######## dvp_frame_tx ########
### src/rtl/dvp_frame_tx.sv
// DVP (OV-style) camera-side transmitter: pclk = clk/2, RGB565 frames from an internal pattern generator.
// Optional build macro DVP_TX_CONTINUOUS_EN: frames repeat back-to-back after the first start.
module dvp_frame_tx #(
    parameter int unsigned WIDTH       = 1280,
    parameter int unsigned HEIGHT      = 720,
    parameter int unsigned VSYNC_LINES = 3,
    parameter int unsigned VBP_LINES   = 17,
    parameter int unsigned VFP_LINES   = 10,
    parameter int unsigned HBLANK      = 144
) (
    input  logic       clk,
    input  logic       rst_n,
    input  logic       start,
    input  logic [1:0] pattern_sel,
    output logic       busy,
    output logic       frame_done,
    output logic       pclk,
    output logic       vsync,
    output logic       href,
    output logic [7:0] data
);
    localparam int unsigned LINE_LEN  = 2 * WIDTH + HBLANK;
    localparam int unsigned COL_W     = $clog2(LINE_LEN);
    localparam int unsigned MAX_AB    = (VSYNC_LINES > VBP_LINES) ? VSYNC_LINES : VBP_LINES;
    localparam int unsigned MAX_CD    = (HEIGHT > VFP_LINES) ? HEIGHT : VFP_LINES;
    localparam int unsigned MAX_LINES = (MAX_AB > MAX_CD) ? MAX_AB : MAX_CD;
    localparam int unsigned LN_W      = $clog2(MAX_LINES + 1);
    localparam int unsigned BAR_W     = WIDTH / 8;
    localparam int unsigned BAR_PX_W  = $clog2(BAR_W + 1);

    localparam logic [COL_W-1:0]    COL_LAST = COL_W'(LINE_LEN - 1);
    localparam logic [COL_W-1:0]    ACT_COLS = COL_W'(2 * WIDTH);
    localparam logic [BAR_PX_W-1:0] BAR_LAST = BAR_PX_W'(BAR_W - 1);

    typedef enum logic [2:0] {S_IDLE, S_VSYNC, S_VBP, S_ACTIVE, S_VFP} state_t;

    state_t              state_q, state_d;
    logic [COL_W-1:0]    col_q, col_d;
    logic [LN_W-1:0]     line_q, line_d, phase_last;
    logic                pend_q, pend_d;
    logic [1:0]          pat_q, pat_d;
    logic                busy_q, busy_d;
    logic                done_q, done_d;
    // Only the low five bits of the frame counter ever reach the ramp pattern.
    logic [4:0]          frame_cnt_q, frame_cnt_d;
    logic                pclk_q;
    logic                vsync_q, vsync_d;
    logic                href_q, href_d;
    logic [7:0]          data_q, data_d;
    logic [BAR_PX_W-1:0] bar_px_q, bar_px_d;
    logic [3:0]          bar_idx_q, bar_idx_d;
    logic [7:0]          x_b, y_b;
    logic [15:0]         pix;
    logic                tick;

    assign tick = pclk_q;

    // NOTE: every variable gets a default before any branch so no latch is inferred.
    always_comb begin
        state_d     = state_q;
        col_d       = col_q;
        line_d      = line_q;
        pend_d      = pend_q;
        pat_d       = pat_q;
        busy_d      = busy_q;
        done_d      = 1'b0;
        frame_cnt_d = frame_cnt_q;
        vsync_d     = vsync_q;
        href_d      = href_q;
        data_d      = data_q;
        bar_px_d    = bar_px_q;
        bar_idx_d   = bar_idx_q;
        x_b         = 8'h00;
        y_b         = 8'h00;
        pix         = 16'h0000;

        case (state_q)
            S_VSYNC:  phase_last = LN_W'(VSYNC_LINES - 1);
            S_VBP:    phase_last = LN_W'(VBP_LINES - 1);
            S_ACTIVE: phase_last = LN_W'(HEIGHT - 1);
            default:  phase_last = LN_W'(VFP_LINES - 1);
        endcase

        if (state_q == S_IDLE) begin
            if (start) pend_d = 1'b1;
            if (tick && (pend_q || start)) begin
                state_d = S_VSYNC;
                col_d   = '0;
                line_d  = '0;
                pat_d   = pattern_sel;
                busy_d  = 1'b1;
                pend_d  = 1'b0;
            end
        end else if (tick) begin
            if (col_q == COL_LAST) begin
                col_d = '0;
                if (line_q == phase_last) begin
                    line_d = '0;
                    case (state_q)
                        S_VSYNC:  state_d = S_VBP;
                        S_VBP:    state_d = S_ACTIVE;
                        S_ACTIVE: state_d = S_VFP;
                        default: begin
                            done_d      = 1'b1;
                            frame_cnt_d = frame_cnt_q + 1'b1;
`ifdef DVP_TX_CONTINUOUS_EN
                            state_d     = S_VSYNC;
                            pat_d       = pattern_sel;
`else
                            state_d     = S_IDLE;
                            busy_d      = 1'b0;
`endif
                        end
                    endcase
                end else begin
                    line_d = line_q + 1'b1;
                end
            end else begin
                col_d = col_q + 1'b1;
            end
        end

        // Outputs are recomputed only on ticks so they hold across the next pclk rising edge.
        if (tick) begin
            if (col_d == '0) begin
                bar_px_d  = '0;
                bar_idx_d = '0;
            end else if (!col_d[0]) begin
                if (bar_px_q == BAR_LAST) begin
                    bar_px_d  = '0;
                    bar_idx_d = (bar_idx_q == 4'd8) ? 4'd8 : bar_idx_q + 4'd1;
                end else begin
                    bar_px_d  = bar_px_q + 1'b1;
                end
            end

            x_b = 8'(col_d >> 1);
            y_b = 8'(line_d);
            case (pat_q)
                2'd0: begin
                    case (bar_idx_d)
                        4'd0:    pix = 16'hFFFF;
                        4'd1:    pix = 16'hFFE0;
                        4'd2:    pix = 16'h07FF;
                        4'd3:    pix = 16'h07E0;
                        4'd4:    pix = 16'hF81F;
                        4'd5:    pix = 16'hF800;
                        4'd6:    pix = 16'h001F;
                        default: pix = 16'h0000;
                    endcase
                end
                2'd1:    pix = {x_b[4:0], y_b[5:0], frame_cnt_q};
                2'd2:    pix = (x_b[3] ^ y_b[3]) ? 16'hFFFF : 16'h0000;
                default: pix = {y_b, x_b};
            endcase

            vsync_d = (state_d == S_VSYNC);
            href_d  = (state_d == S_ACTIVE) && (col_d < ACT_COLS);
            data_d  = href_d ? (col_d[0] ? pix[7:0] : pix[15:8]) : 8'h00;
        end
    end

    // NOTE: sequential state uses non-blocking assignments so all registers update together.
    always_ff @(posedge clk or negedge rst_n) begin
        if (!rst_n) begin
            state_q     <= S_IDLE;
            col_q       <= '0;
            line_q      <= '0;
            pend_q      <= 1'b0;
            pat_q       <= 2'd0;
            busy_q      <= 1'b0;
            done_q      <= 1'b0;
            frame_cnt_q <= '0;
            pclk_q      <= 1'b0;
            vsync_q     <= 1'b0;
            href_q      <= 1'b0;
            data_q      <= 8'h00;
            bar_px_q    <= '0;
            bar_idx_q   <= '0;
        end else begin
            state_q     <= state_d;
            col_q       <= col_d;
            line_q      <= line_d;
            pend_q      <= pend_d;
            pat_q       <= pat_d;
            busy_q      <= busy_d;
            done_q      <= done_d;
            frame_cnt_q <= frame_cnt_d;
            pclk_q      <= ~pclk_q;
            vsync_q     <= vsync_d;
            href_q      <= href_d;
            data_q      <= data_d;
            bar_px_q    <= bar_px_d;
            bar_idx_q   <= bar_idx_d;
        end
    end

    assign busy       = busy_q;
    assign frame_done = done_q;
    assign pclk       = pclk_q;
    assign vsync      = vsync_q;
    assign href       = href_q;
    assign data       = data_q;
endmodule

### config.mk
export PLATFORM = sky130hd
export DESIGN_NAME = dvp_frame_tx
export DESIGN_NICKNAME = d
export VERILOG_FILES = /design/src/rtl/dvp_frame_tx.sv
export SDC_FILE = /design/constraint.sdc
export NUM_CORES = 1
export LEC_CHECK = 0
export CORE_ASPECT_RATIO = 1.75
export CORE_MARGIN = 8
export CORE_UTILIZATION = 45
export CTS_CLUSTER_SIZE = 8
export DETAILED_ROUTE_END_ITERATION = 8
export GPL_TIMING_DRIVEN = 1
export PLACE_DENSITY = 0.61
export SYNTH_ARGS = -nofsm -noshare
export SYNTH_HDL_FRONTEND = slang
export SYNTH_SLANG_ARGS = --single-unit
### constraint.sdc
create_clock -name clk -period 8.8 [get_ports clk]
set_input_delay 2.2 -clock clk [delete_from_list [all_inputs] [get_ports clk]]
set_output_delay 2.2 -clock clk [all_outputs]
set_load 0.01 [all_outputs]
######## video_sync_v ########
--- config.mk ---
export PLATFORM = sky130hd
export DESIGN_NAME = video_sync_v
export DESIGN_NICKNAME = d
export VERILOG_FILES = /design/src/rtl/video_sync_v_pkg.sv /design/src/rtl/video_sync_v_vwin.sv /design/src/rtl/video_sync_v.sv
export SDC_FILE = /design/constraint.sdc
export NUM_CORES = 1
export LEC_CHECK = 0
export CORE_MARGIN = 3
export CORE_UTILIZATION = 50
export CTS_BUF_LIST = sky130_fd_sc_hd__clkbuf_4 sky130_fd_sc_hd__clkbuf_8
export CTS_CLUSTER_SIZE = 40
export DETAILED_ROUTE_END_ITERATION = 7
export PLACE_DENSITY = 0.81
export RECOVER_POWER = 50
export SLEW_MARGIN = 25
export SYNTH_ARGS = -nofsm -noshare
export SYNTH_HDL_FRONTEND = slang
export SYNTH_SLANG_ARGS = --single-unit
--- constraint.sdc ---
create_clock -name clk -period 2.35 [get_ports clk]
set_clock_uncertainty 0.2 [all_clocks]
set_input_delay 0.3525 -clock clk [delete_from_list [all_inputs] [get_ports clk]]
set_output_delay 0.3525 -clock clk [all_outputs]
set_load 0.02 [all_outputs]
--- src/rtl/video_sync_v_pkg.sv ---
// Shared vertical video timing: frame length, window bounds and display-mode helpers.
// Frame-buffer address logic imports the same numbers so both agree on line positions.
package video_sync_v_pkg;

  typedef logic [8:0] line_t;

  localparam line_t VPERIOD       = 9'd320;
  localparam line_t VLAST         = VPERIOD - 9'd1;
  localparam line_t VBLNK_BEG     = 9'd0;
  localparam line_t VSYNC_BEG     = 9'd8;
  localparam line_t VSYNC_END     = 9'd12;
  localparam line_t VBLNK_END     = 9'd32;
  localparam line_t VPIX_BEG_PENT = 9'd80;
  localparam line_t VPIX_END_PENT = 9'd272;
  localparam line_t VPIX_BEG_ATM  = 9'd76;
  localparam line_t VPIX_END_ATM  = 9'd276;
  localparam line_t VINT_BEG      = 9'd0;

  typedef enum logic {
    MODE_PENT = 1'b0,
    MODE_ATM  = 1'b1
  } vmode_e;

  function automatic line_t vpix_beg_for(input vmode_e mode);
    return (mode == MODE_ATM) ? VPIX_BEG_ATM : VPIX_BEG_PENT;
  endfunction

  function automatic line_t vpix_end_for(input vmode_e mode);
    return (mode == MODE_ATM) ? VPIX_END_ATM : VPIX_END_PENT;
  endfunction

endpackage

--- src/rtl/video_sync_v_vwin.sv ---
// Generic set/clear window register: on a line event, sets at the set line and
// clears at the clear line (equality compares), otherwise holds.
module video_sync_v_vwin
  import video_sync_v_pkg::*;
(
  input  logic  clk,
  input  logic  rst_n,
  input  logic  line_evt_i,
  input  line_t vcount_i,
  input  line_t set_line_i,
  input  line_t clr_line_i,
  output logic  win_o
);

  logic win_q, win_d;

  always_comb begin
    win_d = win_q;
    if (line_evt_i) begin
      if (vcount_i == set_line_i) begin
        win_d = 1'b1;
      end else if (vcount_i == clr_line_i) begin
        win_d = 1'b0;
      end
    end
  end

  always_ff @(posedge clk or negedge rst_n) begin
    if (!rst_n) begin
      win_q <= 1'b0;
    end else begin
      win_q <= win_d;
    end
  end

  assign win_o = win_q;

endmodule

--- src/rtl/video_sync_v.sv ---
// Vertical timing generator: counts lines on hsync_start and produces vblank, vsync,
// the vertical pixel window and the frame_start / int_start strobes.
module video_sync_v
  import video_sync_v_pkg::*;
(
  input  logic       clk,
  input  logic       rst_n,
  input  logic       init,
  input  logic       hsync_start,
  input  logic       hint_start,
  input  logic       mode_atm_n_pent,
  output logic       vblank,
  output logic       vsync,
  output logic       vpix,
  output logic       frame_start,
  output logic       int_start,
  output logic [8:0] vcount
);

  line_t  vcount_q, vcount_d;
  vmode_e mode_q, mode_d;
  logic   frame_start_q, frame_start_d;
  logic   int_start_q, int_start_d;
  logic   wrap;
  line_t  vpix_beg, vpix_end;

  // init forces a wrap even when the counter is already at 0, so frame_start still pulses
  always_comb begin
    wrap          = init || (vcount_q == VLAST);
    vcount_d      = vcount_q;
    mode_d        = mode_q;
    frame_start_d = 1'b0;
    if (hsync_start) begin
      vcount_d      = wrap ? '0 : vcount_q + 9'd1;
      frame_start_d = wrap;
      if (wrap) begin
        mode_d = vmode_e'(mode_atm_n_pent);
      end
    end
    int_start_d = hint_start && (vcount_q == VINT_BEG);
  end

  always_ff @(posedge clk or negedge rst_n) begin
    if (!rst_n) begin
      vcount_q      <= '0;
      mode_q        <= MODE_PENT;
      frame_start_q <= 1'b0;
      int_start_q   <= 1'b0;
    end else begin
      vcount_q      <= vcount_d;
      mode_q        <= mode_d;
      frame_start_q <= frame_start_d;
      int_start_q   <= int_start_d;
    end
  end

  // The window picks its bounds from the latched mode, so a mid-frame flip waits for the wrap
  assign vpix_beg = vpix_beg_for(mode_q);
  assign vpix_end = vpix_end_for(mode_q);

  video_sync_v_vwin u_vblank (
    .clk        (clk),
    .rst_n      (rst_n),
    .line_evt_i (hsync_start),
    .vcount_i   (vcount_q),
    .set_line_i (VBLNK_BEG),
    .clr_line_i (VBLNK_END),
    .win_o      (vblank)
  );

  video_sync_v_vwin u_vsync (
    .clk        (clk),
    .rst_n      (rst_n),
    .line_evt_i (hsync_start),
    .vcount_i   (vcount_q),
    .set_line_i (VSYNC_BEG),
    .clr_line_i (VSYNC_END),
    .win_o      (vsync)
  );

  video_sync_v_vwin u_vpix (
    .clk        (clk),
    .rst_n      (rst_n),
    .line_evt_i (hsync_start),
    .vcount_i   (vcount_q),
    .set_line_i (vpix_beg),
    .clr_line_i (vpix_end),
    .win_o      (vpix)
  );

  assign frame_start = frame_start_q;
  assign int_start   = int_start_q;
  assign vcount      = vcount_q;

endmodule

######## ga_rand_chunk_arbiter ########
--- src/rtl/ga_rand_arb_pkg.sv ---
// Shared sizing helpers and types for the GA random-chunk arbiter.
// Widths are derived from the top-level parameters through these functions.
package ga_rand_arb_pkg;

    localparam int DEF_RAND_W  = 42;
    localparam int DEF_CHUNK_W = 14;

    typedef logic [DEF_CHUNK_W-1:0] chunk_t;

    // The arbiter is EMPTY exactly when no unused chunk remains in the pool.
    typedef enum logic {
        ST_EMPTY = 1'b0,
        ST_SERVE = 1'b1
    } arb_state_e;

    function automatic int chunks_f(input int rand_w, input int chunk_w);
        return rand_w / chunk_w;
    endfunction

    function automatic int avail_w_f(input int chunks);
        return $clog2(chunks + 1);
    endfunction

    function automatic int ptr_w_f(input int num_req);
        return (num_req > 1) ? $clog2(num_req) : 1;
    endfunction

endpackage

--- src/rtl/ga_rr_picker.sv ---
// Combinational round-robin picker: first set request at or above ptr, with wrap.
module ga_rr_picker
    import ga_rand_arb_pkg::*;
#(
    parameter int NUM_REQ = 4,
    parameter int PTR_W   = ptr_w_f(NUM_REQ)
) (
    input  logic [NUM_REQ-1:0] req_i,
    input  logic [PTR_W-1:0]   ptr_i,
    output logic [PTR_W-1:0]   winner_o,
    output logic               any_req_o
);

    logic [NUM_REQ-1:0] rot;
    logic [PTR_W:0]     sum;

    // Rotate so bit 0 is the requester at ptr; scanning high to low leaves the
    // lowest rotated offset as the final winner.
    always_comb begin
        rot      = NUM_REQ'(({req_i, req_i} >> ptr_i));
        sum      = '0;
        winner_o = '0;
        for (int off = NUM_REQ - 1; off >= 0; off--) begin
            if (rot[off]) begin
                sum = {1'b0, ptr_i} + (PTR_W+1)'(off);
                if (sum >= (PTR_W+1)'(NUM_REQ)) begin
                    sum = sum - (PTR_W+1)'(NUM_REQ);
                end
                winner_o = sum[PTR_W-1:0];
            end
        end
    end

    assign any_req_o = |req_i;

endmodule

--- src/rtl/ga_rand_chunk_arbiter.sv ---
// Buffers one generator word and hands it out chunk by chunk (LSB first) to
// NUM_REQ requesters in round-robin order, never reusing a bit.
module ga_rand_chunk_arbiter
    import ga_rand_arb_pkg::*;
#(
    parameter int SIM_DLY = 1,
    parameter int RAND_W  = 42,
    parameter int CHUNK_W = 14,
    parameter int NUM_REQ = 4
) (
    input  logic               clk,
    input  logic               rst,
    input  logic               sw_rst,
    input  logic [RAND_W-1:0]  rand_42bit,
    input  logic [NUM_REQ-1:0] req,
    output logic [NUM_REQ-1:0] gnt,
    output logic [CHUNK_W-1:0] rand_chunk,
    output logic               rand_vld,
    output logic               pool_empty,
    output logic [15:0]        word_cnt
);

    localparam int CHUNKS  = chunks_f(RAND_W, CHUNK_W);
    localparam int AVAIL_W = avail_w_f(CHUNKS);
    localparam int PTR_W   = ptr_w_f(NUM_REQ);

    if (RAND_W % CHUNK_W != 0) begin : g_bad_chunk_w
        $error("RAND_W must be an exact multiple of CHUNK_W");
    end
    if (NUM_REQ < 2 || NUM_REQ > 8) begin : g_bad_num_req
        $error("NUM_REQ must lie in 2..8");
    end
    if (SIM_DLY < 0) begin : g_bad_sim_dly
        $error("SIM_DLY must not be negative");
    end

    logic [RAND_W-1:0]  pool_q,  pool_d;
    logic [AVAIL_W-1:0] avail_q, avail_d;
    logic [PTR_W-1:0]   ptr_q,   ptr_d;
    logic [NUM_REQ-1:0] gnt_q,   gnt_d;
    logic [CHUNK_W-1:0] chunk_q, chunk_d;
    logic               empty_q, empty_d;
    logic [15:0]        wcnt_q,  wcnt_d;

    arb_state_e         state;
    logic [PTR_W-1:0]   winner;
    logic               any_req;

    ga_rr_picker #(
        .NUM_REQ (NUM_REQ),
        .PTR_W   (PTR_W)
    ) u_picker (
        .req_i     (req),
        .ptr_i     (ptr_q),
        .winner_o  (winner),
        .any_req_o (any_req)
    );

    always_ff @(posedge clk or posedge rst) begin
        if (rst) begin
            pool_q  <= '0;
            avail_q <= '0;
            ptr_q   <= '0;
            gnt_q   <= '0;
            chunk_q <= '0;
            empty_q <= 1'b1;
            wcnt_q  <= '0;
        end else begin
            pool_q  <= pool_d;
            avail_q <= avail_d;
            ptr_q   <= ptr_d;
            gnt_q   <= gnt_d;
            chunk_q <= chunk_d;
            empty_q <= empty_d;
            wcnt_q  <= wcnt_d;
        end
    end

    // A refill cycle never grants, so the pool is only read once it is loaded.
    always_comb begin
        state   = (avail_q == '0) ? ST_EMPTY : ST_SERVE;
        pool_d  = pool_q;
        avail_d = avail_q;
        ptr_d   = ptr_q;
        gnt_d   = '0;
        chunk_d = chunk_q;
        wcnt_d  = wcnt_q;
        if (sw_rst) begin
            pool_d  = '0;
            avail_d = '0;
            ptr_d   = '0;
            chunk_d = '0;
            wcnt_d  = '0;
        end else begin
            case (state)
                ST_EMPTY: begin
                    pool_d  = rand_42bit;
                    avail_d = AVAIL_W'(CHUNKS);
                    wcnt_d  = wcnt_q + 16'd1;
                end
                ST_SERVE: begin
                    if (any_req) begin
                        gnt_d   = NUM_REQ'(1) << winner;
                        chunk_d = pool_q[CHUNK_W-1:0];
                        pool_d  = pool_q >> CHUNK_W;
                        avail_d = avail_q - AVAIL_W'(1);
                        ptr_d   = (winner == PTR_W'(NUM_REQ - 1)) ? '0 : winner + PTR_W'(1);
                    end
                end
                default: begin
                    avail_d = '0;
                end
            endcase
        end
        empty_d = (avail_d == '0);
    end

    assign gnt        = gnt_q;
    assign rand_chunk = chunk_q;
    assign rand_vld   = |gnt_q;
    assign pool_empty = empty_q;
    assign word_cnt   = wcnt_q;

endmodule

--- config.mk ---
export PLATFORM = sky130hd
export DESIGN_NAME = ga_rand_chunk_arbiter
export DESIGN_NICKNAME = d
export VERILOG_FILES = /design/src/rtl/ga_rand_arb_pkg.sv /design/src/rtl/ga_rr_picker.sv /design/src/rtl/ga_rand_chunk_arbiter.sv
export SDC_FILE = /design/constraint.sdc
export NUM_CORES = 1
export LEC_CHECK = 0
export ABC_AREA = 1
export CORE_MARGIN = 2
export CORE_UTILIZATION = 45
export DETAILED_ROUTE_END_ITERATION = 10
export PLACE_DENSITY = 0.72
export RECOVER_POWER = 25
export SETUP_SLACK_MARGIN = 0.05
export SYNTH_ARGS = -nofsm -noshare
export SYNTH_HDL_FRONTEND = slang
export SYNTH_SLANG_ARGS = --single-unit
--- constraint.sdc ---
create_clock -name clk -period 4.16 [get_ports clk]
set_clock_uncertainty 0.2 [all_clocks]
set_input_delay 0.416 -clock clk [delete_from_list [all_inputs] [get_ports clk]]
set_output_delay 0.416 -clock clk [all_outputs]
set_load 0.02 [all_outputs]
######## shift_add_multiplier ########
===== src/rtl/mul_pkg.sv =====
// Shared types for the shift-add multiplier: FSM state encoding and counter sizing.
package mul_pkg;

    typedef enum logic [1:0] {
        IDLE,
        BUSY,
        DONE
    } mul_state_e;

    // Iteration counter width; never narrower than one bit.
    function automatic int cnt_width(input int n);
        return (n < 2) ? 1 : $clog2(n);
    endfunction

endpackage


===== src/rtl/carry_lookahead_adder.sv =====
// Block carry-lookahead adder: ripple inside each BLOCK_SIZE block, lookahead across blocks.
// Purely combinational, zero latency, no handshake.
module carry_lookahead_adder #(
    parameter int N          = 32,
    parameter int BLOCK_SIZE = 4
) (
    input  logic [N-1:0] a,
    input  logic [N-1:0] b,
    input  logic         cin,
    output logic [N-1:0] s,
    output logic         cout
);

    localparam int NB = N / BLOCK_SIZE;

    logic [N-1:0]  g;
    logic [N-1:0]  pr;
    logic [N-1:0]  c;
    logic [NB-1:0] bg;
    logic [NB-1:0] bp;
    logic [NB:0]   bc;

    always_comb begin
        g  = a & b;
        pr = a ^ b;
        bg = '0;
        bp = '1;
        bc = '0;
        c  = '0;

        // Group generate/propagate, accumulated from the block's LSB upward.
        for (int k = 0; k < NB; k++) begin
            for (int i = 0; i < BLOCK_SIZE; i++) begin
                bg[k] = g[k*BLOCK_SIZE + i] | (pr[k*BLOCK_SIZE + i] & bg[k]);
                bp[k] = bp[k] & pr[k*BLOCK_SIZE + i];
            end
        end

        bc[0] = cin;
        for (int k = 0; k < NB; k++) begin
            bc[k+1] = bg[k] | (bp[k] & bc[k]);
        end

        for (int k = 0; k < NB; k++) begin
            for (int i = 0; i < BLOCK_SIZE; i++) begin
                if (i == 0) begin
                    c[k*BLOCK_SIZE] = bc[k];
                end else begin
                    c[k*BLOCK_SIZE + i] = g[k*BLOCK_SIZE + i - 1]
                                        | (pr[k*BLOCK_SIZE + i - 1] & c[k*BLOCK_SIZE + i - 1]);
                end
            end
        end

        s    = pr ^ c;
        cout = bc[NB];
    end

endmodule


===== src/rtl/shift_add_multiplier.sv =====
// Sequential unsigned NxN->2N multiplier, one shift-add step per clock; out_valid N+1 edges after accept.
// No operand queueing: in_ready low while busy; product held stable while out_ready is low.
module shift_add_multiplier
    import mul_pkg::*;
#(
    parameter int N          = 32,
    parameter int BLOCK_SIZE = 4
) (
    input  logic           clk,
    input  logic           rst_n,
    input  logic           in_valid,
    output logic           in_ready,
    input  logic [N-1:0]   a,
    input  logic [N-1:0]   b,
    output logic           out_valid,
    input  logic           out_ready,
    output logic [2*N-1:0] p
);

    localparam int CW = cnt_width(N);

    if ((N % BLOCK_SIZE != 0) || (N < 2)) begin : g_bad_param
        $error("shift_add_multiplier: N must be >= 2 and a multiple of BLOCK_SIZE");
    end

    mul_state_e     state;
    logic [N-1:0]   mcand;
    logic [2*N-1:0] prod;
    logic [CW-1:0]  cnt;

    logic [N-1:0]   addend;
    logic [N-1:0]   sum;
    logic           cout;

    assign addend = prod[0] ? mcand : '0;

    carry_lookahead_adder #(
        .N          (N),
        .BLOCK_SIZE (BLOCK_SIZE)
    ) u_adder (
        .a    (prod[2*N-1:N]),
        .b    (addend),
        .cin  (1'b0),
        .s    (sum),
        .cout (cout)
    );

    assign p = prod;

    // DONE spends its first cycle registering out_valid, so the handshake only
    // completes once out_valid is actually visible to the consumer.
    always_ff @(posedge clk) begin
        if (!rst_n) begin
            state     <= IDLE;
            mcand     <= '0;
            prod      <= '0;
            cnt       <= '0;
            in_ready  <= 1'b1;
            out_valid <= 1'b0;
        end else begin
            case (state)
                IDLE: begin
                    if (in_valid && in_ready) begin
                        mcand    <= a;
                        prod     <= {{N{1'b0}}, b};
                        cnt      <= '0;
                        in_ready <= 1'b0;
                        state    <= BUSY;
                    end
                end
                BUSY: begin
                    prod <= {cout, sum, prod[N-1:1]};
                    cnt  <= cnt + 1'b1;
                    if (cnt == CW'(N - 1)) begin
                        state <= DONE;
                    end
                end
                DONE: begin
                    if (out_valid && out_ready) begin
                        out_valid <= 1'b0;
                        in_ready  <= 1'b1;
                        state     <= IDLE;
                    end else begin
                        out_valid <= 1'b1;
                    end
                end
                default: begin
                    state     <= IDLE;
                    in_ready  <= 1'b1;
                    out_valid <= 1'b0;
                end
            endcase
        end
    end

endmodule

===== config.mk =====
export PLATFORM = sky130hd
export DESIGN_NAME = shift_add_multiplier
export DESIGN_NICKNAME = d
export VERILOG_FILES = /design/src/rtl/mul_pkg.sv /design/src/rtl/carry_lookahead_adder.sv /design/src/rtl/shift_add_multiplier.sv
export SDC_FILE = /design/constraint.sdc
export NUM_CORES = 1
export LEC_CHECK = 0
export CORE_AREA = 2 2 124 126
export DETAILED_ROUTE_END_ITERATION = 8
export DIE_AREA = 0 0 126 128
export GPL_ROUTABILITY_DRIVEN = 1
export HOLD_SLACK_MARGIN = 0.03
export MAX_ROUTING_LAYER = met4
export PLACE_DENSITY = 0.7
export SLEW_MARGIN = 20
export SYNTH_ARGS = -nofsm -noshare
export SYNTH_HDL_FRONTEND = slang
export SYNTH_SLANG_ARGS = --single-unit

===== constraint.sdc =====
create_clock -name clk -period 4.8 [get_ports clk]
set_input_delay 0.48 -clock clk [delete_from_list [all_inputs] [get_ports clk]]
set_output_delay 0.48 -clock clk [all_outputs]
set_load 0.005 [all_outputs]


==> gallery <==
I/O nets highlighted.
image #1
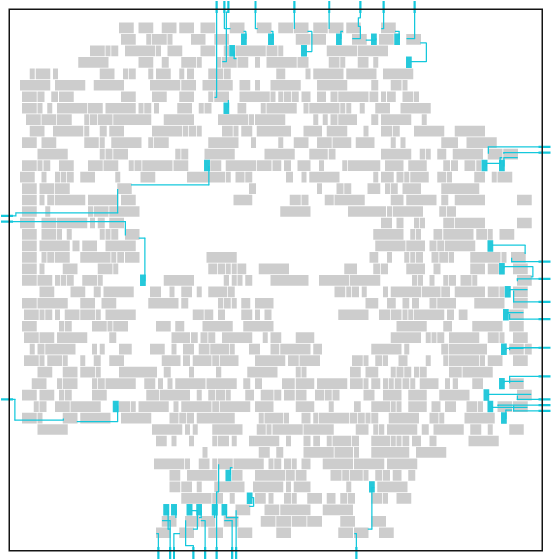
image #2
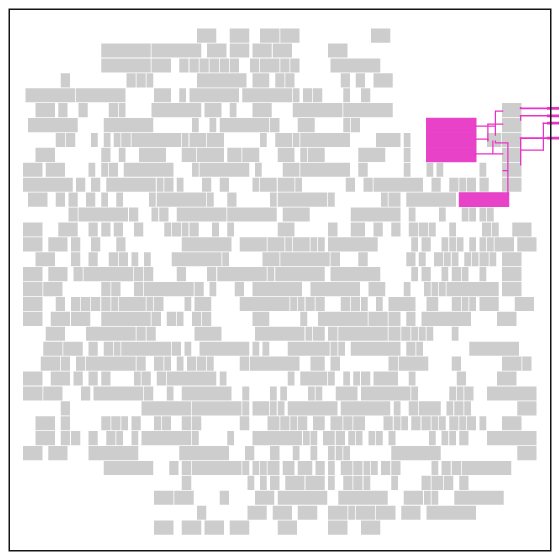
image #3
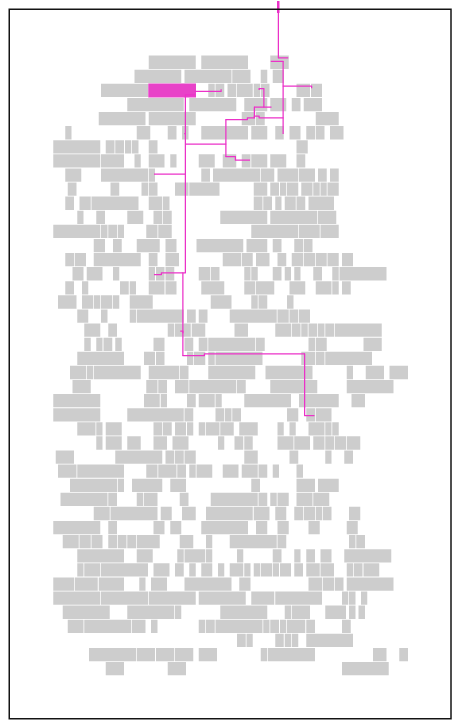
image #4
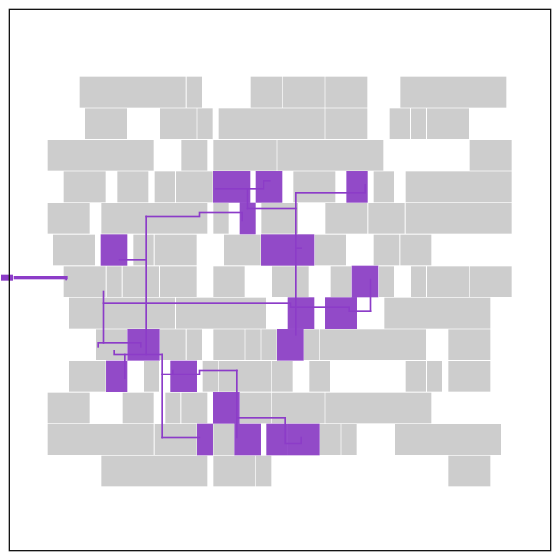
Image #2 comes from ga_rand_chunk_arbiter.
Image #1 comes from shift_add_multiplier.
Image #3 comes from dvp_frame_tx.
Image #4 comes from video_sync_v.
- fewest cells: image #4

Key to image #4:
| color | port | direction | end cells | buffers | wire |
|---|---|---|---|---|---|
| purple | `hsync_start` | input | 18 | 2 | 132 um |

dvp_frame_tx, the clock network:
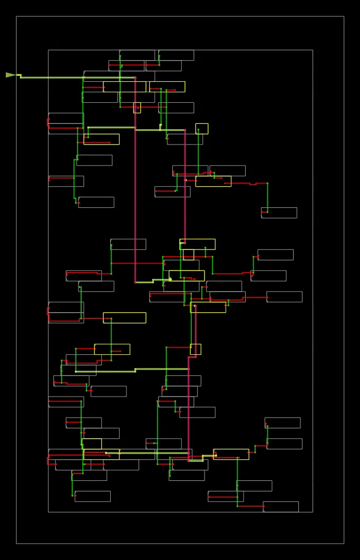
Num Clock Sinks: 58
Clk. pwr: 0.383 mW
Worst-Skew Late Latency: 0.33 ns

dvp_frame_tx, gate families picked out:
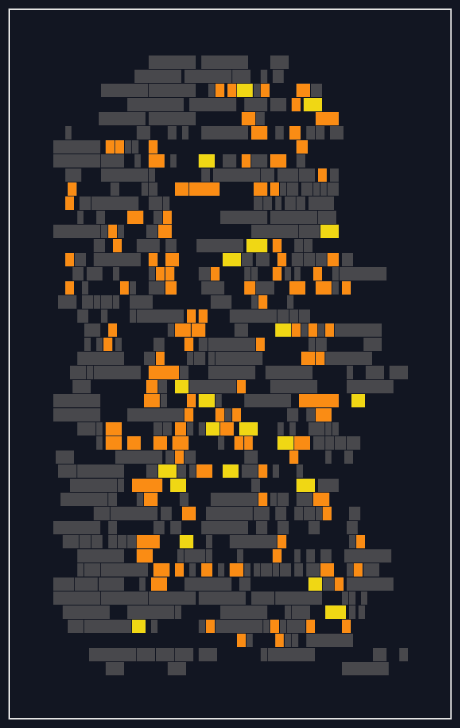
| color | family | cells |
|---|---|---|
| yellow | AND-OR and OR-AND gates | 21 |
| orange | inverting AOI/OAI gates | 110 |

==> ci_impl_report.md, dvp_frame_tx <==
## Synthesis and layout report

| Metric | Value |
|---|---|
| Net Count, Synth | `444` |
| Yosys simple share | `25.3%` |
| Placement Setup Slack | `around 3.5 ns` |
| Hold-fix buffers, CTS | `0` |
| Hold Violations, Final | `0` |
| Top cell area share | `about two fifths` |
| Pre-Place Util | `45.6%` |
| Status | `completed` |
| Ys flops | `58` |
| Max stage delay cell, worst path | `nor4_2` |
| WL/cell | `19.1 um` |
| Initial drt markers | `approximately 210` |
| Async set-or-reset flop fraction in the synthesized netlist | `100%` |
| Distinct cells, synth | `approximately 73` |
| Xor/xnor share | `3.05%` |
| Number of enable flip-flop cells | `0` |
| Max Fanout on Critical Path | `10` |
| Clock group share of total power | `approximately 58%` |
| Hold path cells | `1` |
| Root Buffer | `clkbuf_16` |
| Tot GR Track Use | `between 10% and 20%` |
-- dvp_frame_tx: final cells by class --
cell class	instances	area (um2)	area share [%]
inverter	13	48.8	1.15
tap	92	115	2.71
timing repair buffer	20	188	4.42
clock inverter	6	88.8	2.09
sequential	58	1450	34.1
multi-input combinational	340	2120	49.9
clock buffer	10	239	5.62
-- dvp_frame_tx: flip-flops by register name, summed over array words and instances, names as in the netlist --
name / cells
state_q: 3
col_q: 12
busy: 1
vsync: 1
bar_idx_q: 4
bar_px_q: 8
frame_done: 1
pat_q: 2
pend_q: 1
data: 8
frame_cnt_q: 5
line_q: 10
pclk: 1
href: 1
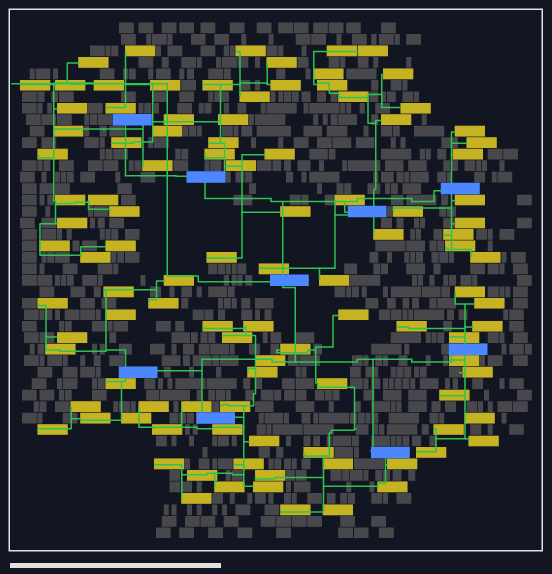
shift_add_multiplier: clock wires, drivers and flops
Bar = 50 um.
[blue] clock drivers | count: 9
[green] clock wires | length: 1400 um
[yellow] flip-flops | count: 105
flops lie: widely spread
routed clock nets: 10
Worst-Skew Late Latency: 0.36 ns
Clock Skew: 0.0105 ns
Clk. pwr: 0.712 mW
clock group share of total power: 35.1%

==> ci_impl_report.md, shift_add_multiplier <==
## Synthesis and layout report

| Metric | Value |
|---|---|
| Status | `completed` |
| Crit-path leading delay family | `adder cells` |
| Worst Setup Start Kind | `flop` |
| Worst EP required | `5.06 ns` |
| Vias in the first global route | `4774` |
| M1 wire length | `6400 um` |
| Clock slew seen by the registers of the worst setup and hold paths | `0.08 ns` |
| M3 GR Usage | `6.39%` |
| H-tree depth | `3` |
| Switching part of the total | `28.0%` |
| Comb area | `0.00333 mm2` |
| Max stage delay cell, worst path | `fa_1` |
| Final slew viol count | `0` |
| Io pins | `134` |
| RR Startpoint | `p[0]` |
| Most common reg cell | `dfxtp_1` |
| Max Used Layer | `met4` |
| Max Fanout on Critical Path | `3` |
| Slowest cell delay on critical path | `approximately 0.43 ns` |
| Num Clock Sinks | `105` |
| Reg power frac | `47.5%` |
| Dpl cell area | `0.00721 mm2` |
| Placement Setup Slack | `0.207 ns` |
| Max-Cap Viols | `0` |
-- shift_add_multiplier: cells by family after synthesis --
kind of cell | after synthesis | share of synthesized area, %
and+or+nand+nor | 301 | 23.2
xor gates and xnor gates | 7 | 1.06
buffers and inverters | 95 | 6.83
DFF | 105 | 36.2
AOI/OAI and AO/OA | 139 | 17.8
adders and majority gates | 55 | 15.0
-- shift_add_multiplier: worst paths after layout --
kind,endpoint,slack [ns],depth (start not counted)
worst min register to register,mcand[9],0.45,2
worst max-delay path,p[50],0.31,18
worst min-delay path,mcand[9],0.45,2
worst max register to register,p[50],0.31,18
ga_rand_chunk_arbiter, signal wires by layer:
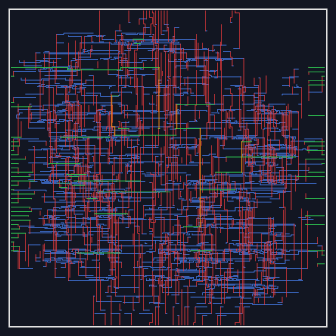
| color | layer | wire length |
|---|---|---|
| orange | metal 4 | 79.8 um |
| green | metal 3 | 454 um |
| red | metal 2 | 4510 um |
| blue | metal 1 | 4340 um |
WL/cell: 13.9 um
final WL: 9380 um
Tot GR Track Use: 20.4%
via count: 3518

==> ci_impl_report.md, ga_rand_chunk_arbiter <==
## Synthesis and layout report

| Metric | Value |
|---|---|
| Max-Cap Viols | `1` |
| GPL Wtd Cong | `0.833` |
| Hold Startpoint | `pool_q[9]` |
| Top cell area share | `49.8%` |
| Comb area | `0.00159 mm2` |
| Failing checks | `capacitance limit, slew limit` |
| Status | `finished, violations left` |
| Most common reg cell | `dfrtp_1` |
| Sw power | `0.800 mW` |
| Int Pwr | `1.37 mW` |
| Non-clk invs | `about 73` |
| Combinational power share | `32.6%` |
| Final slew viol count | `between 50 and 60` |
| Die height | `98.5 um` |
| Worst Tran Pin Value | `2.36 ns` |
| Synth Seq Share | `50.5%` |
| Clock group share of total power | `23.4%` |
| Most frequent cells in the layout | `85 x nand2_1, 83 x clkdlybuf4s50_1, 80 x dfrtp_1, 74 x nand3_1, 67 x inv_1` |
## ga_rand_chunk_arbiter: per-layer routing
metal  up-vias  share of wire (%)  wire (um)  global-route usage, %
met1      1659                 46       4340                   28.8
met4         0               0.84         79                   5.16
met3        11                4.8        454                   3.97
met5         -                  0          0                      0
met2        96                 48       4510                   32.5
li1       1752                  -          -                      -
## ga_rand_chunk_arbiter: power groups by stage
stage	clock [mW]	sequential, mW	combinational (mW)
finish	0.509	0.956	0.708
global route	0.547	0.969	0.796
CTS	0.518	0.955	0.714
detailed placement	0	0.970	0.711
global placement	0	0.966	0.684
floorplan	0	0.994	0.453
video_sync_v, gate families picked out:
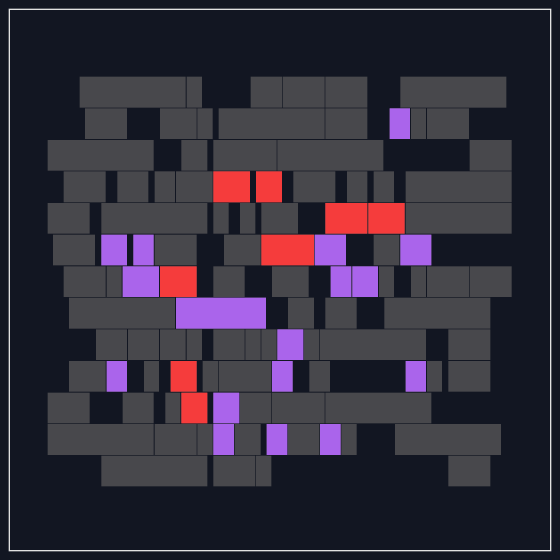
| color | family | cells | most used |
|---|---|---|---|
| purple | inverting AOI/OAI gates | 17 | o21ai_0 |
| red | AND and OR gates | 8 | and3_1 |
most numerous logic cell after layout: clkdlybuf4s50_1
combinational share of cell area: 38.2%
Finished Layout Cells: 122

==> ci_impl_report.md, video_sync_v <==
## Synthesis and layout report

| Metric | Value |
|---|---|
| Status | `completed` |
| Synth Seq Share | `about 46%` |
| Dpl cell area | `0.00104 mm2` |
| First-pass GRT wire length | `between 3000 and 4000 um` |
| Ys flops | `15` |
| Crit end category | `flop` |
| Hold Violations, Final | `0` |
| Layout cells sized above 1 | `about 11%` |
| Final clock-cell share | `2.81%` |
| Power density over cell area | `691 mW/mm2` |
| Max-Cap Viols | `0` |
| Top power group | `sequential cells` |
| Post-synthesis average cell area | `9.89 um2` |
| Die height | `46.5 um` |
| # resized after CTS | `0` |
| Row cnt | `13` |
| Switching part of the total | `33.1%` |
| DR WL met3 | `116 um` |
| M3 GR Usage | `4.30%` |
| Core Area | `~0.0014 mm2` |
| Worst EP required | `2.32 ns` |
| Clk. pwr | `roughly 0.16 mW` |
| WL/cell | `15.9 um` |
| Initial DRT Pass Iterations | `4` |
| CLK BUF | `4` |
| # DRC | `0` |
[video_sync_v: path summary, 6_finish.rpt]
path / end / depth (start not counted)
worst max-delay path: mode_q / 4
worst min-delay path: u_vblank.win_o / 2
worst max register to register: mode_q / 4
worst min register to register: u_vblank.win_o / 2
max in group asynchronous: vcount[5] / 1
min in group asynchronous: vcount[1] / 1
[video_sync_v: registers in the layout, summed over array words and instances (netlist names)]
register        flops
vcount              9
mode_q              1
u_vpix.win_o        1
int_start           1
u_vblank.win_o      1
frame_start         1
u_vsync.win_o       1

######## riscv_lsu ########
riscv_lsu, I/O nets highlighted:
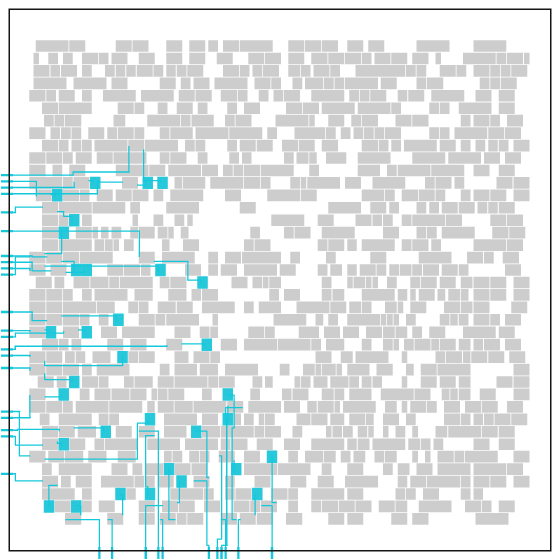

--- src/rtl/riscv_lsu_pkg.sv ---
// riscv_lsu_pkg: load/store size encodings, LSU FSM states and size helpers
package riscv_lsu_pkg;

   localparam logic [2:0] LDST_B  = 3'd0;
   localparam logic [2:0] LDST_H  = 3'd1;
   localparam logic [2:0] LDST_W  = 3'd2;
   localparam logic [2:0] LDST_BU = 3'd4;
   localparam logic [2:0] LDST_HU = 3'd5;

   typedef enum logic [1:0] {
      IDLE = 2'd0,
      REQ  = 2'd1,
      RESP = 2'd2,
      DONE = 2'd3
   } lsu_state_e;

   function automatic logic size_is_byte(input logic [2:0] size);
      return size == LDST_B || size == LDST_BU;
   endfunction

   function automatic logic size_is_half(input logic [2:0] size);
      return size == LDST_H || size == LDST_HU;
   endfunction

   // Unlisted encodings behave as words, so anything not byte/half is word-sized.
   function automatic logic misaligned(input logic [2:0] size, input logic [1:0] addr);
      return size_is_half(size) ? addr[0] : !size_is_byte(size) && addr != 2'b00;
   endfunction

endpackage

--- src/rtl/riscv_lsu_align.sv ---
// riscv_lsu_align: byte-enable, store-lane replication and load extract/extend
module riscv_lsu_align
   import riscv_lsu_pkg::*;
(
   input  logic [2:0]  size,
   input  logic [1:0]  addr,
   input  logic [31:0] wdata,
   input  logic [31:0] rdata,
   output logic [3:0]  be,
   output logic [31:0] wdata_rep,
   output logic [31:0] rdata_ext
);

   logic        is_b, is_h, sx;
   logic [1:0]  off;
   logic [31:0] shifted;

   always_comb begin
      is_b      = size_is_byte(size);
      is_h      = size_is_half(size);
      sx        = ~size[2];
      off       = is_b ? addr : is_h ? {addr[1], 1'b0} : 2'b00;
      be        = is_b ? 4'b0001 << off : is_h ? 4'b0011 << off : 4'b1111;
      wdata_rep = is_b ? {4{wdata[7:0]}} : is_h ? {2{wdata[15:0]}} : wdata;
      shifted   = rdata >> {off, 3'b000};
      rdata_ext = is_b ? {{24{sx & shifted[7]}}, shifted[7:0]}
                : is_h ? {{16{sx & shifted[15]}}, shifted[15:0]}
                : shifted;
   end

endmodule

--- src/rtl/riscv_lsu.sv ---
// riscv_lsu: load-store unit with req/gnt/rvalid bus FSM; LSU_MISALIGN_TRAP_EN enables misaligned-access trapping
module riscv_lsu
   import riscv_lsu_pkg::*;
#(
   parameter int ADDR_W = 32
) (
   input  logic              clk_i,
   input  logic              rst_i,
   input  logic              lsu_req_i,
   input  logic              lsu_we_i,
   input  logic [2:0]        lsu_size_i,
   input  logic [ADDR_W-1:0] lsu_addr_i,
   input  logic [31:0]       lsu_wdata_i,
   output logic              lsu_stall_req_o,
   output logic [31:0]       lsu_rdata_o,
   output logic              lsu_misalign_o,
   output logic              data_req_o,
   input  logic              data_gnt_i,
   input  logic              data_rvalid_i,
   input  logic [31:0]       data_rdata_i,
   output logic              data_we_o,
   output logic [3:0]        data_be_o,
   output logic [ADDR_W-1:0] data_addr_o,
   output logic [31:0]       data_wdata_o
);

   lsu_state_e        state_q, state_d;
   logic [ADDR_W-1:0] addr_q;
   logic              we_q;
   logic [2:0]        size_q;
   logic [31:0]       wdata_q;
   logic [3:0]        be;
   logic [31:0]       wdata_rep, rdata_ext;
   logic              trap;

`ifdef LSU_MISALIGN_TRAP_EN
   logic mis_q;
   assign trap = misaligned(lsu_size_i, lsu_addr_i[1:0]);
   always_ff @(posedge clk_i)
      mis_q <= rst_i ? 1'b0 : (state_q == IDLE) & lsu_req_i & trap;
   assign lsu_misalign_o = mis_q;
`else
   assign trap           = 1'b0;
   assign lsu_misalign_o = 1'b0;
`endif

   riscv_lsu_align u_align (
      .size      (size_q),
      .addr      (addr_q[1:0]),
      .wdata     (wdata_q),
      .rdata     (data_rdata_i),
      .be        (be),
      .wdata_rep (wdata_rep),
      .rdata_ext (rdata_ext)
   );

   assign lsu_stall_req_o = lsu_req_i & (state_q != DONE);

   always_comb begin
      state_d      = state_q;
      data_req_o   = 1'b0;
      data_we_o    = 1'b0;
      data_be_o    = '0;
      data_addr_o  = '0;
      data_wdata_o = '0;
      case (state_q)
         IDLE: state_d = lsu_req_i ? (trap ? DONE : REQ) : IDLE;
         REQ: begin
            data_req_o   = 1'b1;
            data_we_o    = we_q;
            data_be_o    = be;
            data_addr_o  = {addr_q[ADDR_W-1:2], 2'b00};
            data_wdata_o = wdata_rep;
            state_d      = data_gnt_i ? (we_q ? DONE : RESP) : REQ;
         end
         RESP:    state_d = data_rvalid_i ? DONE : RESP;
         default: state_d = IDLE;
      endcase
   end

   always_ff @(posedge clk_i) begin
      if (rst_i) begin
         state_q     <= IDLE;
         addr_q      <= '0;
         we_q        <= 1'b0;
         size_q      <= '0;
         wdata_q     <= '0;
         lsu_rdata_o <= '0;
      end else begin
         state_q <= state_d;
         if (state_q == IDLE && lsu_req_i) begin
            addr_q  <= lsu_addr_i;
            we_q    <= lsu_we_i;
            size_q  <= lsu_size_i;
            wdata_q <= lsu_wdata_i;
         end
         if (state_q == RESP && data_rvalid_i)
            lsu_rdata_o <= rdata_ext;
      end
   end

endmodule

--- config.mk ---
export PLATFORM = sky130hd
export DESIGN_NAME = riscv_lsu
export DESIGN_NICKNAME = d
export VERILOG_FILES = /design/src/rtl/riscv_lsu_pkg.sv /design/src/rtl/riscv_lsu_align.sv /design/src/rtl/riscv_lsu.sv
export SDC_FILE = /design/constraint.sdc
export NUM_CORES = 1
export LEC_CHECK = 0
export CORE_MARGIN = 4
export CORE_UTILIZATION = 51
export CTS_BUF_LIST = sky130_fd_sc_hd__clkbuf_8
export CTS_CLUSTER_DIAMETER = 50
export CTS_CLUSTER_SIZE = 14
export DETAILED_ROUTE_END_ITERATION = 8
export HOLD_SLACK_MARGIN = 0.02
export PLACE_DENSITY_LB_ADDON = 0.08
export SLEW_MARGIN = 30
export SYNTH_ARGS = -nofsm -noshare
export SYNTH_HDL_FRONTEND = slang
export SYNTH_HIERARCHICAL = 1
export SYNTH_SLANG_ARGS = --single-unit
export TNS_END_PERCENT = 30
--- constraint.sdc ---
create_clock -name clk_i -period 4.7 [get_ports clk_i]
set_input_delay 0.94 -clock clk_i [delete_from_list [all_inputs] [get_ports clk_i]]
set_output_delay 0.94 -clock clk_i [all_outputs]
set_load 0.02 [all_outputs]
######## seq_mag_comparator ########
## config.mk

```make
export PLATFORM = sky130hd
export DESIGN_NAME = seq_mag_comparator
export DESIGN_NICKNAME = d
export VERILOG_FILES = /design/src/rtl/cmp_pkg.sv /design/src/rtl/cmp_digit.sv /design/src/rtl/seq_mag_comparator.sv
export SDC_FILE = /design/constraint.sdc
export NUM_CORES = 1
export LEC_CHECK = 0
export ABC_AREA = 1
export CORE_UTILIZATION = 52
export DETAILED_ROUTE_END_ITERATION = 12
export PLACE_DENSITY = 0.76
export SLEW_MARGIN = 40
export SYNTH_ARGS = -nofsm -noshare
export SYNTH_HDL_FRONTEND = slang
export SYNTH_SLANG_ARGS = --single-unit
```

## constraint.sdc

```tcl
create_clock -name clk -period 2.65 [get_ports clk]
set_input_delay 0.265 -clock clk [delete_from_list [all_inputs] [get_ports clk]]
set_output_delay 0.265 -clock clk [all_outputs]
set_load 0.02 [all_outputs]
```

## src/rtl/cmp_pkg.sv

```systemverilog
// Shared types for the iterative magnitude comparator.
// Latency: n/a (types and constants only).
// Backpressure: n/a.
package cmp_pkg;

    typedef enum logic [1:0] {
        IDLE = 2'd0,
        RUN  = 2'd1,
        DONE = 2'd2
    } cmp_state_t;

    // Result vector ordering is {lt, gt, eq}
    localparam logic [2:0] CMP_LT   = 3'b100;
    localparam logic [2:0] CMP_GT   = 3'b010;
    localparam logic [2:0] CMP_EQ   = 3'b001;
    localparam logic [2:0] CMP_NONE = 3'b000;

endpackage

```

## src/rtl/cmp_digit.sv

```systemverilog
// Single-digit unsigned magnitude compare.
// Latency: combinational.
// Backpressure: none.
module cmp_digit #(
    parameter int DIGIT = 4
) (
    input  logic [DIGIT-1:0] a_d,
    input  logic [DIGIT-1:0] b_d,
    output logic             lt_d,
    output logic             gt_d
);

    assign lt_d = (a_d < b_d);
    assign gt_d = (a_d > b_d);

endmodule

```

## src/rtl/seq_mag_comparator.sv

```systemverilog
// Iterative MSB-first magnitude comparator, DIGIT bits per cycle, optional signed mode.
// Latency: k+1 cycles from accepted start to done, k = digits examined (1..N, or N without early exit).
// Backpressure: start is ignored while busy; a start in the done cycle is accepted with no bubble.
module seq_mag_comparator
    import cmp_pkg::*;
#(
    parameter int WIDTH      = 32,
    parameter int DIGIT      = 4,
    parameter int EARLY_EXIT = 1,
    localparam int N         = WIDTH / DIGIT,
    localparam int CNT_W     = $clog2(N + 1)
) (
    input  logic             clk,
    input  logic             rst_n,
    input  logic             start,
    input  logic [WIDTH-1:0] a,
    input  logic [WIDTH-1:0] b,
    input  logic             signed_mode,
    output logic             busy,
    output logic             done,
    output logic             lt,
    output logic             gt,
    output logic             eq,
    output logic [CNT_W-1:0] cycles
);

    localparam int IDX_W = (N > 1) ? $clog2(N) : 1;
    localparam logic [WIDTH-1:0] MSB_MASK = {1'b1, {(WIDTH-1){1'b0}}};

    if (WIDTH % DIGIT != 0) begin : g_bad_width
        $error("seq_mag_comparator: WIDTH must be a multiple of DIGIT");
    end

    cmp_state_t       state_q,  state_d;
    logic [WIDTH-1:0] a_q,      a_d;
    logic [WIDTH-1:0] b_q,      b_d;
    logic [IDX_W-1:0] idx_q,    idx_d;
    logic [CNT_W-1:0] cnt_q,    cnt_d;
    logic [CNT_W-1:0] cycles_q, cycles_d;
    logic [2:0]       res_q,    res_d;
    logic [1:0]       diff_q,   diff_d;

    logic [DIGIT-1:0] dig_a;
    logic [DIGIT-1:0] dig_b;
    logic             dig_lt;
    logic             dig_gt;
    logic [1:0]       first_diff;

    assign dig_a = a_q[idx_q*DIGIT +: DIGIT];
    assign dig_b = b_q[idx_q*DIGIT +: DIGIT];

    cmp_digit #(.DIGIT(DIGIT)) u_digit (
        .a_d  (dig_a),
        .b_d  (dig_b),
        .lt_d (dig_lt),
        .gt_d (dig_gt)
    );

    // The first differing digit decides the result; later digits never overwrite it
    assign first_diff = (diff_q != 2'b00) ? diff_q : {dig_lt, dig_gt};

    always_comb begin
        state_d  = state_q;
        a_d      = a_q;
        b_d      = b_q;
        idx_d    = idx_q;
        cnt_d    = cnt_q;
        cycles_d = cycles_q;
        res_d    = res_q;
        diff_d   = diff_q;

        case (state_q)
            IDLE, DONE: begin
                if (start) begin
                    // Flipping the sign bit maps two's complement onto offset binary
                    a_d     = signed_mode ? (a ^ MSB_MASK) : a;
                    b_d     = signed_mode ? (b ^ MSB_MASK) : b;
                    idx_d   = IDX_W'(N - 1);
                    cnt_d   = '0;
                    res_d   = CMP_NONE;
                    diff_d  = 2'b00;
                    state_d = RUN;
                end else begin
                    state_d = IDLE;
                end
            end
            RUN: begin
                cnt_d = CNT_W'(cnt_q + 1'b1);
                if ((EARLY_EXIT != 0) && (dig_lt || dig_gt)) begin
                    res_d    = dig_lt ? CMP_LT : CMP_GT;
                    cycles_d = CNT_W'(cnt_q + 1'b1);
                    state_d  = DONE;
                end else if (idx_q == '0) begin
                    res_d    = (first_diff == 2'b00) ? CMP_EQ : {first_diff, 1'b0};
                    cycles_d = CNT_W'(cnt_q + 1'b1);
                    state_d  = DONE;
                end else begin
                    idx_d  = idx_q - 1'b1;
                    diff_d = first_diff;
                end
            end
            default: state_d = IDLE;
        endcase
    end

    always_ff @(posedge clk or negedge rst_n) begin
        if (!rst_n) begin
            state_q  <= IDLE;
            a_q      <= '0;
            b_q      <= '0;
            idx_q    <= '0;
            cnt_q    <= '0;
            cycles_q <= '0;
            res_q    <= CMP_NONE;
            diff_q   <= 2'b00;
        end else begin
            state_q  <= state_d;
            a_q      <= a_d;
            b_q      <= b_d;
            idx_q    <= idx_d;
            cnt_q    <= cnt_d;
            cycles_q <= cycles_d;
            res_q    <= res_d;
            diff_q   <= diff_d;
        end
    end

    assign busy          = (state_q == RUN);
    assign done          = (state_q == DONE);
    assign {lt, gt, eq}  = res_q;
    assign cycles        = cycles_q;

endmodule
```

riscv_lsu, clock wires, drivers and flops:
Bar = 20 um.
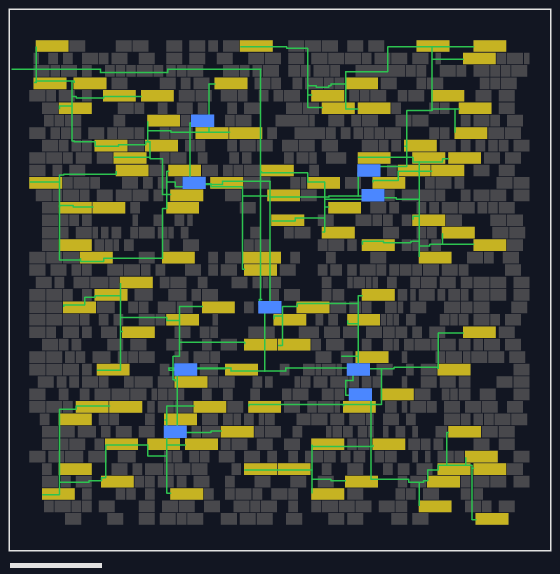
[yellow] flip-flops | count: 102
[blue] clock drivers | count: 9
[green] clock wires | length: 1290 um
flops lie: widely spread

## Picture notes: 'I/O nets highlighted' of riscv_lsu
| color | port | direction | end cells | buffers | wire |
|---|---|---|---|---|---|
| cyan | `lsu_wdata_i` | input | 32 | 32 | 728 um |

==> ci_impl_report.md, riscv_lsu <==
## Synthesis and layout report

| Metric | Value |
|---|---|
| Antenna diode instance count | `0` |
| Area grow syn2layout | `33.8%` |
| Tot GR Track Use | `22.8%` |
| Int Pwr | `about 1.5 mW` |
| Hold-fix buffers, CTS | `0` |
| Clock slew seen by the registers of the worst setup and hold paths | `0.10 ns` |
| Tool Warnings | `28` |
| # resized after CTS | `0` |
| GRT met1 Usage | `28.7%` |
| Grt peak-use layer | `met2` |
| Met2 Wirelength | `7880 um` |
| Synth mux share | `a little under a quarter` |
| M3 GR Usage | `under 10%` |
| Most frequent cell after synthesis | `nand2b_1` |
| Status | `completed` |
| DP Wirelength | `11300 um` |
## riscv_lsu: cells in the final DEF, fill, tap and decap left out, drive strengths merged, types with 2 or more instances in the layout
cell type,count
nand2b,205
nor2,3
a22oi,7
and2,68
nand2,24
mux2i,122
mux2,18
nor3b,2
clkdlybuf4s50,204
o211ai,16
conb,3
buf,5
inv,6
clkbuf,11
o21bai,2
dfxtp,102
clkinv,4
o22ai,8
o21ai,17
## riscv_lsu: sequential cells by signal, summed over array words and instances (netlist names)
signal / count
lsu_rdata_o: 32
state_q: 2
we_q: 1
addr_q: 32
wdata_q: 32
size_q: 3
seq_mag_comparator, clock wires, drivers and flops:
Bar = 20 um.
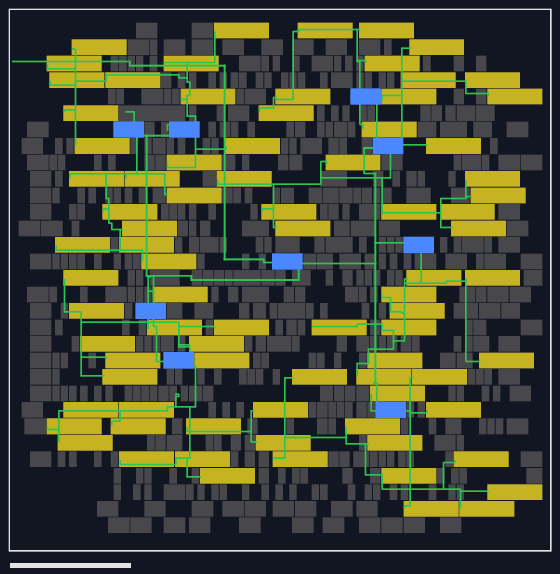
[green] clock wires | length: 932 um
[yellow] flip-flops | count: 82
[blue] clock drivers | count: 9
routed clock nets: 10

==> ci_impl_report.md, seq_mag_comparator <==
## Synthesis and layout report

| Metric | Value |
|---|---|
| Status | `completed` |
| Cell count after synthesis | `487` |
| FF/Latch Area | `0.00205 mm2` |
| Warnings from Yosys | `0` |
| Final slew viol count | `0` |
| Adder Area Share | `2.22%` |
| Flop2flop setup slack | `0.24 ns` |
| R2R cell count | `12` |
| Antenna violations before repair | `0` |
| Period minus WS final | `between 2 and 2.5 ns` |
| Met2 Use GR | `39.9%` |
| RR Startpoint | `idx_q[1]` |
| Worst EP required | `2.89 ns` |
| Design Power | `slightly above 5 mW` |
| CP Class | `reg -> reg` |
| First-pass GRT wire length | `14600 um` |
| Crit-path leading delay family | `simple AND/OR/NAND/NOR gates` |
[seq_mag_comparator: layout make-up]
type	count	area share [%]
clock inverter	3	0.810
tap	99	2.51
timing repair buffer	86	16.9
multi-input combinational	362	34.0
inverter	16	1.34
sequential	82	41.5
clock buffer	12	2.94
[seq_mag_comparator: state kept, by name (all words and copies together) (netlist names)]
| name | flops |
|---|---|
| res_q | 3 |
| b_q | 32 |
| idx_q | 3 |
| a_q | 32 |
| state_q | 2 |
| cycles | 4 |
| diff_q | 2 |
| cnt_q | 4 |

==> screenshots <==
The clock network.
(a)
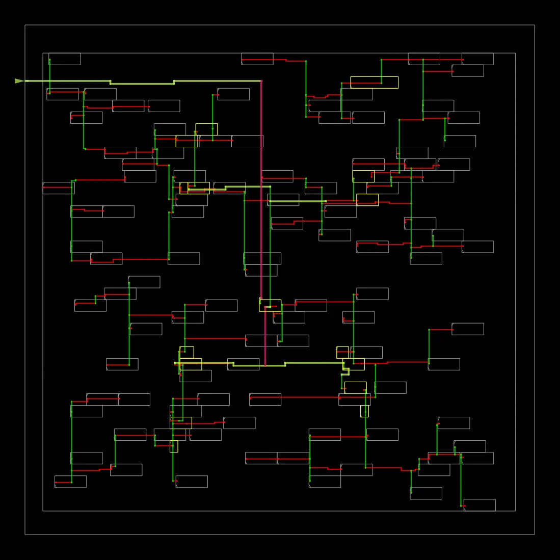
(b)
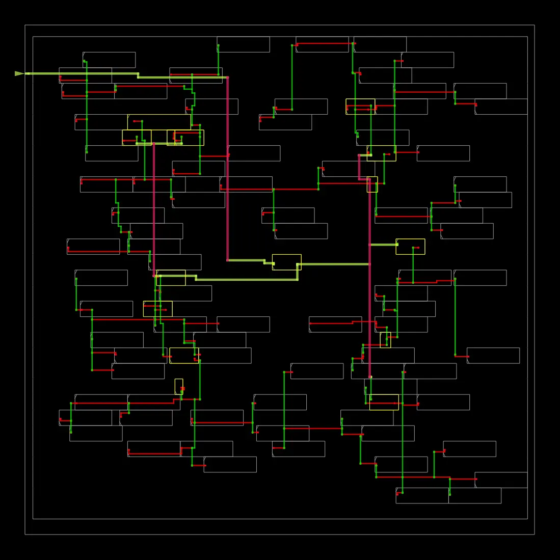
- most sequential cells: (a)
- riscv_lsu = (a)
- seq_mag_comparator = (b)


######## pad_event_arbiter_flat ########
pad_event_arbiter_flat, clock wires, drivers and flops:
Bar = 50 um.
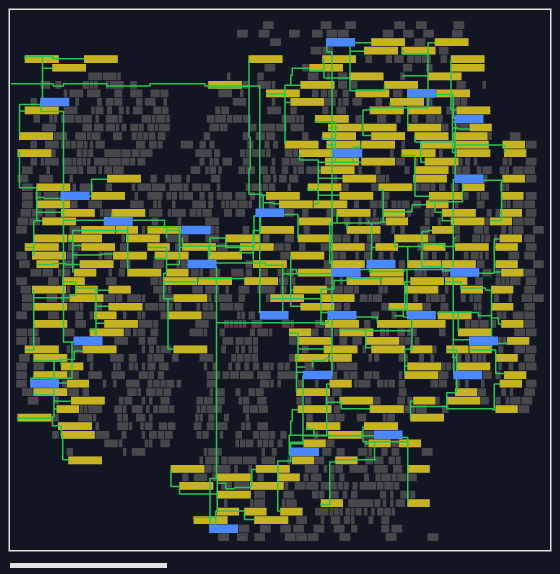

`src/rtl/pad_event_arbiter_if.sv`:
```
// Event stream from pad_event_arbiter to game logic.
// The interface carries a valid/ready handshake and the snapshot payload.
interface pad_event_arbiter_if;
  logic        evt_valid;
  logic        evt_ready;
  logic        evt_pad;
  logic [15:0] evt_buttons;
  logic [7:0]  evt_x;
  logic [7:0]  evt_y;
  logic [15:0] evt_pressed;

  modport master (
    output evt_valid, evt_pad, evt_buttons, evt_x, evt_y, evt_pressed,
    input  evt_ready
  );

  modport slave (
    input  evt_valid, evt_pad, evt_buttons, evt_x, evt_y, evt_pressed,
    output evt_ready
  );
endinterface

```
`src/rtl/pad_event_arbiter.sv`:
```
// Detects meaningful per-pad changes in the two gamepad reports and coalesces them.
// It round-robins the resulting snapshots onto a single valid/ready event stream.
module pad_event_arbiter #(
  parameter logic [15:0] BTN_MASK = 16'hFFFF,
  parameter bit          AXIS_EN  = 1'b1,
  parameter logic [7:0]  DEADBAND = 8'd0
) (
  input  logic                clk,
  input  logic                resetn,
  input  logic [127:0]        ldata,
  input  logic [127:0]        rdata,
  pad_event_arbiter_if.master evt,
  output logic [7:0]          drop_cnt
);

  typedef struct packed {
    logic [15:0] btn;
    logic [7:0]  x;
    logic [7:0]  y;
  } pad_rep_t;

  typedef enum logic {IDLE = 1'b0, PRESENT = 1'b1} state_e;

  pad_rep_t    in_s       [2];
  pad_rep_t    sh_q       [2];
  pad_rep_t    snap_q     [2];
  logic [15:0] prev_btn_q [2];
  logic [1:0]  pend_q, pend_d;
  logic [1:0]  trig;
  logic        last_grant_q;
  logic [7:0]  drop_cnt_q, drop_cnt_d;
  state_e      state_q, state_d;
  logic        load_evt;
  logic        grant;
  logic        evt_pad_q;
  pad_rep_t    evt_rep_q;
  logic [15:0] evt_pressed_q;
  logic        unused_bytes;

  // Only the button word and the two axis bytes matter; pad id and trailing bytes are dropped.
  assign in_s[0] = {ldata[23:8], ldata[31:24], ldata[39:32]};
  assign in_s[1] = {rdata[23:8], rdata[31:24], rdata[39:32]};
  assign unused_bytes = ^{ldata[7:0], ldata[127:40], rdata[7:0], rdata[127:40]};

  function automatic logic [7:0] absdiff(input logic [7:0] a, input logic [7:0] b);
    logic [8:0] d;
    d = {1'b0, a} - {1'b0, b};
    return d[8] ? (b - a) : d[7:0];
  endfunction

  always_comb begin
    trig = '0;
    for (int p = 0; p < 2; p++) begin
      trig[p] = (|((in_s[p].btn ^ sh_q[p].btn) & BTN_MASK))
             || (AXIS_EN && ((absdiff(in_s[p].x, sh_q[p].x) > DEADBAND)
                          || (absdiff(in_s[p].y, sh_q[p].y) > DEADBAND)));
    end
  end

  // NOTE: sequential state uses non-blocking assignments so every flop samples pre-edge values.
  always_ff @(posedge clk) begin
    if (!resetn) state_q <= IDLE;
    else         state_q <= state_d;
  end

  // NOTE: every combinational output gets a default first so no path can infer a latch.
  always_comb begin
    state_d = state_q;
    case (state_q)
      IDLE:    if (|pend_q) state_d = PRESENT;
      PRESENT: if (evt.evt_ready) state_d = IDLE;
    endcase
  end

  always_comb begin
    load_evt      = (state_q == IDLE) && (|pend_q);
    grant         = (pend_q == 2'b11) ? ~last_grant_q : pend_q[1];
    evt.evt_valid = (state_q == PRESENT);
  end

  // A snapshot granted this cycle has been delivered, so re-triggering that pad is not a drop.
  always_comb begin
    logic [8:0] drop_sum;
    pend_d   = pend_q;
    drop_sum = {1'b0, drop_cnt_q};
    if (load_evt) pend_d[grant] = 1'b0;
    for (int p = 0; p < 2; p++) begin
      if (trig[p]) begin
        if (pend_d[p]) drop_sum = drop_sum + 9'd1;
        pend_d[p] = 1'b1;
      end
    end
    drop_cnt_d = drop_sum[8] ? 8'hFF : drop_sum[7:0];
  end

  always_ff @(posedge clk) begin
    if (!resetn) begin
      pend_q        <= '0;
      drop_cnt_q    <= '0;
      last_grant_q  <= 1'b1;
      evt_pad_q     <= 1'b0;
      evt_rep_q     <= '0;
      evt_pressed_q <= '0;
      for (int p = 0; p < 2; p++) begin
        sh_q[p]       <= '0;
        prev_btn_q[p] <= '0;
      end
    end else begin
      pend_q     <= pend_d;
      drop_cnt_q <= drop_cnt_d;
      for (int p = 0; p < 2; p++) begin
        if (trig[p]) sh_q[p] <= in_s[p];
      end
      if (load_evt) begin
        evt_pad_q         <= grant;
        evt_rep_q         <= snap_q[grant];
        evt_pressed_q     <= snap_q[grant].btn & ~prev_btn_q[grant];
        prev_btn_q[grant] <= snap_q[grant].btn;
        last_grant_q      <= grant;
      end
    end
  end

  // NOTE: snapshot storage is not reset; a snapshot is only read while its pending bit is set.
  always_ff @(posedge clk) begin
    for (int p = 0; p < 2; p++) begin
      if (trig[p]) snap_q[p] <= in_s[p];
    end
  end

  assign evt.evt_pad     = evt_pad_q;
  assign evt.evt_buttons = evt_rep_q.btn;
  assign evt.evt_x       = evt_rep_q.x;
  assign evt.evt_y       = evt_rep_q.y;
  assign evt.evt_pressed = evt_pressed_q;
  assign drop_cnt        = drop_cnt_q;

endmodule
```
`src/flat_wrapper.sv`:
```
// flat-port wrapper written by rule: the top's interface ports become plain ports
module pad_event_arbiter_flat 
#(
  parameter logic [15:0] BTN_MASK = 16'hFFFF,
  parameter bit          AXIS_EN  = 1'b1,
  parameter logic [7:0]  DEADBAND = 8'd0
)
  (clk, resetn, ldata, rdata, drop_cnt, evt_evt_valid, evt_evt_pad, evt_evt_buttons, evt_evt_x, evt_evt_y, evt_evt_pressed, evt_evt_ready);
  pad_event_arbiter_if evt_i ();
  input  logic clk;
  input  logic resetn;
  input  logic [127:0] ldata;
  input  logic [127:0] rdata;
  output logic [7:0] drop_cnt;
  output wire logic [$bits(evt_i.evt_valid)-1:0] evt_evt_valid;
  output wire logic [$bits(evt_i.evt_pad)-1:0] evt_evt_pad;
  output wire logic [$bits(evt_i.evt_buttons)-1:0] evt_evt_buttons;
  output wire logic [$bits(evt_i.evt_x)-1:0] evt_evt_x;
  output wire logic [$bits(evt_i.evt_y)-1:0] evt_evt_y;
  output wire logic [$bits(evt_i.evt_pressed)-1:0] evt_evt_pressed;
  input wire logic [$bits(evt_i.evt_ready)-1:0] evt_evt_ready;
  assign evt_evt_valid = evt_i.evt_valid;
  assign evt_evt_pad = evt_i.evt_pad;
  assign evt_evt_buttons = evt_i.evt_buttons;
  assign evt_evt_x = evt_i.evt_x;
  assign evt_evt_y = evt_i.evt_y;
  assign evt_evt_pressed = evt_i.evt_pressed;
  assign evt_i.evt_ready = evt_evt_ready;
  pad_event_arbiter #(.BTN_MASK(BTN_MASK), .AXIS_EN(AXIS_EN), .DEADBAND(DEADBAND)) u_core (.clk(clk), .resetn(resetn), .ldata(ldata), .rdata(rdata), .evt(evt_i), .drop_cnt(drop_cnt));
endmodule
```
`config.mk`:
```
export PLATFORM = sky130hd
export DESIGN_NAME = pad_event_arbiter_flat
export DESIGN_NICKNAME = d
export VERILOG_FILES = /design/src/rtl/pad_event_arbiter_if.sv /design/src/rtl/pad_event_arbiter.sv /design/src/flat_wrapper.sv
export SDC_FILE = /design/constraint.sdc
export NUM_CORES = 1
export LEC_CHECK = 0
export CORE_MARGIN = 1.5
export CORE_UTILIZATION = 42
export DETAILED_ROUTE_END_ITERATION = 12
export HOLD_SLACK_MARGIN = 0.05
export PLACE_DENSITY = 0.68
export SLEW_MARGIN = 20
export SYNTH_ARGS = -nofsm -noshare
export SYNTH_HDL_FRONTEND = slang
export SYNTH_SLANG_ARGS = --single-unit
```
`constraint.sdc`:
```
create_clock -name clk -period 8 [get_ports clk]
set_input_delay 0.8 -clock clk [delete_from_list [all_inputs] [get_ports clk]]
set_output_delay 0.8 -clock clk [all_outputs]
set_load 0.05 [all_outputs]
```
######## mux_n_scan ########
## config.mk

```make
export PLATFORM = sky130hd
export DESIGN_NAME = mux_n_scan
export DESIGN_NICKNAME = d
export VERILOG_FILES = /design/src/rtl/mux_n_scan.sv
export SDC_FILE = /design/constraint.sdc
export NUM_CORES = 1
export LEC_CHECK = 0
export ABC_AREA = 1
export CAP_MARGIN = 10
export CORE_MARGIN = 3
export CORE_UTILIZATION = 42
export DETAILED_ROUTE_END_ITERATION = 10
export PLACE_DENSITY = 0.79
export SYNTH_ARGS = -nofsm -noshare
export SYNTH_HDL_FRONTEND = slang
export SYNTH_SLANG_ARGS = --single-unit
export TNS_END_PERCENT = 30
```

## constraint.sdc

```tcl
create_clock -name clk -period 1.7 [get_ports clk]
set_clock_uncertainty 0.15 [all_clocks]
set_input_delay 0.255 -clock clk [delete_from_list [all_inputs] [get_ports clk]]
set_output_delay 0.255 -clock clk [all_outputs]
set_load 0.005 [all_outputs]
```

## src/rtl/mux_n_scan.sv

```systemverilog
// mux_n_scan: N-channel, W-bit registered multiplexer with two modes.
//   Manual mode (MODE=0) presents channel SEL on S.
//   Scan mode (MODE=1) steps round-robin through channels 0..N-1 and
//   holds each channel for DWELL enabled cycles.
//   All outputs are registered, so there is one cycle from input sample to output.
//
// Ports:
//   clk    in   1         rising-edge clock
//   rst    in   1         asynchronous active-high reset
//   I      in   N*W       channel data; channel k is I[k*W +: W]
//   SEL    in   SELW      manual channel select (used only when MODE=0)
//   MODE   in   1         0 = manual, 1 = scan
//   EN     in   1         update enable; 0 freezes state and drops VALID
//   S      out  W         registered selected data
//   CH     out  SELW      index of the channel currently on S
//   VALID  out  1         S/CH were freshly captured from an in-range channel
//   WRAP   out  1         pulse on the final dwell sample of channel N-1
module mux_n_scan #(
  parameter int N     = 8,
  parameter int W     = 4,
  parameter int DWELL = 4,
  localparam int SELW = (N > 1) ? $clog2(N) : 1
) (
  input  logic              clk,
  input  logic              rst,
  input  logic [N*W-1:0]    I,
  input  logic [SELW-1:0]   SEL,
  input  logic              MODE,
  input  logic              EN,
  output logic [W-1:0]      S,
  output logic [SELW-1:0]   CH,
  output logic              VALID,
  output logic              WRAP
);

  localparam int CNTW = (DWELL > 1) ? $clog2(DWELL) : 1;

  localparam logic [SELW-1:0] PTR_LAST   = SELW'(N - 1);
  localparam logic [SELW-1:0] PTR_ONE    = SELW'(1);
  // One bit wider than SEL so that N itself is representable.
  localparam logic [SELW:0]   CHAN_COUNT = (SELW + 1)'(N);
  localparam logic [CNTW-1:0] CNT_LAST   = CNTW'(DWELL - 1);
  localparam logic [CNTW-1:0] CNT_ONE    = CNTW'(1);

  typedef enum logic {
    ST_MANUAL = 1'b0,
    ST_SCAN   = 1'b1
  } state_t;

  state_t            state_q, state_d;
  logic [SELW-1:0]   ptr_q,   ptr_d;
  logic [CNTW-1:0]   cnt_q,   cnt_d;
  logic [W-1:0]      s_q,     s_d;
  logic [SELW-1:0]   ch_q,    ch_d;
  logic              valid_q, valid_d;
  logic              wrap_q,  wrap_d;

  logic [SELW-1:0]   ptr_eff;
  logic [CNTW-1:0]   cnt_eff;
  logic              sel_ok;
  logic              dwell_done;
  logic              at_last;

  // Extract channel idx from the concatenated input bus.
  function automatic logic [W-1:0] pick_channel(input logic [N*W-1:0] data,
                                                input logic [SELW-1:0] idx);
    return data[idx*W +: W];
  endfunction

  // While in manual, the stored scan position is ignored, so a fresh entry
  // into scan always begins at channel 0 with a full dwell window.
  assign ptr_eff    = (state_q == ST_SCAN) ? ptr_q : '0;
  assign cnt_eff    = (state_q == ST_SCAN) ? cnt_q : '0;
  assign sel_ok     = ({1'b0, SEL} < CHAN_COUNT);
  assign dwell_done = (cnt_eff == CNT_LAST);
  assign at_last    = (ptr_eff == PTR_LAST);

  // State and output registers with asynchronous reset.
  always_ff @(posedge clk or posedge rst) begin
    if (rst) begin
      state_q <= ST_MANUAL;
      ptr_q   <= '0;
      cnt_q   <= '0;
      s_q     <= '0;
      ch_q    <= '0;
      valid_q <= 1'b0;
      wrap_q  <= 1'b0;
    end else begin
      state_q <= state_d;
      ptr_q   <= ptr_d;
      cnt_q   <= cnt_d;
      s_q     <= s_d;
      ch_q    <= ch_d;
      valid_q <= valid_d;
      wrap_q  <= wrap_d;
    end
  end

  // Next-state logic: mode tracking plus scan pointer and dwell counter.
  always_comb begin
    state_d = state_q;
    ptr_d   = ptr_q;
    cnt_d   = cnt_q;
    if (EN) begin
      if (MODE) begin
        state_d = ST_SCAN;
        if (dwell_done) begin
          cnt_d = '0;
          ptr_d = at_last ? '0 : (ptr_eff + PTR_ONE);
        end else begin
          cnt_d = cnt_eff + CNT_ONE;
          ptr_d = ptr_eff;
        end
      end else begin
        state_d = ST_MANUAL;
        ptr_d   = '0;
        cnt_d   = '0;
      end
    end else begin
      state_d = state_q;
      ptr_d   = ptr_q;
      cnt_d   = cnt_q;
    end
  end

  // Output logic: next values for the registered S/CH/VALID/WRAP.
  always_comb begin
    s_d     = s_q;
    ch_d    = ch_q;
    valid_d = 1'b0;
    wrap_d  = 1'b0;
    if (EN) begin
      if (MODE) begin
        s_d     = pick_channel(I, ptr_eff);
        ch_d    = ptr_eff;
        valid_d = 1'b1;
        wrap_d  = dwell_done & at_last;
      end else if (sel_ok) begin
        s_d     = pick_channel(I, SEL);
        ch_d    = SEL;
        valid_d = 1'b1;
      end else begin
        // Out-of-range select: blank the data but keep the last channel index.
        s_d     = '0;
        ch_d    = ch_q;
        valid_d = 1'b0;
      end
    end else begin
      s_d     = s_q;
      ch_d    = ch_q;
      valid_d = 1'b0;
      wrap_d  = 1'b0;
    end
  end

  assign S     = s_q;
  assign CH    = ch_q;
  assign VALID = valid_q;
  assign WRAP  = wrap_q;

endmodule

```

######## axi_aw_burst_addr_gen ########
### config.mk
export PLATFORM = sky130hd
export DESIGN_NAME = axi_aw_burst_addr_gen
export DESIGN_NICKNAME = d
export VERILOG_FILES = /design/src/rtl/axi_aw_burst_addr_gen.sv
export SDC_FILE = /design/constraint.sdc
export NUM_CORES = 1
export LEC_CHECK = 0
export CORE_ASPECT_RATIO = 2
export CORE_MARGIN = 2
export CORE_UTILIZATION = 45
export DETAILED_ROUTE_END_ITERATION = 8
export DONT_BUFFER_PORTS = 1
export GPL_TIMING_DRIVEN = 0
export HOLD_SLACK_MARGIN = 0.03
export PLACE_DENSITY_LB_ADDON = 0.25
export SKIP_LAST_GASP = 1
export SLEW_MARGIN = 10
export SYNTH_ARGS = -nofsm -noshare
export SYNTH_HDL_FRONTEND = slang
export SYNTH_SLANG_ARGS = --single-unit
### constraint.sdc
create_clock -name aclk -period 6.78 [get_ports aclk]
set_input_delay 0.678 -clock aclk [delete_from_list [all_inputs] [get_ports aclk]]
set_output_delay 0.678 -clock aclk [all_outputs]
set_load 0.01 [all_outputs]
### src/rtl/axi_aw_burst_addr_gen.sv
// AXI write-address burst expander: accepts one AW transfer and emits one
// address per data beat (FIXED / INCR / WRAP), flagging illegal bursts.
module axi_aw_burst_addr_gen #(
  parameter int ADDR_WIDTH = 32,
  parameter int DATA_BYTES = 4
) (
  input  logic                  aclk,
  input  logic                  aresetn,
  input  logic [ADDR_WIDTH-1:0] awaddr,
  input  logic [7:0]            awlen,
  input  logic [2:0]            awsize,
  input  logic [2:0]            awburst,
  input  logic                  awvalid,
  output logic                  awready,
  output logic [ADDR_WIDTH-1:0] beat_addr,
  output logic [7:0]            beat_idx,
  output logic                  beat_last,
  output logic                  beat_valid,
  input  logic                  beat_ready,
  output logic                  burst_err
);

  localparam int MAX_SIZE = $clog2(DATA_BYTES);

  typedef enum logic {IDLE, BURST} state_t;
  typedef enum logic [1:0] {MODE_FIXED, MODE_INCR, MODE_WRAP} mode_t;

  state_t                state_q, state_d;
  mode_t                 mode_q, mode_d, aw_mode;
  logic [ADDR_WIDTH-1:0] step_q, step_d, lo_q, lo_d, hi_q, hi_d;
  logic [7:0]            len_q, len_d;
  logic                  awready_d, valid_d, last_d, err_d;
  logic [ADDR_WIDTH-1:0] addr_d, next_addr;
  logic [7:0]            idx_d;

  // Accept-time terms, evaluated on the raw AW fields.
  logic [ADDR_WIDTH-1:0] aw_s, aw_span, aw_lo, aw_last_incr;
  logic [8:0]            aw_n;
  logic                  wrap_ok, aw_err;

  always_comb begin
    aw_s         = ADDR_WIDTH'(1) << awsize;
    aw_n         = {1'b0, awlen} + 9'd1;
    aw_span      = ADDR_WIDTH'(aw_n) << awsize;
    aw_lo        = awaddr & ~(aw_span - ADDR_WIDTH'(1));
    aw_last_incr = (awaddr & ~(aw_s - ADDR_WIDTH'(1))) + (ADDR_WIDTH'(awlen) << awsize);
    wrap_ok      = (awlen == 8'd1 || awlen == 8'd3 || awlen == 8'd7 || awlen == 8'd15) &&
                   ((awaddr & (aw_s - ADDR_WIDTH'(1))) == '0);
    case (awburst)
      3'd0:    aw_mode = MODE_FIXED;
      3'd2:    aw_mode = wrap_ok ? MODE_WRAP : MODE_INCR;
      default: aw_mode = MODE_INCR;
    endcase
    aw_err = (awsize > 3'(MAX_SIZE)) ||
             (awburst > 3'd2) ||
             (awburst == 3'd2 && !wrap_ok) ||
             (awburst == 3'd0 && awlen > 8'd15) ||
             (aw_mode == MODE_INCR &&
              aw_last_incr[ADDR_WIDTH-1:12] != awaddr[ADDR_WIDTH-1:12]);
  end

  always_comb begin
    case (mode_q)
      MODE_FIXED: next_addr = beat_addr;
      MODE_WRAP:  next_addr = ((beat_addr + step_q) == hi_q) ? lo_q : beat_addr + step_q;
      default:    next_addr = (beat_addr & ~(step_q - ADDR_WIDTH'(1))) + step_q;
    endcase
  end

  // NOTE: every signal gets a default before the case so no latch is inferred.
  always_comb begin
    state_d   = state_q;
    mode_d    = mode_q;
    step_d    = step_q;
    lo_d      = lo_q;
    hi_d      = hi_q;
    len_d     = len_q;
    awready_d = awready;
    valid_d   = beat_valid;
    last_d    = beat_last;
    addr_d    = beat_addr;
    idx_d     = beat_idx;
    err_d     = 1'b0;
    case (state_q)
      IDLE: begin
        awready_d = 1'b1;
        if (awvalid && awready) begin
          state_d   = BURST;
          mode_d    = aw_mode;
          step_d    = aw_s;
          lo_d      = aw_lo;
          hi_d      = aw_lo + aw_span;
          len_d     = awlen;
          awready_d = 1'b0;
          valid_d   = 1'b1;
          addr_d    = awaddr;
          idx_d     = 8'd0;
          last_d    = (awlen == 8'd0);
          err_d     = aw_err;
        end
      end
      default: begin
        if (beat_ready) begin
          if (beat_last) begin
            state_d   = IDLE;
            awready_d = 1'b1;
            valid_d   = 1'b0;
            last_d    = 1'b0;
          end else begin
            addr_d = next_addr;
            idx_d  = beat_idx + 8'd1;
            last_d = ((beat_idx + 8'd1) == len_q);
          end
        end
      end
    endcase
  end

  // NOTE: sequential state uses non-blocking assignments only.
  always_ff @(posedge aclk or negedge aresetn) begin
    if (!aresetn) begin
      state_q    <= IDLE;
      mode_q     <= MODE_INCR;
      step_q     <= '0;
      lo_q       <= '0;
      hi_q       <= '0;
      len_q      <= '0;
      awready    <= 1'b0;
      beat_valid <= 1'b0;
      beat_last  <= 1'b0;
      beat_addr  <= '0;
      beat_idx   <= '0;
      burst_err  <= 1'b0;
    end else begin
      state_q    <= state_d;
      mode_q     <= mode_d;
      step_q     <= step_d;
      lo_q       <= lo_d;
      hi_q       <= hi_d;
      len_q      <= len_d;
      awready    <= awready_d;
      beat_valid <= valid_d;
      beat_last  <= last_d;
      beat_addr  <= addr_d;
      beat_idx   <= idx_d;
      burst_err  <= err_d;
    end
  end

endmodule

==> layout pictures side by side <==
Gate families picked out.
Plate I
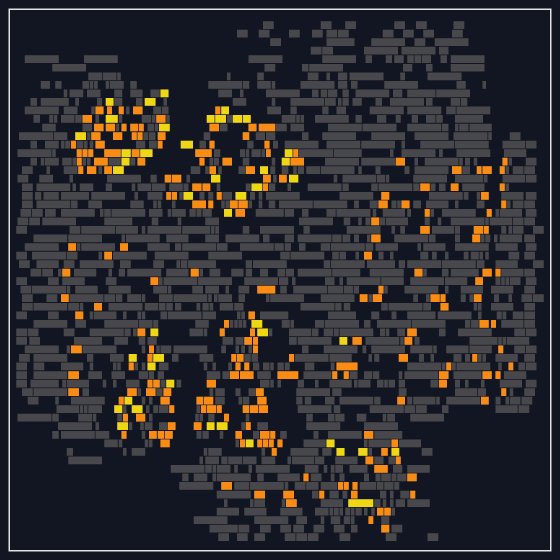
Plate II
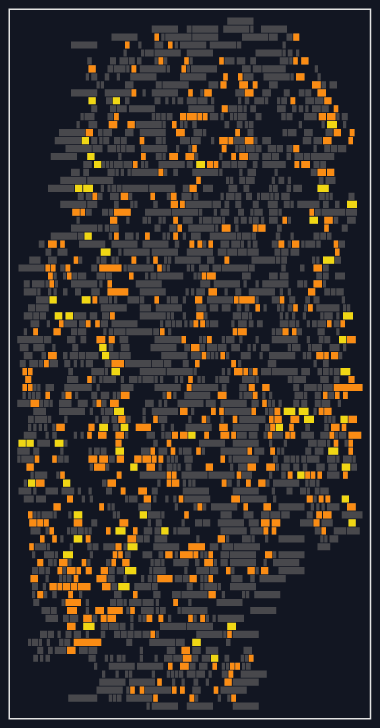
Plate III
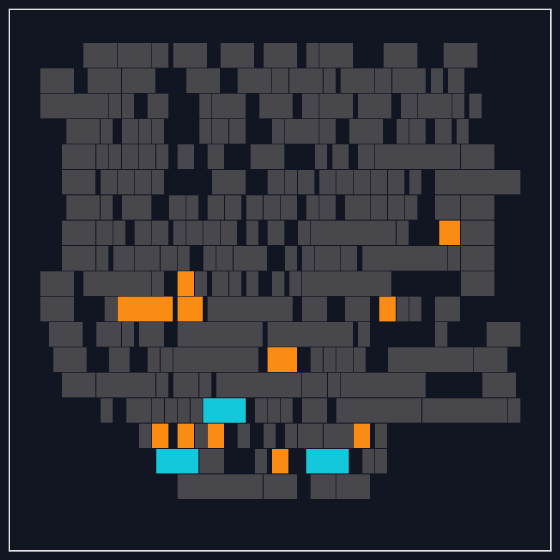
- fewest cells: Plate III
- most cells: Plate II
Plate II -> axi_aw_burst_addr_gen
Plate I -> pad_event_arbiter_flat
Plate III -> mux_n_scan

axi_aw_burst_addr_gen, I/O nets highlighted:
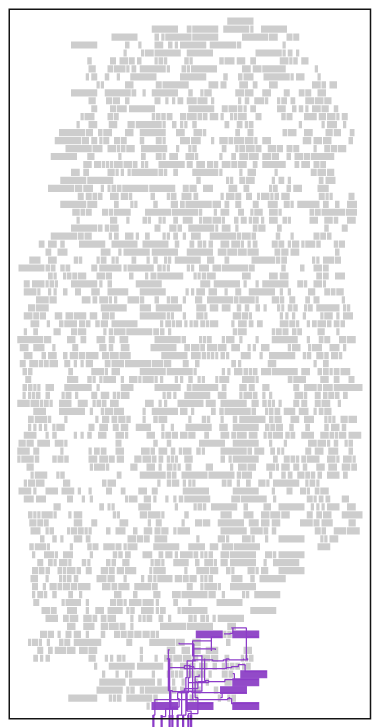
| color | port | direction | end cells | buffers | wire |
|---|---|---|---|---|---|
| purple | `beat_idx` | output | 8 | 0 | 431 um |
I/O Buffers: 0
io pins: 94

==> ci_impl_report.md, axi_aw_burst_addr_gen <==
## Synthesis and layout report

| Metric | Value |
|---|---|
| Ys flops | `approximately 130` |
| Vias in the first global route | `12399` |
| Xor/xnor share | `9.79%` |
| Mapped Area | `roughly 0.013 mm2` |
| Sw power | `3.03 mW` |
| Via count | `13015` |
| Number of cells on the critical path | `21` |
| Complex Gates by Area | `24.0%` |
| Fin util | `49.1%` |
| Layout cells sized above 1 | `7.75%` |
| Leakage | `5.83 nW` |
| Longest Clk Path Bufs | `2` |
| Arrival time of the worst setup path | `5.99 ns` |
| M1 wire length | `19500 um` |
| Switching part of the total | `51.8%` |
| Warnings from Yosys | `0` |
| Tool Warnings | `31` |
| Buf+Inv Stages, Crit Path | `5` |
| Vias per inst | `6.44` |
| Die area | `0.0297 mm2` |
| Worst-Skew Late Latency | `~0.44 ns` |
| CTS Buf Count | `17` |
| Gr ovfl total | `0` |
| M3 GR Usage | `around 4.8%` |
| Synth Seq Share | `25.0%` |
| Status | `completed` |
==> axi_aw_burst_addr_gen: layout make-up <==
type	instances	area, um2	share of cell area, %
buffer	103	457	3.32
clock buffer	17	425	3.10
clock inverter	15	114	0.829
inverter	56	210	1.53
multi-input combinational	1346	8880	64.6
sequential	127	3180	23.1
tap	356	445	3.24
timing repair buffer	1	27.5	0.200
==> axi_aw_burst_addr_gen: flip-flops by register name (all words and copies together), names as in the netlist <==
signal	count
beat_addr	32
hi_q	32
lo_q	32
beat_idx	8
len_q	8
step_q	8
mode_q	2
awready	1
beat_last	1
beat_valid	1
burst_err	1
state_q	1
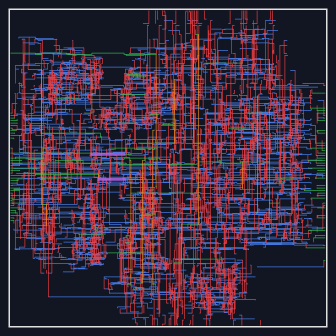
pad_event_arbiter_flat: signal wires by layer
| color | layer | wire length |
|---|---|---|
| blue | metal 1 | 13600 um |
| purple | metal 5 | 31.3 um |
| orange | metal 4 | 826 um |
| green | metal 3 | 1270 um |
| red | metal 2 | 13400 um |
via count: 8992
WL/cell: 17.6 um

Notes on 'clock wires, drivers and flops' of pad_event_arbiter_flat above:
[yellow] flip-flops | count: 221
[blue] clock drivers | count: 25
[green] clock wires | length: 2820 um
flops lie: widely spread
Clock Skew: 0.0101 ns
clock group share of total power: 35.3%
Worst-Skew Late Latency: 0.53 ns
Clk. pwr: 1.08 mW

==> ci_impl_report.md, pad_event_arbiter_flat <==
## Synthesis and layout report

| Metric | Value |
|---|---|
| Status | `completed` |
| Comb area | `between 0.005 and 0.006 mm2` |
| Layout cells sized above 1 | `6.68%` |
| Final clock-cell share | `5.40%` |
| Async set-or-reset flop fraction in the synthesized netlist | `0%` |
| Leading area contributor after synthesis | `edfxtp_1` |
| Crit-path leading delay family | `simple AND/OR/NAND/NOR gates` |
| Top cell area share | `40.0%` |
| # Cells Yosys | `approximately 1100` |
| CP Class | `in -> reg` |
| Longest Clk Path Bufs | `3` |
| Combinational power share | `20.5%` |
| Comb group | `about 0.63 mW` |
| Dpl cell area | `0.0136 mm2` |
| Yosys stat area | `0.0120 mm2` |
| PnR worst setup slack | `3.14 ns` |
| Seq group | `roughly 1.4 mW` |
| Number of cells on the critical path | `12` |
| Num Clock Sinks | `221` |
| Worst vdd ir | `0.000181 V` |
| Max-Cap Viols | `0` |
| Antenna Nets Post-Route | `0` |
| R2R cell count | `10` |
| Io pins | `around 320` |
| Complex Gates by Area | `~16%` |
| Synth cell count leaders | `160 x edfxtp_1, 111 x nor2_1, 95 x inv_1` |
| Antenna violations before repair | `3` |
## pad_event_arbiter_flat: routing by layer
layer	up-vias	GRT usage (%)	wire length, um
li1	4387	-	-
met1	4333	26.9	13600
met2	216	32.0	13400
met3	52	2.77	1270
met4	4	6.28	826
met5	-	0	31
## pad_event_arbiter_flat: worst register-to-register path, cell delays in order (launching register included)
cell and delay (ns):
edfxtp_1 0.39, ha_1 0.52, a21oi_1 0.16, o21ai_1 0.54
or2_2 0.29, nor2_1 0.06, a2111oi_0 0.68, nand4_1 0.21
nor3b_2 0.43, nand2_1 0.45, buf_4 0.39
mux_n_scan, the clock network:
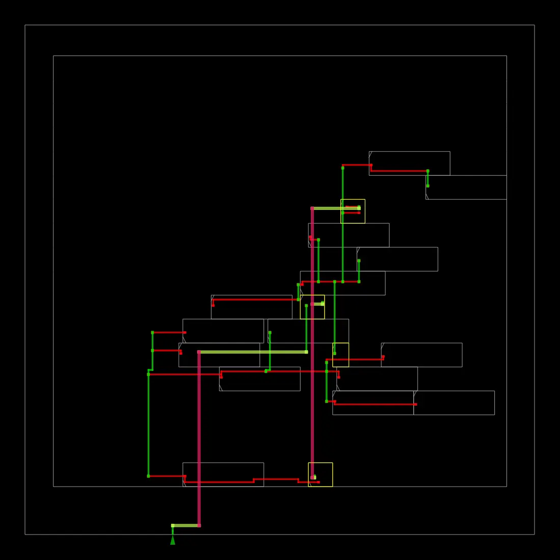
Clk. pwr: 0.222 mW
CTS Buf Count: 3
Worst-Skew Late Latency: 0.30 ns

mux_n_scan, clock wires, drivers and flops:
Bar = 20 um.
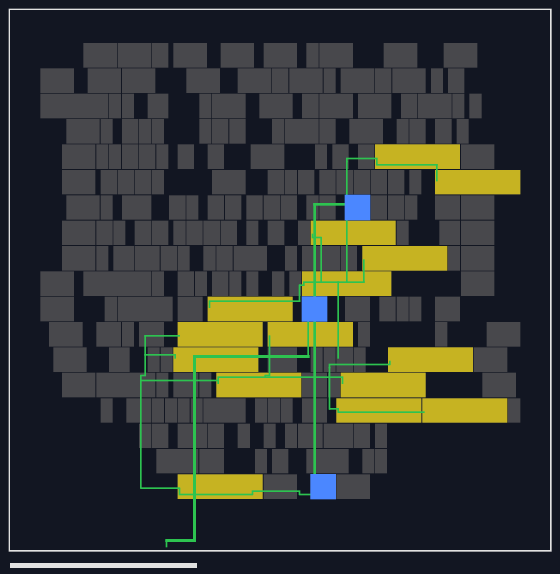
[yellow] flip-flops | count: 15
[green] clock wires | length: 238 um
[blue] clock drivers | count: 3
routed clock nets: 4

==> ci_impl_report.md, mux_n_scan <==
## Synthesis and layout report

| Metric | Value |
|---|---|
| Bufs w/o clock | `slightly above 60` |
| Longest Clk Path Bufs | `2` |
| Num Clock Sinks | `15` |
| Final WL | `roughly 3500 um` |
| Switching part of the total | `a little under a third` |
| Met2 Wirelength | `1760 um` |
| Post-synthesis average cell area | `approximately 7 um2` |
| Final net count | `267` |
| Final setup fails | `0` |
| Layout fillers | `230` |
| Max stage delay cell, worst path | `dfrtp_2` |
| Reg power frac | `43.3%` |
| Root Buffer | `clkbuf_4` |
| Initial DRT Pass Iterations | `4` |
| Relative slew slack | `64.0%` |
| Net Count, Synth | `approximately 200` |
| CLK BUF | `3` |
| Met2 Use GR | `a little under two fifths` |
| Mapped Area | `0.00113 mm2` |
| # Taps | `30` |
| Max-Cap Viols | `0` |
| Unrepaired setup endpoints after global routing | `no` |
| Crit end category | `flop` |
| Status | `completed` |
| M1 wire length | `1450 um` |
| Ys flops | `15` |
| Max Used Layer | `met4` |
| Arrival time of the worst setup path | `1.65 ns` |
| Vias per inst | `5.30` |
| Fin util | `68.8%` |
[mux_n_scan: how the worst max path moves through the flow]
stage                     to  startpoint
finish              ptr_q[2]     state_q
global route        ptr_q[1]     state_q
CTS                 ptr_q[2]     state_q
detailed placement      S[3]        MODE
global placement        S[2]        MODE
floorplan           ptr_q[2]     state_q
[mux_n_scan: placed cells by master (no fill, tap or decap), types with 3 or more instances in the layout]
cell type and n:
buf_4 13, nand2_1 39, ha_1 3, clkdlybuf4s50_1 47, nand3_1 48, nor2_1 9, clkbuf_4 3, inv_1 27
o21ai_0 6, dfrtp_1 14

######## mem_port_arbiter ########
mem_port_arbiter, I/O nets highlighted:
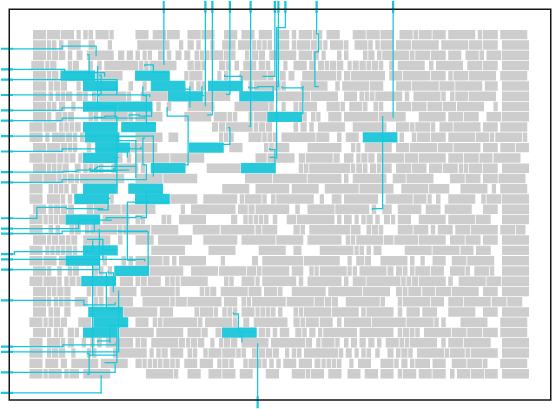

File: src/rtl/mem_port_arbiter.sv
// Arbitrates one external memory port between the CPU memory stage and the DMA engine.
// CPU has priority; a saturating starvation counter forces a DMA grant after STARVE_LIMIT CPU wins.
module mem_port_arbiter #(
  parameter int ADDR_W       = 32,
  parameter int DATA_W       = 32,
  parameter int STARVE_LIMIT = 4
) (
  input  logic              clk,
  input  logic              rst_n,

  input  logic              cpu_req,
  input  logic              cpu_we,
  input  logic [ADDR_W-1:0] cpu_addr,
  input  logic [DATA_W-1:0] cpu_wdata,
  output logic              cpu_valid,
  output logic [DATA_W-1:0] cpu_rdata,

  input  logic              dma_req,
  input  logic              dma_we,
  input  logic [ADDR_W-1:0] dma_addr,
  input  logic [DATA_W-1:0] dma_wdata,
  output logic              dma_valid,
  output logic [DATA_W-1:0] dma_rdata,

  output logic              mem_req,
  output logic              mem_we,
  output logic [ADDR_W-1:0] mem_addr,
  output logic [DATA_W-1:0] mem_wdata,
  input  logic              mem_valid,
  input  logic [DATA_W-1:0] mem_rdata,

  output logic              cpu_gnt,
  output logic              dma_gnt,
  output logic              err_spurious,
  input  logic              err_clr
);

  localparam int CNT_W = $clog2(STARVE_LIMIT + 1);
  localparam logic [CNT_W-1:0] LIMIT = CNT_W'(STARVE_LIMIT);

  typedef enum logic [1:0] {
    S_IDLE  = 2'd0,
    S_ISSUE = 2'd1,
    S_WAIT  = 2'd2
  } state_t;

  typedef enum logic {
    OWN_CPU = 1'b0,
    OWN_DMA = 1'b1
  } owner_t;

  state_t              state_q, state_d;
  owner_t              owner_q, owner_d;
  logic                we_q, we_d;
  logic [ADDR_W-1:0]   addr_q, addr_d;
  logic [DATA_W-1:0]   wdata_q, wdata_d;
  logic [CNT_W-1:0]    cnt_q, cnt_d;
  logic                err_q, err_d;

  logic                grant_dma;
  logic                in_busy;
  logic                in_wait;
  logic                spurious;

  always_ff @(posedge clk or negedge rst_n) begin
    if (!rst_n) begin
      state_q <= S_IDLE;
      owner_q <= OWN_CPU;
      we_q    <= 1'b0;
      addr_q  <= '0;
      wdata_q <= '0;
      cnt_q   <= '0;
      err_q   <= 1'b0;
    end else begin
      state_q <= state_d;
      owner_q <= owner_d;
      we_q    <= we_d;
      addr_q  <= addr_d;
      wdata_q <= wdata_d;
      cnt_q   <= cnt_d;
      err_q   <= err_d;
    end
  end

  always_comb begin
    state_d   = state_q;
    owner_d   = owner_q;
    we_d      = we_q;
    addr_d    = addr_q;
    wdata_d   = wdata_q;
    cnt_d     = cnt_q;
    grant_dma = dma_req & (~cpu_req | (cnt_q >= LIMIT));

    case (state_q)
      S_IDLE: begin
        if (cpu_req | dma_req) begin
          state_d = S_ISSUE;
          if (grant_dma) begin
            owner_d = OWN_DMA;
            we_d    = dma_we;
            addr_d  = dma_addr;
            wdata_d = dma_wdata;
            cnt_d   = '0;
          end else begin
            owner_d = OWN_CPU;
            we_d    = cpu_we;
            addr_d  = cpu_addr;
            wdata_d = cpu_wdata;
            // only a CPU win over a waiting DMA counts toward starvation
            if (dma_req && (cnt_q < LIMIT)) begin
              cnt_d = cnt_q + 1'b1;
            end
          end
        end
      end
      S_ISSUE: state_d = S_WAIT;
      S_WAIT: begin
        if (mem_valid) begin
          state_d = S_IDLE;
        end
      end
      default: state_d = S_IDLE;
    endcase
  end

  assign in_busy  = (state_q == S_ISSUE) | (state_q == S_WAIT);
  assign in_wait  = (state_q == S_WAIT);
  assign spurious = mem_valid & ~in_wait;
  assign err_d    = err_clr ? 1'b0 : (err_q | spurious);

  assign mem_req      = (state_q == S_ISSUE);
  assign mem_we       = we_q;
  assign mem_addr     = addr_q;
  assign mem_wdata    = wdata_q;
  assign err_spurious = err_q;

  assign cpu_gnt   = in_busy & (owner_q == OWN_CPU);
  assign dma_gnt   = in_busy & (owner_q == OWN_DMA);
  assign cpu_valid = mem_valid & in_wait & (owner_q == OWN_CPU);
  assign dma_valid = mem_valid & in_wait & (owner_q == OWN_DMA);
  assign cpu_rdata = cpu_valid ? mem_rdata : '0;
  assign dma_rdata = dma_valid ? mem_rdata : '0;

endmodule

File: config.mk
export PLATFORM = sky130hd
export DESIGN_NAME = mem_port_arbiter
export DESIGN_NICKNAME = d
export VERILOG_FILES = /design/src/rtl/mem_port_arbiter.sv
export SDC_FILE = /design/constraint.sdc
export NUM_CORES = 1
export LEC_CHECK = 0
export ABC_AREA = 1
export CAP_MARGIN = 20
export CORE_ASPECT_RATIO = 0.7
export CORE_MARGIN = 5
export CORE_UTILIZATION = 36
export DETAILED_ROUTE_END_ITERATION = 10
export PLACE_DENSITY = 0.77
export SETUP_SLACK_MARGIN = 0.4
export SLEW_MARGIN = 25
export SYNTH_ARGS = -nofsm -noshare
export SYNTH_HDL_FRONTEND = slang
export SYNTH_SLANG_ARGS = --single-unit
File: constraint.sdc
create_clock -name clk -period 2.25 [get_ports clk]
set_clock_uncertainty 0.15 [all_clocks]
set_input_delay 0.675 -clock clk [delete_from_list [all_inputs] [get_ports clk]]
set_output_delay 0.675 -clock clk [all_outputs]
set_load 0.1 [all_outputs]
######## mem_arbiter_flat ########
$ cat src/rtl/mem_arbiter_pkg.sv
//------------------------------------------------------------------------------
// mem_arb_pkg : shared state type and helpers for mem_arbiter
// Rev 1.0
//------------------------------------------------------------------------------
`default_nettype none

package mem_arb_pkg;

  typedef enum logic {
    IDLE  = 1'b0,
    GRANT = 1'b1
  } arb_state_t;

  localparam int MAX_REQ = 4;
  localparam int IDX_W   = $clog2(MAX_REQ);

  function automatic logic [MAX_REQ-1:0] onehot(input logic [IDX_W-1:0] idx);
    logic [MAX_REQ-1:0] v;
    v      = '0;
    v[idx] = 1'b1;
    return v;
  endfunction

endpackage

`default_nettype wire

$ cat src/rtl/mem_arbiter_if.sv
//------------------------------------------------------------------------------
// mem_arbiter_if : requester-side and memory-side bus of mem_arbiter
// Rev 1.0
//------------------------------------------------------------------------------
`default_nettype none

interface mem_arbiter_if #(
  parameter int NUM_REQ = 2,
  parameter int ADDR_W  = 4,
  parameter int DATA_W  = 32
);

  logic [NUM_REQ-1:0]        req_i;
  logic [NUM_REQ-1:0]        req_rnw_i;
  logic [NUM_REQ*ADDR_W-1:0] req_addr_i;
  logic [NUM_REQ*DATA_W-1:0] req_wdata_i;
  logic [NUM_REQ-1:0]        ready_o;
  logic                      err_o;
  logic [DATA_W-1:0]         rdata_o;
  logic [NUM_REQ-1:0]        grant_o;

  logic                      mem_req_o;
  logic                      mem_rnw_o;
  logic [ADDR_W-1:0]         mem_addr_o;
  logic [DATA_W-1:0]         mem_wdata_o;
  logic                      mem_ready_i;
  logic [DATA_W-1:0]         mem_rdata_i;

  // The arbiter itself
  modport slave (
    input  req_i, req_rnw_i, req_addr_i, req_wdata_i, mem_ready_i, mem_rdata_i,
    output ready_o, err_o, rdata_o, grant_o,
    output mem_req_o, mem_rnw_o, mem_addr_o, mem_wdata_o
  );

  // The surrounding requesters and memory
  modport master (
    output req_i, req_rnw_i, req_addr_i, req_wdata_i, mem_ready_i, mem_rdata_i,
    input  ready_o, err_o, rdata_o, grant_o,
    input  mem_req_o, mem_rnw_o, mem_addr_o, mem_wdata_o
  );

endinterface

`default_nettype wire

$ cat src/rtl/mem_arbiter_rr_pick.sv
//------------------------------------------------------------------------------
// rr_pick : combinational round-robin winner search starting after last_idx
// Rev 1.0
//------------------------------------------------------------------------------
`default_nettype none

module rr_pick
  import mem_arb_pkg::*;
#(
  parameter int NUM_REQ = 2
) (
  input  logic [NUM_REQ-1:0] req_i,
  input  logic [IDX_W-1:0]   last_idx_i,
  output logic               valid_o,
  output logic [IDX_W-1:0]   idx_o
);

  always_comb begin
    valid_o = 1'b0;
    idx_o   = '0;
    // Farthest candidate first, so the nearest one after last_idx overwrites it.
    for (int k = NUM_REQ; k >= 1; k--) begin
      for (int j = 0; j < NUM_REQ; j++) begin
        if (req_i[j] && (j == ((int'(last_idx_i) + k) % NUM_REQ))) begin
          valid_o = 1'b1;
          idx_o   = IDX_W'(j);
        end
      end
    end
  end

endmodule

`default_nettype wire

$ cat src/rtl/mem_arbiter.sv
//------------------------------------------------------------------------------
// mem_arbiter : round-robin arbiter sharing one memory port, with access timeout
// Rev 1.0
//------------------------------------------------------------------------------
`default_nettype none

module mem_arbiter
  import mem_arb_pkg::*;
#(
  parameter int NUM_REQ = 2,
  parameter int ADDR_W  = 4,
  parameter int DATA_W  = 32,
  parameter int TIMEOUT = 15
) (
  input  logic          clk,
  input  logic          reset,
  mem_arbiter_if.slave  bus
);

  localparam int TMO_W      = (TIMEOUT < 1) ? 1 : $clog2(TIMEOUT + 1);
  localparam int TMO_LAST_I = (TIMEOUT == 0) ? 0 : TIMEOUT - 1;
  localparam logic [TMO_W-1:0] TMO_LAST = TMO_W'(TMO_LAST_I);

  arb_state_t         state_q, state_d;
  logic [IDX_W-1:0]   gnt_q, gnt_d;
  logic [IDX_W-1:0]   last_q, last_d;
  logic [TMO_W-1:0]   tmo_q, tmo_d;

  logic [NUM_REQ-1:0] w_grant;
  logic [NUM_REQ-1:0] w_req_masked;
  logic               w_pick_valid;
  logic [IDX_W-1:0]   w_pick_idx;
  logic               w_tmo_hit;

  logic               w_sel_req;
  logic               w_sel_rnw;
  logic [ADDR_W-1:0]  w_sel_addr;
  logic [DATA_W-1:0]  w_sel_wdata;

  assign w_grant   = NUM_REQ'(onehot(gnt_q));
  assign w_tmo_hit = (TIMEOUT != 0) && (tmo_q == TMO_LAST);

  // The finishing owner is kept out of the search in its last granted cycle.
  assign w_req_masked = bus.req_i & ~((state_q == GRANT) ? w_grant : '0);

  rr_pick #(
    .NUM_REQ    (NUM_REQ)
  ) u_rr_pick (
    .req_i      (w_req_masked),
    .last_idx_i (last_q),
    .valid_o    (w_pick_valid),
    .idx_o      (w_pick_idx)
  );

  always_comb begin
    w_sel_req   = 1'b0;
    w_sel_rnw   = 1'b0;
    w_sel_addr  = '0;
    w_sel_wdata = '0;
    for (int i = 0; i < NUM_REQ; i++) begin
      if (gnt_q == IDX_W'(i)) begin
        w_sel_req   = bus.req_i[i];
        w_sel_rnw   = bus.req_rnw_i[i];
        w_sel_addr  = bus.req_addr_i[i*ADDR_W +: ADDR_W];
        w_sel_wdata = bus.req_wdata_i[i*DATA_W +: DATA_W];
      end
    end
  end

  always_ff @(posedge clk or posedge reset) begin
    if (reset) begin
      state_q <= IDLE;
      gnt_q   <= '0;
      last_q  <= IDX_W'(NUM_REQ - 1);
      tmo_q   <= '0;
    end else begin
      state_q <= state_d;
      gnt_q   <= gnt_d;
      last_q  <= last_d;
      tmo_q   <= tmo_d;
    end
  end

  always_comb begin
    state_d         = state_q;
    gnt_d           = gnt_q;
    last_d          = last_q;
    tmo_d           = tmo_q;
    bus.ready_o     = '0;
    bus.err_o       = 1'b0;
    bus.rdata_o     = '0;
    bus.grant_o     = '0;
    bus.mem_req_o   = 1'b0;
    bus.mem_rnw_o   = 1'b0;
    bus.mem_addr_o  = '0;
    bus.mem_wdata_o = '0;

    case (state_q)
      IDLE: begin
        if (w_pick_valid) begin
          state_d = GRANT;
          gnt_d   = w_pick_idx;
          tmo_d   = '0;
        end
      end

      GRANT: begin
        bus.mem_req_o   = 1'b1;
        bus.mem_rnw_o   = w_sel_rnw;
        bus.mem_addr_o  = w_sel_addr;
        bus.mem_wdata_o = w_sel_wdata;
        bus.grant_o     = w_grant;

        if (!w_sel_req) begin
          // Owner abandoned the access: release silently.
          state_d = IDLE;
          last_d  = gnt_q;
        end else if (bus.mem_ready_i) begin
          bus.ready_o = w_grant;
          bus.rdata_o = bus.mem_rdata_i;
          state_d     = IDLE;
          last_d      = gnt_q;
        end else if (w_tmo_hit) begin
          bus.ready_o = w_grant;
          bus.err_o   = 1'b1;
          state_d     = IDLE;
          last_d      = gnt_q;
        end else if (tmo_q != TMO_LAST) begin
          tmo_d = tmo_q + TMO_W'(1);
        end
      end

      default: state_d = IDLE;
    endcase
  end

endmodule

`default_nettype wire
$ cat src/flat_wrapper.sv
// flat-port wrapper written by rule: the top's interface ports become plain ports
module mem_arbiter_flat import mem_arb_pkg::*;
#(
  parameter int NUM_REQ = 2,
  parameter int ADDR_W  = 4,
  parameter int DATA_W  = 32,
  parameter int TIMEOUT = 15
)
  (clk, reset, bus_req_i, bus_req_rnw_i, bus_req_addr_i, bus_req_wdata_i, bus_mem_ready_i, bus_mem_rdata_i, bus_ready_o, bus_err_o, bus_rdata_o, bus_grant_o, bus_mem_req_o, bus_mem_rnw_o, bus_mem_addr_o, bus_mem_wdata_o);
  mem_arbiter_if #(.NUM_REQ(NUM_REQ), .ADDR_W(ADDR_W), .DATA_W(DATA_W)) bus_i ();
  input  logic clk;
  input  logic reset;
  input wire logic [$bits(bus_i.req_i)-1:0] bus_req_i;
  input wire logic [$bits(bus_i.req_rnw_i)-1:0] bus_req_rnw_i;
  input wire logic [$bits(bus_i.req_addr_i)-1:0] bus_req_addr_i;
  input wire logic [$bits(bus_i.req_wdata_i)-1:0] bus_req_wdata_i;
  input wire logic [$bits(bus_i.mem_ready_i)-1:0] bus_mem_ready_i;
  input wire logic [$bits(bus_i.mem_rdata_i)-1:0] bus_mem_rdata_i;
  output wire logic [$bits(bus_i.ready_o)-1:0] bus_ready_o;
  output wire logic [$bits(bus_i.err_o)-1:0] bus_err_o;
  output wire logic [$bits(bus_i.rdata_o)-1:0] bus_rdata_o;
  output wire logic [$bits(bus_i.grant_o)-1:0] bus_grant_o;
  output wire logic [$bits(bus_i.mem_req_o)-1:0] bus_mem_req_o;
  output wire logic [$bits(bus_i.mem_rnw_o)-1:0] bus_mem_rnw_o;
  output wire logic [$bits(bus_i.mem_addr_o)-1:0] bus_mem_addr_o;
  output wire logic [$bits(bus_i.mem_wdata_o)-1:0] bus_mem_wdata_o;
  assign bus_i.req_i = bus_req_i;
  assign bus_i.req_rnw_i = bus_req_rnw_i;
  assign bus_i.req_addr_i = bus_req_addr_i;
  assign bus_i.req_wdata_i = bus_req_wdata_i;
  assign bus_i.mem_ready_i = bus_mem_ready_i;
  assign bus_i.mem_rdata_i = bus_mem_rdata_i;
  assign bus_ready_o = bus_i.ready_o;
  assign bus_err_o = bus_i.err_o;
  assign bus_rdata_o = bus_i.rdata_o;
  assign bus_grant_o = bus_i.grant_o;
  assign bus_mem_req_o = bus_i.mem_req_o;
  assign bus_mem_rnw_o = bus_i.mem_rnw_o;
  assign bus_mem_addr_o = bus_i.mem_addr_o;
  assign bus_mem_wdata_o = bus_i.mem_wdata_o;
  mem_arbiter #(.NUM_REQ(NUM_REQ), .ADDR_W(ADDR_W), .DATA_W(DATA_W), .TIMEOUT(TIMEOUT)) u_core (.clk(clk), .reset(reset), .bus(bus_i));
endmodule
$ cat config.mk
export PLATFORM = sky130hd
export DESIGN_NAME = mem_arbiter_flat
export DESIGN_NICKNAME = d
export VERILOG_FILES = /design/src/rtl/mem_arbiter_pkg.sv /design/src/rtl/mem_arbiter_if.sv /design/src/rtl/mem_arbiter_rr_pick.sv /design/src/rtl/mem_arbiter.sv /design/src/flat_wrapper.sv
export SDC_FILE = /design/constraint.sdc
export NUM_CORES = 1
export LEC_CHECK = 0
export CAP_MARGIN = 0
export CORE_MARGIN = 4
export CORE_UTILIZATION = 25
export CTS_CLUSTER_DIAMETER = 100
export DETAILED_ROUTE_END_ITERATION = 7
export PLACE_DENSITY = 0.88
export SYNTH_ARGS = -nofsm -noshare
export SYNTH_HDL_FRONTEND = slang
export SYNTH_SLANG_ARGS = --single-unit
$ cat constraint.sdc
create_clock -name clk -period 2.45 [get_ports clk]
set_input_delay 0.49 -clock clk [delete_from_list [all_inputs] [get_ports clk]]
set_output_delay 0.49 -clock clk [all_outputs]
set_load 0.01 [all_outputs]
######## irq_ctrl ########
==> src/rtl/irq_ctrl_pkg.sv <==
// Shared definitions for the interrupt controller: cpu bus command encodings,
// default register addresses and the service FSM state encoding.
package irq_ctrl_pkg;

    // cpu memory command encodings as driven on mem_cmd
    typedef enum logic [1:0] {
        MNONE  = 2'd0,
        MREAD  = 2'd1,
        MWRITE = 2'd2
    } mem_cmd_e;

    // Default memory-mapped register addresses
    localparam logic [8:0] MASK_ADDR_DEF = 9'h1F0;
    localparam logic [8:0] STAT_ADDR_DEF = 9'h1F1;
    localparam logic [8:0] EOI_ADDR_DEF  = 9'h1F2;

    // Service sequence: wait, pulse isr, wait for EOI, pulse main
    typedef enum logic [1:0] {
        IDLE  = 2'd0,
        ENTER = 2'd1,
        SVC   = 2'd2,
        EXIT  = 2'd3
    } irq_state_e;

endpackage

==> src/rtl/irq_sync.sv <==
// One interrupt line: two-flop synchroniser for the asynchronous key input,
// followed by a registered rising-edge detector on the second stage.
module irq_sync (
    input  logic clk,
    input  logic reset,
    input  logic i_raw,
    output logic o_rise
);

    logic r_sync1;
    logic r_sync2;
    logic r_prev;
    logic r_rise;

    // Synchronise the raw line and emit a one-cycle pulse on each 0->1 transition
    always_ff @(posedge clk) begin
        if (reset) begin
            r_sync1 <= 1'b0;
            r_sync2 <= 1'b0;
            r_prev  <= 1'b0;
            r_rise  <= 1'b0;
        end else begin
            // NOTE: non-blocking assignments make every flop sample the pre-edge
            // value of its neighbour; blocking here would collapse the chain.
            r_sync1 <= i_raw;
            r_sync2 <= r_sync1;
            r_prev  <= r_sync2;
            r_rise  <= r_sync2 & ~r_prev;
        end
    end

    assign o_rise = r_rise;

endmodule

==> src/rtl/irq_ctrl.sv <==
// Upstream interrupt controller for the cpu. Latches synchronised rising
// edges as pending, services the lowest-numbered enabled pending line with a
// one-cycle isr pulse, and on an EOI write releases the line and pulses main.
// Registers are reached by snooping the cpu RAM bus.
module irq_ctrl
    import irq_ctrl_pkg::*;
#(
    parameter int         NIRQ      = 4,
    parameter logic [8:0] MASK_ADDR = MASK_ADDR_DEF,
    parameter logic [8:0] STAT_ADDR = STAT_ADDR_DEF,
    parameter logic [8:0] EOI_ADDR  = EOI_ADDR_DEF
) (
    input  logic            clk,
    input  logic            reset,
    input  logic [NIRQ-1:0] irq_raw,
    input  logic [8:0]      mem_addr,
    input  logic [1:0]      mem_cmd,
    input  logic [15:0]     wr_data,
    output logic [15:0]     rd_data,
    output logic            rd_hit,
    output logic            isr,
    output logic            main,
    output logic [2:0]      irq_id,
    output logic            in_svc
);

    logic [NIRQ-1:0] w_rise;
    logic [NIRQ-1:0] w_eligible;
    logic [NIRQ-1:0] w_clr;
    logic [2:0]      w_winner;
    logic            w_any;
    logic            w_mask_wr;
    logic            w_eoi_wr;
    logic            w_unused_wr_data;

    logic [NIRQ-1:0] r_mask;
    logic [NIRQ-1:0] r_pending;
    irq_state_e      r_state;
    logic [2:0]      r_irq_id;
    logic            r_isr;
    logic            r_main;
    logic            r_in_svc;

    // Per-line synchroniser and edge detector
    for (genvar g = 0; g < NIRQ; g++) begin : g_line
        irq_sync u_sync (
            .clk    (clk),
            .reset  (reset),
            .i_raw  (irq_raw[g]),
            .o_rise (w_rise[g])
        );
    end

    assign w_mask_wr  = (mem_cmd == MWRITE) && (mem_addr == MASK_ADDR);
    assign w_eoi_wr   = (mem_cmd == MWRITE) && (mem_addr == EOI_ADDR);
    assign w_eligible = r_pending & r_mask;
    assign w_any      = |w_eligible;

    // Only the mask bits of the write data are stored
    assign w_unused_wr_data = ^wr_data[15:NIRQ];

    // Priority encoder: the lowest eligible index wins
    always_comb begin
        // NOTE: a default before the loop keeps every path assigned, so no latch
        // is inferred when nothing is eligible.
        w_winner = 3'd0;
        for (int i = NIRQ - 1; i >= 0; i--) begin
            if (w_eligible[i]) begin
                w_winner = 3'(i);
            end
        end
    end

    // Pending bit to release when the in-service line is acknowledged
    always_comb begin
        w_clr = '0;
        for (int i = 0; i < NIRQ; i++) begin
            w_clr[i] = (r_state == SVC) && w_eoi_wr && (r_irq_id == 3'(i));
        end
    end

    // Pending latch: a fresh edge overrides a simultaneous EOI release
    always_ff @(posedge clk) begin
        if (reset) begin
            r_pending <= '0;
        end else begin
            r_pending <= (r_pending & ~w_clr) | w_rise;
        end
    end

    // Mask register, written from the snooped bus
    always_ff @(posedge clk) begin
        if (reset) begin
            r_mask <= '0;
        end else if (w_mask_wr) begin
            r_mask <= wr_data[NIRQ-1:0];
        end
    end

    // Service FSM with registered isr/main/in_svc/irq_id outputs
    always_ff @(posedge clk) begin
        if (reset) begin
            r_state  <= IDLE;
            r_irq_id <= 3'd0;
            r_isr    <= 1'b0;
            r_main   <= 1'b0;
            r_in_svc <= 1'b0;
        end else begin
            r_isr  <= 1'b0;
            r_main <= 1'b0;
            case (r_state)
                IDLE: begin
                    if (w_any) begin
                        r_state  <= ENTER;
                        r_irq_id <= w_winner;
                        r_isr    <= 1'b1;
                        r_in_svc <= 1'b1;
                    end
                end
                ENTER: begin
                    r_state <= SVC;
                end
                SVC: begin
                    if (w_eoi_wr) begin
                        r_state  <= EXIT;
                        r_main   <= 1'b1;
                        r_in_svc <= 1'b0;
                    end
                end
                EXIT: begin
                    r_state <= IDLE;
                end
                default: begin
                    r_state <= IDLE;
                end
            endcase
        end
    end

    // Combinational register read-back on the snooped bus
    always_comb begin
        rd_hit  = 1'b0;
        rd_data = 16'h0000;
        if (mem_cmd == MREAD) begin
            if (mem_addr == MASK_ADDR) begin
                rd_hit               = 1'b1;
                rd_data[NIRQ-1:0]    = r_mask;
            end else if (mem_addr == STAT_ADDR) begin
                rd_hit               = 1'b1;
                rd_data[15]          = r_in_svc;
                rd_data[10:8]        = r_irq_id;
                rd_data[NIRQ-1:0]    = r_pending;
            end
        end
    end

    assign isr    = r_isr;
    assign main   = r_main;
    assign irq_id = r_irq_id;
    assign in_svc = r_in_svc;

endmodule

==> config.mk <==
export PLATFORM = sky130hd
export DESIGN_NAME = irq_ctrl
export DESIGN_NICKNAME = d
export VERILOG_FILES = /design/src/rtl/irq_ctrl_pkg.sv /design/src/rtl/irq_sync.sv /design/src/rtl/irq_ctrl.sv
export SDC_FILE = /design/constraint.sdc
export NUM_CORES = 1
export LEC_CHECK = 0
export ABC_AREA = 1
export CAP_MARGIN = 20
export CORE_AREA = 5 5 64 66
export CTS_BUF_LIST = sky130_fd_sc_hd__clkbuf_16
export CTS_CLUSTER_SIZE = 14
export DETAILED_ROUTE_END_ITERATION = 8
export DIE_AREA = 0 0 69 71
export PLACE_DENSITY = 0.77
export RECOVER_POWER = 25
export REMOVE_ABC_BUFFERS = 1
export SYNTH_ARGS = -nofsm -noshare
export SYNTH_HDL_FRONTEND = slang
export SYNTH_SLANG_ARGS = --single-unit
==> constraint.sdc <==
create_clock -name clk -period 1.2 [get_ports clk]
set_input_delay 0.24 -clock clk [delete_from_list [all_inputs] [get_ports clk]]
set_output_delay 0.24 -clock clk [all_outputs]
set_load 0.05 [all_outputs]
######## gp_mem_adapter_flat ########
--- config.mk ---
export PLATFORM = sky130hd
export DESIGN_NAME = gp_mem_adapter_flat
export DESIGN_NICKNAME = d
export VERILOG_FILES = /design/src/rtl/gp_mem_adapter_if.sv /design/src/rtl/gp_mem_adapter.sv /design/src/flat_wrapper.sv
export SDC_FILE = /design/constraint.sdc
export NUM_CORES = 1
export LEC_CHECK = 0
export ABC_AREA = 1
export ABC_CLOCK_PERIOD_IN_PS = 2000
export CORE_MARGIN = 3
export CORE_UTILIZATION = 50
export CTS_BUF_LIST = sky130_fd_sc_hd__clkbuf_8
export DETAILED_ROUTE_END_ITERATION = 16
export PLACE_DENSITY = 0.88
export SLEW_MARGIN = 40
export SYNTH_ARGS = -nofsm -noshare
export SYNTH_HDL_FRONTEND = slang
export SYNTH_SLANG_ARGS = --single-unit
--- constraint.sdc ---
create_clock -name clk_i -period 2 [get_ports clk_i]
set_input_delay 0.4 -clock clk_i [delete_from_list [all_inputs] [get_ports clk_i]]
set_output_delay 0.4 -clock clk_i [all_outputs]
set_load 0.1 [all_outputs]
--- src/rtl/gp_mem_adapter_if.sv ---
// Request/response handshake bundle between a generic-payload decoder
// (master) and the memory adapter (slave).
interface gp_mem_adapter_if;
  logic        req_valid;
  logic        req_ready;
  logic [1:0]  req_cmd;
  logic [31:0] req_addr;
  logic [31:0] req_data;
  logic [3:0]  req_be;
  logic        rsp_valid;
  logic        rsp_ready;
  logic [31:0] rsp_data;
  logic [1:0]  rsp_status;

  modport master (
    output req_valid, req_cmd, req_addr, req_data, req_be, rsp_ready,
    input  req_ready, rsp_valid, rsp_data, rsp_status
  );

  modport slave (
    input  req_valid, req_cmd, req_addr, req_data, req_be, rsp_ready,
    output req_ready, rsp_valid, rsp_data, rsp_status
  );
endinterface

--- src/rtl/gp_mem_adapter.sv ---
// Generic-payload to synchronous single-port memory adapter.
// Reads take two edges (address registered by the memory, then sampled),
// full writes go straight out, partial writes do read-modify-write.
module gp_mem_adapter #(
  parameter int          MEM_WORDS = 256,
  parameter logic [31:0] BASE_ADDR = 32'h0
) (
  input  logic               clk_i,
  input  logic               rst_n_i,
  gp_mem_adapter_if.slave    bus,
  output logic [7:0]         mem_addr_o,
  output logic [31:0]        mem_data_o,
  output logic               mem_we_o,
  input  logic [31:0]        mem_q_i,
  output logic [15:0]        ok_cnt_o,
  output logic [15:0]        err_cnt_o
);

  localparam logic [1:0] CMD_READ   = 2'd0;
  localparam logic [1:0] CMD_WRITE  = 2'd1;
  localparam logic [1:0] CMD_IGNORE = 2'd2;
  localparam logic [1:0] CMD_ILL    = 2'd3;

  localparam logic [1:0] ST_OK       = 2'd0;
  localparam logic [1:0] ST_ADDR_ERR = 2'd1;
  localparam logic [1:0] ST_CMD_ERR  = 2'd2;
  localparam logic [1:0] ST_BE_ERR   = 2'd3;

  typedef enum logic [2:0] {
    S_IDLE    = 3'd0,
    S_RD_WAIT = 3'd1,
    S_RD_CAP  = 3'd2,
    S_WR      = 3'd3,
    S_RESP    = 3'd4
  } state_t;

  // Expand byte enables into a 32-bit bit mask.
  function automatic logic [31:0] be_mask(input logic [3:0] be);
    logic [31:0] m;
    m = 32'h0;
    for (int k = 0; k < 4; k++) begin
      m[8*k +: 8] = {8{be[k]}};
    end
    return m;
  endfunction

  state_t      state_q;
  logic        req_ready_q;
  logic        rsp_valid_q;
  logic [31:0] rsp_data_q;
  logic [1:0]  rsp_status_q;
  logic [7:0]  mem_addr_q;
  logic [31:0] mem_data_q;
  logic        mem_we_q;
  logic [15:0] ok_cnt_q;
  logic [15:0] err_cnt_q;
  logic [31:0] wdata_q;
  logic [3:0]  be_q;
  logic        is_write_q;

  logic [32:0] diff_d;
  logic [32:0] word_idx_d;
  logic [1:0]  chk_status_d;

  // Decode the offered request: word index and first-match error status.
  always_comb begin
    diff_d       = {1'b0, bus.req_addr} - {1'b0, BASE_ADDR};
    word_idx_d   = diff_d >> 2;
    chk_status_d = ST_OK;
    if (bus.req_cmd == CMD_ILL) begin
      chk_status_d = ST_CMD_ERR;
    end else if (bus.req_cmd == CMD_READ || bus.req_cmd == CMD_WRITE) begin
      if (bus.req_addr[1:0] != 2'b00 || diff_d[32] ||
          word_idx_d >= 33'(MEM_WORDS)) begin
        chk_status_d = ST_ADDR_ERR;
      end else if (bus.req_be == 4'h0) begin
        chk_status_d = ST_BE_ERR;
      end else begin
        chk_status_d = ST_OK;
      end
    end else begin
      chk_status_d = ST_OK;
    end
  end

  // Transaction FSM with all outputs registered.
  always_ff @(posedge clk_i or negedge rst_n_i) begin
    if (!rst_n_i) begin
      state_q      <= S_IDLE;
      req_ready_q  <= 1'b0;
      rsp_valid_q  <= 1'b0;
      rsp_data_q   <= 32'h0;
      rsp_status_q <= 2'd0;
      mem_addr_q   <= 8'h0;
      mem_data_q   <= 32'h0;
      mem_we_q     <= 1'b0;
      ok_cnt_q     <= 16'h0;
      err_cnt_q    <= 16'h0;
      wdata_q      <= 32'h0;
      be_q         <= 4'h0;
      is_write_q   <= 1'b0;
    end else begin
      case (state_q)
        S_IDLE: begin
          req_ready_q <= 1'b1;
          if (bus.req_valid && req_ready_q) begin
            req_ready_q <= 1'b0;
            wdata_q     <= bus.req_data;
            be_q        <= bus.req_be;
            is_write_q  <= (bus.req_cmd == CMD_WRITE);
            if (chk_status_d != ST_OK || bus.req_cmd == CMD_IGNORE) begin
              rsp_valid_q  <= 1'b1;
              rsp_data_q   <= 32'h0;
              rsp_status_q <= chk_status_d;
              state_q      <= S_RESP;
            end else begin
              mem_addr_q <= word_idx_d[7:0];
              if (bus.req_cmd == CMD_WRITE && bus.req_be == 4'hF) begin
                mem_data_q <= bus.req_data;
                mem_we_q   <= 1'b1;
                state_q    <= S_WR;
              end else begin
                state_q <= S_RD_WAIT;
              end
            end
          end
        end
        S_RD_WAIT: begin
          state_q <= S_RD_CAP;
        end
        S_RD_CAP: begin
          if (is_write_q) begin
            // Merge new enabled bytes over the old word.
            mem_data_q <= (wdata_q & be_mask(be_q)) | (mem_q_i & ~be_mask(be_q));
            mem_we_q   <= 1'b1;
            state_q    <= S_WR;
          end else begin
            rsp_data_q   <= mem_q_i & be_mask(be_q);
            rsp_status_q <= ST_OK;
            rsp_valid_q  <= 1'b1;
            state_q      <= S_RESP;
          end
        end
        S_WR: begin
          mem_we_q     <= 1'b0;
          rsp_data_q   <= 32'h0;
          rsp_status_q <= ST_OK;
          rsp_valid_q  <= 1'b1;
          state_q      <= S_RESP;
        end
        S_RESP: begin
          if (bus.rsp_ready) begin
            rsp_valid_q <= 1'b0;
            req_ready_q <= 1'b1;
            state_q     <= S_IDLE;
            if (rsp_status_q == ST_OK) begin
              if (ok_cnt_q != 16'hFFFF) begin
                ok_cnt_q <= ok_cnt_q + 16'd1;
              end
            end else begin
              if (err_cnt_q != 16'hFFFF) begin
                err_cnt_q <= err_cnt_q + 16'd1;
              end
            end
          end
        end
        default: begin
          state_q     <= S_IDLE;
          req_ready_q <= 1'b0;
          rsp_valid_q <= 1'b0;
          mem_we_q    <= 1'b0;
        end
      endcase
    end
  end

  assign bus.req_ready  = req_ready_q;
  assign bus.rsp_valid  = rsp_valid_q;
  assign bus.rsp_data   = rsp_data_q;
  assign bus.rsp_status = rsp_status_q;
  assign mem_addr_o     = mem_addr_q;
  assign mem_data_o     = mem_data_q;
  assign mem_we_o       = mem_we_q;
  assign ok_cnt_o       = ok_cnt_q;
  assign err_cnt_o      = err_cnt_q;

endmodule
--- src/flat_wrapper.sv ---
// flat-port wrapper written by rule: the top's interface ports become plain ports
module gp_mem_adapter_flat 
#(
  parameter int          MEM_WORDS = 256,
  parameter logic [31:0] BASE_ADDR = 32'h0
)
  (clk_i, rst_n_i, mem_addr_o, mem_data_o, mem_we_o, mem_q_i, ok_cnt_o, err_cnt_o, bus_req_valid, bus_req_cmd, bus_req_addr, bus_req_data, bus_req_be, bus_rsp_ready, bus_req_ready, bus_rsp_valid, bus_rsp_data, bus_rsp_status);
  gp_mem_adapter_if bus_i ();
  input  logic clk_i;
  input  logic rst_n_i;
  output logic [7:0] mem_addr_o;
  output logic [31:0] mem_data_o;
  output logic mem_we_o;
  input  logic [31:0] mem_q_i;
  output logic [15:0] ok_cnt_o;
  output logic [15:0] err_cnt_o;
  input wire logic [$bits(bus_i.req_valid)-1:0] bus_req_valid;
  input wire logic [$bits(bus_i.req_cmd)-1:0] bus_req_cmd;
  input wire logic [$bits(bus_i.req_addr)-1:0] bus_req_addr;
  input wire logic [$bits(bus_i.req_data)-1:0] bus_req_data;
  input wire logic [$bits(bus_i.req_be)-1:0] bus_req_be;
  input wire logic [$bits(bus_i.rsp_ready)-1:0] bus_rsp_ready;
  output wire logic [$bits(bus_i.req_ready)-1:0] bus_req_ready;
  output wire logic [$bits(bus_i.rsp_valid)-1:0] bus_rsp_valid;
  output wire logic [$bits(bus_i.rsp_data)-1:0] bus_rsp_data;
  output wire logic [$bits(bus_i.rsp_status)-1:0] bus_rsp_status;
  assign bus_i.req_valid = bus_req_valid;
  assign bus_i.req_cmd = bus_req_cmd;
  assign bus_i.req_addr = bus_req_addr;
  assign bus_i.req_data = bus_req_data;
  assign bus_i.req_be = bus_req_be;
  assign bus_i.rsp_ready = bus_rsp_ready;
  assign bus_req_ready = bus_i.req_ready;
  assign bus_rsp_valid = bus_i.rsp_valid;
  assign bus_rsp_data = bus_i.rsp_data;
  assign bus_rsp_status = bus_i.rsp_status;
  gp_mem_adapter #(.MEM_WORDS(MEM_WORDS), .BASE_ADDR(BASE_ADDR)) u_core (.clk_i(clk_i), .rst_n_i(rst_n_i), .bus(bus_i), .mem_addr_o(mem_addr_o), .mem_data_o(mem_data_o), .mem_we_o(mem_we_o), .mem_q_i(mem_q_i), .ok_cnt_o(ok_cnt_o), .err_cnt_o(err_cnt_o));
endmodule
irq_ctrl, signal wires by layer:
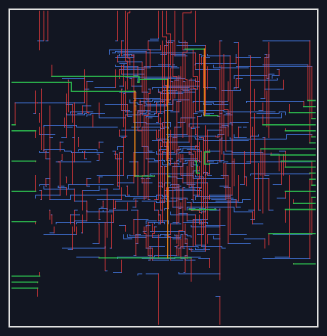
| color | layer | wire length |
|---|---|---|
| orange | metal 4 | 74.1 um |
| blue | metal 1 | 1430 um |
| green | metal 3 | 248 um |
| red | metal 2 | 1810 um |

irq_ctrl, gate families picked out:
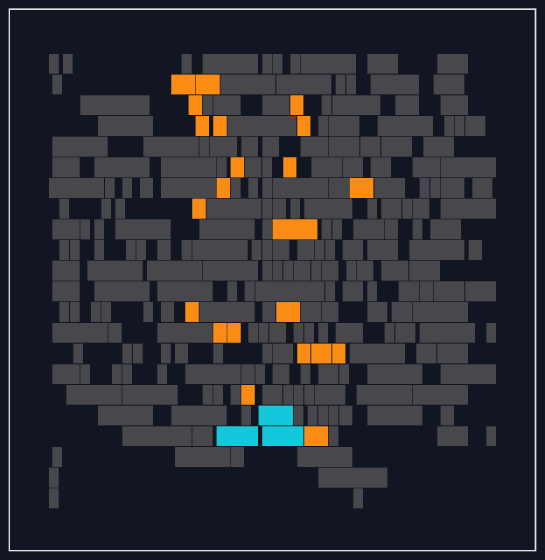
| color | family | cells | most used |
|---|---|---|---|
| cyan | adder and majority cells | 3 | ha_2 |
| orange | inverting AOI/OAI gates | 22 | a21oi_1 |

==> ci_impl_report.md, irq_ctrl <==
## Synthesis and layout report

| Metric | Value |
|---|---|
| PnR worst setup slack | `-0.373 ns` |
| Post-CTS Setup Inserts | `3` |
| Die height | `71 um` |
| Failing checks | `setup timing` |
| Mapped Area | `around 0.0014 mm2` |
| Hold slack | `0.385 ns` |
| Final setup fails | `10` |
| Hold Crit Endpoint | `g_line[3].u_sync.o_rise` |
| Bufs w/o clock | `54` |
| Worst vdd ir | `around 0.0010 V` |
| Synth mux share | `0%` |
| Pre-Place Util | `40.1%` |
| Status | `finished, violations left` |
| Final slew viol count | `0` |
| FF/Latch Area | `621 um2` |
| GPL Wtd Cong | `0.808` |
| Comb area | `749 um2` |
| Flop2flop setup slack | `0.06 ns` |
| Buf+Inv Stages, Crit Path | `3` |
| Combinational power share | `22.0%` |
| Int Pwr | `roughly 2.1 mW` |
irq_ctrl: synthesized netlist by cell type, types with 2 or more instances:
cell | count | share of area [%]
nand3_1 | 4 | 1.4
inv_1 | 36 | 9.6
nor2_1 | 25 | 6.6
nor2_2 | 2 | 0.89
nand2_1 | 38 | 10
nand4_1 | 4 | 1.8
nor3_1 | 7 | 2.5
o21ai_0 | 4 | 1.4
ha_1 | 3 | 2.7
buf_4 | 10 | 5.3
nand2_2 | 2 | 0.89
dfxtp_1 | 31 | 44
a21oi_1 | 16 | 5.7
clkbuf_1 | 2 | 0.53
mem_port_arbiter, gate families picked out:
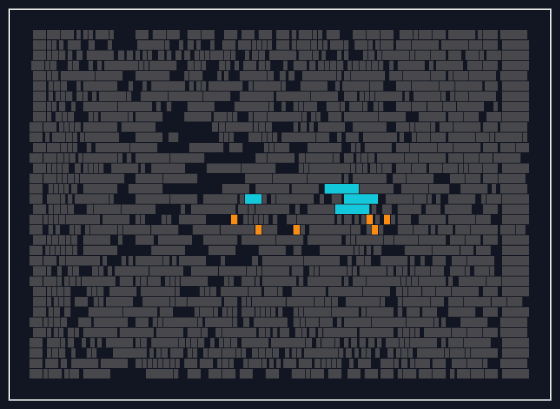
| color | family | cells | most used |
|---|---|---|---|
| orange | inverting AOI/OAI gates | 6 | a21oi_1 |
| cyan | adder and majority cells | 4 | ha_4 |
Finished Layout Cells: 1180
combinational share of cell area: 23.2%
most numerous logic cell after layout: nand2_1

About 'I/O nets highlighted' of mem_port_arbiter:
| color | port | direction | end cells | buffers | wire |
|---|---|---|---|---|---|
| cyan | `mem_addr` | output | 32 | 32 | 1400 um |

==> ci_impl_report.md, mem_port_arbiter <==
## Synthesis and layout report

| Metric | Value |
|---|---|
| Final setup fails | `68` |
| WL/cell | `between 15 and 20 um` |
| Max-Cap Viols | `0` |
| PnR worst setup slack | `-0.237 ns` |
| Row cnt | `34` |
| Io pins | `303` |
| Ys flops | `72` |
| Failing checks | `setup timing` |
| Top cell area share | `40.4%` |
| FMAX | `402 MHz` |
| Yosys stat area | `0.00446 mm2` |
| Core Area | `around 0.012 mm2` |
| Max Used Layer | `met4` |
| Comb area | `0.00238 mm2` |
| Status | `finished, violations left` |
| Max Fanout on Critical Path | `19` |
| Top cells by area | `dfrtp_1 40%, nand2_1 18%, nand3_1 15%` |
| Longest Clk Path Bufs | `2` |
| Leakage | `5.11 nW` |
| Switching part of the total | `55.2%` |
| Most frequent cells in the layout | `208 x nand2_1, 163 x clkdlybuf4s50_1, 162 x inv_1, 149 x buf_12, 130 x nand3_1` |
| CP endpoint | `cpu_rdata[12]` |
| Grt peak-use layer | `met2` |
| Clock slew seen by the registers of the worst setup and hold paths | `~0.060 ns` |
| Post-CTS Setup Inserts | `2` |
| Top power group | `combinational logic` |
| Design Power | `15.6 mW` |
| Most common reg cell | `dfrtp_1` |
| # Taps | `162` |
-- mem_port_arbiter: cell families after synthesis --
logic type      count (synthesis)  synth area share [%]
fa+ha+maj                       4                  1.12
flops                          72                  40.4
simple gates                  414                  38.6
buf+inv                       215                  19.1
compound gates                  6                 0.674
-- mem_port_arbiter: flip-flops by register name, indices dropped and copies added, names as in the netlist --
signal / count
mem_addr: 32
mem_wdata: 32
cnt_q: 3
state_q: 2
err_spurious: 1
mem_we: 1
owner_q: 1
gp_mem_adapter_flat, I/O nets highlighted:
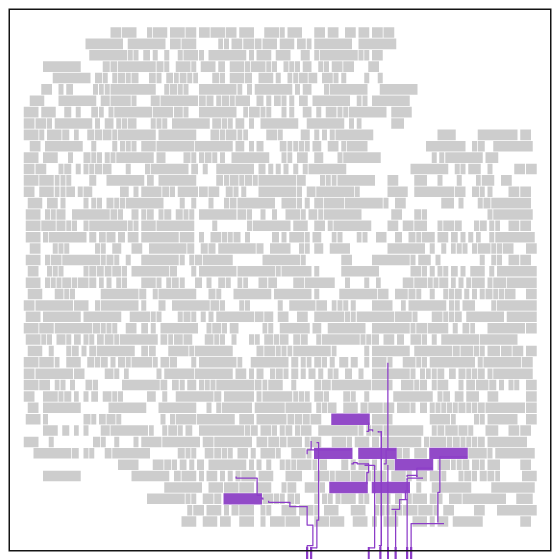
| color | port | direction | end cells | buffers | wire |
|---|---|---|---|---|---|
| purple | `mem_addr_o` | output | 8 | 8 | 273 um |
io pins: 215
I/O Buffers: 214

==> ci_impl_report.md, gp_mem_adapter_flat <==
## Synthesis and layout report

| Metric | Value |
|---|---|
| Status | `completed` |
| Clock Skew | `0.00999 ns` |
| DP Wirelength | `16500 um` |
| Most frequent cell after synthesis | `nand2_1` |
| Distinct cells, synth | `28` |
| Top cell area share | `49.2%` |
| Layout fillers | `between 1000 and 1500` |
| Tot GR Track Use | `roughly 27%` |
| Max stage delay cell, worst path | `dfrtp_4` |
| M3 GR Usage | `5.56%` |
| Period utilization | `between 90 and 100%` |
| Clk. pwr | `2.43 mW` |
| Cell count after synthesis | `approximately 1000` |
| Tool Warnings | `26` |
| CP Cell Sequence | `ha_1 -> nand3_1 -> nor2_4 -> inv_2 -> nor2_1 -> nand3_1 -> nand2_4 -> inv_2 -> buf_12 -> nand2_1 -> o21ai_1` |
| # DRC | `0` |
| Sw power | `8.00 mW` |
| PnR worst setup slack | `0.151 ns` |
| Seq group | `between 4 and 5 mW` |
[gp_mem_adapter_flat: layout make-up]
type | count | area, um2 | share of cell area (%)
Sequential cell | 149 | 3760 | 36.4
Tap cell | 184 | 230 | 2.23
Clock inverter | 11 | 133 | 1.28
Clock buffer | 21 | 289 | 2.80
Timing Repair Buffer | 243 | 2280 | 22.1
Multi-Input combinational cell | 693 | 3210 | 31.1
Inverter | 112 | 422 | 4.08
[gp_mem_adapter_flat: critical path, delay by kind of cell, from the launching register on]
kind	cells	cell delay (ns)
buf+inv	3	0.32
simple gates	6	0.78
compound gates	1	0.05
fa+ha+maj	1	0.17
flops	1	0.43
mem_arbiter_flat, gate families picked out:
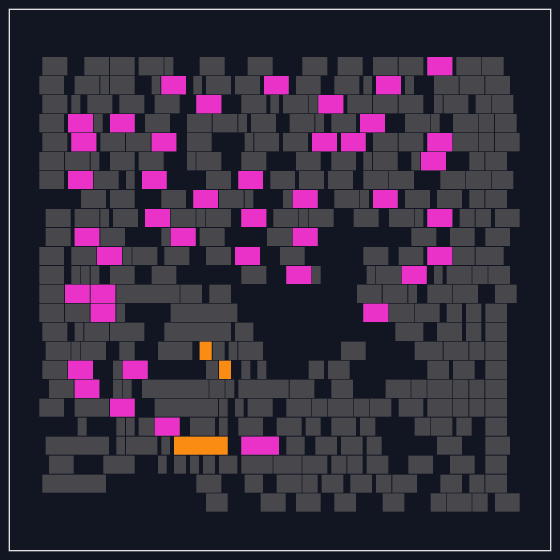
| color | family | cells | most used |
|---|---|---|---|
| orange | inverting AOI/OAI gates | 3 | o21ai_0 |
| magenta | multiplexers | 42 | mux2i_1 |
Finished Layout Cells: 401
combinational share of cell area: 31.3%
most numerous logic cell after layout: clkdlybuf4s50_1

mem_arbiter_flat, signal wires by layer:
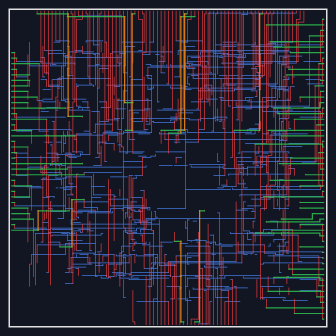
| color | layer | wire length |
|---|---|---|
| blue | metal 1 | 2220 um |
| red | metal 2 | 3510 um |
| orange | metal 4 | 224 um |
| green | metal 3 | 596 um |

==> ci_impl_report.md, mem_arbiter_flat <==
## Synthesis and layout report

| Metric | Value |
|---|---|
| Status | `completed` |
| Xor/xnor share | `0%` |
| FMAX | `418 MHz` |
| Comb area | `986 um2` |
| Multi-input gates | `144` |
| Slowest cell delay on critical path | `0.43 ns` |
| WL/cell | `16.3 um` |
| Async set-or-reset flop fraction in the synthesized netlist | `100%` |
| CTS Buf Count | `3` |
| Pre-Place Util | `between 20% and 30%` |
| Tool Warnings | `27` |
| Clock group share of total power | `between 7 and 8%` |
| Mapped Area | `0.00120 mm2` |
| Comb group | `around 1.7 mW` |
| Switching part of the total | `~41%` |
| GPL Wtd Cong | `0.874` |
| Flop count | `7` |
| Vias in the first global route | `1823` |
| Fin util | `a little over two thirds` |
| Die height | `77.4 um` |
| Synth cell count leaders | `41 x mux2i_1, 39 x nor2_1, 33 x and2_1` |
| Largest family of logic cells by area | `simple AND/OR/NAND/NOR gates` |
| Gr ovfl total | `0` |
| Dpl cell area | `roughly 0.0031 mm2` |
| Initial drt markers | `45` |
[mem_arbiter_flat: per-layer routing]
| metal | GRT usage [%] | part of all wire, % |
|---|---|---|
| met1 | 18.9 | 34 |
| met5 | 0 | 0 |
| met4 | 6.76 | 3.4 |
| met3 | 6.60 | 9.1 |
| met2 | 39.5 | 54 |
[mem_arbiter_flat: registers in the layout, indices dropped and copies added, names as in the netlist]
name / flops
u_core.gnt_q: 1
u_core.tmo_q: 4
u_core.state_q: 1
u_core.last_q: 1

## Gallery

The clock network.
shot_01.png
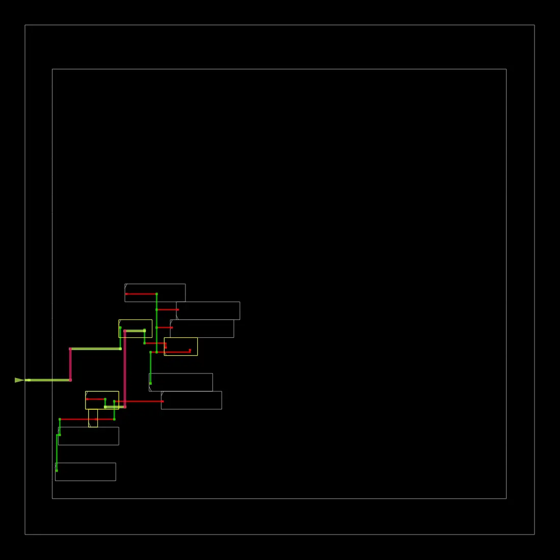
shot_02.png
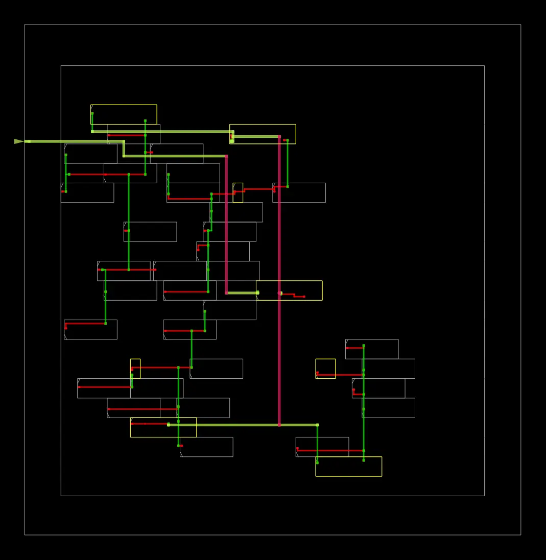
shot_03.png
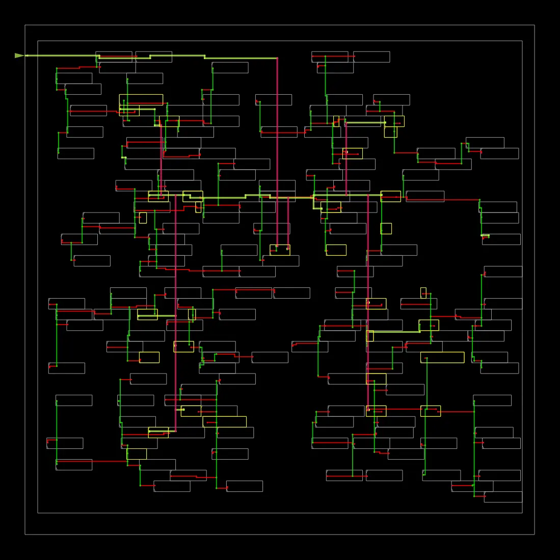
shot_04.png
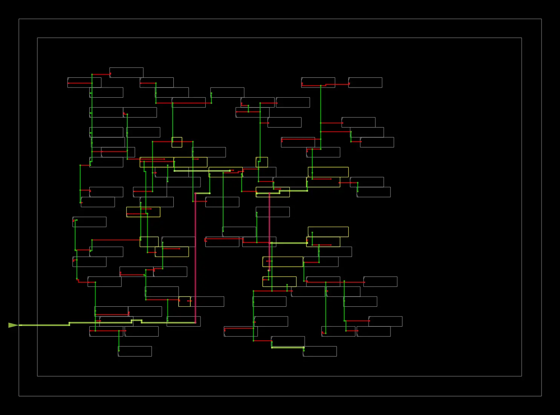
mem_arbiter_flat -> shot_01.png
mem_port_arbiter -> shot_04.png
irq_ctrl -> shot_02.png
gp_mem_adapter_flat -> shot_03.png
The one with the most clock buffers is shot_03.png.


######## rom_stream_reader ########
rom_stream_reader, I/O nets highlighted:
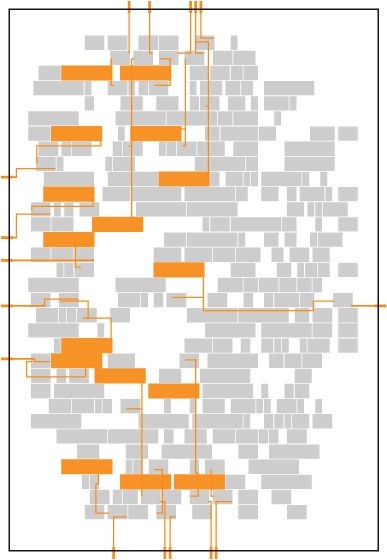

## config.mk

```make
export PLATFORM = sky130hd
export DESIGN_NAME = rom_stream_reader
export DESIGN_NICKNAME = d
export VERILOG_FILES = /design/src/rtl/rom_stream_pkg.sv /design/src/rtl/rom_stream_skid.sv /design/src/rtl/rom_stream_reader.sv
export SDC_FILE = /design/constraint.sdc
export NUM_CORES = 1
export LEC_CHECK = 0
export CAP_MARGIN = 10
export CORE_AREA = 3 3 63 94
export DETAILED_ROUTE_END_ITERATION = 8
export DIE_AREA = 0 0 66 97
export PLACE_DENSITY = 0.84
export SYNTH_ARGS = -nofsm -noshare
export SYNTH_HDL_FRONTEND = slang
export SYNTH_SLANG_ARGS = --single-unit
```

## constraint.sdc

```tcl
create_clock -name clk -period 4.3 [get_ports clk]
set_input_delay 0.86 -clock clk [delete_from_list [all_inputs] [get_ports clk]]
set_output_delay 0.86 -clock clk [all_outputs]
set_load 0.005 [all_outputs]
```

## src/rtl/rom_stream_pkg.sv

```systemverilog
// rom_stream_pkg: shared state type, buffer depth and width helpers for the ROM stream reader
package rom_stream_pkg;
  typedef enum logic [1:0] {IDLE, FETCH, DRAIN, DONE} state_t;
  localparam int FIFO_DEPTH = 2;
  localparam int OCC_W = $clog2(FIFO_DEPTH + 1);
  function automatic int cnt_w(input int aw);
    return aw + 1;
  endfunction
endpackage

```

## src/rtl/rom_stream_skid.sv

```systemverilog
// rom_stream_skid: 2-entry FIFO of {last, data} with head register output and same-cycle push+pop
module rom_stream_skid import rom_stream_pkg::*; #(
  parameter int W = 17
) (
  input  logic             clk,
  input  logic             rst_n,
  input  logic             push,
  input  logic             pop,
  input  logic [W-1:0]     din,
  output logic [W-1:0]     dout,
  output logic [OCC_W-1:0] occ
);
  logic [W-1:0] m0, m1;
  logic [OCC_W-1:0] wi;
  assign dout = m0;
  assign wi = occ - OCC_W'(pop);
  // head shifts on pop; the incoming word lands in the first free slot after the pop
  always_ff @(posedge clk or negedge rst_n)
    if (!rst_n) begin
      m0 <= '0;
      m1 <= '0;
      occ <= '0;
    end else begin
      if (pop) m0 <= m1;
      if (push && wi == '0) m0 <= din;
      if (push && wi == OCC_W'(1)) m1 <= din;
      occ <= occ + OCC_W'(push) - OCC_W'(pop);
    end
endmodule

```

## src/rtl/rom_stream_reader.sv

```systemverilog
// rom_stream_reader: walks a wrapping run of ROM addresses and streams the words out as valid/ready with last
module rom_stream_reader import rom_stream_pkg::*; #(
  parameter int ADDR_W = 3,
  parameter int DATA_W = 16,
  parameter int FIFO_D = FIFO_DEPTH
) (
  input  logic                     clk,
  input  logic                     rst_n,
  input  logic                     start,
  input  logic [ADDR_W-1:0]        base_addr,
  input  logic [cnt_w(ADDR_W)-1:0] count,
  output logic [ADDR_W-1:0]        rom_addr,
  input  logic [DATA_W-1:0]        rom_data,
  output logic [DATA_W-1:0]        out_data,
  output logic                     out_valid,
  input  logic                     out_ready,
  output logic                     out_last,
  output logic                     busy,
  output logic                     done
);
  localparam int CW = cnt_w(ADDR_W);
  state_t st, nst;
  logic [ADDR_W-1:0] rd_addr, ia;
  logic [CW-1:0] rem, ic;
  logic [OCC_W-1:0] occ;
  logic [DATA_W:0] hd;
  logic go, fire, pop, push, inflight, il, ret, rl;
  assign pop = out_valid && out_ready;
  assign out_valid = occ != '0;
  assign {out_last, out_data} = hd;
  // a returned word waits in the ROM output while the buffer is full; no read was issued behind it, so rom_addr and rom_data stay put
  assign push = ret && (occ < OCC_W'(FIFO_D) || pop);
  // the accepting start issues the first read itself; later reads need a free buffer slot counting the word in flight
  always_comb begin
    go = st == IDLE && start;
    ia = go ? base_addr : rd_addr;
    ic = go ? count : rem;
    fire = ic != '0 && (go || (st == FETCH && 3'(occ) + 3'(inflight) - 3'(pop) < 3'(FIFO_D)));
  end
  // state register
  always_ff @(posedge clk or negedge rst_n)
    if (!rst_n) st <= IDLE;
    else st <= nst;
  // next state: the run ends when the word tagged last leaves the stream
  always_comb
    nst = st == IDLE  ? (start ? (count != '0 ? FETCH : DONE) : IDLE) :
          st == FETCH ? (rem == '0 ? DRAIN : FETCH) :
          st == DRAIN ? (pop && out_last ? DONE : DRAIN) : IDLE;
  // status outputs decoded from state
  always_comb begin
    busy = st == FETCH || st == DRAIN;
    done = st == DONE;
  end
  // address walk, remaining count and the two-stage read return pipeline
  always_ff @(posedge clk or negedge rst_n)
    if (!rst_n) begin
      rom_addr <= '0;
      rd_addr <= '0;
      rem <= '0;
      inflight <= 1'b0;
      il <= 1'b0;
      ret <= 1'b0;
      rl <= 1'b0;
    end else begin
      inflight <= fire;
      il <= fire && ic == CW'(1);
      if (!ret || push) begin
        ret <= inflight;
        rl <= il;
      end
      if (fire) begin
        rom_addr <= ia;
        rd_addr <= ia + 1'b1;
        rem <= ic - 1'b1;
      end
    end
  rom_stream_skid #(.W(DATA_W + 1)) u_skid (
    .clk(clk),
    .rst_n(rst_n),
    .push(push),
    .pop(pop),
    .din({rl, rom_data}),
    .dout(hd),
    .occ(occ)
  );
endmodule

```

######## uart_tx_ctrl ########
===== config.mk =====
export PLATFORM = sky130hd
export DESIGN_NAME = uart_tx_ctrl
export DESIGN_NICKNAME = d
export VERILOG_FILES = /design/src/rtl/uart_tx_ctrl.sv
export SDC_FILE = /design/constraint.sdc
export NUM_CORES = 1
export LEC_CHECK = 0
export CAP_MARGIN = 20
export CORE_ASPECT_RATIO = 0.7
export CORE_MARGIN = 2
export CORE_UTILIZATION = 50
export DETAILED_ROUTE_END_ITERATION = 8
export PLACE_DENSITY = 0.76
export SLEW_MARGIN = 20
export SYNTH_ARGS = -nofsm -noshare
export SYNTH_HDL_FRONTEND = slang
export SYNTH_SLANG_ARGS = --single-unit

===== constraint.sdc =====
create_clock -name clk_i -period 2.53 [get_ports clk_i]
set_input_delay 0.253 -clock clk_i [delete_from_list [all_inputs] [get_ports clk_i]]
set_output_delay 0.253 -clock clk_i [all_outputs]
set_load 0.01 [all_outputs]

===== src/rtl/uart_tx_ctrl.sv =====
// uart_tx_ctrl -- UART transmit frame sequencer.
//
// Sends one serial frame per accepted byte:
//   start(0), DATA_W data bits LSB first, optional even parity, STOP_BITS stop(1).
// Each bit is held for CLK_DIV clocks, timed by an internal bit-period counter.
//
// Optional feature macro: UART_TX_PARITY_EN
//   defined   -> an even-parity bit is inserted between the data and stop bits
//   undefined -> no parity bit; data goes straight to stop
//
// Ports:
//   clk_i         clock, all logic on rising edge
//   rst_n_i       synchronous active-low reset
//   tx_data_i     byte to send, sampled on acceptance only
//   tx_valid_i    source has a byte
//   tx_ready_o    controller can accept (IDLE and not in reset)
//   txd_o         registered serial line, idles high
//   busy_o        registered, high from start bit through last stop cycle
//   frame_done_o  registered one-cycle pulse after the last stop cycle

module uart_tx_ctrl #(
   parameter int CLK_DIV   = 32,
   parameter int DATA_W    = 8,
   parameter int STOP_BITS = 1
) (
   input  logic              clk_i,
   input  logic              rst_n_i,
   input  logic [DATA_W-1:0] tx_data_i,
   input  logic              tx_valid_i,
   output logic              tx_ready_o,
   output logic              txd_o,
   output logic              busy_o,
   output logic              frame_done_o
);

   localparam int CW = (CLK_DIV > 1) ? $clog2(CLK_DIV) : 1;
   localparam int BW = $clog2(DATA_W);

   typedef enum logic [2:0] {
      S_IDLE,
      S_START,
      S_DATA,
      S_PARITY,
      S_STOP
   } state_e;

   state_e            state_q, state_d;
   logic [CW-1:0]     cnt_q, cnt_d;
   logic [BW-1:0]     bit_q, bit_d;
   logic              stop_q, stop_d;
   logic [DATA_W-1:0] sh_q, sh_d;
   logic              txd_q, txd_d;
   logic              busy_q, busy_d;
   logic              done_q, done_d;
`ifdef UART_TX_PARITY_EN
   logic              par_q, par_d;
`endif

   logic bit_end;
   logic accept;

   assign tx_ready_o   = (state_q == S_IDLE) && rst_n_i;
   assign accept       = tx_valid_i && tx_ready_o;
   // Wrap cycle of the bit-period counter marks the end of the current bit.
   assign bit_end      = (state_q != S_IDLE) && (cnt_q == CW'(CLK_DIV - 1));

   assign txd_o        = txd_q;
   assign busy_o       = busy_q;
   assign frame_done_o = done_q;

   always_comb begin
      state_d = state_q;
      cnt_d   = cnt_q;
      bit_d   = bit_q;
      stop_d  = stop_q;
      sh_d    = sh_q;
      txd_d   = txd_q;
      busy_d  = busy_q;
      done_d  = 1'b0;
`ifdef UART_TX_PARITY_EN
      par_d   = par_q;
`endif

      if (state_q != S_IDLE) begin
         cnt_d = bit_end ? '0 : cnt_q + 1'b1;
      end

      case (state_q)
         S_IDLE: begin
            if (accept) begin
               state_d = S_START;
               sh_d    = tx_data_i;
               cnt_d   = '0;
               bit_d   = '0;
               stop_d  = 1'b0;
               txd_d   = 1'b0;
               busy_d  = 1'b1;
`ifdef UART_TX_PARITY_EN
               // Parity taken up front since the shift register is consumed.
               par_d   = ^tx_data_i;
`endif
            end
         end

         S_START: begin
            if (bit_end) begin
               state_d = S_DATA;
               txd_d   = sh_q[0];
            end
         end

         S_DATA: begin
            if (bit_end) begin
               if (bit_q == BW'(DATA_W - 1)) begin
`ifdef UART_TX_PARITY_EN
                  state_d = S_PARITY;
                  txd_d   = par_q;
`else
                  state_d = S_STOP;
                  txd_d   = 1'b1;
`endif
               end else begin
                  bit_d = bit_q + 1'b1;
                  sh_d  = sh_q >> 1;
                  txd_d = sh_q[1];
               end
            end
         end

`ifdef UART_TX_PARITY_EN
         S_PARITY: begin
            if (bit_end) begin
               state_d = S_STOP;
               txd_d   = 1'b1;
            end
         end
`endif

         S_STOP: begin
            if (bit_end) begin
               if (stop_q == 1'(STOP_BITS - 1)) begin
                  state_d = S_IDLE;
                  busy_d  = 1'b0;
                  done_d  = 1'b1;
                  txd_d   = 1'b1;
               end else begin
                  stop_d = stop_q + 1'b1;
               end
            end
         end

         default: begin
            state_d = S_IDLE;
            cnt_d   = '0;
            txd_d   = 1'b1;
            busy_d  = 1'b0;
         end
      endcase
   end

   always_ff @(posedge clk_i) begin
      if (!rst_n_i) begin
         state_q <= S_IDLE;
         cnt_q   <= '0;
         bit_q   <= '0;
         stop_q  <= 1'b0;
         sh_q    <= '0;
         txd_q   <= 1'b1;
         busy_q  <= 1'b0;
         done_q  <= 1'b0;
`ifdef UART_TX_PARITY_EN
         par_q   <= 1'b0;
`endif
      end else begin
         state_q <= state_d;
         cnt_q   <= cnt_d;
         bit_q   <= bit_d;
         stop_q  <= stop_d;
         sh_q    <= sh_d;
         txd_q   <= txd_d;
         busy_q  <= busy_d;
         done_q  <= done_d;
`ifdef UART_TX_PARITY_EN
         par_q   <= par_d;
`endif
      end
   end

endmodule


######## bip_uart_reporter_flat ########
==> src/rtl/bip_pkg.sv <==
// Shared definitions for the BIP-to-UART reporter: defaults, state encoding
// and frame-size helpers.
package bip_pkg;

  localparam int NB_DATA_DEF = 16;
  localparam int NB_PC_DEF = 11;
  localparam int NB_OPCODE_DEF = 5;
  localparam logic [7:0] HEADER_DEF = 8'hA5;
  localparam logic [NB_OPCODE_DEF-1:0] HALT_OPCODE_DEF = 5'b00000;

  typedef enum logic [2:0] {
    ST_RUN       = 3'd0,
    ST_CAPTURE   = 3'd1,
    ST_SEND      = 3'd2,
    ST_WAIT_DONE = 3'd3,
    ST_FINISH    = 3'd4,
    ST_HALTED    = 3'd5
  } state_e;

  // Bytes needed to carry an nb-bit field.
  function automatic int nby(input int nb);
    return (nb + 7) / 8;
  endfunction

  // HEADER + PC + ACC + INSTR + CHK.
  function automatic int frame_len(input int nb_pc, input int nb_data);
    return 2 + nby(nb_pc) + 2 * nby(nb_data);
  endfunction

endpackage

==> src/rtl/bip_uart_reporter_if.sv <==
// BIP-side and UART-side signals of the reporter, with the reporter as slave.
interface bip_uart_reporter_if
  import bip_pkg::*;
#(
  parameter int NB_DATA = NB_DATA_DEF,
  parameter int NB_PC = NB_PC_DEF
) ();

  // UART handshake: o_tx_start pulses for one cycle with o_data already valid;
  // o_data then holds until i_tx_done is seen while waiting for it, and
  // i_tx_done at any other time (including the tx_start cycle) is ignored.
  logic               i_mode;
  logic [NB_PC-1:0]   i_pc;
  logic [NB_DATA-1:0] i_acc;
  logic [NB_DATA-1:0] i_instruction;
  logic               i_tx_done;
  logic               o_valid;
  logic [7:0]         o_data;
  logic               o_tx_start;
  logic               o_busy;
  state_e             dbg_state;

  modport master (
    output i_mode, i_pc, i_acc, i_instruction, i_tx_done,
    input  o_valid, o_data, o_tx_start, o_busy, dbg_state
  );

  modport slave (
    input  i_mode, i_pc, i_acc, i_instruction, i_tx_done,
    output o_valid, o_data, o_tx_start, o_busy, dbg_state
  );

endinterface

==> src/rtl/bip_frame_mux.sv <==
// Selects frame byte idx from the snapshot: HEADER, PC, ACC, INSTR (MSB byte
// first, zero-padded at the top), then CHK.
module bip_frame_mux
  import bip_pkg::*;
#(
  parameter int NB_DATA = NB_DATA_DEF,
  parameter int NB_PC = NB_PC_DEF,
  parameter int FRAME_LEN = frame_len(NB_PC, NB_DATA),
  parameter int IDX_W = $clog2(FRAME_LEN)
) (
  input  logic [IDX_W-1:0]   idx,
  input  logic [7:0]         header,
  input  logic [NB_PC-1:0]   pc,
  input  logic [NB_DATA-1:0] acc,
  input  logic [NB_DATA-1:0] instr,
  input  logic [7:0]         chk,
  output logic [7:0]         data
);

  localparam int NBY_PC = nby(NB_PC);
  localparam int NBY_D = nby(NB_DATA);

  logic [NBY_PC*8-1:0]    pc_pad;
  logic [NBY_D*8-1:0]     acc_pad;
  logic [NBY_D*8-1:0]     instr_pad;
  logic [FRAME_LEN*8-1:0] frame;

  always_comb begin
    pc_pad = '0;
    pc_pad[NB_PC-1:0] = pc;
    acc_pad = '0;
    acc_pad[NB_DATA-1:0] = acc;
    instr_pad = '0;
    instr_pad[NB_DATA-1:0] = instr;
  end

  // Byte 0 sits in the top lane so the frame reads left to right.
  assign frame = {header, pc_pad, acc_pad, instr_pad, chk};

  always_comb begin
    data = '0;
    for (int k = 0; k < FRAME_LEN; k++) begin
      if (idx == IDX_W'(k)) data = frame[(FRAME_LEN-1-k)*8 +: 8];
    end
  end

endmodule

==> src/rtl/bip_uart_reporter.sv <==
// Gates BIP execution, snapshots PC/ACC/INSTR and streams them to uart_tx as
// a HEADER-prefixed, XOR-checksummed frame. Supports run-to-halt and single-step.
module bip_uart_reporter
  import bip_pkg::*;
#(
  parameter int NB_DATA = NB_DATA_DEF,
  parameter int NB_PC = NB_PC_DEF,
  parameter int NB_OPCODE = NB_OPCODE_DEF,
  parameter logic [NB_OPCODE-1:0] HALT_OPCODE = HALT_OPCODE_DEF,
  parameter logic [7:0] HEADER = HEADER_DEF
) (
  input logic                i_clock,
  input logic                i_reset,
  bip_uart_reporter_if.slave bus
);

  localparam int FRAME_LEN = frame_len(NB_PC, NB_DATA);
  localparam int IDX_W = $clog2(FRAME_LEN);
  localparam logic [IDX_W-1:0] LAST_IDX = IDX_W'(FRAME_LEN - 1);

  state_e             state;
  logic [IDX_W-1:0]   cnt;
  logic [IDX_W-1:0]   mux_idx;
  logic [7:0]         chk;
  logic [7:0]         mux_byte;
  logic [7:0]         data_q;
  logic               tx_start_q;
  logic               busy_q;
  logic               halt_flag;
  logic               halt_det;
  logic [NB_PC-1:0]   snap_pc;
  logic [NB_DATA-1:0] snap_acc;
  logic [NB_DATA-1:0] snap_instr;

  assign halt_det = (bus.i_instruction[NB_DATA-1 -: NB_OPCODE] == HALT_OPCODE);

  // o_data is registered, so the mux looks at the byte about to be sent.
  assign mux_idx = (state == ST_CAPTURE) ? '0 : cnt + IDX_W'(1);

  bip_frame_mux #(
    .NB_DATA(NB_DATA),
    .NB_PC  (NB_PC)
  ) u_frame_mux (
    .idx   (mux_idx),
    .header(HEADER),
    .pc    (snap_pc),
    .acc   (snap_acc),
    .instr (snap_instr),
    .chk   (chk),
    .data  (mux_byte)
  );

  always_ff @(posedge i_clock) begin
    if (i_reset) begin
      state      <= ST_RUN;
      cnt        <= '0;
      chk        <= '0;
      data_q     <= '0;
      tx_start_q <= 1'b0;
      busy_q     <= 1'b0;
      halt_flag  <= 1'b0;
      snap_pc    <= '0;
      snap_acc   <= '0;
      snap_instr <= '0;
    end else begin
      tx_start_q <= 1'b0;
      case (state)
        ST_RUN: begin
          if (halt_det || bus.i_mode) begin
            state  <= ST_CAPTURE;
            busy_q <= 1'b1;
          end
        end
        ST_CAPTURE: begin
          snap_pc    <= bus.i_pc;
          snap_acc   <= bus.i_acc;
          snap_instr <= bus.i_instruction;
          halt_flag  <= halt_det;
          cnt        <= '0;
          chk        <= '0;
          data_q     <= mux_byte;
          tx_start_q <= 1'b1;
          state      <= ST_SEND;
        end
        ST_SEND: begin
          // HEADER and the checksum byte itself stay out of the checksum.
          if (cnt != '0 && cnt != LAST_IDX) chk <= chk ^ data_q;
          state <= ST_WAIT_DONE;
        end
        ST_WAIT_DONE: begin
          if (bus.i_tx_done) begin
            if (cnt == LAST_IDX) begin
              state  <= ST_FINISH;
              busy_q <= 1'b0;
            end else begin
              cnt        <= mux_idx;
              data_q     <= mux_byte;
              tx_start_q <= 1'b1;
              state      <= ST_SEND;
            end
          end
        end
        ST_FINISH: state <= halt_flag ? ST_HALTED : ST_RUN;
        ST_HALTED: state <= ST_HALTED;
        default:   state <= ST_RUN;
      endcase
    end
  end

  // Combinational so the halt instruction itself is never enabled.
  assign bus.o_valid    = !i_reset && (state == ST_RUN) && !halt_det;
  assign bus.o_data     = data_q;
  assign bus.o_tx_start = tx_start_q;
  assign bus.o_busy     = busy_q;
  assign bus.dbg_state  = state;

endmodule

==> src/flat_wrapper.sv <==
// flat-port wrapper written by rule: the top's interface ports become plain ports
module bip_uart_reporter_flat import bip_pkg::*;
#(
  parameter int NB_DATA = NB_DATA_DEF,
  parameter int NB_PC = NB_PC_DEF,
  parameter int NB_OPCODE = NB_OPCODE_DEF,
  parameter logic [NB_OPCODE-1:0] HALT_OPCODE = HALT_OPCODE_DEF,
  parameter logic [7:0] HEADER = HEADER_DEF
)
  (i_clock, i_reset, bus_i_mode, bus_i_pc, bus_i_acc, bus_i_instruction, bus_i_tx_done, bus_o_valid, bus_o_data, bus_o_tx_start, bus_o_busy, bus_dbg_state);
  bip_uart_reporter_if #(.NB_DATA(NB_DATA), .NB_PC(NB_PC)) bus_i ();
  input logic i_clock;
  input logic i_reset;
  input wire logic [$bits(bus_i.i_mode)-1:0] bus_i_mode;
  input wire logic [$bits(bus_i.i_pc)-1:0] bus_i_pc;
  input wire logic [$bits(bus_i.i_acc)-1:0] bus_i_acc;
  input wire logic [$bits(bus_i.i_instruction)-1:0] bus_i_instruction;
  input wire logic [$bits(bus_i.i_tx_done)-1:0] bus_i_tx_done;
  output wire logic [$bits(bus_i.o_valid)-1:0] bus_o_valid;
  output wire logic [$bits(bus_i.o_data)-1:0] bus_o_data;
  output wire logic [$bits(bus_i.o_tx_start)-1:0] bus_o_tx_start;
  output wire logic [$bits(bus_i.o_busy)-1:0] bus_o_busy;
  output wire logic [$bits(bus_i.dbg_state)-1:0] bus_dbg_state;
  assign bus_i.i_mode = bus_i_mode;
  assign bus_i.i_pc = bus_i_pc;
  assign bus_i.i_acc = bus_i_acc;
  assign bus_i.i_instruction = bus_i_instruction;
  assign bus_i.i_tx_done = bus_i_tx_done;
  assign bus_o_valid = bus_i.o_valid;
  assign bus_o_data = bus_i.o_data;
  assign bus_o_tx_start = bus_i.o_tx_start;
  assign bus_o_busy = bus_i.o_busy;
  assign bus_dbg_state = bus_i.dbg_state;
  bip_uart_reporter #(.NB_DATA(NB_DATA), .NB_PC(NB_PC), .NB_OPCODE(NB_OPCODE), .HALT_OPCODE(HALT_OPCODE), .HEADER(HEADER)) u_core (.i_clock(i_clock), .i_reset(i_reset), .bus(bus_i));
endmodule
==> config.mk <==
export PLATFORM = sky130hd
export DESIGN_NAME = bip_uart_reporter_flat
export DESIGN_NICKNAME = d
export VERILOG_FILES = /design/src/rtl/bip_pkg.sv /design/src/rtl/bip_uart_reporter_if.sv /design/src/rtl/bip_frame_mux.sv /design/src/rtl/bip_uart_reporter.sv /design/src/flat_wrapper.sv
export SDC_FILE = /design/constraint.sdc
export NUM_CORES = 1
export LEC_CHECK = 0
export CORE_MARGIN = 1
export CORE_UTILIZATION = 56
export DETAILED_ROUTE_END_ITERATION = 10
export MAX_ROUTING_LAYER = met4
export PLACE_DENSITY = 0.95
export SYNTH_ARGS = -nofsm -noshare
export SYNTH_HDL_FRONTEND = slang
export SYNTH_HIERARCHICAL = 1
export SYNTH_SLANG_ARGS = --single-unit
==> constraint.sdc <==
create_clock -name i_clock -period 3.35 [get_ports i_clock]
set_clock_uncertainty 0.15 [all_clocks]
set_input_delay 0.8375 -clock i_clock [delete_from_list [all_inputs] [get_ports i_clock]]
set_output_delay 0.8375 -clock i_clock [all_outputs]
set_load 0.03 [all_outputs]
######## sea_round_ctrl_flat ########
--- config.mk ---
export PLATFORM = sky130hd
export DESIGN_NAME = sea_round_ctrl_flat
export DESIGN_NICKNAME = d
export VERILOG_FILES = /design/src/rtl/sea_pkg.sv /design/src/rtl/sea_round_ctrl_if.sv /design/src/rtl/sea_round.sv /design/src/rtl/sea_round_ctrl.sv /design/src/flat_wrapper.sv
export SDC_FILE = /design/constraint.sdc
export NUM_CORES = 1
export LEC_CHECK = 0
export ABC_CLOCK_PERIOD_IN_PS = 2200
export CORE_ASPECT_RATIO = 1.25
export CORE_UTILIZATION = 45
export DETAILED_ROUTE_END_ITERATION = 10
export PLACE_DENSITY = 0.8
export SLEW_MARGIN = 20
export SYNTH_ARGS = -nofsm -noshare
export SYNTH_HDL_FRONTEND = slang
export SYNTH_SLANG_ARGS = --single-unit
export TNS_END_PERCENT = 10
--- constraint.sdc ---
create_clock -name clk -period 2.2 [get_ports clk]
set_input_delay 0.22 -clock clk [delete_from_list [all_inputs] [get_ports clk]]
set_output_delay 0.22 -clock clk [all_outputs]
set_load 0.005 [all_outputs]
--- src/rtl/sea_pkg.sv ---
// Shared types and helpers for the iterative 48-bit SEA Feistel controller:
// FSM state encoding, key rotation step, S-box and rotate helpers.
package sea_pkg;

  typedef enum logic [1:0] {
    IDLE = 2'd0,
    RUN  = 2'd1,
    DONE = 2'd2
  } state_t;

  localparam int KEY_ROT = 3;

  function automatic logic [2:0] sbox(input logic [2:0] x);
    logic [2:0] y;
    case (x)
      3'd0:    y = 3'd0;
      3'd1:    y = 3'd5;
      3'd2:    y = 3'd6;
      3'd3:    y = 3'd7;
      3'd4:    y = 3'd4;
      3'd5:    y = 3'd3;
      3'd6:    y = 3'd1;
      default: y = 3'd2;
    endcase
    return y;
  endfunction

  function automatic logic [47:0] sbox48(input logic [47:0] x);
    logic [47:0] y;
    y = '0;
    for (int g = 0; g < 16; g++) begin
      y[3*g +: 3] = sbox(x[3*g +: 3]);
    end
    return y;
  endfunction

  // Left rotate by n (mod 48); only ever called with elaboration-time constants.
  function automatic logic [47:0] rotl(input logic [47:0] x, input int n);
    logic [95:0] d;
    d = {x, x} << (n % 48);
    return d[95:48];
  endfunction

endpackage

--- src/rtl/sea_round_ctrl_if.sv ---
// Upstream/downstream valid-ready bundle for sea_round_ctrl.
interface sea_round_ctrl_if;

  logic        in_valid;
  logic        in_ready;
  logic        in_decrypt;
  logic [47:0] in_l;
  logic [47:0] in_r;
  logic [47:0] in_key;
  logic        out_valid;
  logic        out_ready;
  logic [47:0] out_l;
  logic [47:0] out_r;

  modport master (
    output in_valid, in_decrypt, in_l, in_r, in_key, out_ready,
    input  in_ready, out_valid, out_l, out_r
  );

  modport slave (
    input  in_valid, in_decrypt, in_l, in_r, in_key, out_ready,
    output in_ready, out_valid, out_l, out_r
  );

endinterface

--- src/rtl/sea_round.sv ---
// One combinational SEA Feistel round; the decrypt path is the exact
// inverse of the encrypt path for the same round key.
module sea_round
  import sea_pkg::*;
(
  input  logic [47:0] l,
  input  logic [47:0] r,
  input  logic [47:0] k,
  input  logic        decrypt,
  output logic [47:0] nl,
  output logic [47:0] nr
);

  logic [47:0] fin;
  logic [47:0] fout;

  // The round function always works on the half that passes through unchanged.
  assign fin  = decrypt ? (l ^ k) : (r ^ k);
  assign fout = rotl(sbox48(fin), 1);

  always_comb begin
    nl = r;
    nr = fout ^ {l[7:0], l[47:8]};
    if (decrypt) begin
      nl = rotl(fout ^ r, 8);
      nr = l;
    end
  end

endmodule

--- src/rtl/sea_round_ctrl.sv ---
// Iterative SEA controller: one round per cycle for ROUNDS cycles, key
// generated on the fly, valid/ready handshake on both sides.
module sea_round_ctrl
  import sea_pkg::*;
#(
  parameter int ROUNDS = 8
) (
  input  logic             clk,
  input  logic             rst,
  sea_round_ctrl_if.slave  bus,
  output logic             busy
);

  // Decrypt starts from the last encrypt key and walks the schedule backwards.
  localparam int          DEC_ROT = (KEY_ROT * (ROUNDS - 1)) % 48;
  localparam logic [5:0]  LAST    = 6'(ROUNDS - 1);

  state_t      state;
  state_t      state_nx;
  logic [47:0] l_q;
  logic [47:0] r_q;
  logic [47:0] k_q;
  logic        dec_q;
  logic [5:0]  cnt;
  logic [47:0] nl;
  logic [47:0] nr;
  logic        accept;

  sea_round u_round (
    .l       (l_q),
    .r       (r_q),
    .k       (k_q),
    .decrypt (dec_q),
    .nl      (nl),
    .nr      (nr)
  );

  assign accept    = bus.in_valid && bus.in_ready;
  assign bus.out_l = l_q;
  assign bus.out_r = r_q;

  always_ff @(posedge clk) begin
    if (rst) begin
      state <= IDLE;
    end else begin
      state <= state_nx;
    end
  end

  always_comb begin
    state_nx      = state;
    bus.in_ready  = 1'b0;
    bus.out_valid = 1'b0;
    busy          = 1'b0;
    case (state)
      IDLE: begin
        bus.in_ready = !rst;
        if (bus.in_valid && !rst) begin
          state_nx = RUN;
        end
      end
      RUN: begin
        busy = 1'b1;
        if (cnt == LAST) begin
          state_nx = DONE;
        end
      end
      DONE: begin
        busy          = 1'b1;
        bus.out_valid = 1'b1;
        if (bus.out_ready) begin
          state_nx = IDLE;
        end
      end
      default: state_nx = IDLE;
    endcase
  end

  // Data, key and round counter; the result stays in l_q/r_q after DONE.
  always_ff @(posedge clk) begin
    if (rst) begin
      l_q   <= '0;
      r_q   <= '0;
      k_q   <= '0;
      dec_q <= 1'b0;
      cnt   <= '0;
    end else begin
      case (state)
        IDLE: begin
          if (accept) begin
            l_q   <= bus.in_l;
            r_q   <= bus.in_r;
            dec_q <= bus.in_decrypt;
            k_q   <= bus.in_decrypt ? rotl(bus.in_key, DEC_ROT) : bus.in_key;
            cnt   <= '0;
          end
        end
        RUN: begin
          l_q <= nl;
          r_q <= nr;
          k_q <= dec_q ? rotl(k_q, 48 - KEY_ROT) : rotl(k_q, KEY_ROT);
          cnt <= cnt + 6'd1;
        end
        default: ;
      endcase
    end
  end

endmodule
--- src/flat_wrapper.sv ---
// flat-port wrapper written by rule: the top's interface ports become plain ports
module sea_round_ctrl_flat import sea_pkg::*;
#(
  parameter int ROUNDS = 8
)
  (clk, rst, busy, bus_in_valid, bus_in_decrypt, bus_in_l, bus_in_r, bus_in_key, bus_out_ready, bus_in_ready, bus_out_valid, bus_out_l, bus_out_r);
  sea_round_ctrl_if bus_i ();
  input  logic clk;
  input  logic rst;
  output logic busy;
  input wire logic [$bits(bus_i.in_valid)-1:0] bus_in_valid;
  input wire logic [$bits(bus_i.in_decrypt)-1:0] bus_in_decrypt;
  input wire logic [$bits(bus_i.in_l)-1:0] bus_in_l;
  input wire logic [$bits(bus_i.in_r)-1:0] bus_in_r;
  input wire logic [$bits(bus_i.in_key)-1:0] bus_in_key;
  input wire logic [$bits(bus_i.out_ready)-1:0] bus_out_ready;
  output wire logic [$bits(bus_i.in_ready)-1:0] bus_in_ready;
  output wire logic [$bits(bus_i.out_valid)-1:0] bus_out_valid;
  output wire logic [$bits(bus_i.out_l)-1:0] bus_out_l;
  output wire logic [$bits(bus_i.out_r)-1:0] bus_out_r;
  assign bus_i.in_valid = bus_in_valid;
  assign bus_i.in_decrypt = bus_in_decrypt;
  assign bus_i.in_l = bus_in_l;
  assign bus_i.in_r = bus_in_r;
  assign bus_i.in_key = bus_in_key;
  assign bus_i.out_ready = bus_out_ready;
  assign bus_in_ready = bus_i.in_ready;
  assign bus_out_valid = bus_i.out_valid;
  assign bus_out_l = bus_i.out_l;
  assign bus_out_r = bus_i.out_r;
  sea_round_ctrl #(.ROUNDS(ROUNDS)) u_core (.clk(clk), .rst(rst), .bus(bus_i), .busy(busy));
endmodule

==> notes/layouts.md <==
Pictures saved along the way, in no particular order.

Gate families picked out.
panel A
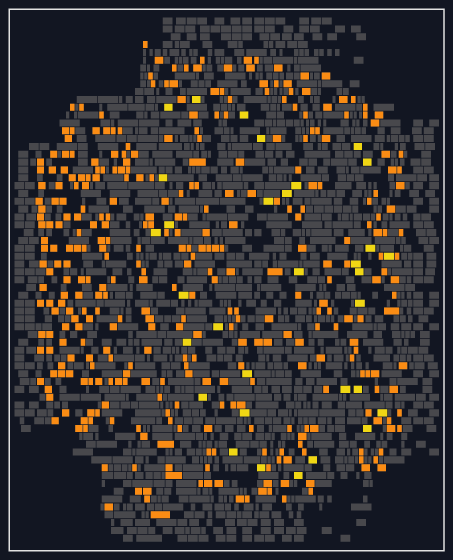
panel B
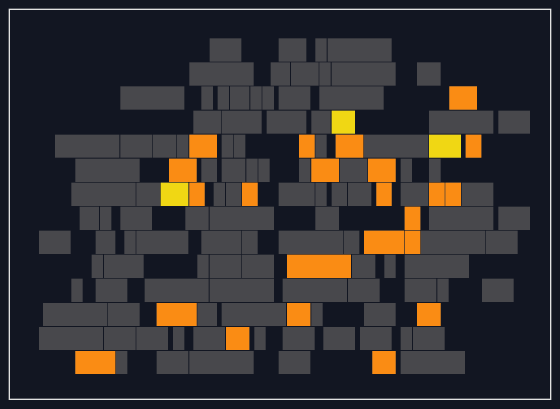
panel C
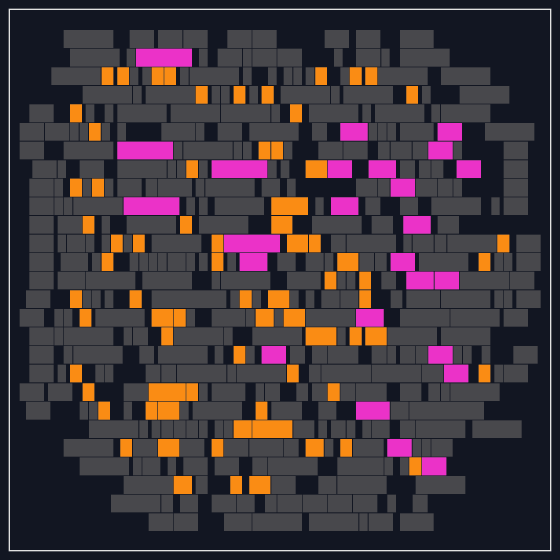
panel D
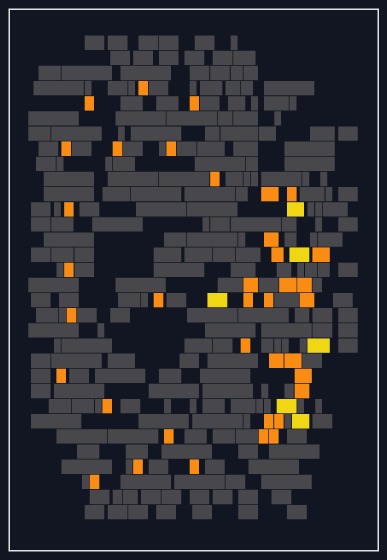
Of these, most cells: panel A
Of these, fewest cells: panel B
uart_tx_ctrl is panel B.
sea_round_ctrl_flat is panel A.
rom_stream_reader is panel D.
bip_uart_reporter_flat is panel C.

uart_tx_ctrl, the clock network:
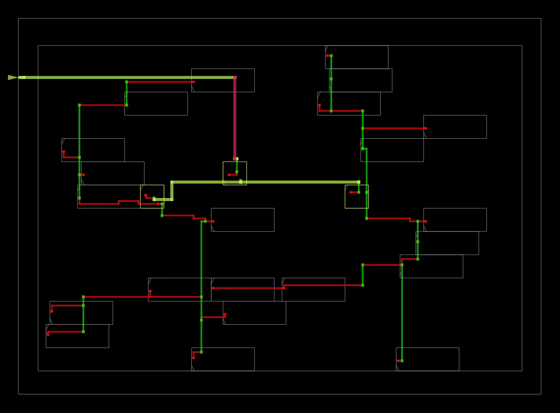
Clock Skew: 0.00551 ns
flop count: 22

==> ci_impl_report.md, uart_tx_ctrl <==
## Synthesis and layout report

| Metric | Value |
|---|---|
| Status | `completed` |
| Relative slew slack | `60.4%` |
| Most frequent cell after synthesis | `dfxtp_1` |
| Clock group share of total power | `24.9%` |
| # resized after CTS | `0` |
| FMAX | `449 MHz` |
| Hold Startpoint | `sh_q[7]` |
| Crit-path leading delay family | `simple AND/OR/NAND/NOR gates` |
| Top cells by area | `dfxtp_1 39%, mux2i_1 11%, nor2_1 6.6%` |
| RR Startpoint | `cnt_q[0]` |
| Xor/xnor share | `2.30%` |
| Type of the most critical hold path | `reg -> reg` |
| Top power group | `sequential cells` |
| Root Buffer | `clkbuf_4` |
| Max stage delay cell, worst path | `clkdlybuf4s50_1` |
| Pre-Place Util | `53.0%` |
| Unrepaired setup endpoints after global routing | `no` |
| M3 GR Usage | `5.67%` |
==> uart_tx_ctrl: stage by stage <==
stage	hold WS [ns]	std cells	power (mW)	worst slack (ns)	instance area, um2
5_1_grt	0.536	166	0.652	0.129	1330
4_1_cts	0.509	166	0.627	0.319	1330
2_1_floorplan	0.329	122	0.437	0.539	1140
3_3_place_gp	0.480	163	0.472	0.421	1300
3_5_place_dp	0.489	163	0.475	0.345	1300
6_report	0.510	166	0.621	0.301	1330
==> uart_tx_ctrl: sequential cells by signal (all words and copies together) (netlist names) <==
name,count
cnt_q,5
frame_done_o,1
state_q,3
txd_o,1
bit_q,3
sh_q,8
busy_o,1
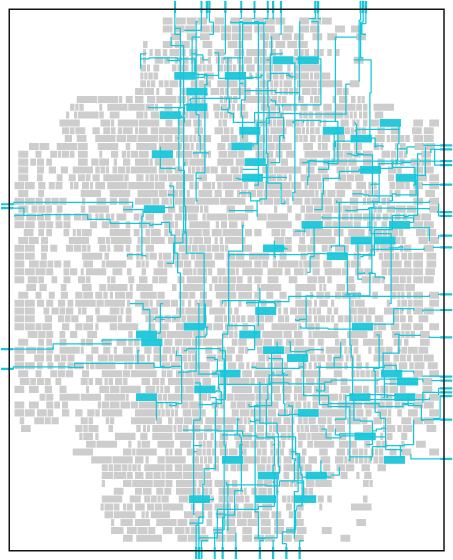
sea_round_ctrl_flat: I/O nets highlighted
| color | port | direction | end cells | buffers | wire |
|---|---|---|---|---|---|
| cyan | `bus_out_r` | output | 48 | 65 | 4530 um |
io pins: 248
I/O Buffers: 247

==> ci_impl_report.md, sea_round_ctrl_flat <==
## Synthesis and layout report

| Metric | Value |
|---|---|
| Dpl cell area | `0.0161 mm2` |
| FMAX | `471 MHz` |
| Max Fanout on Critical Path | `8` |
| PnR worst setup slack | `0.0775 ns` |
| Worst Setup SP | `u_core.dec_q` |
| Pre-Place Util | `~46%` |
| Layout cells sized above 1 | `13.4%` |
| Most numerous logic cell after layout | `nor2_1` |
| GRT met1 Usage | `41.2%` |
| Worst vdd ir | `0.000497 V` |
| Antenna Nets Post-Route | `0` |
| Layout fillers | `2261` |
| Buffer share of cell area | `23.6%` |
| Tool Warnings | `31` |
| Xor/xnor share | `between 10% and 20%` |
| Status | `completed` |
| Crit-path leading delay family | `buffers and inverters` |
| Met2 Use GR | `between 50% and 60%` |
| Top cell area share | `roughly a quarter` |
| Sw power | `5.74 mW` |
| Fin area | `0.0169 mm2` |
| Cells after DPL | `2235` |
| WL/cell | `21.0 um` |
| Number of enable flip-flop cells | `0` |
| Clk. pwr | `2.82 mW` |
| Final slew viol count | `0` |
-- sea_round_ctrl_flat: worst min-delay path by stage --
stage,start,endpoint,slack (ns),depth (start not counted)
floorplan,u_core.cnt[5],u_core.cnt[5],0.47,2
global placement,u_core.cnt[5],u_core.cnt[5],0.49,2
detailed placement,u_core.cnt[1],u_core.cnt[1],0.52,2
CTS,bus_in_decrypt,u_core.dec_q,0.12,3
global route,bus_in_decrypt,u_core.dec_q,0.13,3
finish,bus_in_decrypt,u_core.dec_q,0.13,3
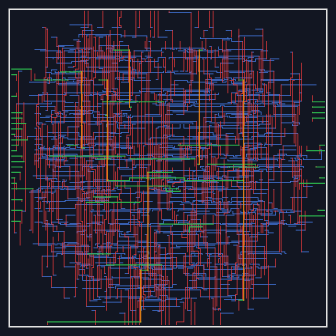
bip_uart_reporter_flat: signal wires by layer
| color | layer | wire length |
|---|---|---|
| green | metal 3 | 343 um |
| red | metal 2 | 4120 um |
| orange | metal 4 | 180 um |
| blue | metal 1 | 3440 um |
final WL: 8090 um
via count: 2917
WL/cell: 15.6 um
Tot GR Track Use: 28.7%

==> ci_impl_report.md, bip_uart_reporter_flat <==
## Synthesis and layout report

| Metric | Value |
|---|---|
| Status | `completed` |
| DR WL met3 | `342 um` |
| Vias per inst | `5.64` |
| Die Width | `between 70 and 80 um` |
| Comb group | `0.354 mW` |
| Placement Setup Slack | `-0.233 ns` |
| Worst Setup Start Kind | `primary input` |
| R2R cell count | `9` |
| Hold Crit Endpoint | `u_core/snap_acc[2]` |
| Sum of negative setup slack | `0 ns` |
| Final clock-cell share | `under 10%` |
| Reg power frac | `45.3%` |
| Largest net degree at the start of global routing | `between 60 and 70` |
| Final slew viol count | `0` |
| Ys flops | `around 68` |
| Final setup fails | `0` |
| Power density over cell area | `487 mW/mm2` |
| GPL Wtd Cong | `approximately 0.8` |
| Antenna diode instance count | `0` |
| GRT met1 Usage | `roughly a third` |
| Tool Warnings | `28` |
[bip_uart_reporter_flat: kinds of logic (layout without fill, tap and decap cells)]
| logic type | after synthesis | count (layout) | synth area share, % |
|---|---|---|---|
| AOI/OAI and AO/OA | 74 | 74 | 14.0 |
| xor gates and xnor gates | 8 | 8 | 2.11 |
| adders and majority gates | 4 | 4 | 1.51 |
| buffers and inverters | 35 | 89 | 7.23 |
| DFF | 68 | 68 | 40.9 |
| muxes | 25 | 25 | 9.79 |
| other | 2 | 8 | 0.226 |
| and+or+nand+nor | 169 | 169 | 24.2 |
rom_stream_reader, the clock network:
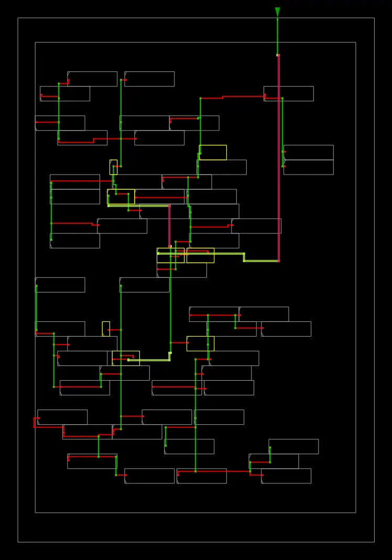
CLK BUF: 8
Clock Skew: 0.00484 ns
Worst-Skew Late Latency: 0.29 ns
Num Clock Sinks: 52

## Picture notes: 'I/O nets highlighted' of rom_stream_reader
| color | port | direction | end cells | buffers | wire |
|---|---|---|---|---|---|
| orange | `out_data` | output | 16 | 16 | 430 um |

==> ci_impl_report.md, rom_stream_reader <==
## Synthesis and layout report

| Metric | Value |
|---|---|
| Reg power frac | `39.5%` |
| Crit end category | `flop` |
| Combinational power share | `48.3%` |
| Worst Setup Start Kind | `primary input` |
| H-tree depth | `2` |
| Hold Violations, Final | `0` |
| Comb area | `roughly 0.0012 mm2` |
| Arrival time of the worst setup path | `roughly 3.6 ns` |
| Layout fillers | `422` |
| Top cell area share | `50.5%` |
| Async set-or-reset flop fraction in the synthesized netlist | `100%` |
| Largest family of logic cells by area | `multiplexers` |
| CP Cell Sequence | `clkdlybuf4s50_1 -> nand2_4 -> inv_1 -> ha_1 -> inv_1 -> nand2_1 -> fa_1 -> nand2_1 -> o21ai_2 -> and2_1 -> mux2_2` |
| Synth mux share | `~18%` |
| Crit-path leading delay family | `adder cells` |
| Most frequent cells in the layout | `52 x dfrtp_1, 48 x clkdlybuf4s50_1, 23 x a21oi_1, 22 x mux2i_1, 19 x nor2_1` |
| Pre-Place Util | `between 40 and 50%` |
| Worst Setup SP | `out_ready` |
| Yosys stat area | `0.00258 mm2` |
| Status | `completed` |
| Initial DRT Pass Iterations | `4` |
| # Taps | `68` |
==> rom_stream_reader: stage by stage <==
step / utilization, % / worst slack, ns / total power, mW / area, um2 / instances
after floorplan: - / 1.04 / 1.58 / 2580 / 223
after global placement: 60.4 / 0.631 / 1.94 / 3120 / 334
after detailed placement: 60.4 / 0.560 / 1.98 / 3120 / 334
after CTS: 62.2 / 0.876 / 2.26 / 3210 / 342
after global routing: 62.2 / 0.715 / 2.42 / 3210 / 342
final: 62.2 / 0.860 / 2.23 / 3210 / 342

######## ctrl_frame_tx ########
ctrl_frame_tx, I/O nets highlighted:
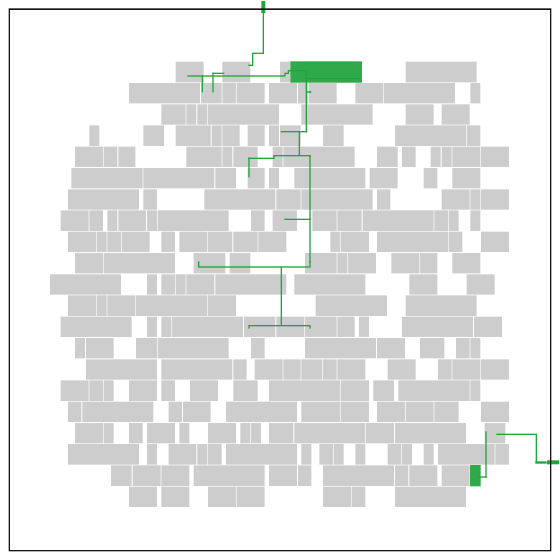

`src/rtl/ctrl_frame_pkg.sv`:
```
// Shared constants, state encoding and line-vector builder for the control frame transmitter.
package ctrl_frame_pkg;

  localparam int VREF_W_DEF   = 4;
  localparam int DATA_W_DEF   = 8;
  localparam int CONVER_W_DEF = 8;
  localparam int COMP_W_DEF   = 6;

  // Widest line vector the builder can produce.
  localparam int LINE_MAX = 32;

  function automatic int max_int(input int a, input int b);
    return (a > b) ? a : b;
  endfunction

  localparam int FRAME_LEN =
    max_int(max_int(VREF_W_DEF, DATA_W_DEF), max_int(CONVER_W_DEF, COMP_W_DEF)) + 1;

  typedef enum logic [1:0] {
    ST_IDLE = 2'd0,
    ST_SEND = 2'd1,
    ST_LOCK = 2'd2
  } state_e;

  // Bit s of the result is the line value in frame slot s: pad zeros, then the
  // marker, then the field LSB first, so every line ends on slot flen-1.
  function automatic logic [LINE_MAX-1:0] build_line(
    input logic [LINE_MAX-1:0] field,
    input int                  w,
    input int                  flen
  );
    logic [LINE_MAX-1:0] mask;
    mask = (LINE_MAX'(1) << w) - LINE_MAX'(1);
    return (((field & mask) << 1) | LINE_MAX'(1)) << (flen - 1 - w);
  endfunction

endpackage

```
`src/rtl/ctrl_line_ser.sv`:
```
// One serial line: load a whole frame vector, then shift it out LSB first.
module ctrl_line_ser
  import ctrl_frame_pkg::*;
#(
  parameter int W   = 8,
  parameter int LEN = 9
) (
  input  logic         clk,
  input  logic         rst,
  input  logic         load,
  input  logic         shift,
  input  logic [W-1:0] field,
  output logic         line
);

  typedef logic [LEN-1:0] frame_t;

  frame_t sr;

  // Zeros shifted in leave the register empty once the frame is out, so the
  // line idles low without extra gating.
  always_ff @(posedge clk or negedge rst) begin
    if (!rst) begin
      sr <= '0;
    end else if (load) begin
      sr <= frame_t'(build_line({{(LINE_MAX-W){1'b0}}, field}, W, LEN));
    end else if (shift) begin
      sr <= {1'b0, sr[LEN-1:1]};
    end
  end

  assign line = sr[0];

endmodule

```
`src/rtl/ctrl_frame_tx.sv`:
```
// Four-line marker-framed serial transmitter for the analog control receiver.
// Optional one-shot lock after the first frame: define CTRL_TX_ONESHOT_EN.
module ctrl_frame_tx
  import ctrl_frame_pkg::*;
#(
  parameter int VREF_W   = VREF_W_DEF,
  parameter int DATA_W   = DATA_W_DEF,
  parameter int CONVER_W = CONVER_W_DEF,
  parameter int COMP_W   = COMP_W_DEF
) (
  input  logic                clk,
  input  logic                rst,
  input  logic                in_valid,
  output logic                in_ready,
  input  logic [VREF_W-1:0]   vref,
  input  logic [DATA_W-1:0]   data,
  input  logic [CONVER_W-1:0] conver,
  input  logic [COMP_W-1:0]   comp,
  output logic                out_vref,
  output logic                out_data,
  output logic                out_conver,
  output logic                out_comp,
  output logic                busy,
  output logic                done,
  output logic [1:0]          state_dbg
);

  localparam int FRAME_SLOTS =
    max_int(max_int(VREF_W, DATA_W), max_int(CONVER_W, COMP_W)) + 1;
  localparam int SLOT_W = $clog2(FRAME_SLOTS);
  localparam logic [SLOT_W-1:0] LAST_SLOT = SLOT_W'(FRAME_SLOTS - 1);

  localparam logic [1:0] IDLE = 2'(ST_IDLE);
  localparam logic [1:0] SEND = 2'(ST_SEND);
`ifdef CTRL_TX_ONESHOT_EN
  localparam logic [1:0] LOCK = 2'(ST_LOCK);
`endif

  logic [1:0]        state;
  logic [SLOT_W-1:0] slot;
  logic              accept;

  // Handshake: a word transfers on a rising edge where in_valid and in_ready
  // are both high; in_ready depends only on state, never on in_valid.
  assign in_ready  = (state == IDLE);
  assign accept    = in_valid && in_ready;
  assign busy      = (state == SEND);
  assign state_dbg = state;

  always_ff @(posedge clk or negedge rst) begin
    if (!rst) begin
      state <= IDLE;
      slot  <= '0;
      done  <= 1'b0;
    end else begin
      done <= 1'b0;
      case (state)
        IDLE: begin
          if (in_valid) begin
            state <= SEND;
            slot  <= '0;
          end
        end
        SEND: begin
          if (slot == LAST_SLOT) begin
            done  <= 1'b1;
            slot  <= '0;
`ifdef CTRL_TX_ONESHOT_EN
            state <= LOCK;
`else
            state <= IDLE;
`endif
          end else begin
            slot <= slot + 1'b1;
          end
        end
`ifdef CTRL_TX_ONESHOT_EN
        LOCK: state <= LOCK;
`endif
        default: state <= IDLE;
      endcase
    end
  end

  ctrl_line_ser #(.W(VREF_W), .LEN(FRAME_SLOTS)) u_ser_vref (
    .clk   (clk),
    .rst   (rst),
    .load  (accept),
    .shift (busy),
    .field (vref),
    .line  (out_vref)
  );

  ctrl_line_ser #(.W(DATA_W), .LEN(FRAME_SLOTS)) u_ser_data (
    .clk   (clk),
    .rst   (rst),
    .load  (accept),
    .shift (busy),
    .field (data),
    .line  (out_data)
  );

  ctrl_line_ser #(.W(CONVER_W), .LEN(FRAME_SLOTS)) u_ser_conver (
    .clk   (clk),
    .rst   (rst),
    .load  (accept),
    .shift (busy),
    .field (conver),
    .line  (out_conver)
  );

  ctrl_line_ser #(.W(COMP_W), .LEN(FRAME_SLOTS)) u_ser_comp (
    .clk   (clk),
    .rst   (rst),
    .load  (accept),
    .shift (busy),
    .field (comp),
    .line  (out_comp)
  );

endmodule

```
`config.mk`:
```
export PLATFORM = sky130hd
export DESIGN_NAME = ctrl_frame_tx
export DESIGN_NICKNAME = d
export VERILOG_FILES = /design/src/rtl/ctrl_frame_pkg.sv /design/src/rtl/ctrl_line_ser.sv /design/src/rtl/ctrl_frame_tx.sv
export SDC_FILE = /design/constraint.sdc
export NUM_CORES = 1
export LEC_CHECK = 0
export CORE_MARGIN = 5
export CORE_UTILIZATION = 55
export CTS_CLUSTER_DIAMETER = 80
export CTS_CLUSTER_SIZE = 12
export DETAILED_ROUTE_END_ITERATION = 10
export GPL_TIMING_DRIVEN = 0
export PLACE_DENSITY = 0.84
export SLEW_MARGIN = 20
export SYNTH_ARGS = -nofsm -noshare
export SYNTH_HDL_FRONTEND = slang
export SYNTH_HIERARCHICAL = 1
export SYNTH_SLANG_ARGS = --single-unit
```
`constraint.sdc`:
```
create_clock -name clk -period 3.23 [get_ports clk]
set_clock_uncertainty 0.15 [all_clocks]
set_input_delay 0.4845 -clock clk [delete_from_list [all_inputs] [get_ports clk]]
set_output_delay 0.4845 -clock clk [all_outputs]
set_load 0.1 [all_outputs]
```
######## input_conditioner ########
**config.mk**
```make
export PLATFORM = sky130hd
export DESIGN_NAME = input_conditioner
export DESIGN_NICKNAME = d
export VERILOG_FILES = /design/src/rtl/input_conditioner.sv
export SDC_FILE = /design/constraint.sdc
export NUM_CORES = 1
export LEC_CHECK = 0
export ABC_AREA = 1
export CORE_MARGIN = 10
export CORE_UTILIZATION = 55
export DETAILED_ROUTE_END_ITERATION = 10
export PLACE_DENSITY_LB_ADDON = 0.05
export SYNTH_ARGS = -nofsm -noshare
export SYNTH_HDL_FRONTEND = slang
export SYNTH_SLANG_ARGS = --single-unit
```
**constraint.sdc**
```tcl
create_clock -name CLK100MHZ -period 2 [get_ports CLK100MHZ]
set_clock_uncertainty 0.2 [all_clocks]
set_input_delay 0.4 -clock CLK100MHZ [delete_from_list [all_inputs] [get_ports CLK100MHZ]]
set_output_delay 0.4 -clock CLK100MHZ [all_outputs]
set_load 0.02 [all_outputs]
```
**src/rtl/input_conditioner.sv**
```systemverilog
// Button/switch front end for the game: synchronizers, per-button debounce, jump/restart strobes,
// IDLE/RUN/DEAD game FSM and registered speed/difficulty decode. Optional macro: JUMP_REPEAT_EN.
module input_conditioner #(
  parameter int DEBOUNCE_CYCLES = 1000000,
  parameter int REPEAT_CYCLES   = 25000000
) (
  input  logic       CLK100MHZ,
  input  logic       reset_n,
  input  logic       jump_btn,
  input  logic       restart_btn,
  input  logic       isdead,
  input  logic [3:0] speed_in,
  input  logic [3:0] difficulty_in,
  output logic       jump,
  output logic       jump_pulse,
  output logic       start,
  output logic       restart_pulse,
  output logic [2:0] speed,
  output logic [1:0] difficulty
);
  localparam int NUM_BTN = 2;
  localparam int BJ      = 0;
  localparam int BR      = 1;
  localparam int DW      = $clog2(DEBOUNCE_CYCLES);

  typedef enum logic [1:0] {IDLE = 2'd0, RUN = 2'd1, DEAD = 2'd2} state_t;
  state_t state, state_nx;

  // {difficulty[3:0], speed[3:0], restart, jump}
  logic [9:0] raw, meta, sync;
  assign raw = {difficulty_in, speed_in, restart_btn, jump_btn};

  always_ff @(posedge CLK100MHZ or negedge reset_n) begin
    if (!reset_n) begin
      meta <= '0;
      sync <= '0;
    end else begin
      meta <= raw;
      sync <= meta;
    end
  end

  logic [NUM_BTN-1:0] btn_lvl, btn_lvl_q, btn_rise;

  for (genvar b = 0; b < NUM_BTN; b++) begin : g_db
    logic [DW-1:0] cnt;
    logic          lvl;
    // Counter only runs while the synchronized input disagrees with the debounced level.
    always_ff @(posedge CLK100MHZ or negedge reset_n) begin
      if (!reset_n) begin
        cnt <= '0;
        lvl <= 1'b0;
      end else if (sync[b] == lvl) begin
        cnt <= '0;
      end else if (cnt == DW'(DEBOUNCE_CYCLES - 1)) begin
        cnt <= '0;
        lvl <= ~lvl;
      end else begin
        cnt <= cnt + 1'b1;
      end
    end
    assign btn_lvl[b] = lvl;
  end

  always_ff @(posedge CLK100MHZ or negedge reset_n) begin
    if (!reset_n) btn_lvl_q <= '0;
    else          btn_lvl_q <= btn_lvl;
  end

  assign btn_rise = btn_lvl & ~btn_lvl_q;

  logic rpt_hit;
`ifdef JUMP_REPEAT_EN
  localparam int RW = $clog2(REPEAT_CYCLES);
  logic [RW-1:0] rpt_cnt;
  assign rpt_hit = (state == RUN) && btn_lvl[BJ] && (rpt_cnt == RW'(REPEAT_CYCLES - 1));

  always_ff @(posedge CLK100MHZ or negedge reset_n) begin
    if (!reset_n)
      rpt_cnt <= '0;
    else if ((state != RUN) || !btn_lvl[BJ] || btn_rise[BJ] || rpt_hit)
      rpt_cnt <= '0;
    else
      rpt_cnt <= rpt_cnt + 1'b1;
  end
`else
  logic unused_rpt;
  assign rpt_hit    = 1'b0;
  assign unused_rpt = ^REPEAT_CYCLES;
`endif

  assign jump          = btn_lvl[BJ];
  assign jump_pulse    = (btn_rise[BJ] && (state != DEAD)) || rpt_hit;
  assign restart_pulse = btn_rise[BR];

  always_ff @(posedge CLK100MHZ or negedge reset_n) begin
    if (!reset_n) state <= IDLE;
    else          state <= state_nx;
  end

  // Restart wins over both isdead and jump.
  always_comb begin
    state_nx = state;
    case (state)
      IDLE:    if (!restart_pulse && jump_pulse) state_nx = RUN;
      RUN:     if (restart_pulse) state_nx = IDLE;
               else if (isdead)   state_nx = DEAD;
      DEAD:    if (restart_pulse) state_nx = IDLE;
      default: state_nx = IDLE;
    endcase
  end

  logic [2:0] spd_dec;
  logic [1:0] dif_dec;
  always_comb begin
    spd_dec = 3'd2;
    if      (sync[5]) spd_dec = 3'd6;
    else if (sync[4]) spd_dec = 3'd5;
    else if (sync[3]) spd_dec = 3'd4;
    else if (sync[2]) spd_dec = 3'd3;
    dif_dec = 2'd0;
    if      (sync[9]) dif_dec = 2'd3;
    else if (sync[8]) dif_dec = 2'd2;
    else if (sync[7]) dif_dec = 2'd1;
  end

  // Settings are frozen once the game leaves IDLE.
  always_ff @(posedge CLK100MHZ or negedge reset_n) begin
    if (!reset_n) begin
      start      <= 1'b0;
      speed      <= 3'd2;
      difficulty <= 2'd0;
    end else begin
      start <= (state_nx == RUN);
      if (state == IDLE) begin
        speed      <= spd_dec;
        difficulty <= dif_dec;
      end
    end
  end
endmodule

```
input_conditioner, I/O nets highlighted:
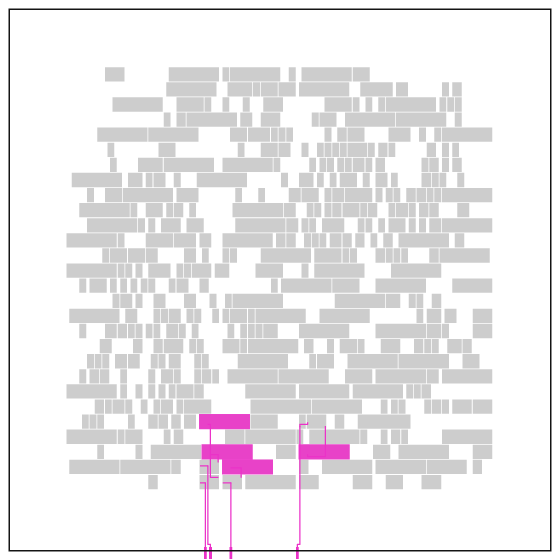
| color | port | direction | end cells | buffers | wire |
|---|---|---|---|---|---|
| magenta | `speed_in` | input | 4 | 4 | 93.5 um |
io pins: 22
I/O Buffers: 20

input_conditioner, clock wires, drivers and flops:
Bar = 20 um.
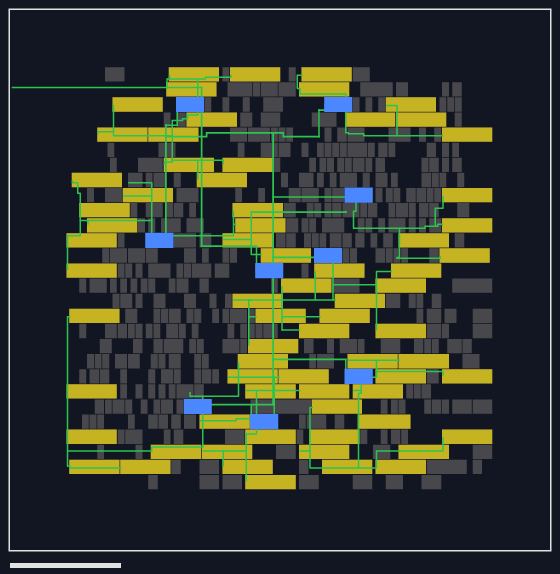
[blue] clock drivers | count: 9
[yellow] flip-flops | count: 70
[green] clock wires | length: 842 um
routed clock nets: 10
clock group share of total power: 41.2%
Worst-Skew Late Latency: 0.35 ns
Clk. pwr: 1.17 mW

==> ci_impl_report.md, input_conditioner <==
## Synthesis and layout report

| Metric | Value |
|---|---|
| Status | `completed` |
| GRT met1 Usage | `17.1%` |
| WL/cell | `13.1 um` |
| Relative slew slack | `around two thirds` |
| Initial DRT Pass Iterations | `4` |
| Type of the most critical hold path | `reg -> reg` |
| Worst vdd ir | `0.000534 V` |
| Sum of negative setup slack | `0 ns` |
| Leakage | `1.66 nW` |
| Root Buffer | `clkbuf_8` |
| Final setup fails | `0` |
| Initial drt markers | `a little over 80` |
| Leading area contributor after synthesis | `dfrtp_1` |
| Core Area | `0.00585 mm2` |
| Crit-path leading delay family | `buffers and inverters` |
| Most frequent cell after synthesis | `nor2_1` |
| Dpl cell area | `0.00363 mm2` |
| Hold Violations, Final | `0` |
| # DRC | `0` |
| GPL Wtd Cong | `between 0.8 and 0.9` |
| FMAX | `524 MHz` |
-- input_conditioner: what timing repair did --
action	CTS	global route
setup buffers	0	0
resized	4	2
hold buffers	1	0
endpoints found under the setup margin	4	1
endpoints found under the hold margin	18	0
-- input_conditioner: power by group --
part | total, mW | internal (mW) | switching [mW]
registers | 1.49 | 1.46 | 0.0271
logic | 0.178 | 0.0765 | 0.102
clock network | 1.17 | 0.618 | 0.548
total | 2.83 | 2.16 | 0.677
-- input_conditioner: sequential cells by signal (all words and copies together), names as in the netlist, 2 cells and up --
name and cells:
btn_lvl_q 2, difficulty 2, g_db.cnt 40, meta 9, speed 3, state 2
sync 9
ctrl_frame_tx, the clock network:
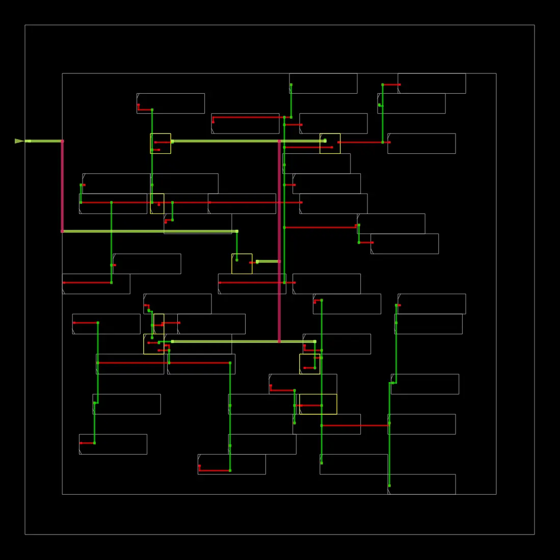
Num Clock Sinks: 42
flop count: 42
CLK BUF: 7

About 'I/O nets highlighted' of ctrl_frame_tx:
| color | port | direction | end cells | buffers | wire |
|---|---|---|---|---|---|
| green | `state_dbg` | output | 2 | 3 | 127 um |
I/O Buffers: 36
io pins: 38

==> ci_impl_report.md, ctrl_frame_tx <==
## Synthesis and layout report

| Metric | Value |
|---|---|
| Cells after DPL | `258` |
| Number of cells on the critical path | `2` |
| Worst-Skew Late Latency | `0.34 ns` |
| RR Startpoint | `state_dbg[0]` |
| Non-clk invs | `5` |
| Initial DRT Pass Iterations | `4` |
| Max-Cap Viols | `0` |
| Status | `completed` |
| Most common reg cell | `dfrtp_1` |
| Int Pwr | `~1.1 mW` |
| M3 GR Usage | `under 10%` |
| Largest net degree at the start of global routing | `31` |
| Met2 Wirelength | `1920 um` |
| Vias per inst | `5.24` |
| Longest Clk Path Bufs | `2` |
| Net Count, Synth | `between 200 and 250` |
| Worst vdd ir | `0.000469 V` |
| Most frequent cell after synthesis | `dfrtp_1` |
| Cell count after synthesis | `about 180` |
| M1 wire length | `around 1600 um` |
| Clk. pwr | `approximately 0.26 mW` |
| Layout cells sized above 1 | `around an eighth` |
| Complex Gates by Area | `11.2%` |
| Post-synthesis average cell area | `roughly 11 um2` |
| Leakage | `1.28 nW` |
| Period utilization | `91.5%` |
ctrl_frame_tx: how the worst min path moves through the flow:
stage / start / to / cells past startpoint
4_1_cts: u_ser_vref/sr[5] / u_ser_vref/sr[4] / 1
5_1_grt: u_ser_vref/sr[5] / u_ser_vref/sr[4] / 1
3_3_place_gp: u_ser_conver/sr[1] / u_ser_conver/sr[0] / 1
6_report: u_ser_vref/sr[5] / u_ser_vref/sr[4] / 1
3_5_place_dp: rst / u_ser_conver/sr[3] / 1
2_1_floorplan: rst / done / 0

==> screenshots <==
Gate families picked out.
picture 1
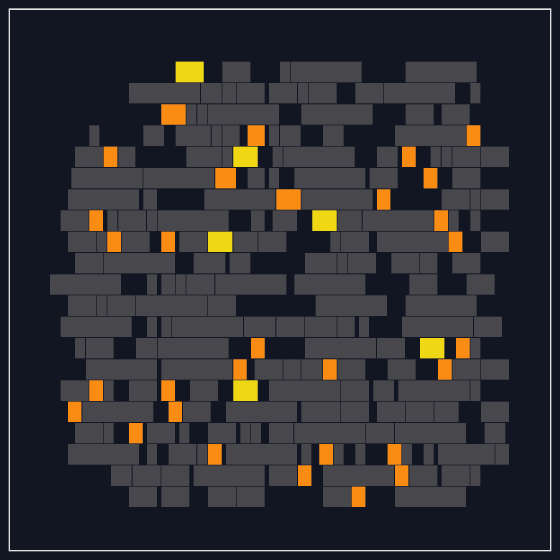
picture 2
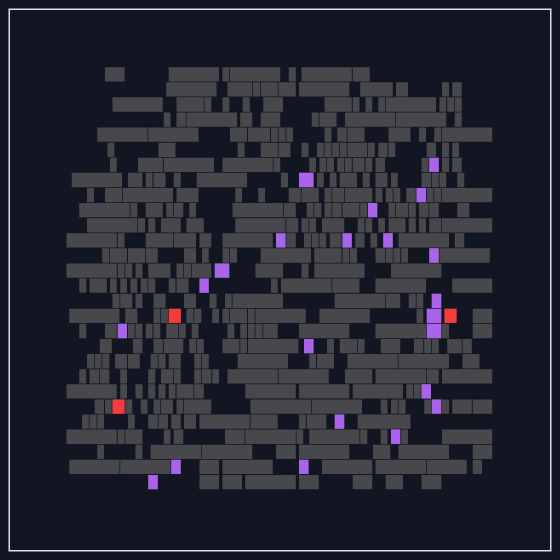
- ctrl_frame_tx = picture 1
- input_conditioner = picture 2

Key to picture 2:
| color | family | cells |
|---|---|---|
| red | AND and OR gates | 3 |
| purple | inverting AOI/OAI gates | 22 |


######## uart_tx_frame_serializer ########
$ cat config.mk
export PLATFORM = sky130hd
export DESIGN_NAME = uart_tx_frame_serializer
export DESIGN_NICKNAME = d
export VERILOG_FILES = /design/src/rtl/uart_tx_frame_serializer.sv
export SDC_FILE = /design/constraint.sdc
export NUM_CORES = 1
export LEC_CHECK = 0
export CAP_MARGIN = 20
export CORE_MARGIN = 10
export CORE_UTILIZATION = 51
export CTS_CLUSTER_DIAMETER = 150
export CTS_CLUSTER_SIZE = 10
export DETAILED_ROUTE_END_ITERATION = 16
export GPL_ROUTABILITY_DRIVEN = 0
export PLACE_DENSITY = 0.68
export SYNTH_ARGS = -nofsm -noshare
export SYNTH_HDL_FRONTEND = slang
export SYNTH_SLANG_ARGS = --single-unit
$ cat constraint.sdc
create_clock -name clk -period 3.5 [get_ports clk]
set_clock_uncertainty 0.2 [all_clocks]
set_input_delay 0.35 -clock clk [delete_from_list [all_inputs] [get_ports clk]]
set_output_delay 0.35 -clock clk [all_outputs]
set_load 0.005 [all_outputs]
$ cat src/rtl/uart_tx_frame_serializer.sv
// uart_tx_frame_serializer
// Buffers words in a small FIFO, splits each word into bytes (LSB first) and
// drives the byte handshake of the 8N1 UART transmitter. A sync byte is sent
// before the first word of every frame of FRAME_LEN words.
module uart_tx_frame_serializer #(
    parameter int unsigned WORD_BYTES = 2,
    parameter int unsigned FIFO_DEPTH = 16,
    parameter int unsigned FRAME_LEN  = 64,
    parameter logic [7:0]  SYNC_BYTE  = 8'hA5
) (
    input  logic                        clk,
    input  logic                        rst,
    input  logic [8*WORD_BYTES-1:0]     in_data,
    input  logic                        in_valid,
    output logic                        in_ready,
    output logic [7:0]                  tx_data,
    output logic                        tx_enable,
    input  logic                        tx_busy,
    output logic [$clog2(FIFO_DEPTH):0] fifo_count,
    output logic                        overflow
);
    localparam int WORD_W = 8 * WORD_BYTES;
    localparam int AW     = $clog2(FIFO_DEPTH);
    localparam int CW     = AW + 1;
    localparam int BCW    = (WORD_BYTES > 1) ? $clog2(WORD_BYTES) : 1;
    localparam int WCW    = (FRAME_LEN > 1) ? $clog2(FRAME_LEN) : 1;

    typedef enum logic [2:0] {
        IDLE, SYNC, LOAD, REQ, WAIT_DONE, NEXT
    } state_t;

    state_t            state, state_nxt;
    logic [WORD_W-1:0] fifo_mem [FIFO_DEPTH];
    logic [AW-1:0]     wr_ptr, rd_ptr;
    logic [WORD_W-1:0] shift_reg, shift_next;
    logic [BCW-1:0]    byte_cnt;
    logic [WCW-1:0]    word_cnt;
    logic              sync_sent;   // byte in flight is the sync byte, not word data
    logic              push, pop;
    logic              byte_last, frame_last;

    assign in_ready   = (fifo_count != CW'(FIFO_DEPTH));
    assign push       = in_valid & in_ready;
    assign byte_last  = (byte_cnt == BCW'(WORD_BYTES - 1));
    assign frame_last = (word_cnt == WCW'(FRAME_LEN - 1));
    assign shift_next = shift_reg >> 8;

    // FIFO storage; pointers wrap naturally since depth is a power of two
    always_ff @(posedge clk) begin
        if (push) fifo_mem[wr_ptr] <= in_data;
    end

    // FIFO pointers, occupancy and sticky overflow flag
    always_ff @(posedge clk) begin
        if (rst) begin
            wr_ptr     <= '0;
            rd_ptr     <= '0;
            fifo_count <= '0;
            overflow   <= 1'b0;
        end else begin
            if (push) wr_ptr <= wr_ptr + 1'b1;
            if (pop)  rd_ptr <= rd_ptr + 1'b1;
            if (push && !pop)      fifo_count <= fifo_count + 1'b1;
            else if (!push && pop) fifo_count <= fifo_count - 1'b1;
            if (in_valid && !in_ready) overflow <= 1'b1;
        end
    end

    // FSM state register
    always_ff @(posedge clk) begin
        if (rst) state <= IDLE;
        else     state <= state_nxt;
    end

    // FSM next state; tx_enable is a pure decode of REQ so it drops the cycle
    // after the transmitter reports busy
    always_comb begin
        state_nxt = state;
        tx_enable = 1'b0;
        pop       = 1'b0;
        case (state)
            IDLE: begin
                if (fifo_count != '0) state_nxt = (word_cnt == '0) ? SYNC : LOAD;
            end
            SYNC: state_nxt = REQ;
            LOAD: begin
                pop       = 1'b1;
                state_nxt = REQ;
            end
            REQ: begin
                tx_enable = 1'b1;
                if (tx_busy) state_nxt = WAIT_DONE;
            end
            WAIT_DONE: begin
                if (!tx_busy) state_nxt = NEXT;
            end
            NEXT: begin
                if (sync_sent)      state_nxt = LOAD;
                else if (byte_last) state_nxt = IDLE;
                else                state_nxt = REQ;
            end
            default: state_nxt = IDLE;
        endcase
    end

    // Byte datapath: tx_data only changes on entry to REQ, so it is stable
    // for the whole REQ/WAIT_DONE handshake
    always_ff @(posedge clk) begin
        if (rst) begin
            tx_data   <= 8'h00;
            shift_reg <= '0;
            byte_cnt  <= '0;
            word_cnt  <= '0;
            sync_sent <= 1'b0;
        end else begin
            case (state)
                SYNC: begin
                    tx_data   <= SYNC_BYTE;
                    sync_sent <= 1'b1;
                end
                LOAD: begin
                    shift_reg <= fifo_mem[rd_ptr];
                    tx_data   <= fifo_mem[rd_ptr][7:0];
                    byte_cnt  <= '0;
                    sync_sent <= 1'b0;
                end
                NEXT: begin
                    if (!sync_sent) begin
                        byte_cnt  <= byte_cnt + 1'b1;
                        shift_reg <= shift_next;
                        if (byte_last) word_cnt <= frame_last ? '0 : word_cnt + 1'b1;
                        else           tx_data  <= shift_next[7:0];
                    end
                end
                default: ;
            endcase
        end
    end
endmodule
######## stream_rate_monitor ########
==> config.mk <==
export PLATFORM = sky130hd
export DESIGN_NAME = stream_rate_monitor
export DESIGN_NICKNAME = d
export VERILOG_FILES = /design/src/rtl/stream_rate_monitor.sv
export SDC_FILE = /design/constraint.sdc
export NUM_CORES = 1
export LEC_CHECK = 0
export CAP_MARGIN = 20
export CORE_MARGIN = 1
export CORE_UTILIZATION = 62
export CTS_CLUSTER_SIZE = 28
export DETAILED_ROUTE_END_ITERATION = 10
export DONT_BUFFER_PORTS = 1
export PLACE_DENSITY = 0.79
export SLEW_MARGIN = 15
export SYNTH_ARGS = -nofsm -noshare
export SYNTH_HDL_FRONTEND = slang
export SYNTH_SLANG_ARGS = --single-unit
==> constraint.sdc <==
create_clock -name i_axi_clk -period 17.65 [get_ports i_axi_clk]
set_clock_uncertainty 0.1 [all_clocks]
set_input_delay 3.53 -clock i_axi_clk [delete_from_list [all_inputs] [get_ports i_axi_clk]]
set_output_delay 3.53 -clock i_axi_clk [all_outputs]
set_load 0.02 [all_outputs]
==> src/rtl/stream_rate_monitor.sv <==
// ---------------------------------------------------------------------------
// stream_rate_monitor
//
// Purpose:
//   Zero-latency AXI4-Stream video tap. The stream passes straight through
//   while the block measures the frame geometry (pixels per line, lines per
//   frame), counts frames, and gathers per-window rates (frames, beats and
//   optionally stalls) over a programmable window of clock cycles. A small
//   strobe/ack register port exposes control, sticky status and the results.
//
// Optional feature:
//   Define STREAM_RATE_MONITOR_STALL_COUNT_EN to build STALLS_PER_WINDOW
//   (address 8) and STATUS.STALL_SEEN (bit 4). Without the macro, address 8
//   reads 0 as a valid register and bit 4 reads 0.
//
// Ports:
//   i_axi_clk, i_axi_rst          clock, asynchronous active-high reset
//   i_axis_in_*, o_axis_in_tready ingress stream (tuser marks start of frame)
//   o_axis_out_*, i_axis_out_tready egress stream (combinational copy)
//   i_reg_wr_stb, i_reg_rd_stb    one-cycle register access strobes
//   i_reg_addr, i_reg_wr_data     word address and write data
//   o_reg_ack                     one-cycle ack, one cycle after a strobe
//   o_reg_rd_data                 read data, valid with ack, held until next read
//   o_reg_invalid                 pulses with ack for addresses above 9
//
// Register map (word addresses):
//   0 CONTROL (bit0 W1 clear counts, bit1 enable)   5 BEATS_PER_WINDOW
//   1 STATUS  (W1C: 0 FRAME_SEEN, 1 ROW_MISMATCH,    6 LINES_PER_FRAME
//             2 LINE_MISMATCH, 3 EARLY_SOF,          7 PIXELS_PER_LINE
//             4 STALL_SEEN)                          8 STALLS_PER_WINDOW
//   2 WINDOW                                         9 VERSION (0x11000000)
//   3 TOTAL_FRAMES
//   4 FRAMES_PER_WINDOW
// ---------------------------------------------------------------------------
module stream_rate_monitor #(
    parameter int unsigned CLOCK_FREQUENCY = 100000000,
    parameter int unsigned DATA_WIDTH      = 24,
    parameter int unsigned COUNT_WIDTH     = 32,
    parameter int unsigned DIM_WIDTH       = 16,
    parameter int unsigned REG_ADDR_WIDTH  = 4
) (
    input  logic                      i_axi_clk,
    input  logic                      i_axi_rst,

    input  logic                      i_axis_in_tuser,
    input  logic                      i_axis_in_tvalid,
    input  logic                      i_axis_in_tlast,
    output logic                      o_axis_in_tready,
    input  logic [DATA_WIDTH-1:0]     i_axis_in_tdata,

    output logic                      o_axis_out_tuser,
    output logic                      o_axis_out_tvalid,
    output logic                      o_axis_out_tlast,
    input  logic                      i_axis_out_tready,
    output logic [DATA_WIDTH-1:0]     o_axis_out_tdata,

    input  logic                      i_reg_wr_stb,
    input  logic                      i_reg_rd_stb,
    input  logic [REG_ADDR_WIDTH-1:0] i_reg_addr,
    input  logic [31:0]               i_reg_wr_data,
    output logic                      o_reg_ack,
    output logic [31:0]               o_reg_rd_data,
    output logic                      o_reg_invalid
);

    localparam logic [31:0] ADDR_CONTROL      = 32'd0;
    localparam logic [31:0] ADDR_STATUS       = 32'd1;
    localparam logic [31:0] ADDR_WINDOW       = 32'd2;
    localparam logic [31:0] ADDR_TOTAL_FRAMES = 32'd3;
    localparam logic [31:0] ADDR_FRAMES_PW    = 32'd4;
    localparam logic [31:0] ADDR_BEATS_PW     = 32'd5;
    localparam logic [31:0] ADDR_LINES_PF     = 32'd6;
    localparam logic [31:0] ADDR_PIXELS_PL    = 32'd7;
    localparam logic [31:0] ADDR_STALLS_PW    = 32'd8;
    localparam logic [31:0] ADDR_VERSION      = 32'd9;
    localparam logic [31:0] VERSION_ID        = 32'h1100_0000;

    localparam logic [DIM_WIDTH-1:0]   DIM_ONE = DIM_WIDTH'(1);
    localparam logic [COUNT_WIDTH-1:0] CNT_ONE = COUNT_WIDTH'(1);

    // ------------------------------------------------------------------
    // Stream pass-through
    // ------------------------------------------------------------------
    assign o_axis_out_tuser  = i_axis_in_tuser;
    assign o_axis_out_tvalid = i_axis_in_tvalid;
    assign o_axis_out_tlast  = i_axis_in_tlast;
    assign o_axis_out_tdata  = i_axis_in_tdata;
    assign o_axis_in_tready  = i_axis_out_tready;

    logic beat;
    logic sof;
    assign beat = i_axis_in_tvalid & i_axis_out_tready;
    assign sof  = beat & i_axis_in_tuser;

    // ------------------------------------------------------------------
    // Register decode
    // ------------------------------------------------------------------
    logic [31:0] addr_ext;
    logic        addr_invalid;
    logic        wr_ctrl;
    logic        wr_status;
    logic        wr_window;
    logic        ctrl_clear;
    logic        ctrl_enable_q;

    always_comb begin
        addr_ext = '0;
        addr_ext[REG_ADDR_WIDTH-1:0] = i_reg_addr;
    end

    assign addr_invalid = (addr_ext > ADDR_VERSION);
    assign wr_ctrl      = i_reg_wr_stb && (addr_ext == ADDR_CONTROL);
    assign wr_status    = i_reg_wr_stb && (addr_ext == ADDR_STATUS);
    assign wr_window    = i_reg_wr_stb && (addr_ext == ADDR_WINDOW);
    assign ctrl_clear   = wr_ctrl && i_reg_wr_data[0];

    // ------------------------------------------------------------------
    // Frame geometry
    // ------------------------------------------------------------------
    logic [DIM_WIDTH-1:0]   pix_cnt_q;
    logic [DIM_WIDTH-1:0]   line_cnt_q;
    logic [DIM_WIDTH-1:0]   pixels_pl_q;
    logic [DIM_WIDTH-1:0]   lines_pf_q;
    logic [COUNT_WIDTH-1:0] total_frames_q;

    logic [DIM_WIDTH-1:0]   pix_start;
    logic [DIM_WIDTH-1:0]   line_start;
    logic [DIM_WIDTH-1:0]   pix_inc;
    logic [DIM_WIDTH-1:0]   line_inc;

    // An SOF beat is pixel 0 of line 0, so counting restarts from zero
    // before this beat is added.
    always_comb begin
        pix_start  = sof ? '0 : pix_cnt_q;
        line_start = sof ? '0 : line_cnt_q;
        pix_inc    = (pix_start  == '1) ? pix_start  : pix_start  + DIM_ONE;
        line_inc   = (line_start == '1) ? line_start : line_start + DIM_ONE;
    end

    always_ff @(posedge i_axi_clk or posedge i_axi_rst) begin
        if (i_axi_rst) begin
            pix_cnt_q      <= '0;
            line_cnt_q     <= '0;
            pixels_pl_q    <= '0;
            lines_pf_q     <= '0;
            total_frames_q <= '0;
        end else begin
            if (ctrl_enable_q && beat) begin
                if (i_axis_in_tlast) begin
                    pixels_pl_q <= pix_inc;
                    pix_cnt_q   <= '0;
                    line_cnt_q  <= line_inc;
                end else begin
                    pix_cnt_q   <= pix_inc;
                    line_cnt_q  <= line_start;
                end
                if (sof) begin
                    lines_pf_q <= line_cnt_q;
                end
            end
            if (ctrl_clear) begin
                total_frames_q <= '0;
            end else if (ctrl_enable_q && sof && (total_frames_q != '1)) begin
                total_frames_q <= total_frames_q + CNT_ONE;
            end
        end
    end

    // ------------------------------------------------------------------
    // Sticky status (bits 3:0); a set event beats a same-cycle clear
    // ------------------------------------------------------------------
    logic [3:0] status_q;
    logic [3:0] status_set;
    logic [3:0] status_clr;

    always_comb begin
        status_set    = '0;
        status_set[0] = ctrl_enable_q && sof;
        status_set[1] = ctrl_enable_q && beat && i_axis_in_tlast &&
                        (pixels_pl_q != '0) && (pixels_pl_q != pix_inc);
        status_set[2] = ctrl_enable_q && sof &&
                        (lines_pf_q != '0) && (lines_pf_q != line_cnt_q);
        status_set[3] = ctrl_enable_q && sof && (pix_cnt_q != '0);
        status_clr    = wr_status ? i_reg_wr_data[3:0] : '0;
    end

    always_ff @(posedge i_axi_clk or posedge i_axi_rst) begin
        if (i_axi_rst) begin
            status_q <= '0;
        end else begin
            status_q <= (status_q & ~status_clr) | status_set;
        end
    end

    // ------------------------------------------------------------------
    // Measurement window
    // ------------------------------------------------------------------
    logic [31:0]            window_q;
    logic [31:0]            win_cnt_q;
    logic                   win_active;
    logic                   win_last;
    logic [COUNT_WIDTH-1:0] frames_run_q;
    logic [COUNT_WIDTH-1:0] beats_run_q;
    logic [COUNT_WIDTH-1:0] frames_run_nx;
    logic [COUNT_WIDTH-1:0] beats_run_nx;
    logic [COUNT_WIDTH-1:0] frames_pw_q;
    logic [COUNT_WIDTH-1:0] beats_pw_q;

    // A window of 0 or 1 cycles never latches.
    assign win_active = (window_q > 32'd1);
    assign win_last   = ctrl_enable_q && win_active && (win_cnt_q == window_q - 32'd1);

    // Running counts including this cycle's event, so the terminal cycle is
    // part of the latched result.
    always_comb begin
        frames_run_nx = (sof  && (frames_run_q != '1)) ? frames_run_q + CNT_ONE : frames_run_q;
        beats_run_nx  = (beat && (beats_run_q  != '1)) ? beats_run_q  + CNT_ONE : beats_run_q;
    end

    always_ff @(posedge i_axi_clk or posedge i_axi_rst) begin
        if (i_axi_rst) begin
            ctrl_enable_q <= 1'b1;
            window_q      <= 32'(CLOCK_FREQUENCY);
            win_cnt_q     <= '0;
        end else begin
            if (wr_ctrl) begin
                ctrl_enable_q <= i_reg_wr_data[1];
            end
            if (wr_window) begin
                window_q  <= i_reg_wr_data;
                win_cnt_q <= '0;
            end else if (ctrl_enable_q) begin
                if (!win_active || win_last) begin
                    win_cnt_q <= '0;
                end else begin
                    win_cnt_q <= win_cnt_q + 32'd1;
                end
            end
        end
    end

    always_ff @(posedge i_axi_clk or posedge i_axi_rst) begin
        if (i_axi_rst) begin
            frames_run_q <= '0;
            beats_run_q  <= '0;
            frames_pw_q  <= '0;
            beats_pw_q   <= '0;
        end else begin
            if (wr_window || ctrl_clear) begin
                frames_run_q <= '0;
                beats_run_q  <= '0;
            end else if (ctrl_enable_q) begin
                if (win_last) begin
                    frames_pw_q  <= frames_run_nx;
                    beats_pw_q   <= beats_run_nx;
                    frames_run_q <= '0;
                    beats_run_q  <= '0;
                end else begin
                    frames_run_q <= frames_run_nx;
                    beats_run_q  <= beats_run_nx;
                end
            end
        end
    end

    // ------------------------------------------------------------------
    // Optional stall statistics
    // ------------------------------------------------------------------
    logic        stall_seen_bit;
    logic [31:0] stalls_pw_word;

`ifdef STREAM_RATE_MONITOR_STALL_COUNT_EN
    logic                   stall;
    logic                   stall_seen_q;
    logic [COUNT_WIDTH-1:0] stalls_run_q;
    logic [COUNT_WIDTH-1:0] stalls_run_nx;
    logic [COUNT_WIDTH-1:0] stalls_pw_q;

    assign stall         = i_axis_in_tvalid & ~i_axis_out_tready;
    assign stalls_run_nx = (stall && (stalls_run_q != '1)) ? stalls_run_q + CNT_ONE : stalls_run_q;

    always_ff @(posedge i_axi_clk or posedge i_axi_rst) begin
        if (i_axi_rst) begin
            stall_seen_q <= 1'b0;
            stalls_run_q <= '0;
            stalls_pw_q  <= '0;
        end else begin
            stall_seen_q <= (stall_seen_q & ~(wr_status & i_reg_wr_data[4])) |
                            (ctrl_enable_q & stall);
            if (wr_window || ctrl_clear) begin
                stalls_run_q <= '0;
            end else if (ctrl_enable_q) begin
                if (win_last) begin
                    stalls_pw_q  <= stalls_run_nx;
                    stalls_run_q <= '0;
                end else begin
                    stalls_run_q <= stalls_run_nx;
                end
            end
        end
    end

    assign stall_seen_bit = stall_seen_q;
    assign stalls_pw_word = 32'(stalls_pw_q);
`else
    assign stall_seen_bit = 1'b0;
    assign stalls_pw_word = '0;
`endif

    // ------------------------------------------------------------------
    // Register read and handshake
    // ------------------------------------------------------------------
    logic [31:0] rd_mux;
    logic        rd_take;

    // A write on the same cycle wins; the read is dropped.
    assign rd_take = i_reg_rd_stb && !i_reg_wr_stb;

    always_comb begin
        rd_mux = '0;
        case (addr_ext)
            ADDR_CONTROL:      rd_mux = {30'd0, ctrl_enable_q, 1'b0};
            ADDR_STATUS:       rd_mux = {27'd0, stall_seen_bit, status_q};
            ADDR_WINDOW:       rd_mux = window_q;
            ADDR_TOTAL_FRAMES: rd_mux = 32'(total_frames_q);
            ADDR_FRAMES_PW:    rd_mux = 32'(frames_pw_q);
            ADDR_BEATS_PW:     rd_mux = 32'(beats_pw_q);
            ADDR_LINES_PF:     rd_mux = 32'(lines_pf_q);
            ADDR_PIXELS_PL:    rd_mux = 32'(pixels_pl_q);
            ADDR_STALLS_PW:    rd_mux = stalls_pw_word;
            ADDR_VERSION:      rd_mux = VERSION_ID;
            default:           rd_mux = '0;
        endcase
    end

    always_ff @(posedge i_axi_clk or posedge i_axi_rst) begin
        if (i_axi_rst) begin
            o_reg_ack     <= 1'b0;
            o_reg_invalid <= 1'b0;
            o_reg_rd_data <= '0;
        end else begin
            o_reg_ack     <= i_reg_wr_stb | i_reg_rd_stb;
            o_reg_invalid <= (i_reg_wr_stb | i_reg_rd_stb) & addr_invalid;
            if (rd_take) begin
                o_reg_rd_data <= rd_mux;
            end
        end
    end

endmodule

######## core_ctrl ########
==> src/rtl/core_ctrl.sv <==
// Multicycle execution controller: fetch/decode/load/calc/write sequencer with
// RAM busy wait states, an internal return-address stack, and HALT/FAULT states.
module core_ctrl #(
    parameter int DATA_WIDTH   = 8,
    parameter int BUS_WIDTH    = 8,
    parameter int IP_WIDTH     = 8,
    parameter int OPCODE_WIDTH = 8,
    parameter int CTRL_BIT     = 6,
    parameter int STACK_DEPTH  = 4
) (
    input  logic                               clk,
    input  logic                               rstn,
    input  logic [4*BUS_WIDTH-1:0]             line,
    output logic [IP_WIDTH-1:0]                ip,
    output logic                               line_mem_en,
    input  logic [OPCODE_WIDTH-1:0]            opcode,
    output logic [BUS_WIDTH-1:0]               instr_addr,
    output logic                               instr_mem_en,
    input  logic                               ram_busy,
    input  logic [DATA_WIDTH-1:0]              data_rd,
    output logic [DATA_WIDTH-1:0]              data_wr,
    output logic [BUS_WIDTH-1:0]               addr_rd,
    output logic [BUS_WIDTH-1:0]               addr_wr,
    output logic                               ram_rd_en,
    output logic                               ram_wr_en,
    output logic [OPCODE_WIDTH-1:0]            opcode_alu,
    output logic [DATA_WIDTH-1:0]              value1,
    output logic [DATA_WIDTH-1:0]              value2,
    input  logic [DATA_WIDTH-1:0]              result,
    input  logic                               update_ip,
    output logic                               alu_en,
    output logic                               ip_update_en,
    output logic                               halted,
    output logic                               fault,
    output logic [$clog2(STACK_DEPTH+1)-1:0]   sp
);

    localparam int SP_WIDTH = $clog2(STACK_DEPTH + 1);
    // Stack storage is rounded up to 2**SP_WIDTH so sp indexes it directly.
    localparam int SLOTS    = 1 << SP_WIDTH;

    typedef enum logic [3:0] {
        S_FETCH, S_DECODE, S_OPC, S_LOAD1, S_LOAD2,
        S_CALC, S_WRITE, S_NEXT, S_HALT, S_FAULT
    } state_t;

    typedef enum logic [1:0] {K_JMP, K_CALL, K_RET, K_HALT} kind_t;

    state_t               state, state_nxt;
    kind_t                opc_kind, alu_kind;
    logic [BUS_WIDTH-1:0] addr1, addr2;
    logic                 taken;
    logic [IP_WIDTH-1:0]  stack [SLOTS];
    logic [IP_WIDTH-1:0]  ip_inc;
    logic                 opc_skip_alu, alu_ctrl, stack_full, stack_empty;

    assign opc_kind     = kind_t'(opcode[1:0]);
    assign alu_kind     = kind_t'(opcode_alu[1:0]);
    assign opc_skip_alu = opcode[CTRL_BIT] && (opc_kind != K_JMP);
    assign alu_ctrl     = opcode_alu[CTRL_BIT];
    assign stack_full   = (sp == SP_WIDTH'(STACK_DEPTH));
    assign stack_empty  = (sp == '0);
    assign ip_inc       = ip + IP_WIDTH'(1);
    assign halted       = (state == S_HALT);
    assign fault        = (state == S_FAULT);

    always_ff @(posedge clk or negedge rstn) begin
        if (!rstn) state <= S_FETCH;
        else       state <= state_nxt;
    end

    always_comb begin
        state_nxt    = state;
        line_mem_en  = 1'b0;
        instr_mem_en = 1'b0;
        ram_rd_en    = 1'b0;
        ram_wr_en    = 1'b0;
        alu_en       = 1'b0;
        ip_update_en = 1'b0;
        case (state)
            S_FETCH: begin
                // Gated so every output reads 0 while reset is held.
                line_mem_en = rstn;
                state_nxt   = S_DECODE;
            end
            S_DECODE: begin
                instr_mem_en = 1'b1;
                state_nxt    = S_OPC;
            end
            S_OPC:   state_nxt = opc_skip_alu ? S_NEXT : S_LOAD1;
            S_LOAD1: begin
                ram_rd_en = 1'b1;
                if (!ram_busy) state_nxt = S_LOAD2;
            end
            S_LOAD2: begin
                ram_rd_en = 1'b1;
                if (!ram_busy) state_nxt = S_CALC;
            end
            S_CALC: begin
                alu_en    = 1'b1;
                state_nxt = alu_ctrl ? S_NEXT : S_WRITE;
            end
            S_WRITE: begin
                ram_wr_en = 1'b1;
                if (!ram_busy) state_nxt = S_NEXT;
            end
            S_NEXT: begin
                ip_update_en = 1'b1;
                state_nxt    = S_FETCH;
                if (alu_ctrl) begin
                    case (alu_kind)
                        K_CALL: if (stack_full)  begin state_nxt = S_FAULT; ip_update_en = 1'b0; end
                        K_RET:  if (stack_empty) begin state_nxt = S_FAULT; ip_update_en = 1'b0; end
                        K_HALT: begin state_nxt = S_HALT; ip_update_en = 1'b0; end
                        default: ;
                    endcase
                end
            end
            S_HALT:  state_nxt = S_HALT;
            S_FAULT: state_nxt = S_FAULT;
            default: state_nxt = S_FETCH;
        endcase
    end

    always_ff @(posedge clk or negedge rstn) begin
        if (!rstn) begin
            ip         <= '0;
            instr_addr <= '0;
            addr_wr    <= '0;
            addr1      <= '0;
            addr2      <= '0;
            addr_rd    <= '0;
            opcode_alu <= '0;
            value1     <= '0;
            value2     <= '0;
            data_wr    <= '0;
            taken      <= 1'b0;
            sp         <= '0;
            for (int unsigned i = 0; i < SLOTS; i++) stack[i] <= '0;
        end else begin
            case (state)
                S_DECODE: {instr_addr, addr_wr, addr1, addr2} <= line;
                S_OPC: begin
                    opcode_alu <= opcode;
                    if (!opc_skip_alu) addr_rd <= addr1;
                end
                S_LOAD1: if (!ram_busy) begin
                    value1  <= data_rd;
                    addr_rd <= addr2;
                end
                S_LOAD2: if (!ram_busy) value2 <= data_rd;
                S_CALC: begin
                    data_wr <= result;
                    taken   <= update_ip;
                end
                S_NEXT: begin
                    if (!alu_ctrl) begin
                        ip <= ip_inc;
                    end else begin
                        case (alu_kind)
                            K_JMP: ip <= taken ? addr_wr[IP_WIDTH-1:0] : ip_inc;
                            K_CALL: if (!stack_full) begin
                                stack[sp] <= ip_inc;
                                sp        <= sp + SP_WIDTH'(1);
                                ip        <= addr_wr[IP_WIDTH-1:0];
                            end
                            K_RET: if (!stack_empty) begin
                                ip <= stack[sp - SP_WIDTH'(1)];
                                sp <= sp - SP_WIDTH'(1);
                            end
                            default: ;
                        endcase
                    end
                end
                default: ;
            endcase
        end
    end

endmodule

==> config.mk <==
export PLATFORM = sky130hd
export DESIGN_NAME = core_ctrl
export DESIGN_NICKNAME = d
export VERILOG_FILES = /design/src/rtl/core_ctrl.sv
export SDC_FILE = /design/constraint.sdc
export NUM_CORES = 1
export LEC_CHECK = 0
export ABC_CLOCK_PERIOD_IN_PS = 4350
export CELL_PAD_IN_SITES_DETAIL_PLACEMENT = 0
export CELL_PAD_IN_SITES_GLOBAL_PLACEMENT = 1
export CORE_ASPECT_RATIO = 1.4
export CORE_MARGIN = 2
export CORE_UTILIZATION = 35
export CTS_BUF_LIST = sky130_fd_sc_hd__clkbuf_4
export CTS_CLUSTER_DIAMETER = 60
export DETAILED_ROUTE_END_ITERATION = 10
export GPL_TIMING_DRIVEN = 1
export PLACE_DENSITY_LB_ADDON = 0.1
export SYNTH_ARGS = -nofsm -noshare
export SYNTH_HDL_FRONTEND = slang
export SYNTH_SLANG_ARGS = --single-unit
==> constraint.sdc <==
create_clock -name clk -period 4.35 [get_ports clk]
set_input_delay 0.435 -clock clk [delete_from_list [all_inputs] [get_ports clk]]
set_output_delay 0.435 -clock clk [all_outputs]
set_load 0.005 [all_outputs]
uart_tx_frame_serializer, clock wires, drivers and flops:
Bar = 50 um.
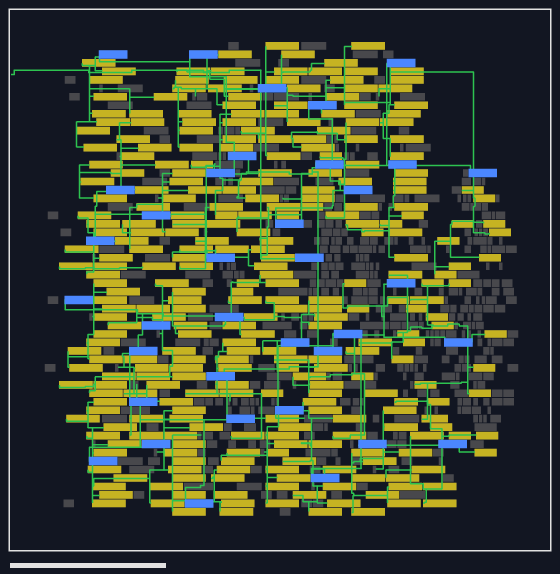
[yellow] flip-flops | count: 301
[blue] clock drivers | count: 36
[green] clock wires | length: 3470 um
routed clock nets: 37

uart_tx_frame_serializer, the clock network:
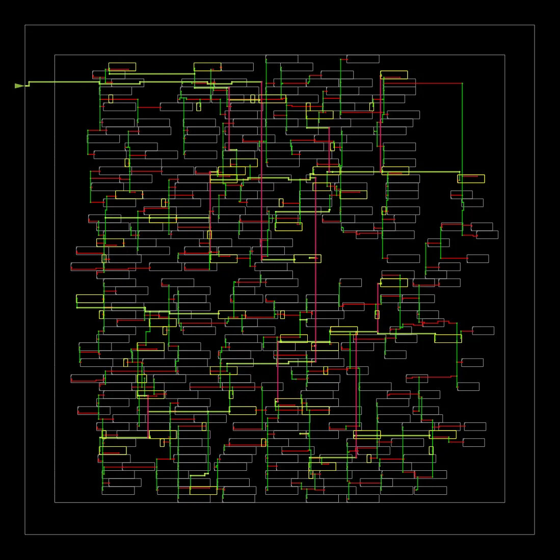
CLK BUF: 64
Num Clock Sinks: 301
CTS Buf Count: 36

==> ci_impl_report.md, uart_tx_frame_serializer <==
## Synthesis and layout report

| Metric | Value |
|---|---|
| Status | `completed` |
| Bufs w/o clock | `65` |
| Complex Gates by Area | `4.75%` |
| Sw power | `2.42 mW` |
| Reg power frac | `between 40% and 50%` |
| Hold path cells | `2` |
| Combinational power share | `between 10% and 20%` |
| Cells after DPL | `between 1000 and 1500` |
| Clock group share of total power | `a little over a third` |
| PnR worst setup slack | `0.495 ns` |
| Top power group | `sequential cells` |
| # Taps | `319` |
| Die height | `between 150 and 200 um` |
| Yosys simple share | `4.91%` |
| Initial DRT Pass Iterations | `7` |
| Max-Cap Viols | `0` |
| Vias in the first global route | `about 6600` |
| Number of enable flip-flop cells | `between 200 and 300` |
| Die area | `0.0301 mm2` |
| Max stage delay cell, worst path | `nor4_1` |
| Io pins | `36` |
| Synth Seq Share | `between 70% and 80%` |
| M3 GR Usage | `roughly 3.6%` |
| Worst Setup Start Kind | `flop` |
| CP endpoint | `fifo_count[4]` |
| Relative slew slack | `41.6%` |
| Seq area share | `approximately three fifths` |
| Critical R2R Capture | `fifo_count[4]` |
| Met2 Use GR | `28.8%` |
## uart_tx_frame_serializer: cell usage after synthesis, drive strengths merged, types with 7 or more instances
master | count | share of area, %
edfxtp | 256 | 64
nor2 | 58 | 1.9
mux4 | 50 | 9.6
mux2i | 47 | 3.9
dfxtp | 45 | 7.5
nand2 | 27 | 0.84
a21oi | 23 | 1.0
o21ai | 23 | 1.1
buf | 22 | 1.6
clkbuf | 12 | 0.38
ha | 11 | 1.1
inv | 10 | 0.31
nand3 | 9 | 0.38
a22oi | 8 | 0.50
xnor2 | 7 | 0.51
xor2 | 7 | 0.51
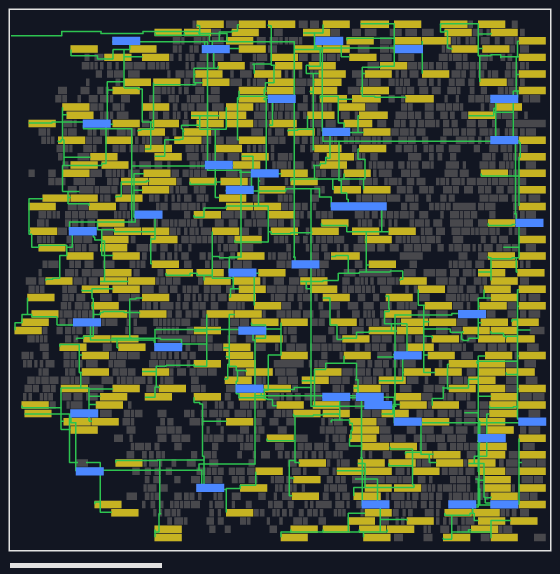
stream_rate_monitor: clock wires, drivers and flops
Bar = 50 um.
[yellow] flip-flops | count: 327
[blue] clock drivers | count: 37
[green] clock wires | length: 4170 um
routed clock nets: 38
flops lie: widely spread

==> ci_impl_report.md, stream_rate_monitor <==
## Synthesis and layout report

| Metric | Value |
|---|---|
| # DRC | `0` |
| M3 GR Usage | `6.73%` |
| Design Power | `2.03 mW` |
| Layout fillers | `around 2300` |
| Max Fanout on Critical Path | `6` |
| Hold Crit Endpoint | `frames_pw_q[17]` |
| Number of enable flip-flop cells | `0` |
| Max-Cap Viols | `0` |
| Layout cells sized above 1 | `9.97%` |
| Top cells by area | `dfrtp_1 41%, nand2_1 5.0%, xnor2_1 4.5%` |
| Antenna diode instance count | `0` |
| Vias in the first global route | `15072` |
| Pre-Place Util | `63.7%` |
| Warnings from Yosys | `0` |
| Status | `completed` |
| Yosys stat area | `0.0191 mm2` |
| Clock slew seen by the registers of the worst setup and hold paths | `~0.060 ns` |
| Largest family of logic cells by area | `simple AND/OR/NAND/NOR gates` |
| Leakage | `8.73 nW` |
| Worst EP required | `14.02 ns` |
| Die height | `177 um` |
| # Cells Yosys | `2024` |
==> stream_rate_monitor: routing by layer <==
layer | part of all wire (%) | vias to the layer above
met5 | 0 | -
met4 | 2.5 | 0
met3 | 11 | 128
met2 | 45 | 860
met1 | 41 | 7860
li1 | - | 7187
==> stream_rate_monitor: cell type report <==
class	instances	area, um2	area share (%)
Inverter	51	199	0.981
Tap cell	390	488	2.41
Timing Repair Buffer	23	200	0.987
Multi-Input combinational cell	1487	9960	49.1
Clock inverter	20	224	1.10
Clock buffer	47	1020	5.04
Sequential cell	327	8200	40.4
core_ctrl, I/O nets highlighted:
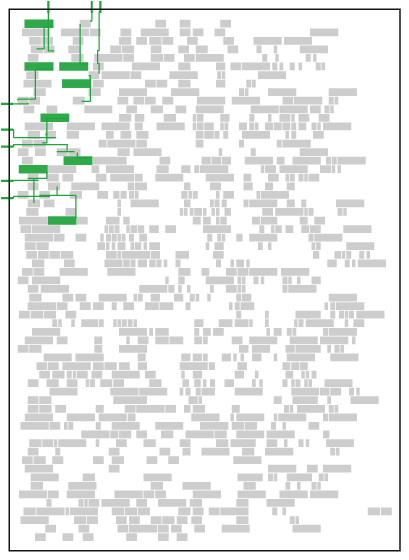
| color | port | direction | end cells | buffers | wire |
|---|---|---|---|---|---|
| green | `value2` | output | 8 | 8 | 228 um |
io pins: 135
I/O Buffers: 134

==> ci_impl_report.md, core_ctrl <==
## Synthesis and layout report

| Metric | Value |
|---|---|
| Final setup fails | `0` |
| Number of flip-flops under the largest register name | `64` |
| Distinct cells, synth | `61` |
| Final clock-cell share | `3.18%` |
| Type of the most critical hold path | `in -> async` |
| Flop count | `about 150` |
| PnR worst setup slack | `1.36 ns` |
| Buf+Inv Stages, Crit Path | `1` |
| Die Width | `about 120 um` |
| Arrival time of the worst setup path | `2.55 ns` |
| # Taps | `252` |
| CP Cell Sequence | `nand2b_1 -> nor2_2 -> clkdlybuf4s50_1` |
| Vias per inst | `5.15` |
| H-tree depth | `4` |
| M3 GR Usage | `5.50%` |
| Row cnt | `61` |
| CP Class | `reg -> out` |
| Bufs w/o clock | `approximately 140` |
| Top cell area share | `54.1%` |
| CP endpoint | `alu_en` |
| Layout cells sized above 1 | `17.0%` |
| Status | `completed` |
| Max Used Layer | `met4` |
| Largest net degree at the start of global routing | `68` |
| Longest Clk Path Bufs | `2` |
| Adder Area Share | `1.60%` |
| Largest family of logic cells by area | `multiplexers` |
| Num Clock Sinks | `152` |
| Max stage delay cell, worst path | `dfrtp_1` |
| Async set-or-reset flop fraction in the synthesized netlist | `100%` |
-- core_ctrl: metrics by stage --
step,std cells,instance area [um2],total power [mW],utilization [%]
floorplan,620,7030,4.02,-
global placement,980,8570,5.32,43.4
detailed placement,980,8570,5.38,43.4
CTS,1013,8860,6.30,44.8
global route,1014,8870,6.65,44.9
finish,1014,8870,6.21,44.9
-- core_ctrl: power breakdown --
group / internal (mW) / leakage [nW] / switching, mW
logic: 1.52 / 1.61 / 1.44
clock network: 0.351 / 0.146 / 0.535
registers: 1.92 / 1.92 / 0.448

######## deser_rx_ctrl ########
`config.mk`:
```
export PLATFORM = sky130hd
export DESIGN_NAME = deser_rx_ctrl
export DESIGN_NICKNAME = d
export VERILOG_FILES = /design/src/rtl/deser_rx_ctrl.sv
export SDC_FILE = /design/constraint.sdc
export NUM_CORES = 1
export LEC_CHECK = 0
export CORE_AREA = 2 2 93 95
export CTS_BUF_LIST = sky130_fd_sc_hd__clkbuf_16
export DETAILED_ROUTE_END_ITERATION = 8
export DIE_AREA = 0 0 95 97
export GPL_ROUTABILITY_DRIVEN = 0
export SYNTH_ARGS = -nofsm -noshare
export SYNTH_HDL_FRONTEND = slang
export SYNTH_SLANG_ARGS = --single-unit
```
`constraint.sdc`:
```
create_clock -name i_Rclk -period 3.1 [get_ports i_Rclk]
set_input_delay 0.31 -clock i_Rclk [delete_from_list [all_inputs] [get_ports i_Rclk]]
set_output_delay 0.31 -clock i_Rclk [all_outputs]
set_load 0.005 [all_outputs]
```
`src/rtl/deser_rx_ctrl.sv`:
```
// Receive-side sequencer for the 8b/10b deserializer path.
// Pulls serial bits from the async FIFO and hunts for K28.5 commas to find the
// 10-bit word boundary. Verifies alignment with further commas before locking,
// then emits framed symbols to the 10b/8b decoder. Decoder code errors are
// tracked, and a run of them drops lock and restarts the hunt.
module deser_rx_ctrl #(
   parameter int LOCK_COMMAS = 2,   // aligned commas (incl. first) to lock, 2..15
   parameter int VERIFY_SYMS = 16,  // symbols allowed in VERIFY before re-hunt
   parameter int ERR_LIMIT   = 4    // consecutive code errors that drop lock, 1..15
) (
   input  logic       i_Rclk,
   input  logic       i_rst_n,
   input  logic       i_enable,
   input  logic       i_empty,
   input  logic       i_fifo_bit,
   input  logic       i_code_err,
   output logic       o_R_en,
   output logic [9:0] o_symbol,
   output logic       o_sym_valid,
   output logic       o_is_comma,
   output logic       o_locked,
   output logic       o_lock_lost
);

   localparam int CW = $clog2(LOCK_COMMAS + 1);
   localparam int SW = $clog2(VERIFY_SYMS + 1);
   localparam int EW = $clog2(ERR_LIMIT + 1);

   localparam logic [9:0] COMMA_NEG = 10'h17C;  // K28.5, RD-
   localparam logic [9:0] COMMA_POS = 10'h283;  // K28.5, RD+

   typedef enum logic [1:0] {IDLE, HUNT, VERIFY, LOCKED} state_t;

   state_t         state, state_nxt;
   logic [9:0]     shift, shift_nxt;
   logic           bit_vld;
   logic [3:0]     bit_cnt;
   logic [CW-1:0]  comma_cnt;
   logic [SW-1:0]  sym_cnt;
   logic [EW-1:0]  err_cnt, err_nxt;
   logic           err_chk;    // this cycle carries the decoder verdict on the last strobe
   logic           take;       // a FIFO bit is valid and will be consumed
   logic           comma;      // the window including this bit is a K28.5
   logic           boundary;   // this bit completes a 10-bit symbol
   logic           realign;    // start a fresh alignment on this bit
   logic           lock_hit;
   logic           timeout;
   logic           lose;

   // A bit already in flight when enable drops is discarded, not shifted in.
   assign o_R_en    = i_enable && !i_empty && (state != IDLE);
   assign take      = bit_vld && i_enable;
   assign shift_nxt = {i_fifo_bit, shift[9:1]};
   assign comma     = take && ((shift_nxt == COMMA_NEG) || (shift_nxt == COMMA_POS));
   assign boundary  = take && (bit_cnt == 4'd9);

   // Next-state decode, alignment decisions and decoder error accounting.
   always_comb begin
      // NOTE: every signal written here gets a default first so no latch is inferred.
      state_nxt = state;
      realign   = 1'b0;
      lock_hit  = 1'b0;
      timeout   = 1'b0;
      lose      = 1'b0;
      err_nxt   = err_cnt;
      case (state)
         IDLE: state_nxt = HUNT;
         HUNT: begin
            if (comma) begin
               realign   = 1'b1;
               state_nxt = VERIFY;
            end
         end
         VERIFY: begin
            if (boundary) begin
               if (comma && (comma_cnt == CW'(LOCK_COMMAS - 1))) begin
                  lock_hit  = 1'b1;
                  state_nxt = LOCKED;
               end else if (sym_cnt == SW'(VERIFY_SYMS - 1)) begin
                  timeout   = 1'b1;
                  state_nxt = HUNT;
               end
            end else if (comma) begin
               // Off-boundary comma: trust the newer alignment and restart verification.
               realign = 1'b1;
            end
         end
         LOCKED: begin
            if (err_chk) begin
               if (!i_code_err)                   err_nxt = '0;
               else if (err_cnt != EW'(ERR_LIMIT)) err_nxt = err_cnt + EW'(1);
            end
            if (err_nxt == EW'(ERR_LIMIT)) begin
               lose      = 1'b1;
               state_nxt = HUNT;
            end
         end
         default: state_nxt = IDLE;
      endcase
      if (!i_enable) state_nxt = IDLE;
   end

   // State register.
   always_ff @(posedge i_Rclk) begin
      // NOTE: sequential state uses non-blocking assignments so all registers update together.
      if (!i_rst_n) state <= IDLE;
      else          state <= state_nxt;
   end

   // Shift register, alignment counters, error counter and registered outputs.
   always_ff @(posedge i_Rclk) begin
      if (!i_rst_n || !i_enable) begin
         bit_vld     <= 1'b0;
         shift       <= '0;
         bit_cnt     <= '0;
         comma_cnt   <= '0;
         sym_cnt     <= '0;
         err_cnt     <= '0;
         err_chk     <= 1'b0;
         o_sym_valid <= 1'b0;
         o_is_comma  <= 1'b0;
         o_locked    <= 1'b0;
         o_lock_lost <= 1'b0;
         // The last emitted symbol is kept across an enable drop; only reset clears it.
         if (!i_rst_n) o_symbol <= '0;
      end else begin
         bit_vld     <= o_R_en;
         err_chk     <= o_sym_valid;
         err_cnt     <= err_nxt;
         o_sym_valid <= 1'b0;
         o_is_comma  <= 1'b0;
         o_lock_lost <= lose;

         if (take) begin
            shift   <= shift_nxt;
            bit_cnt <= (bit_cnt == 4'd9) ? 4'd0 : bit_cnt + 4'd1;
         end

         if (realign) begin
            bit_cnt   <= '0;
            comma_cnt <= CW'(1);
            sym_cnt   <= '0;
         end else if (state == VERIFY && boundary) begin
            sym_cnt <= sym_cnt + SW'(1);
            if (comma) comma_cnt <= comma_cnt + CW'(1);
            if (timeout) begin
               comma_cnt <= '0;
               sym_cnt   <= '0;
            end
         end

         if (lock_hit) o_locked <= 1'b1;

         // Losing sync on a boundary edge suppresses that edge's emission.
         if (lose) begin
            o_locked  <= 1'b0;
            comma_cnt <= '0;
            sym_cnt   <= '0;
            err_cnt   <= '0;
         end else if (state == LOCKED && boundary) begin
            o_symbol    <= shift_nxt;
            o_sym_valid <= 1'b1;
            o_is_comma  <= comma;
         end
      end
   end

endmodule

```
deser_rx_ctrl, I/O nets highlighted:
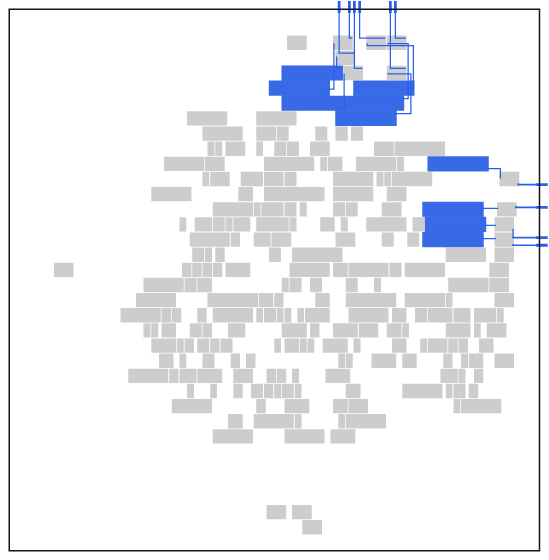
| color | port | direction | end cells | buffers | wire |
|---|---|---|---|---|---|
| blue | `o_symbol` | output | 10 | 10 | 149 um |

==> ci_impl_report.md <==
## Synthesis and layout report

| Metric | Value |
|---|---|
| Leakage | `0.910 nW` |
| Root Buffer | `clkbuf_16` |
| Sum of negative setup slack | `0 ns` |
| Via count | `1512` |
| Max stage delay cell, worst path | `clkdlybuf4s50_1` |
| Critical R2R Capture | `o_symbol[9]` |
| Top cell area share | `between 30% and 40%` |
| Mapped Area | `0.00198 mm2` |
| Status | `completed` |
| Adder Area Share | `6.31%` |
| Number of flip-flops under the largest register name | `10` |
| # Taps | `roughly 110` |
| Switching part of the total | `19.8%` |
| Largest family of logic cells by area | `simple AND/OR/NAND/NOR gates` |
| Vias in the first global route | `1357` |
| Crit end category | `primary output` |
| Largest net degree at the start of global routing | `17` |
==> per-stage QoR <==
step           std cells  instance area [um2]  setup slack (ns)  power, mW
2_1_floorplan        205                 1980              1.09      0.593
3_3_place_gp         327                 2310             0.552      0.621
3_5_place_dp         327                 2310             0.469      0.622
4_1_cts              335                 2480             0.579       1.21
5_1_grt              335                 2480             0.539       1.25
6_report             335                 2480             0.646       1.20
==> critical path, delay by kind of cell <==
| kind | cells | cell delay [ns] |
|---|---|---|
| buf+inv | 3 | 1.49 |
| simple gates | 1 | 0.34 |


==> gallery <==
Signal wires by layer.
panel A
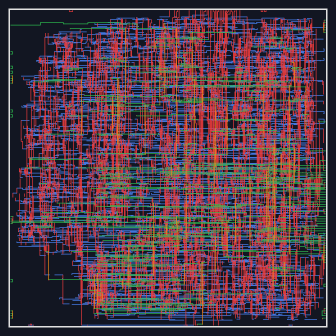
panel B
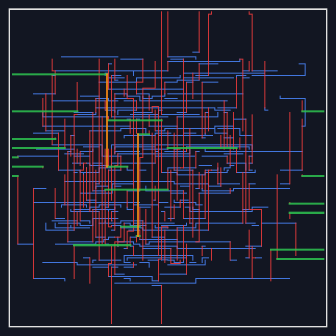
panel C
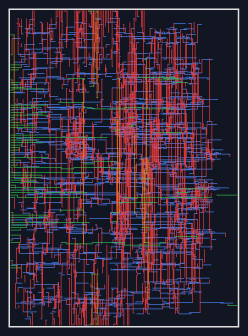
panel D
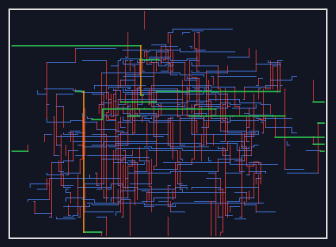
panel E
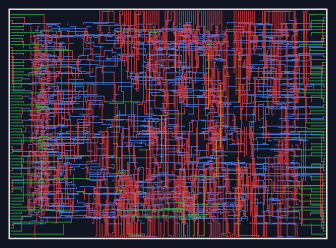
panel F
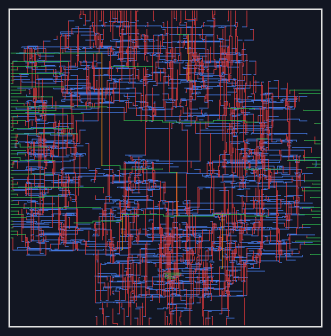
uart_tx_ctrl: panel D
video_sync_v: panel B
mem_port_arbiter: panel E
stream_rate_monitor: panel A
shift_add_multiplier: panel F
core_ctrl: panel C
The one with the most wire is panel A.

Key to panel E:
| color | layer | wire length |
|---|---|---|
| blue | metal 1 | 6880 um |
| orange | metal 4 | 391 um |
| green | metal 3 | 1780 um |
| red | metal 2 | 10200 um |


==> notes/layouts.md <==
Pictures saved along the way, in no particular order.

The clock network.
picture 1
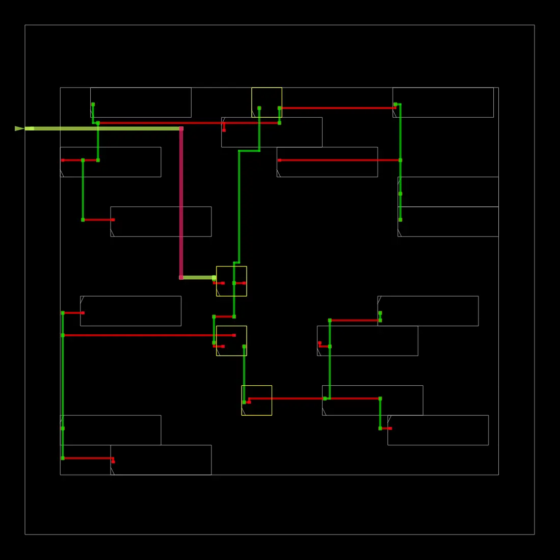
picture 2
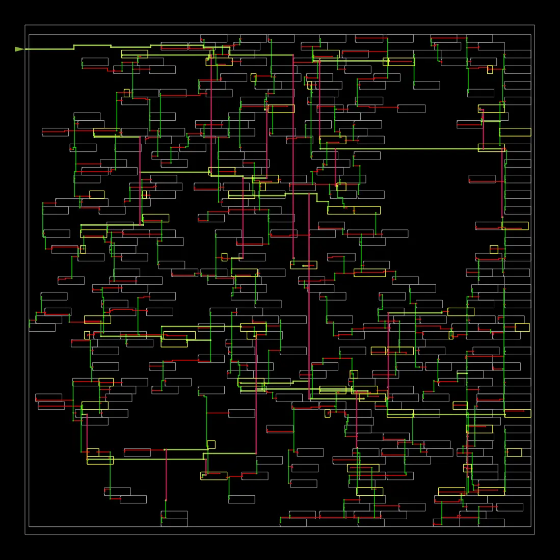
picture 3
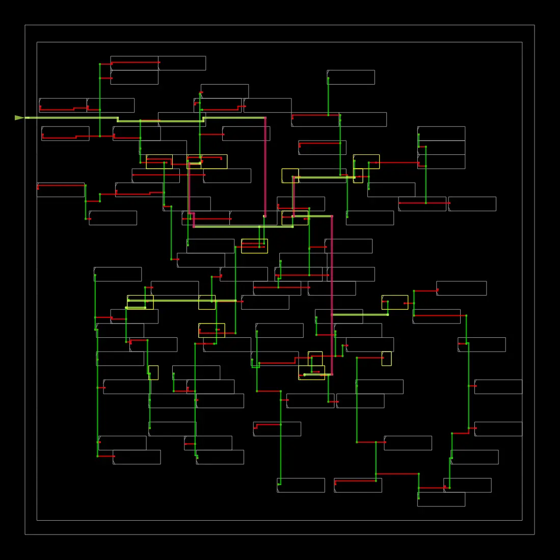
picture 4
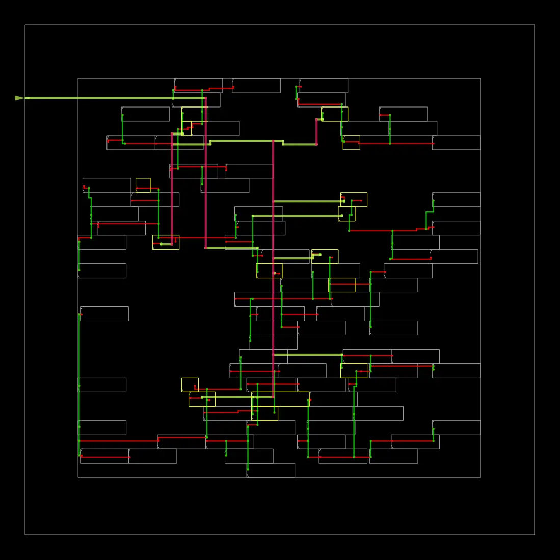
picture 5
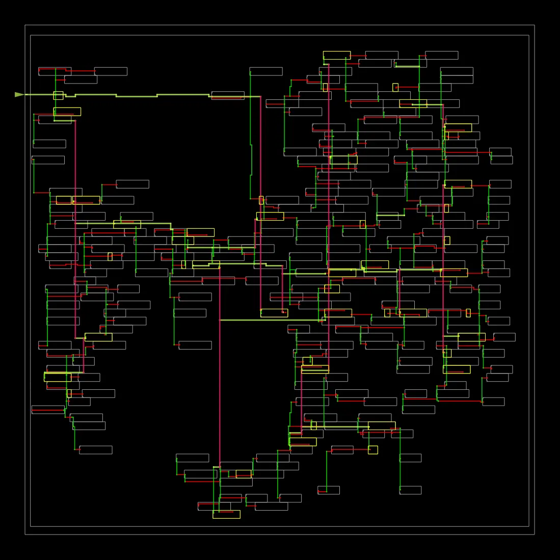
picture 6
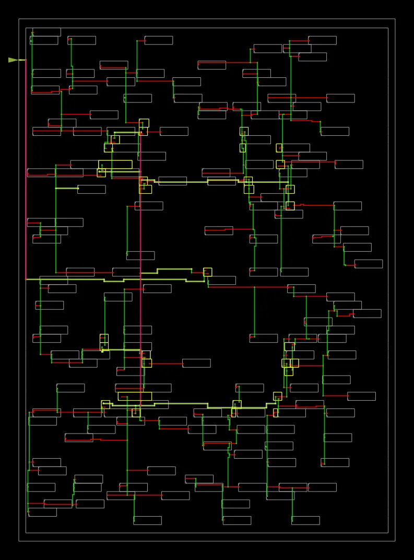
Of these, most sequential cells: picture 2
- video_sync_v = picture 1
- input_conditioner = picture 4
- stream_rate_monitor = picture 2
- pad_event_arbiter_flat = picture 5
- core_ctrl = picture 6
- ga_rand_chunk_arbiter = picture 3

Power figures rest on the tool's default switching activity, not on a simulated workload.
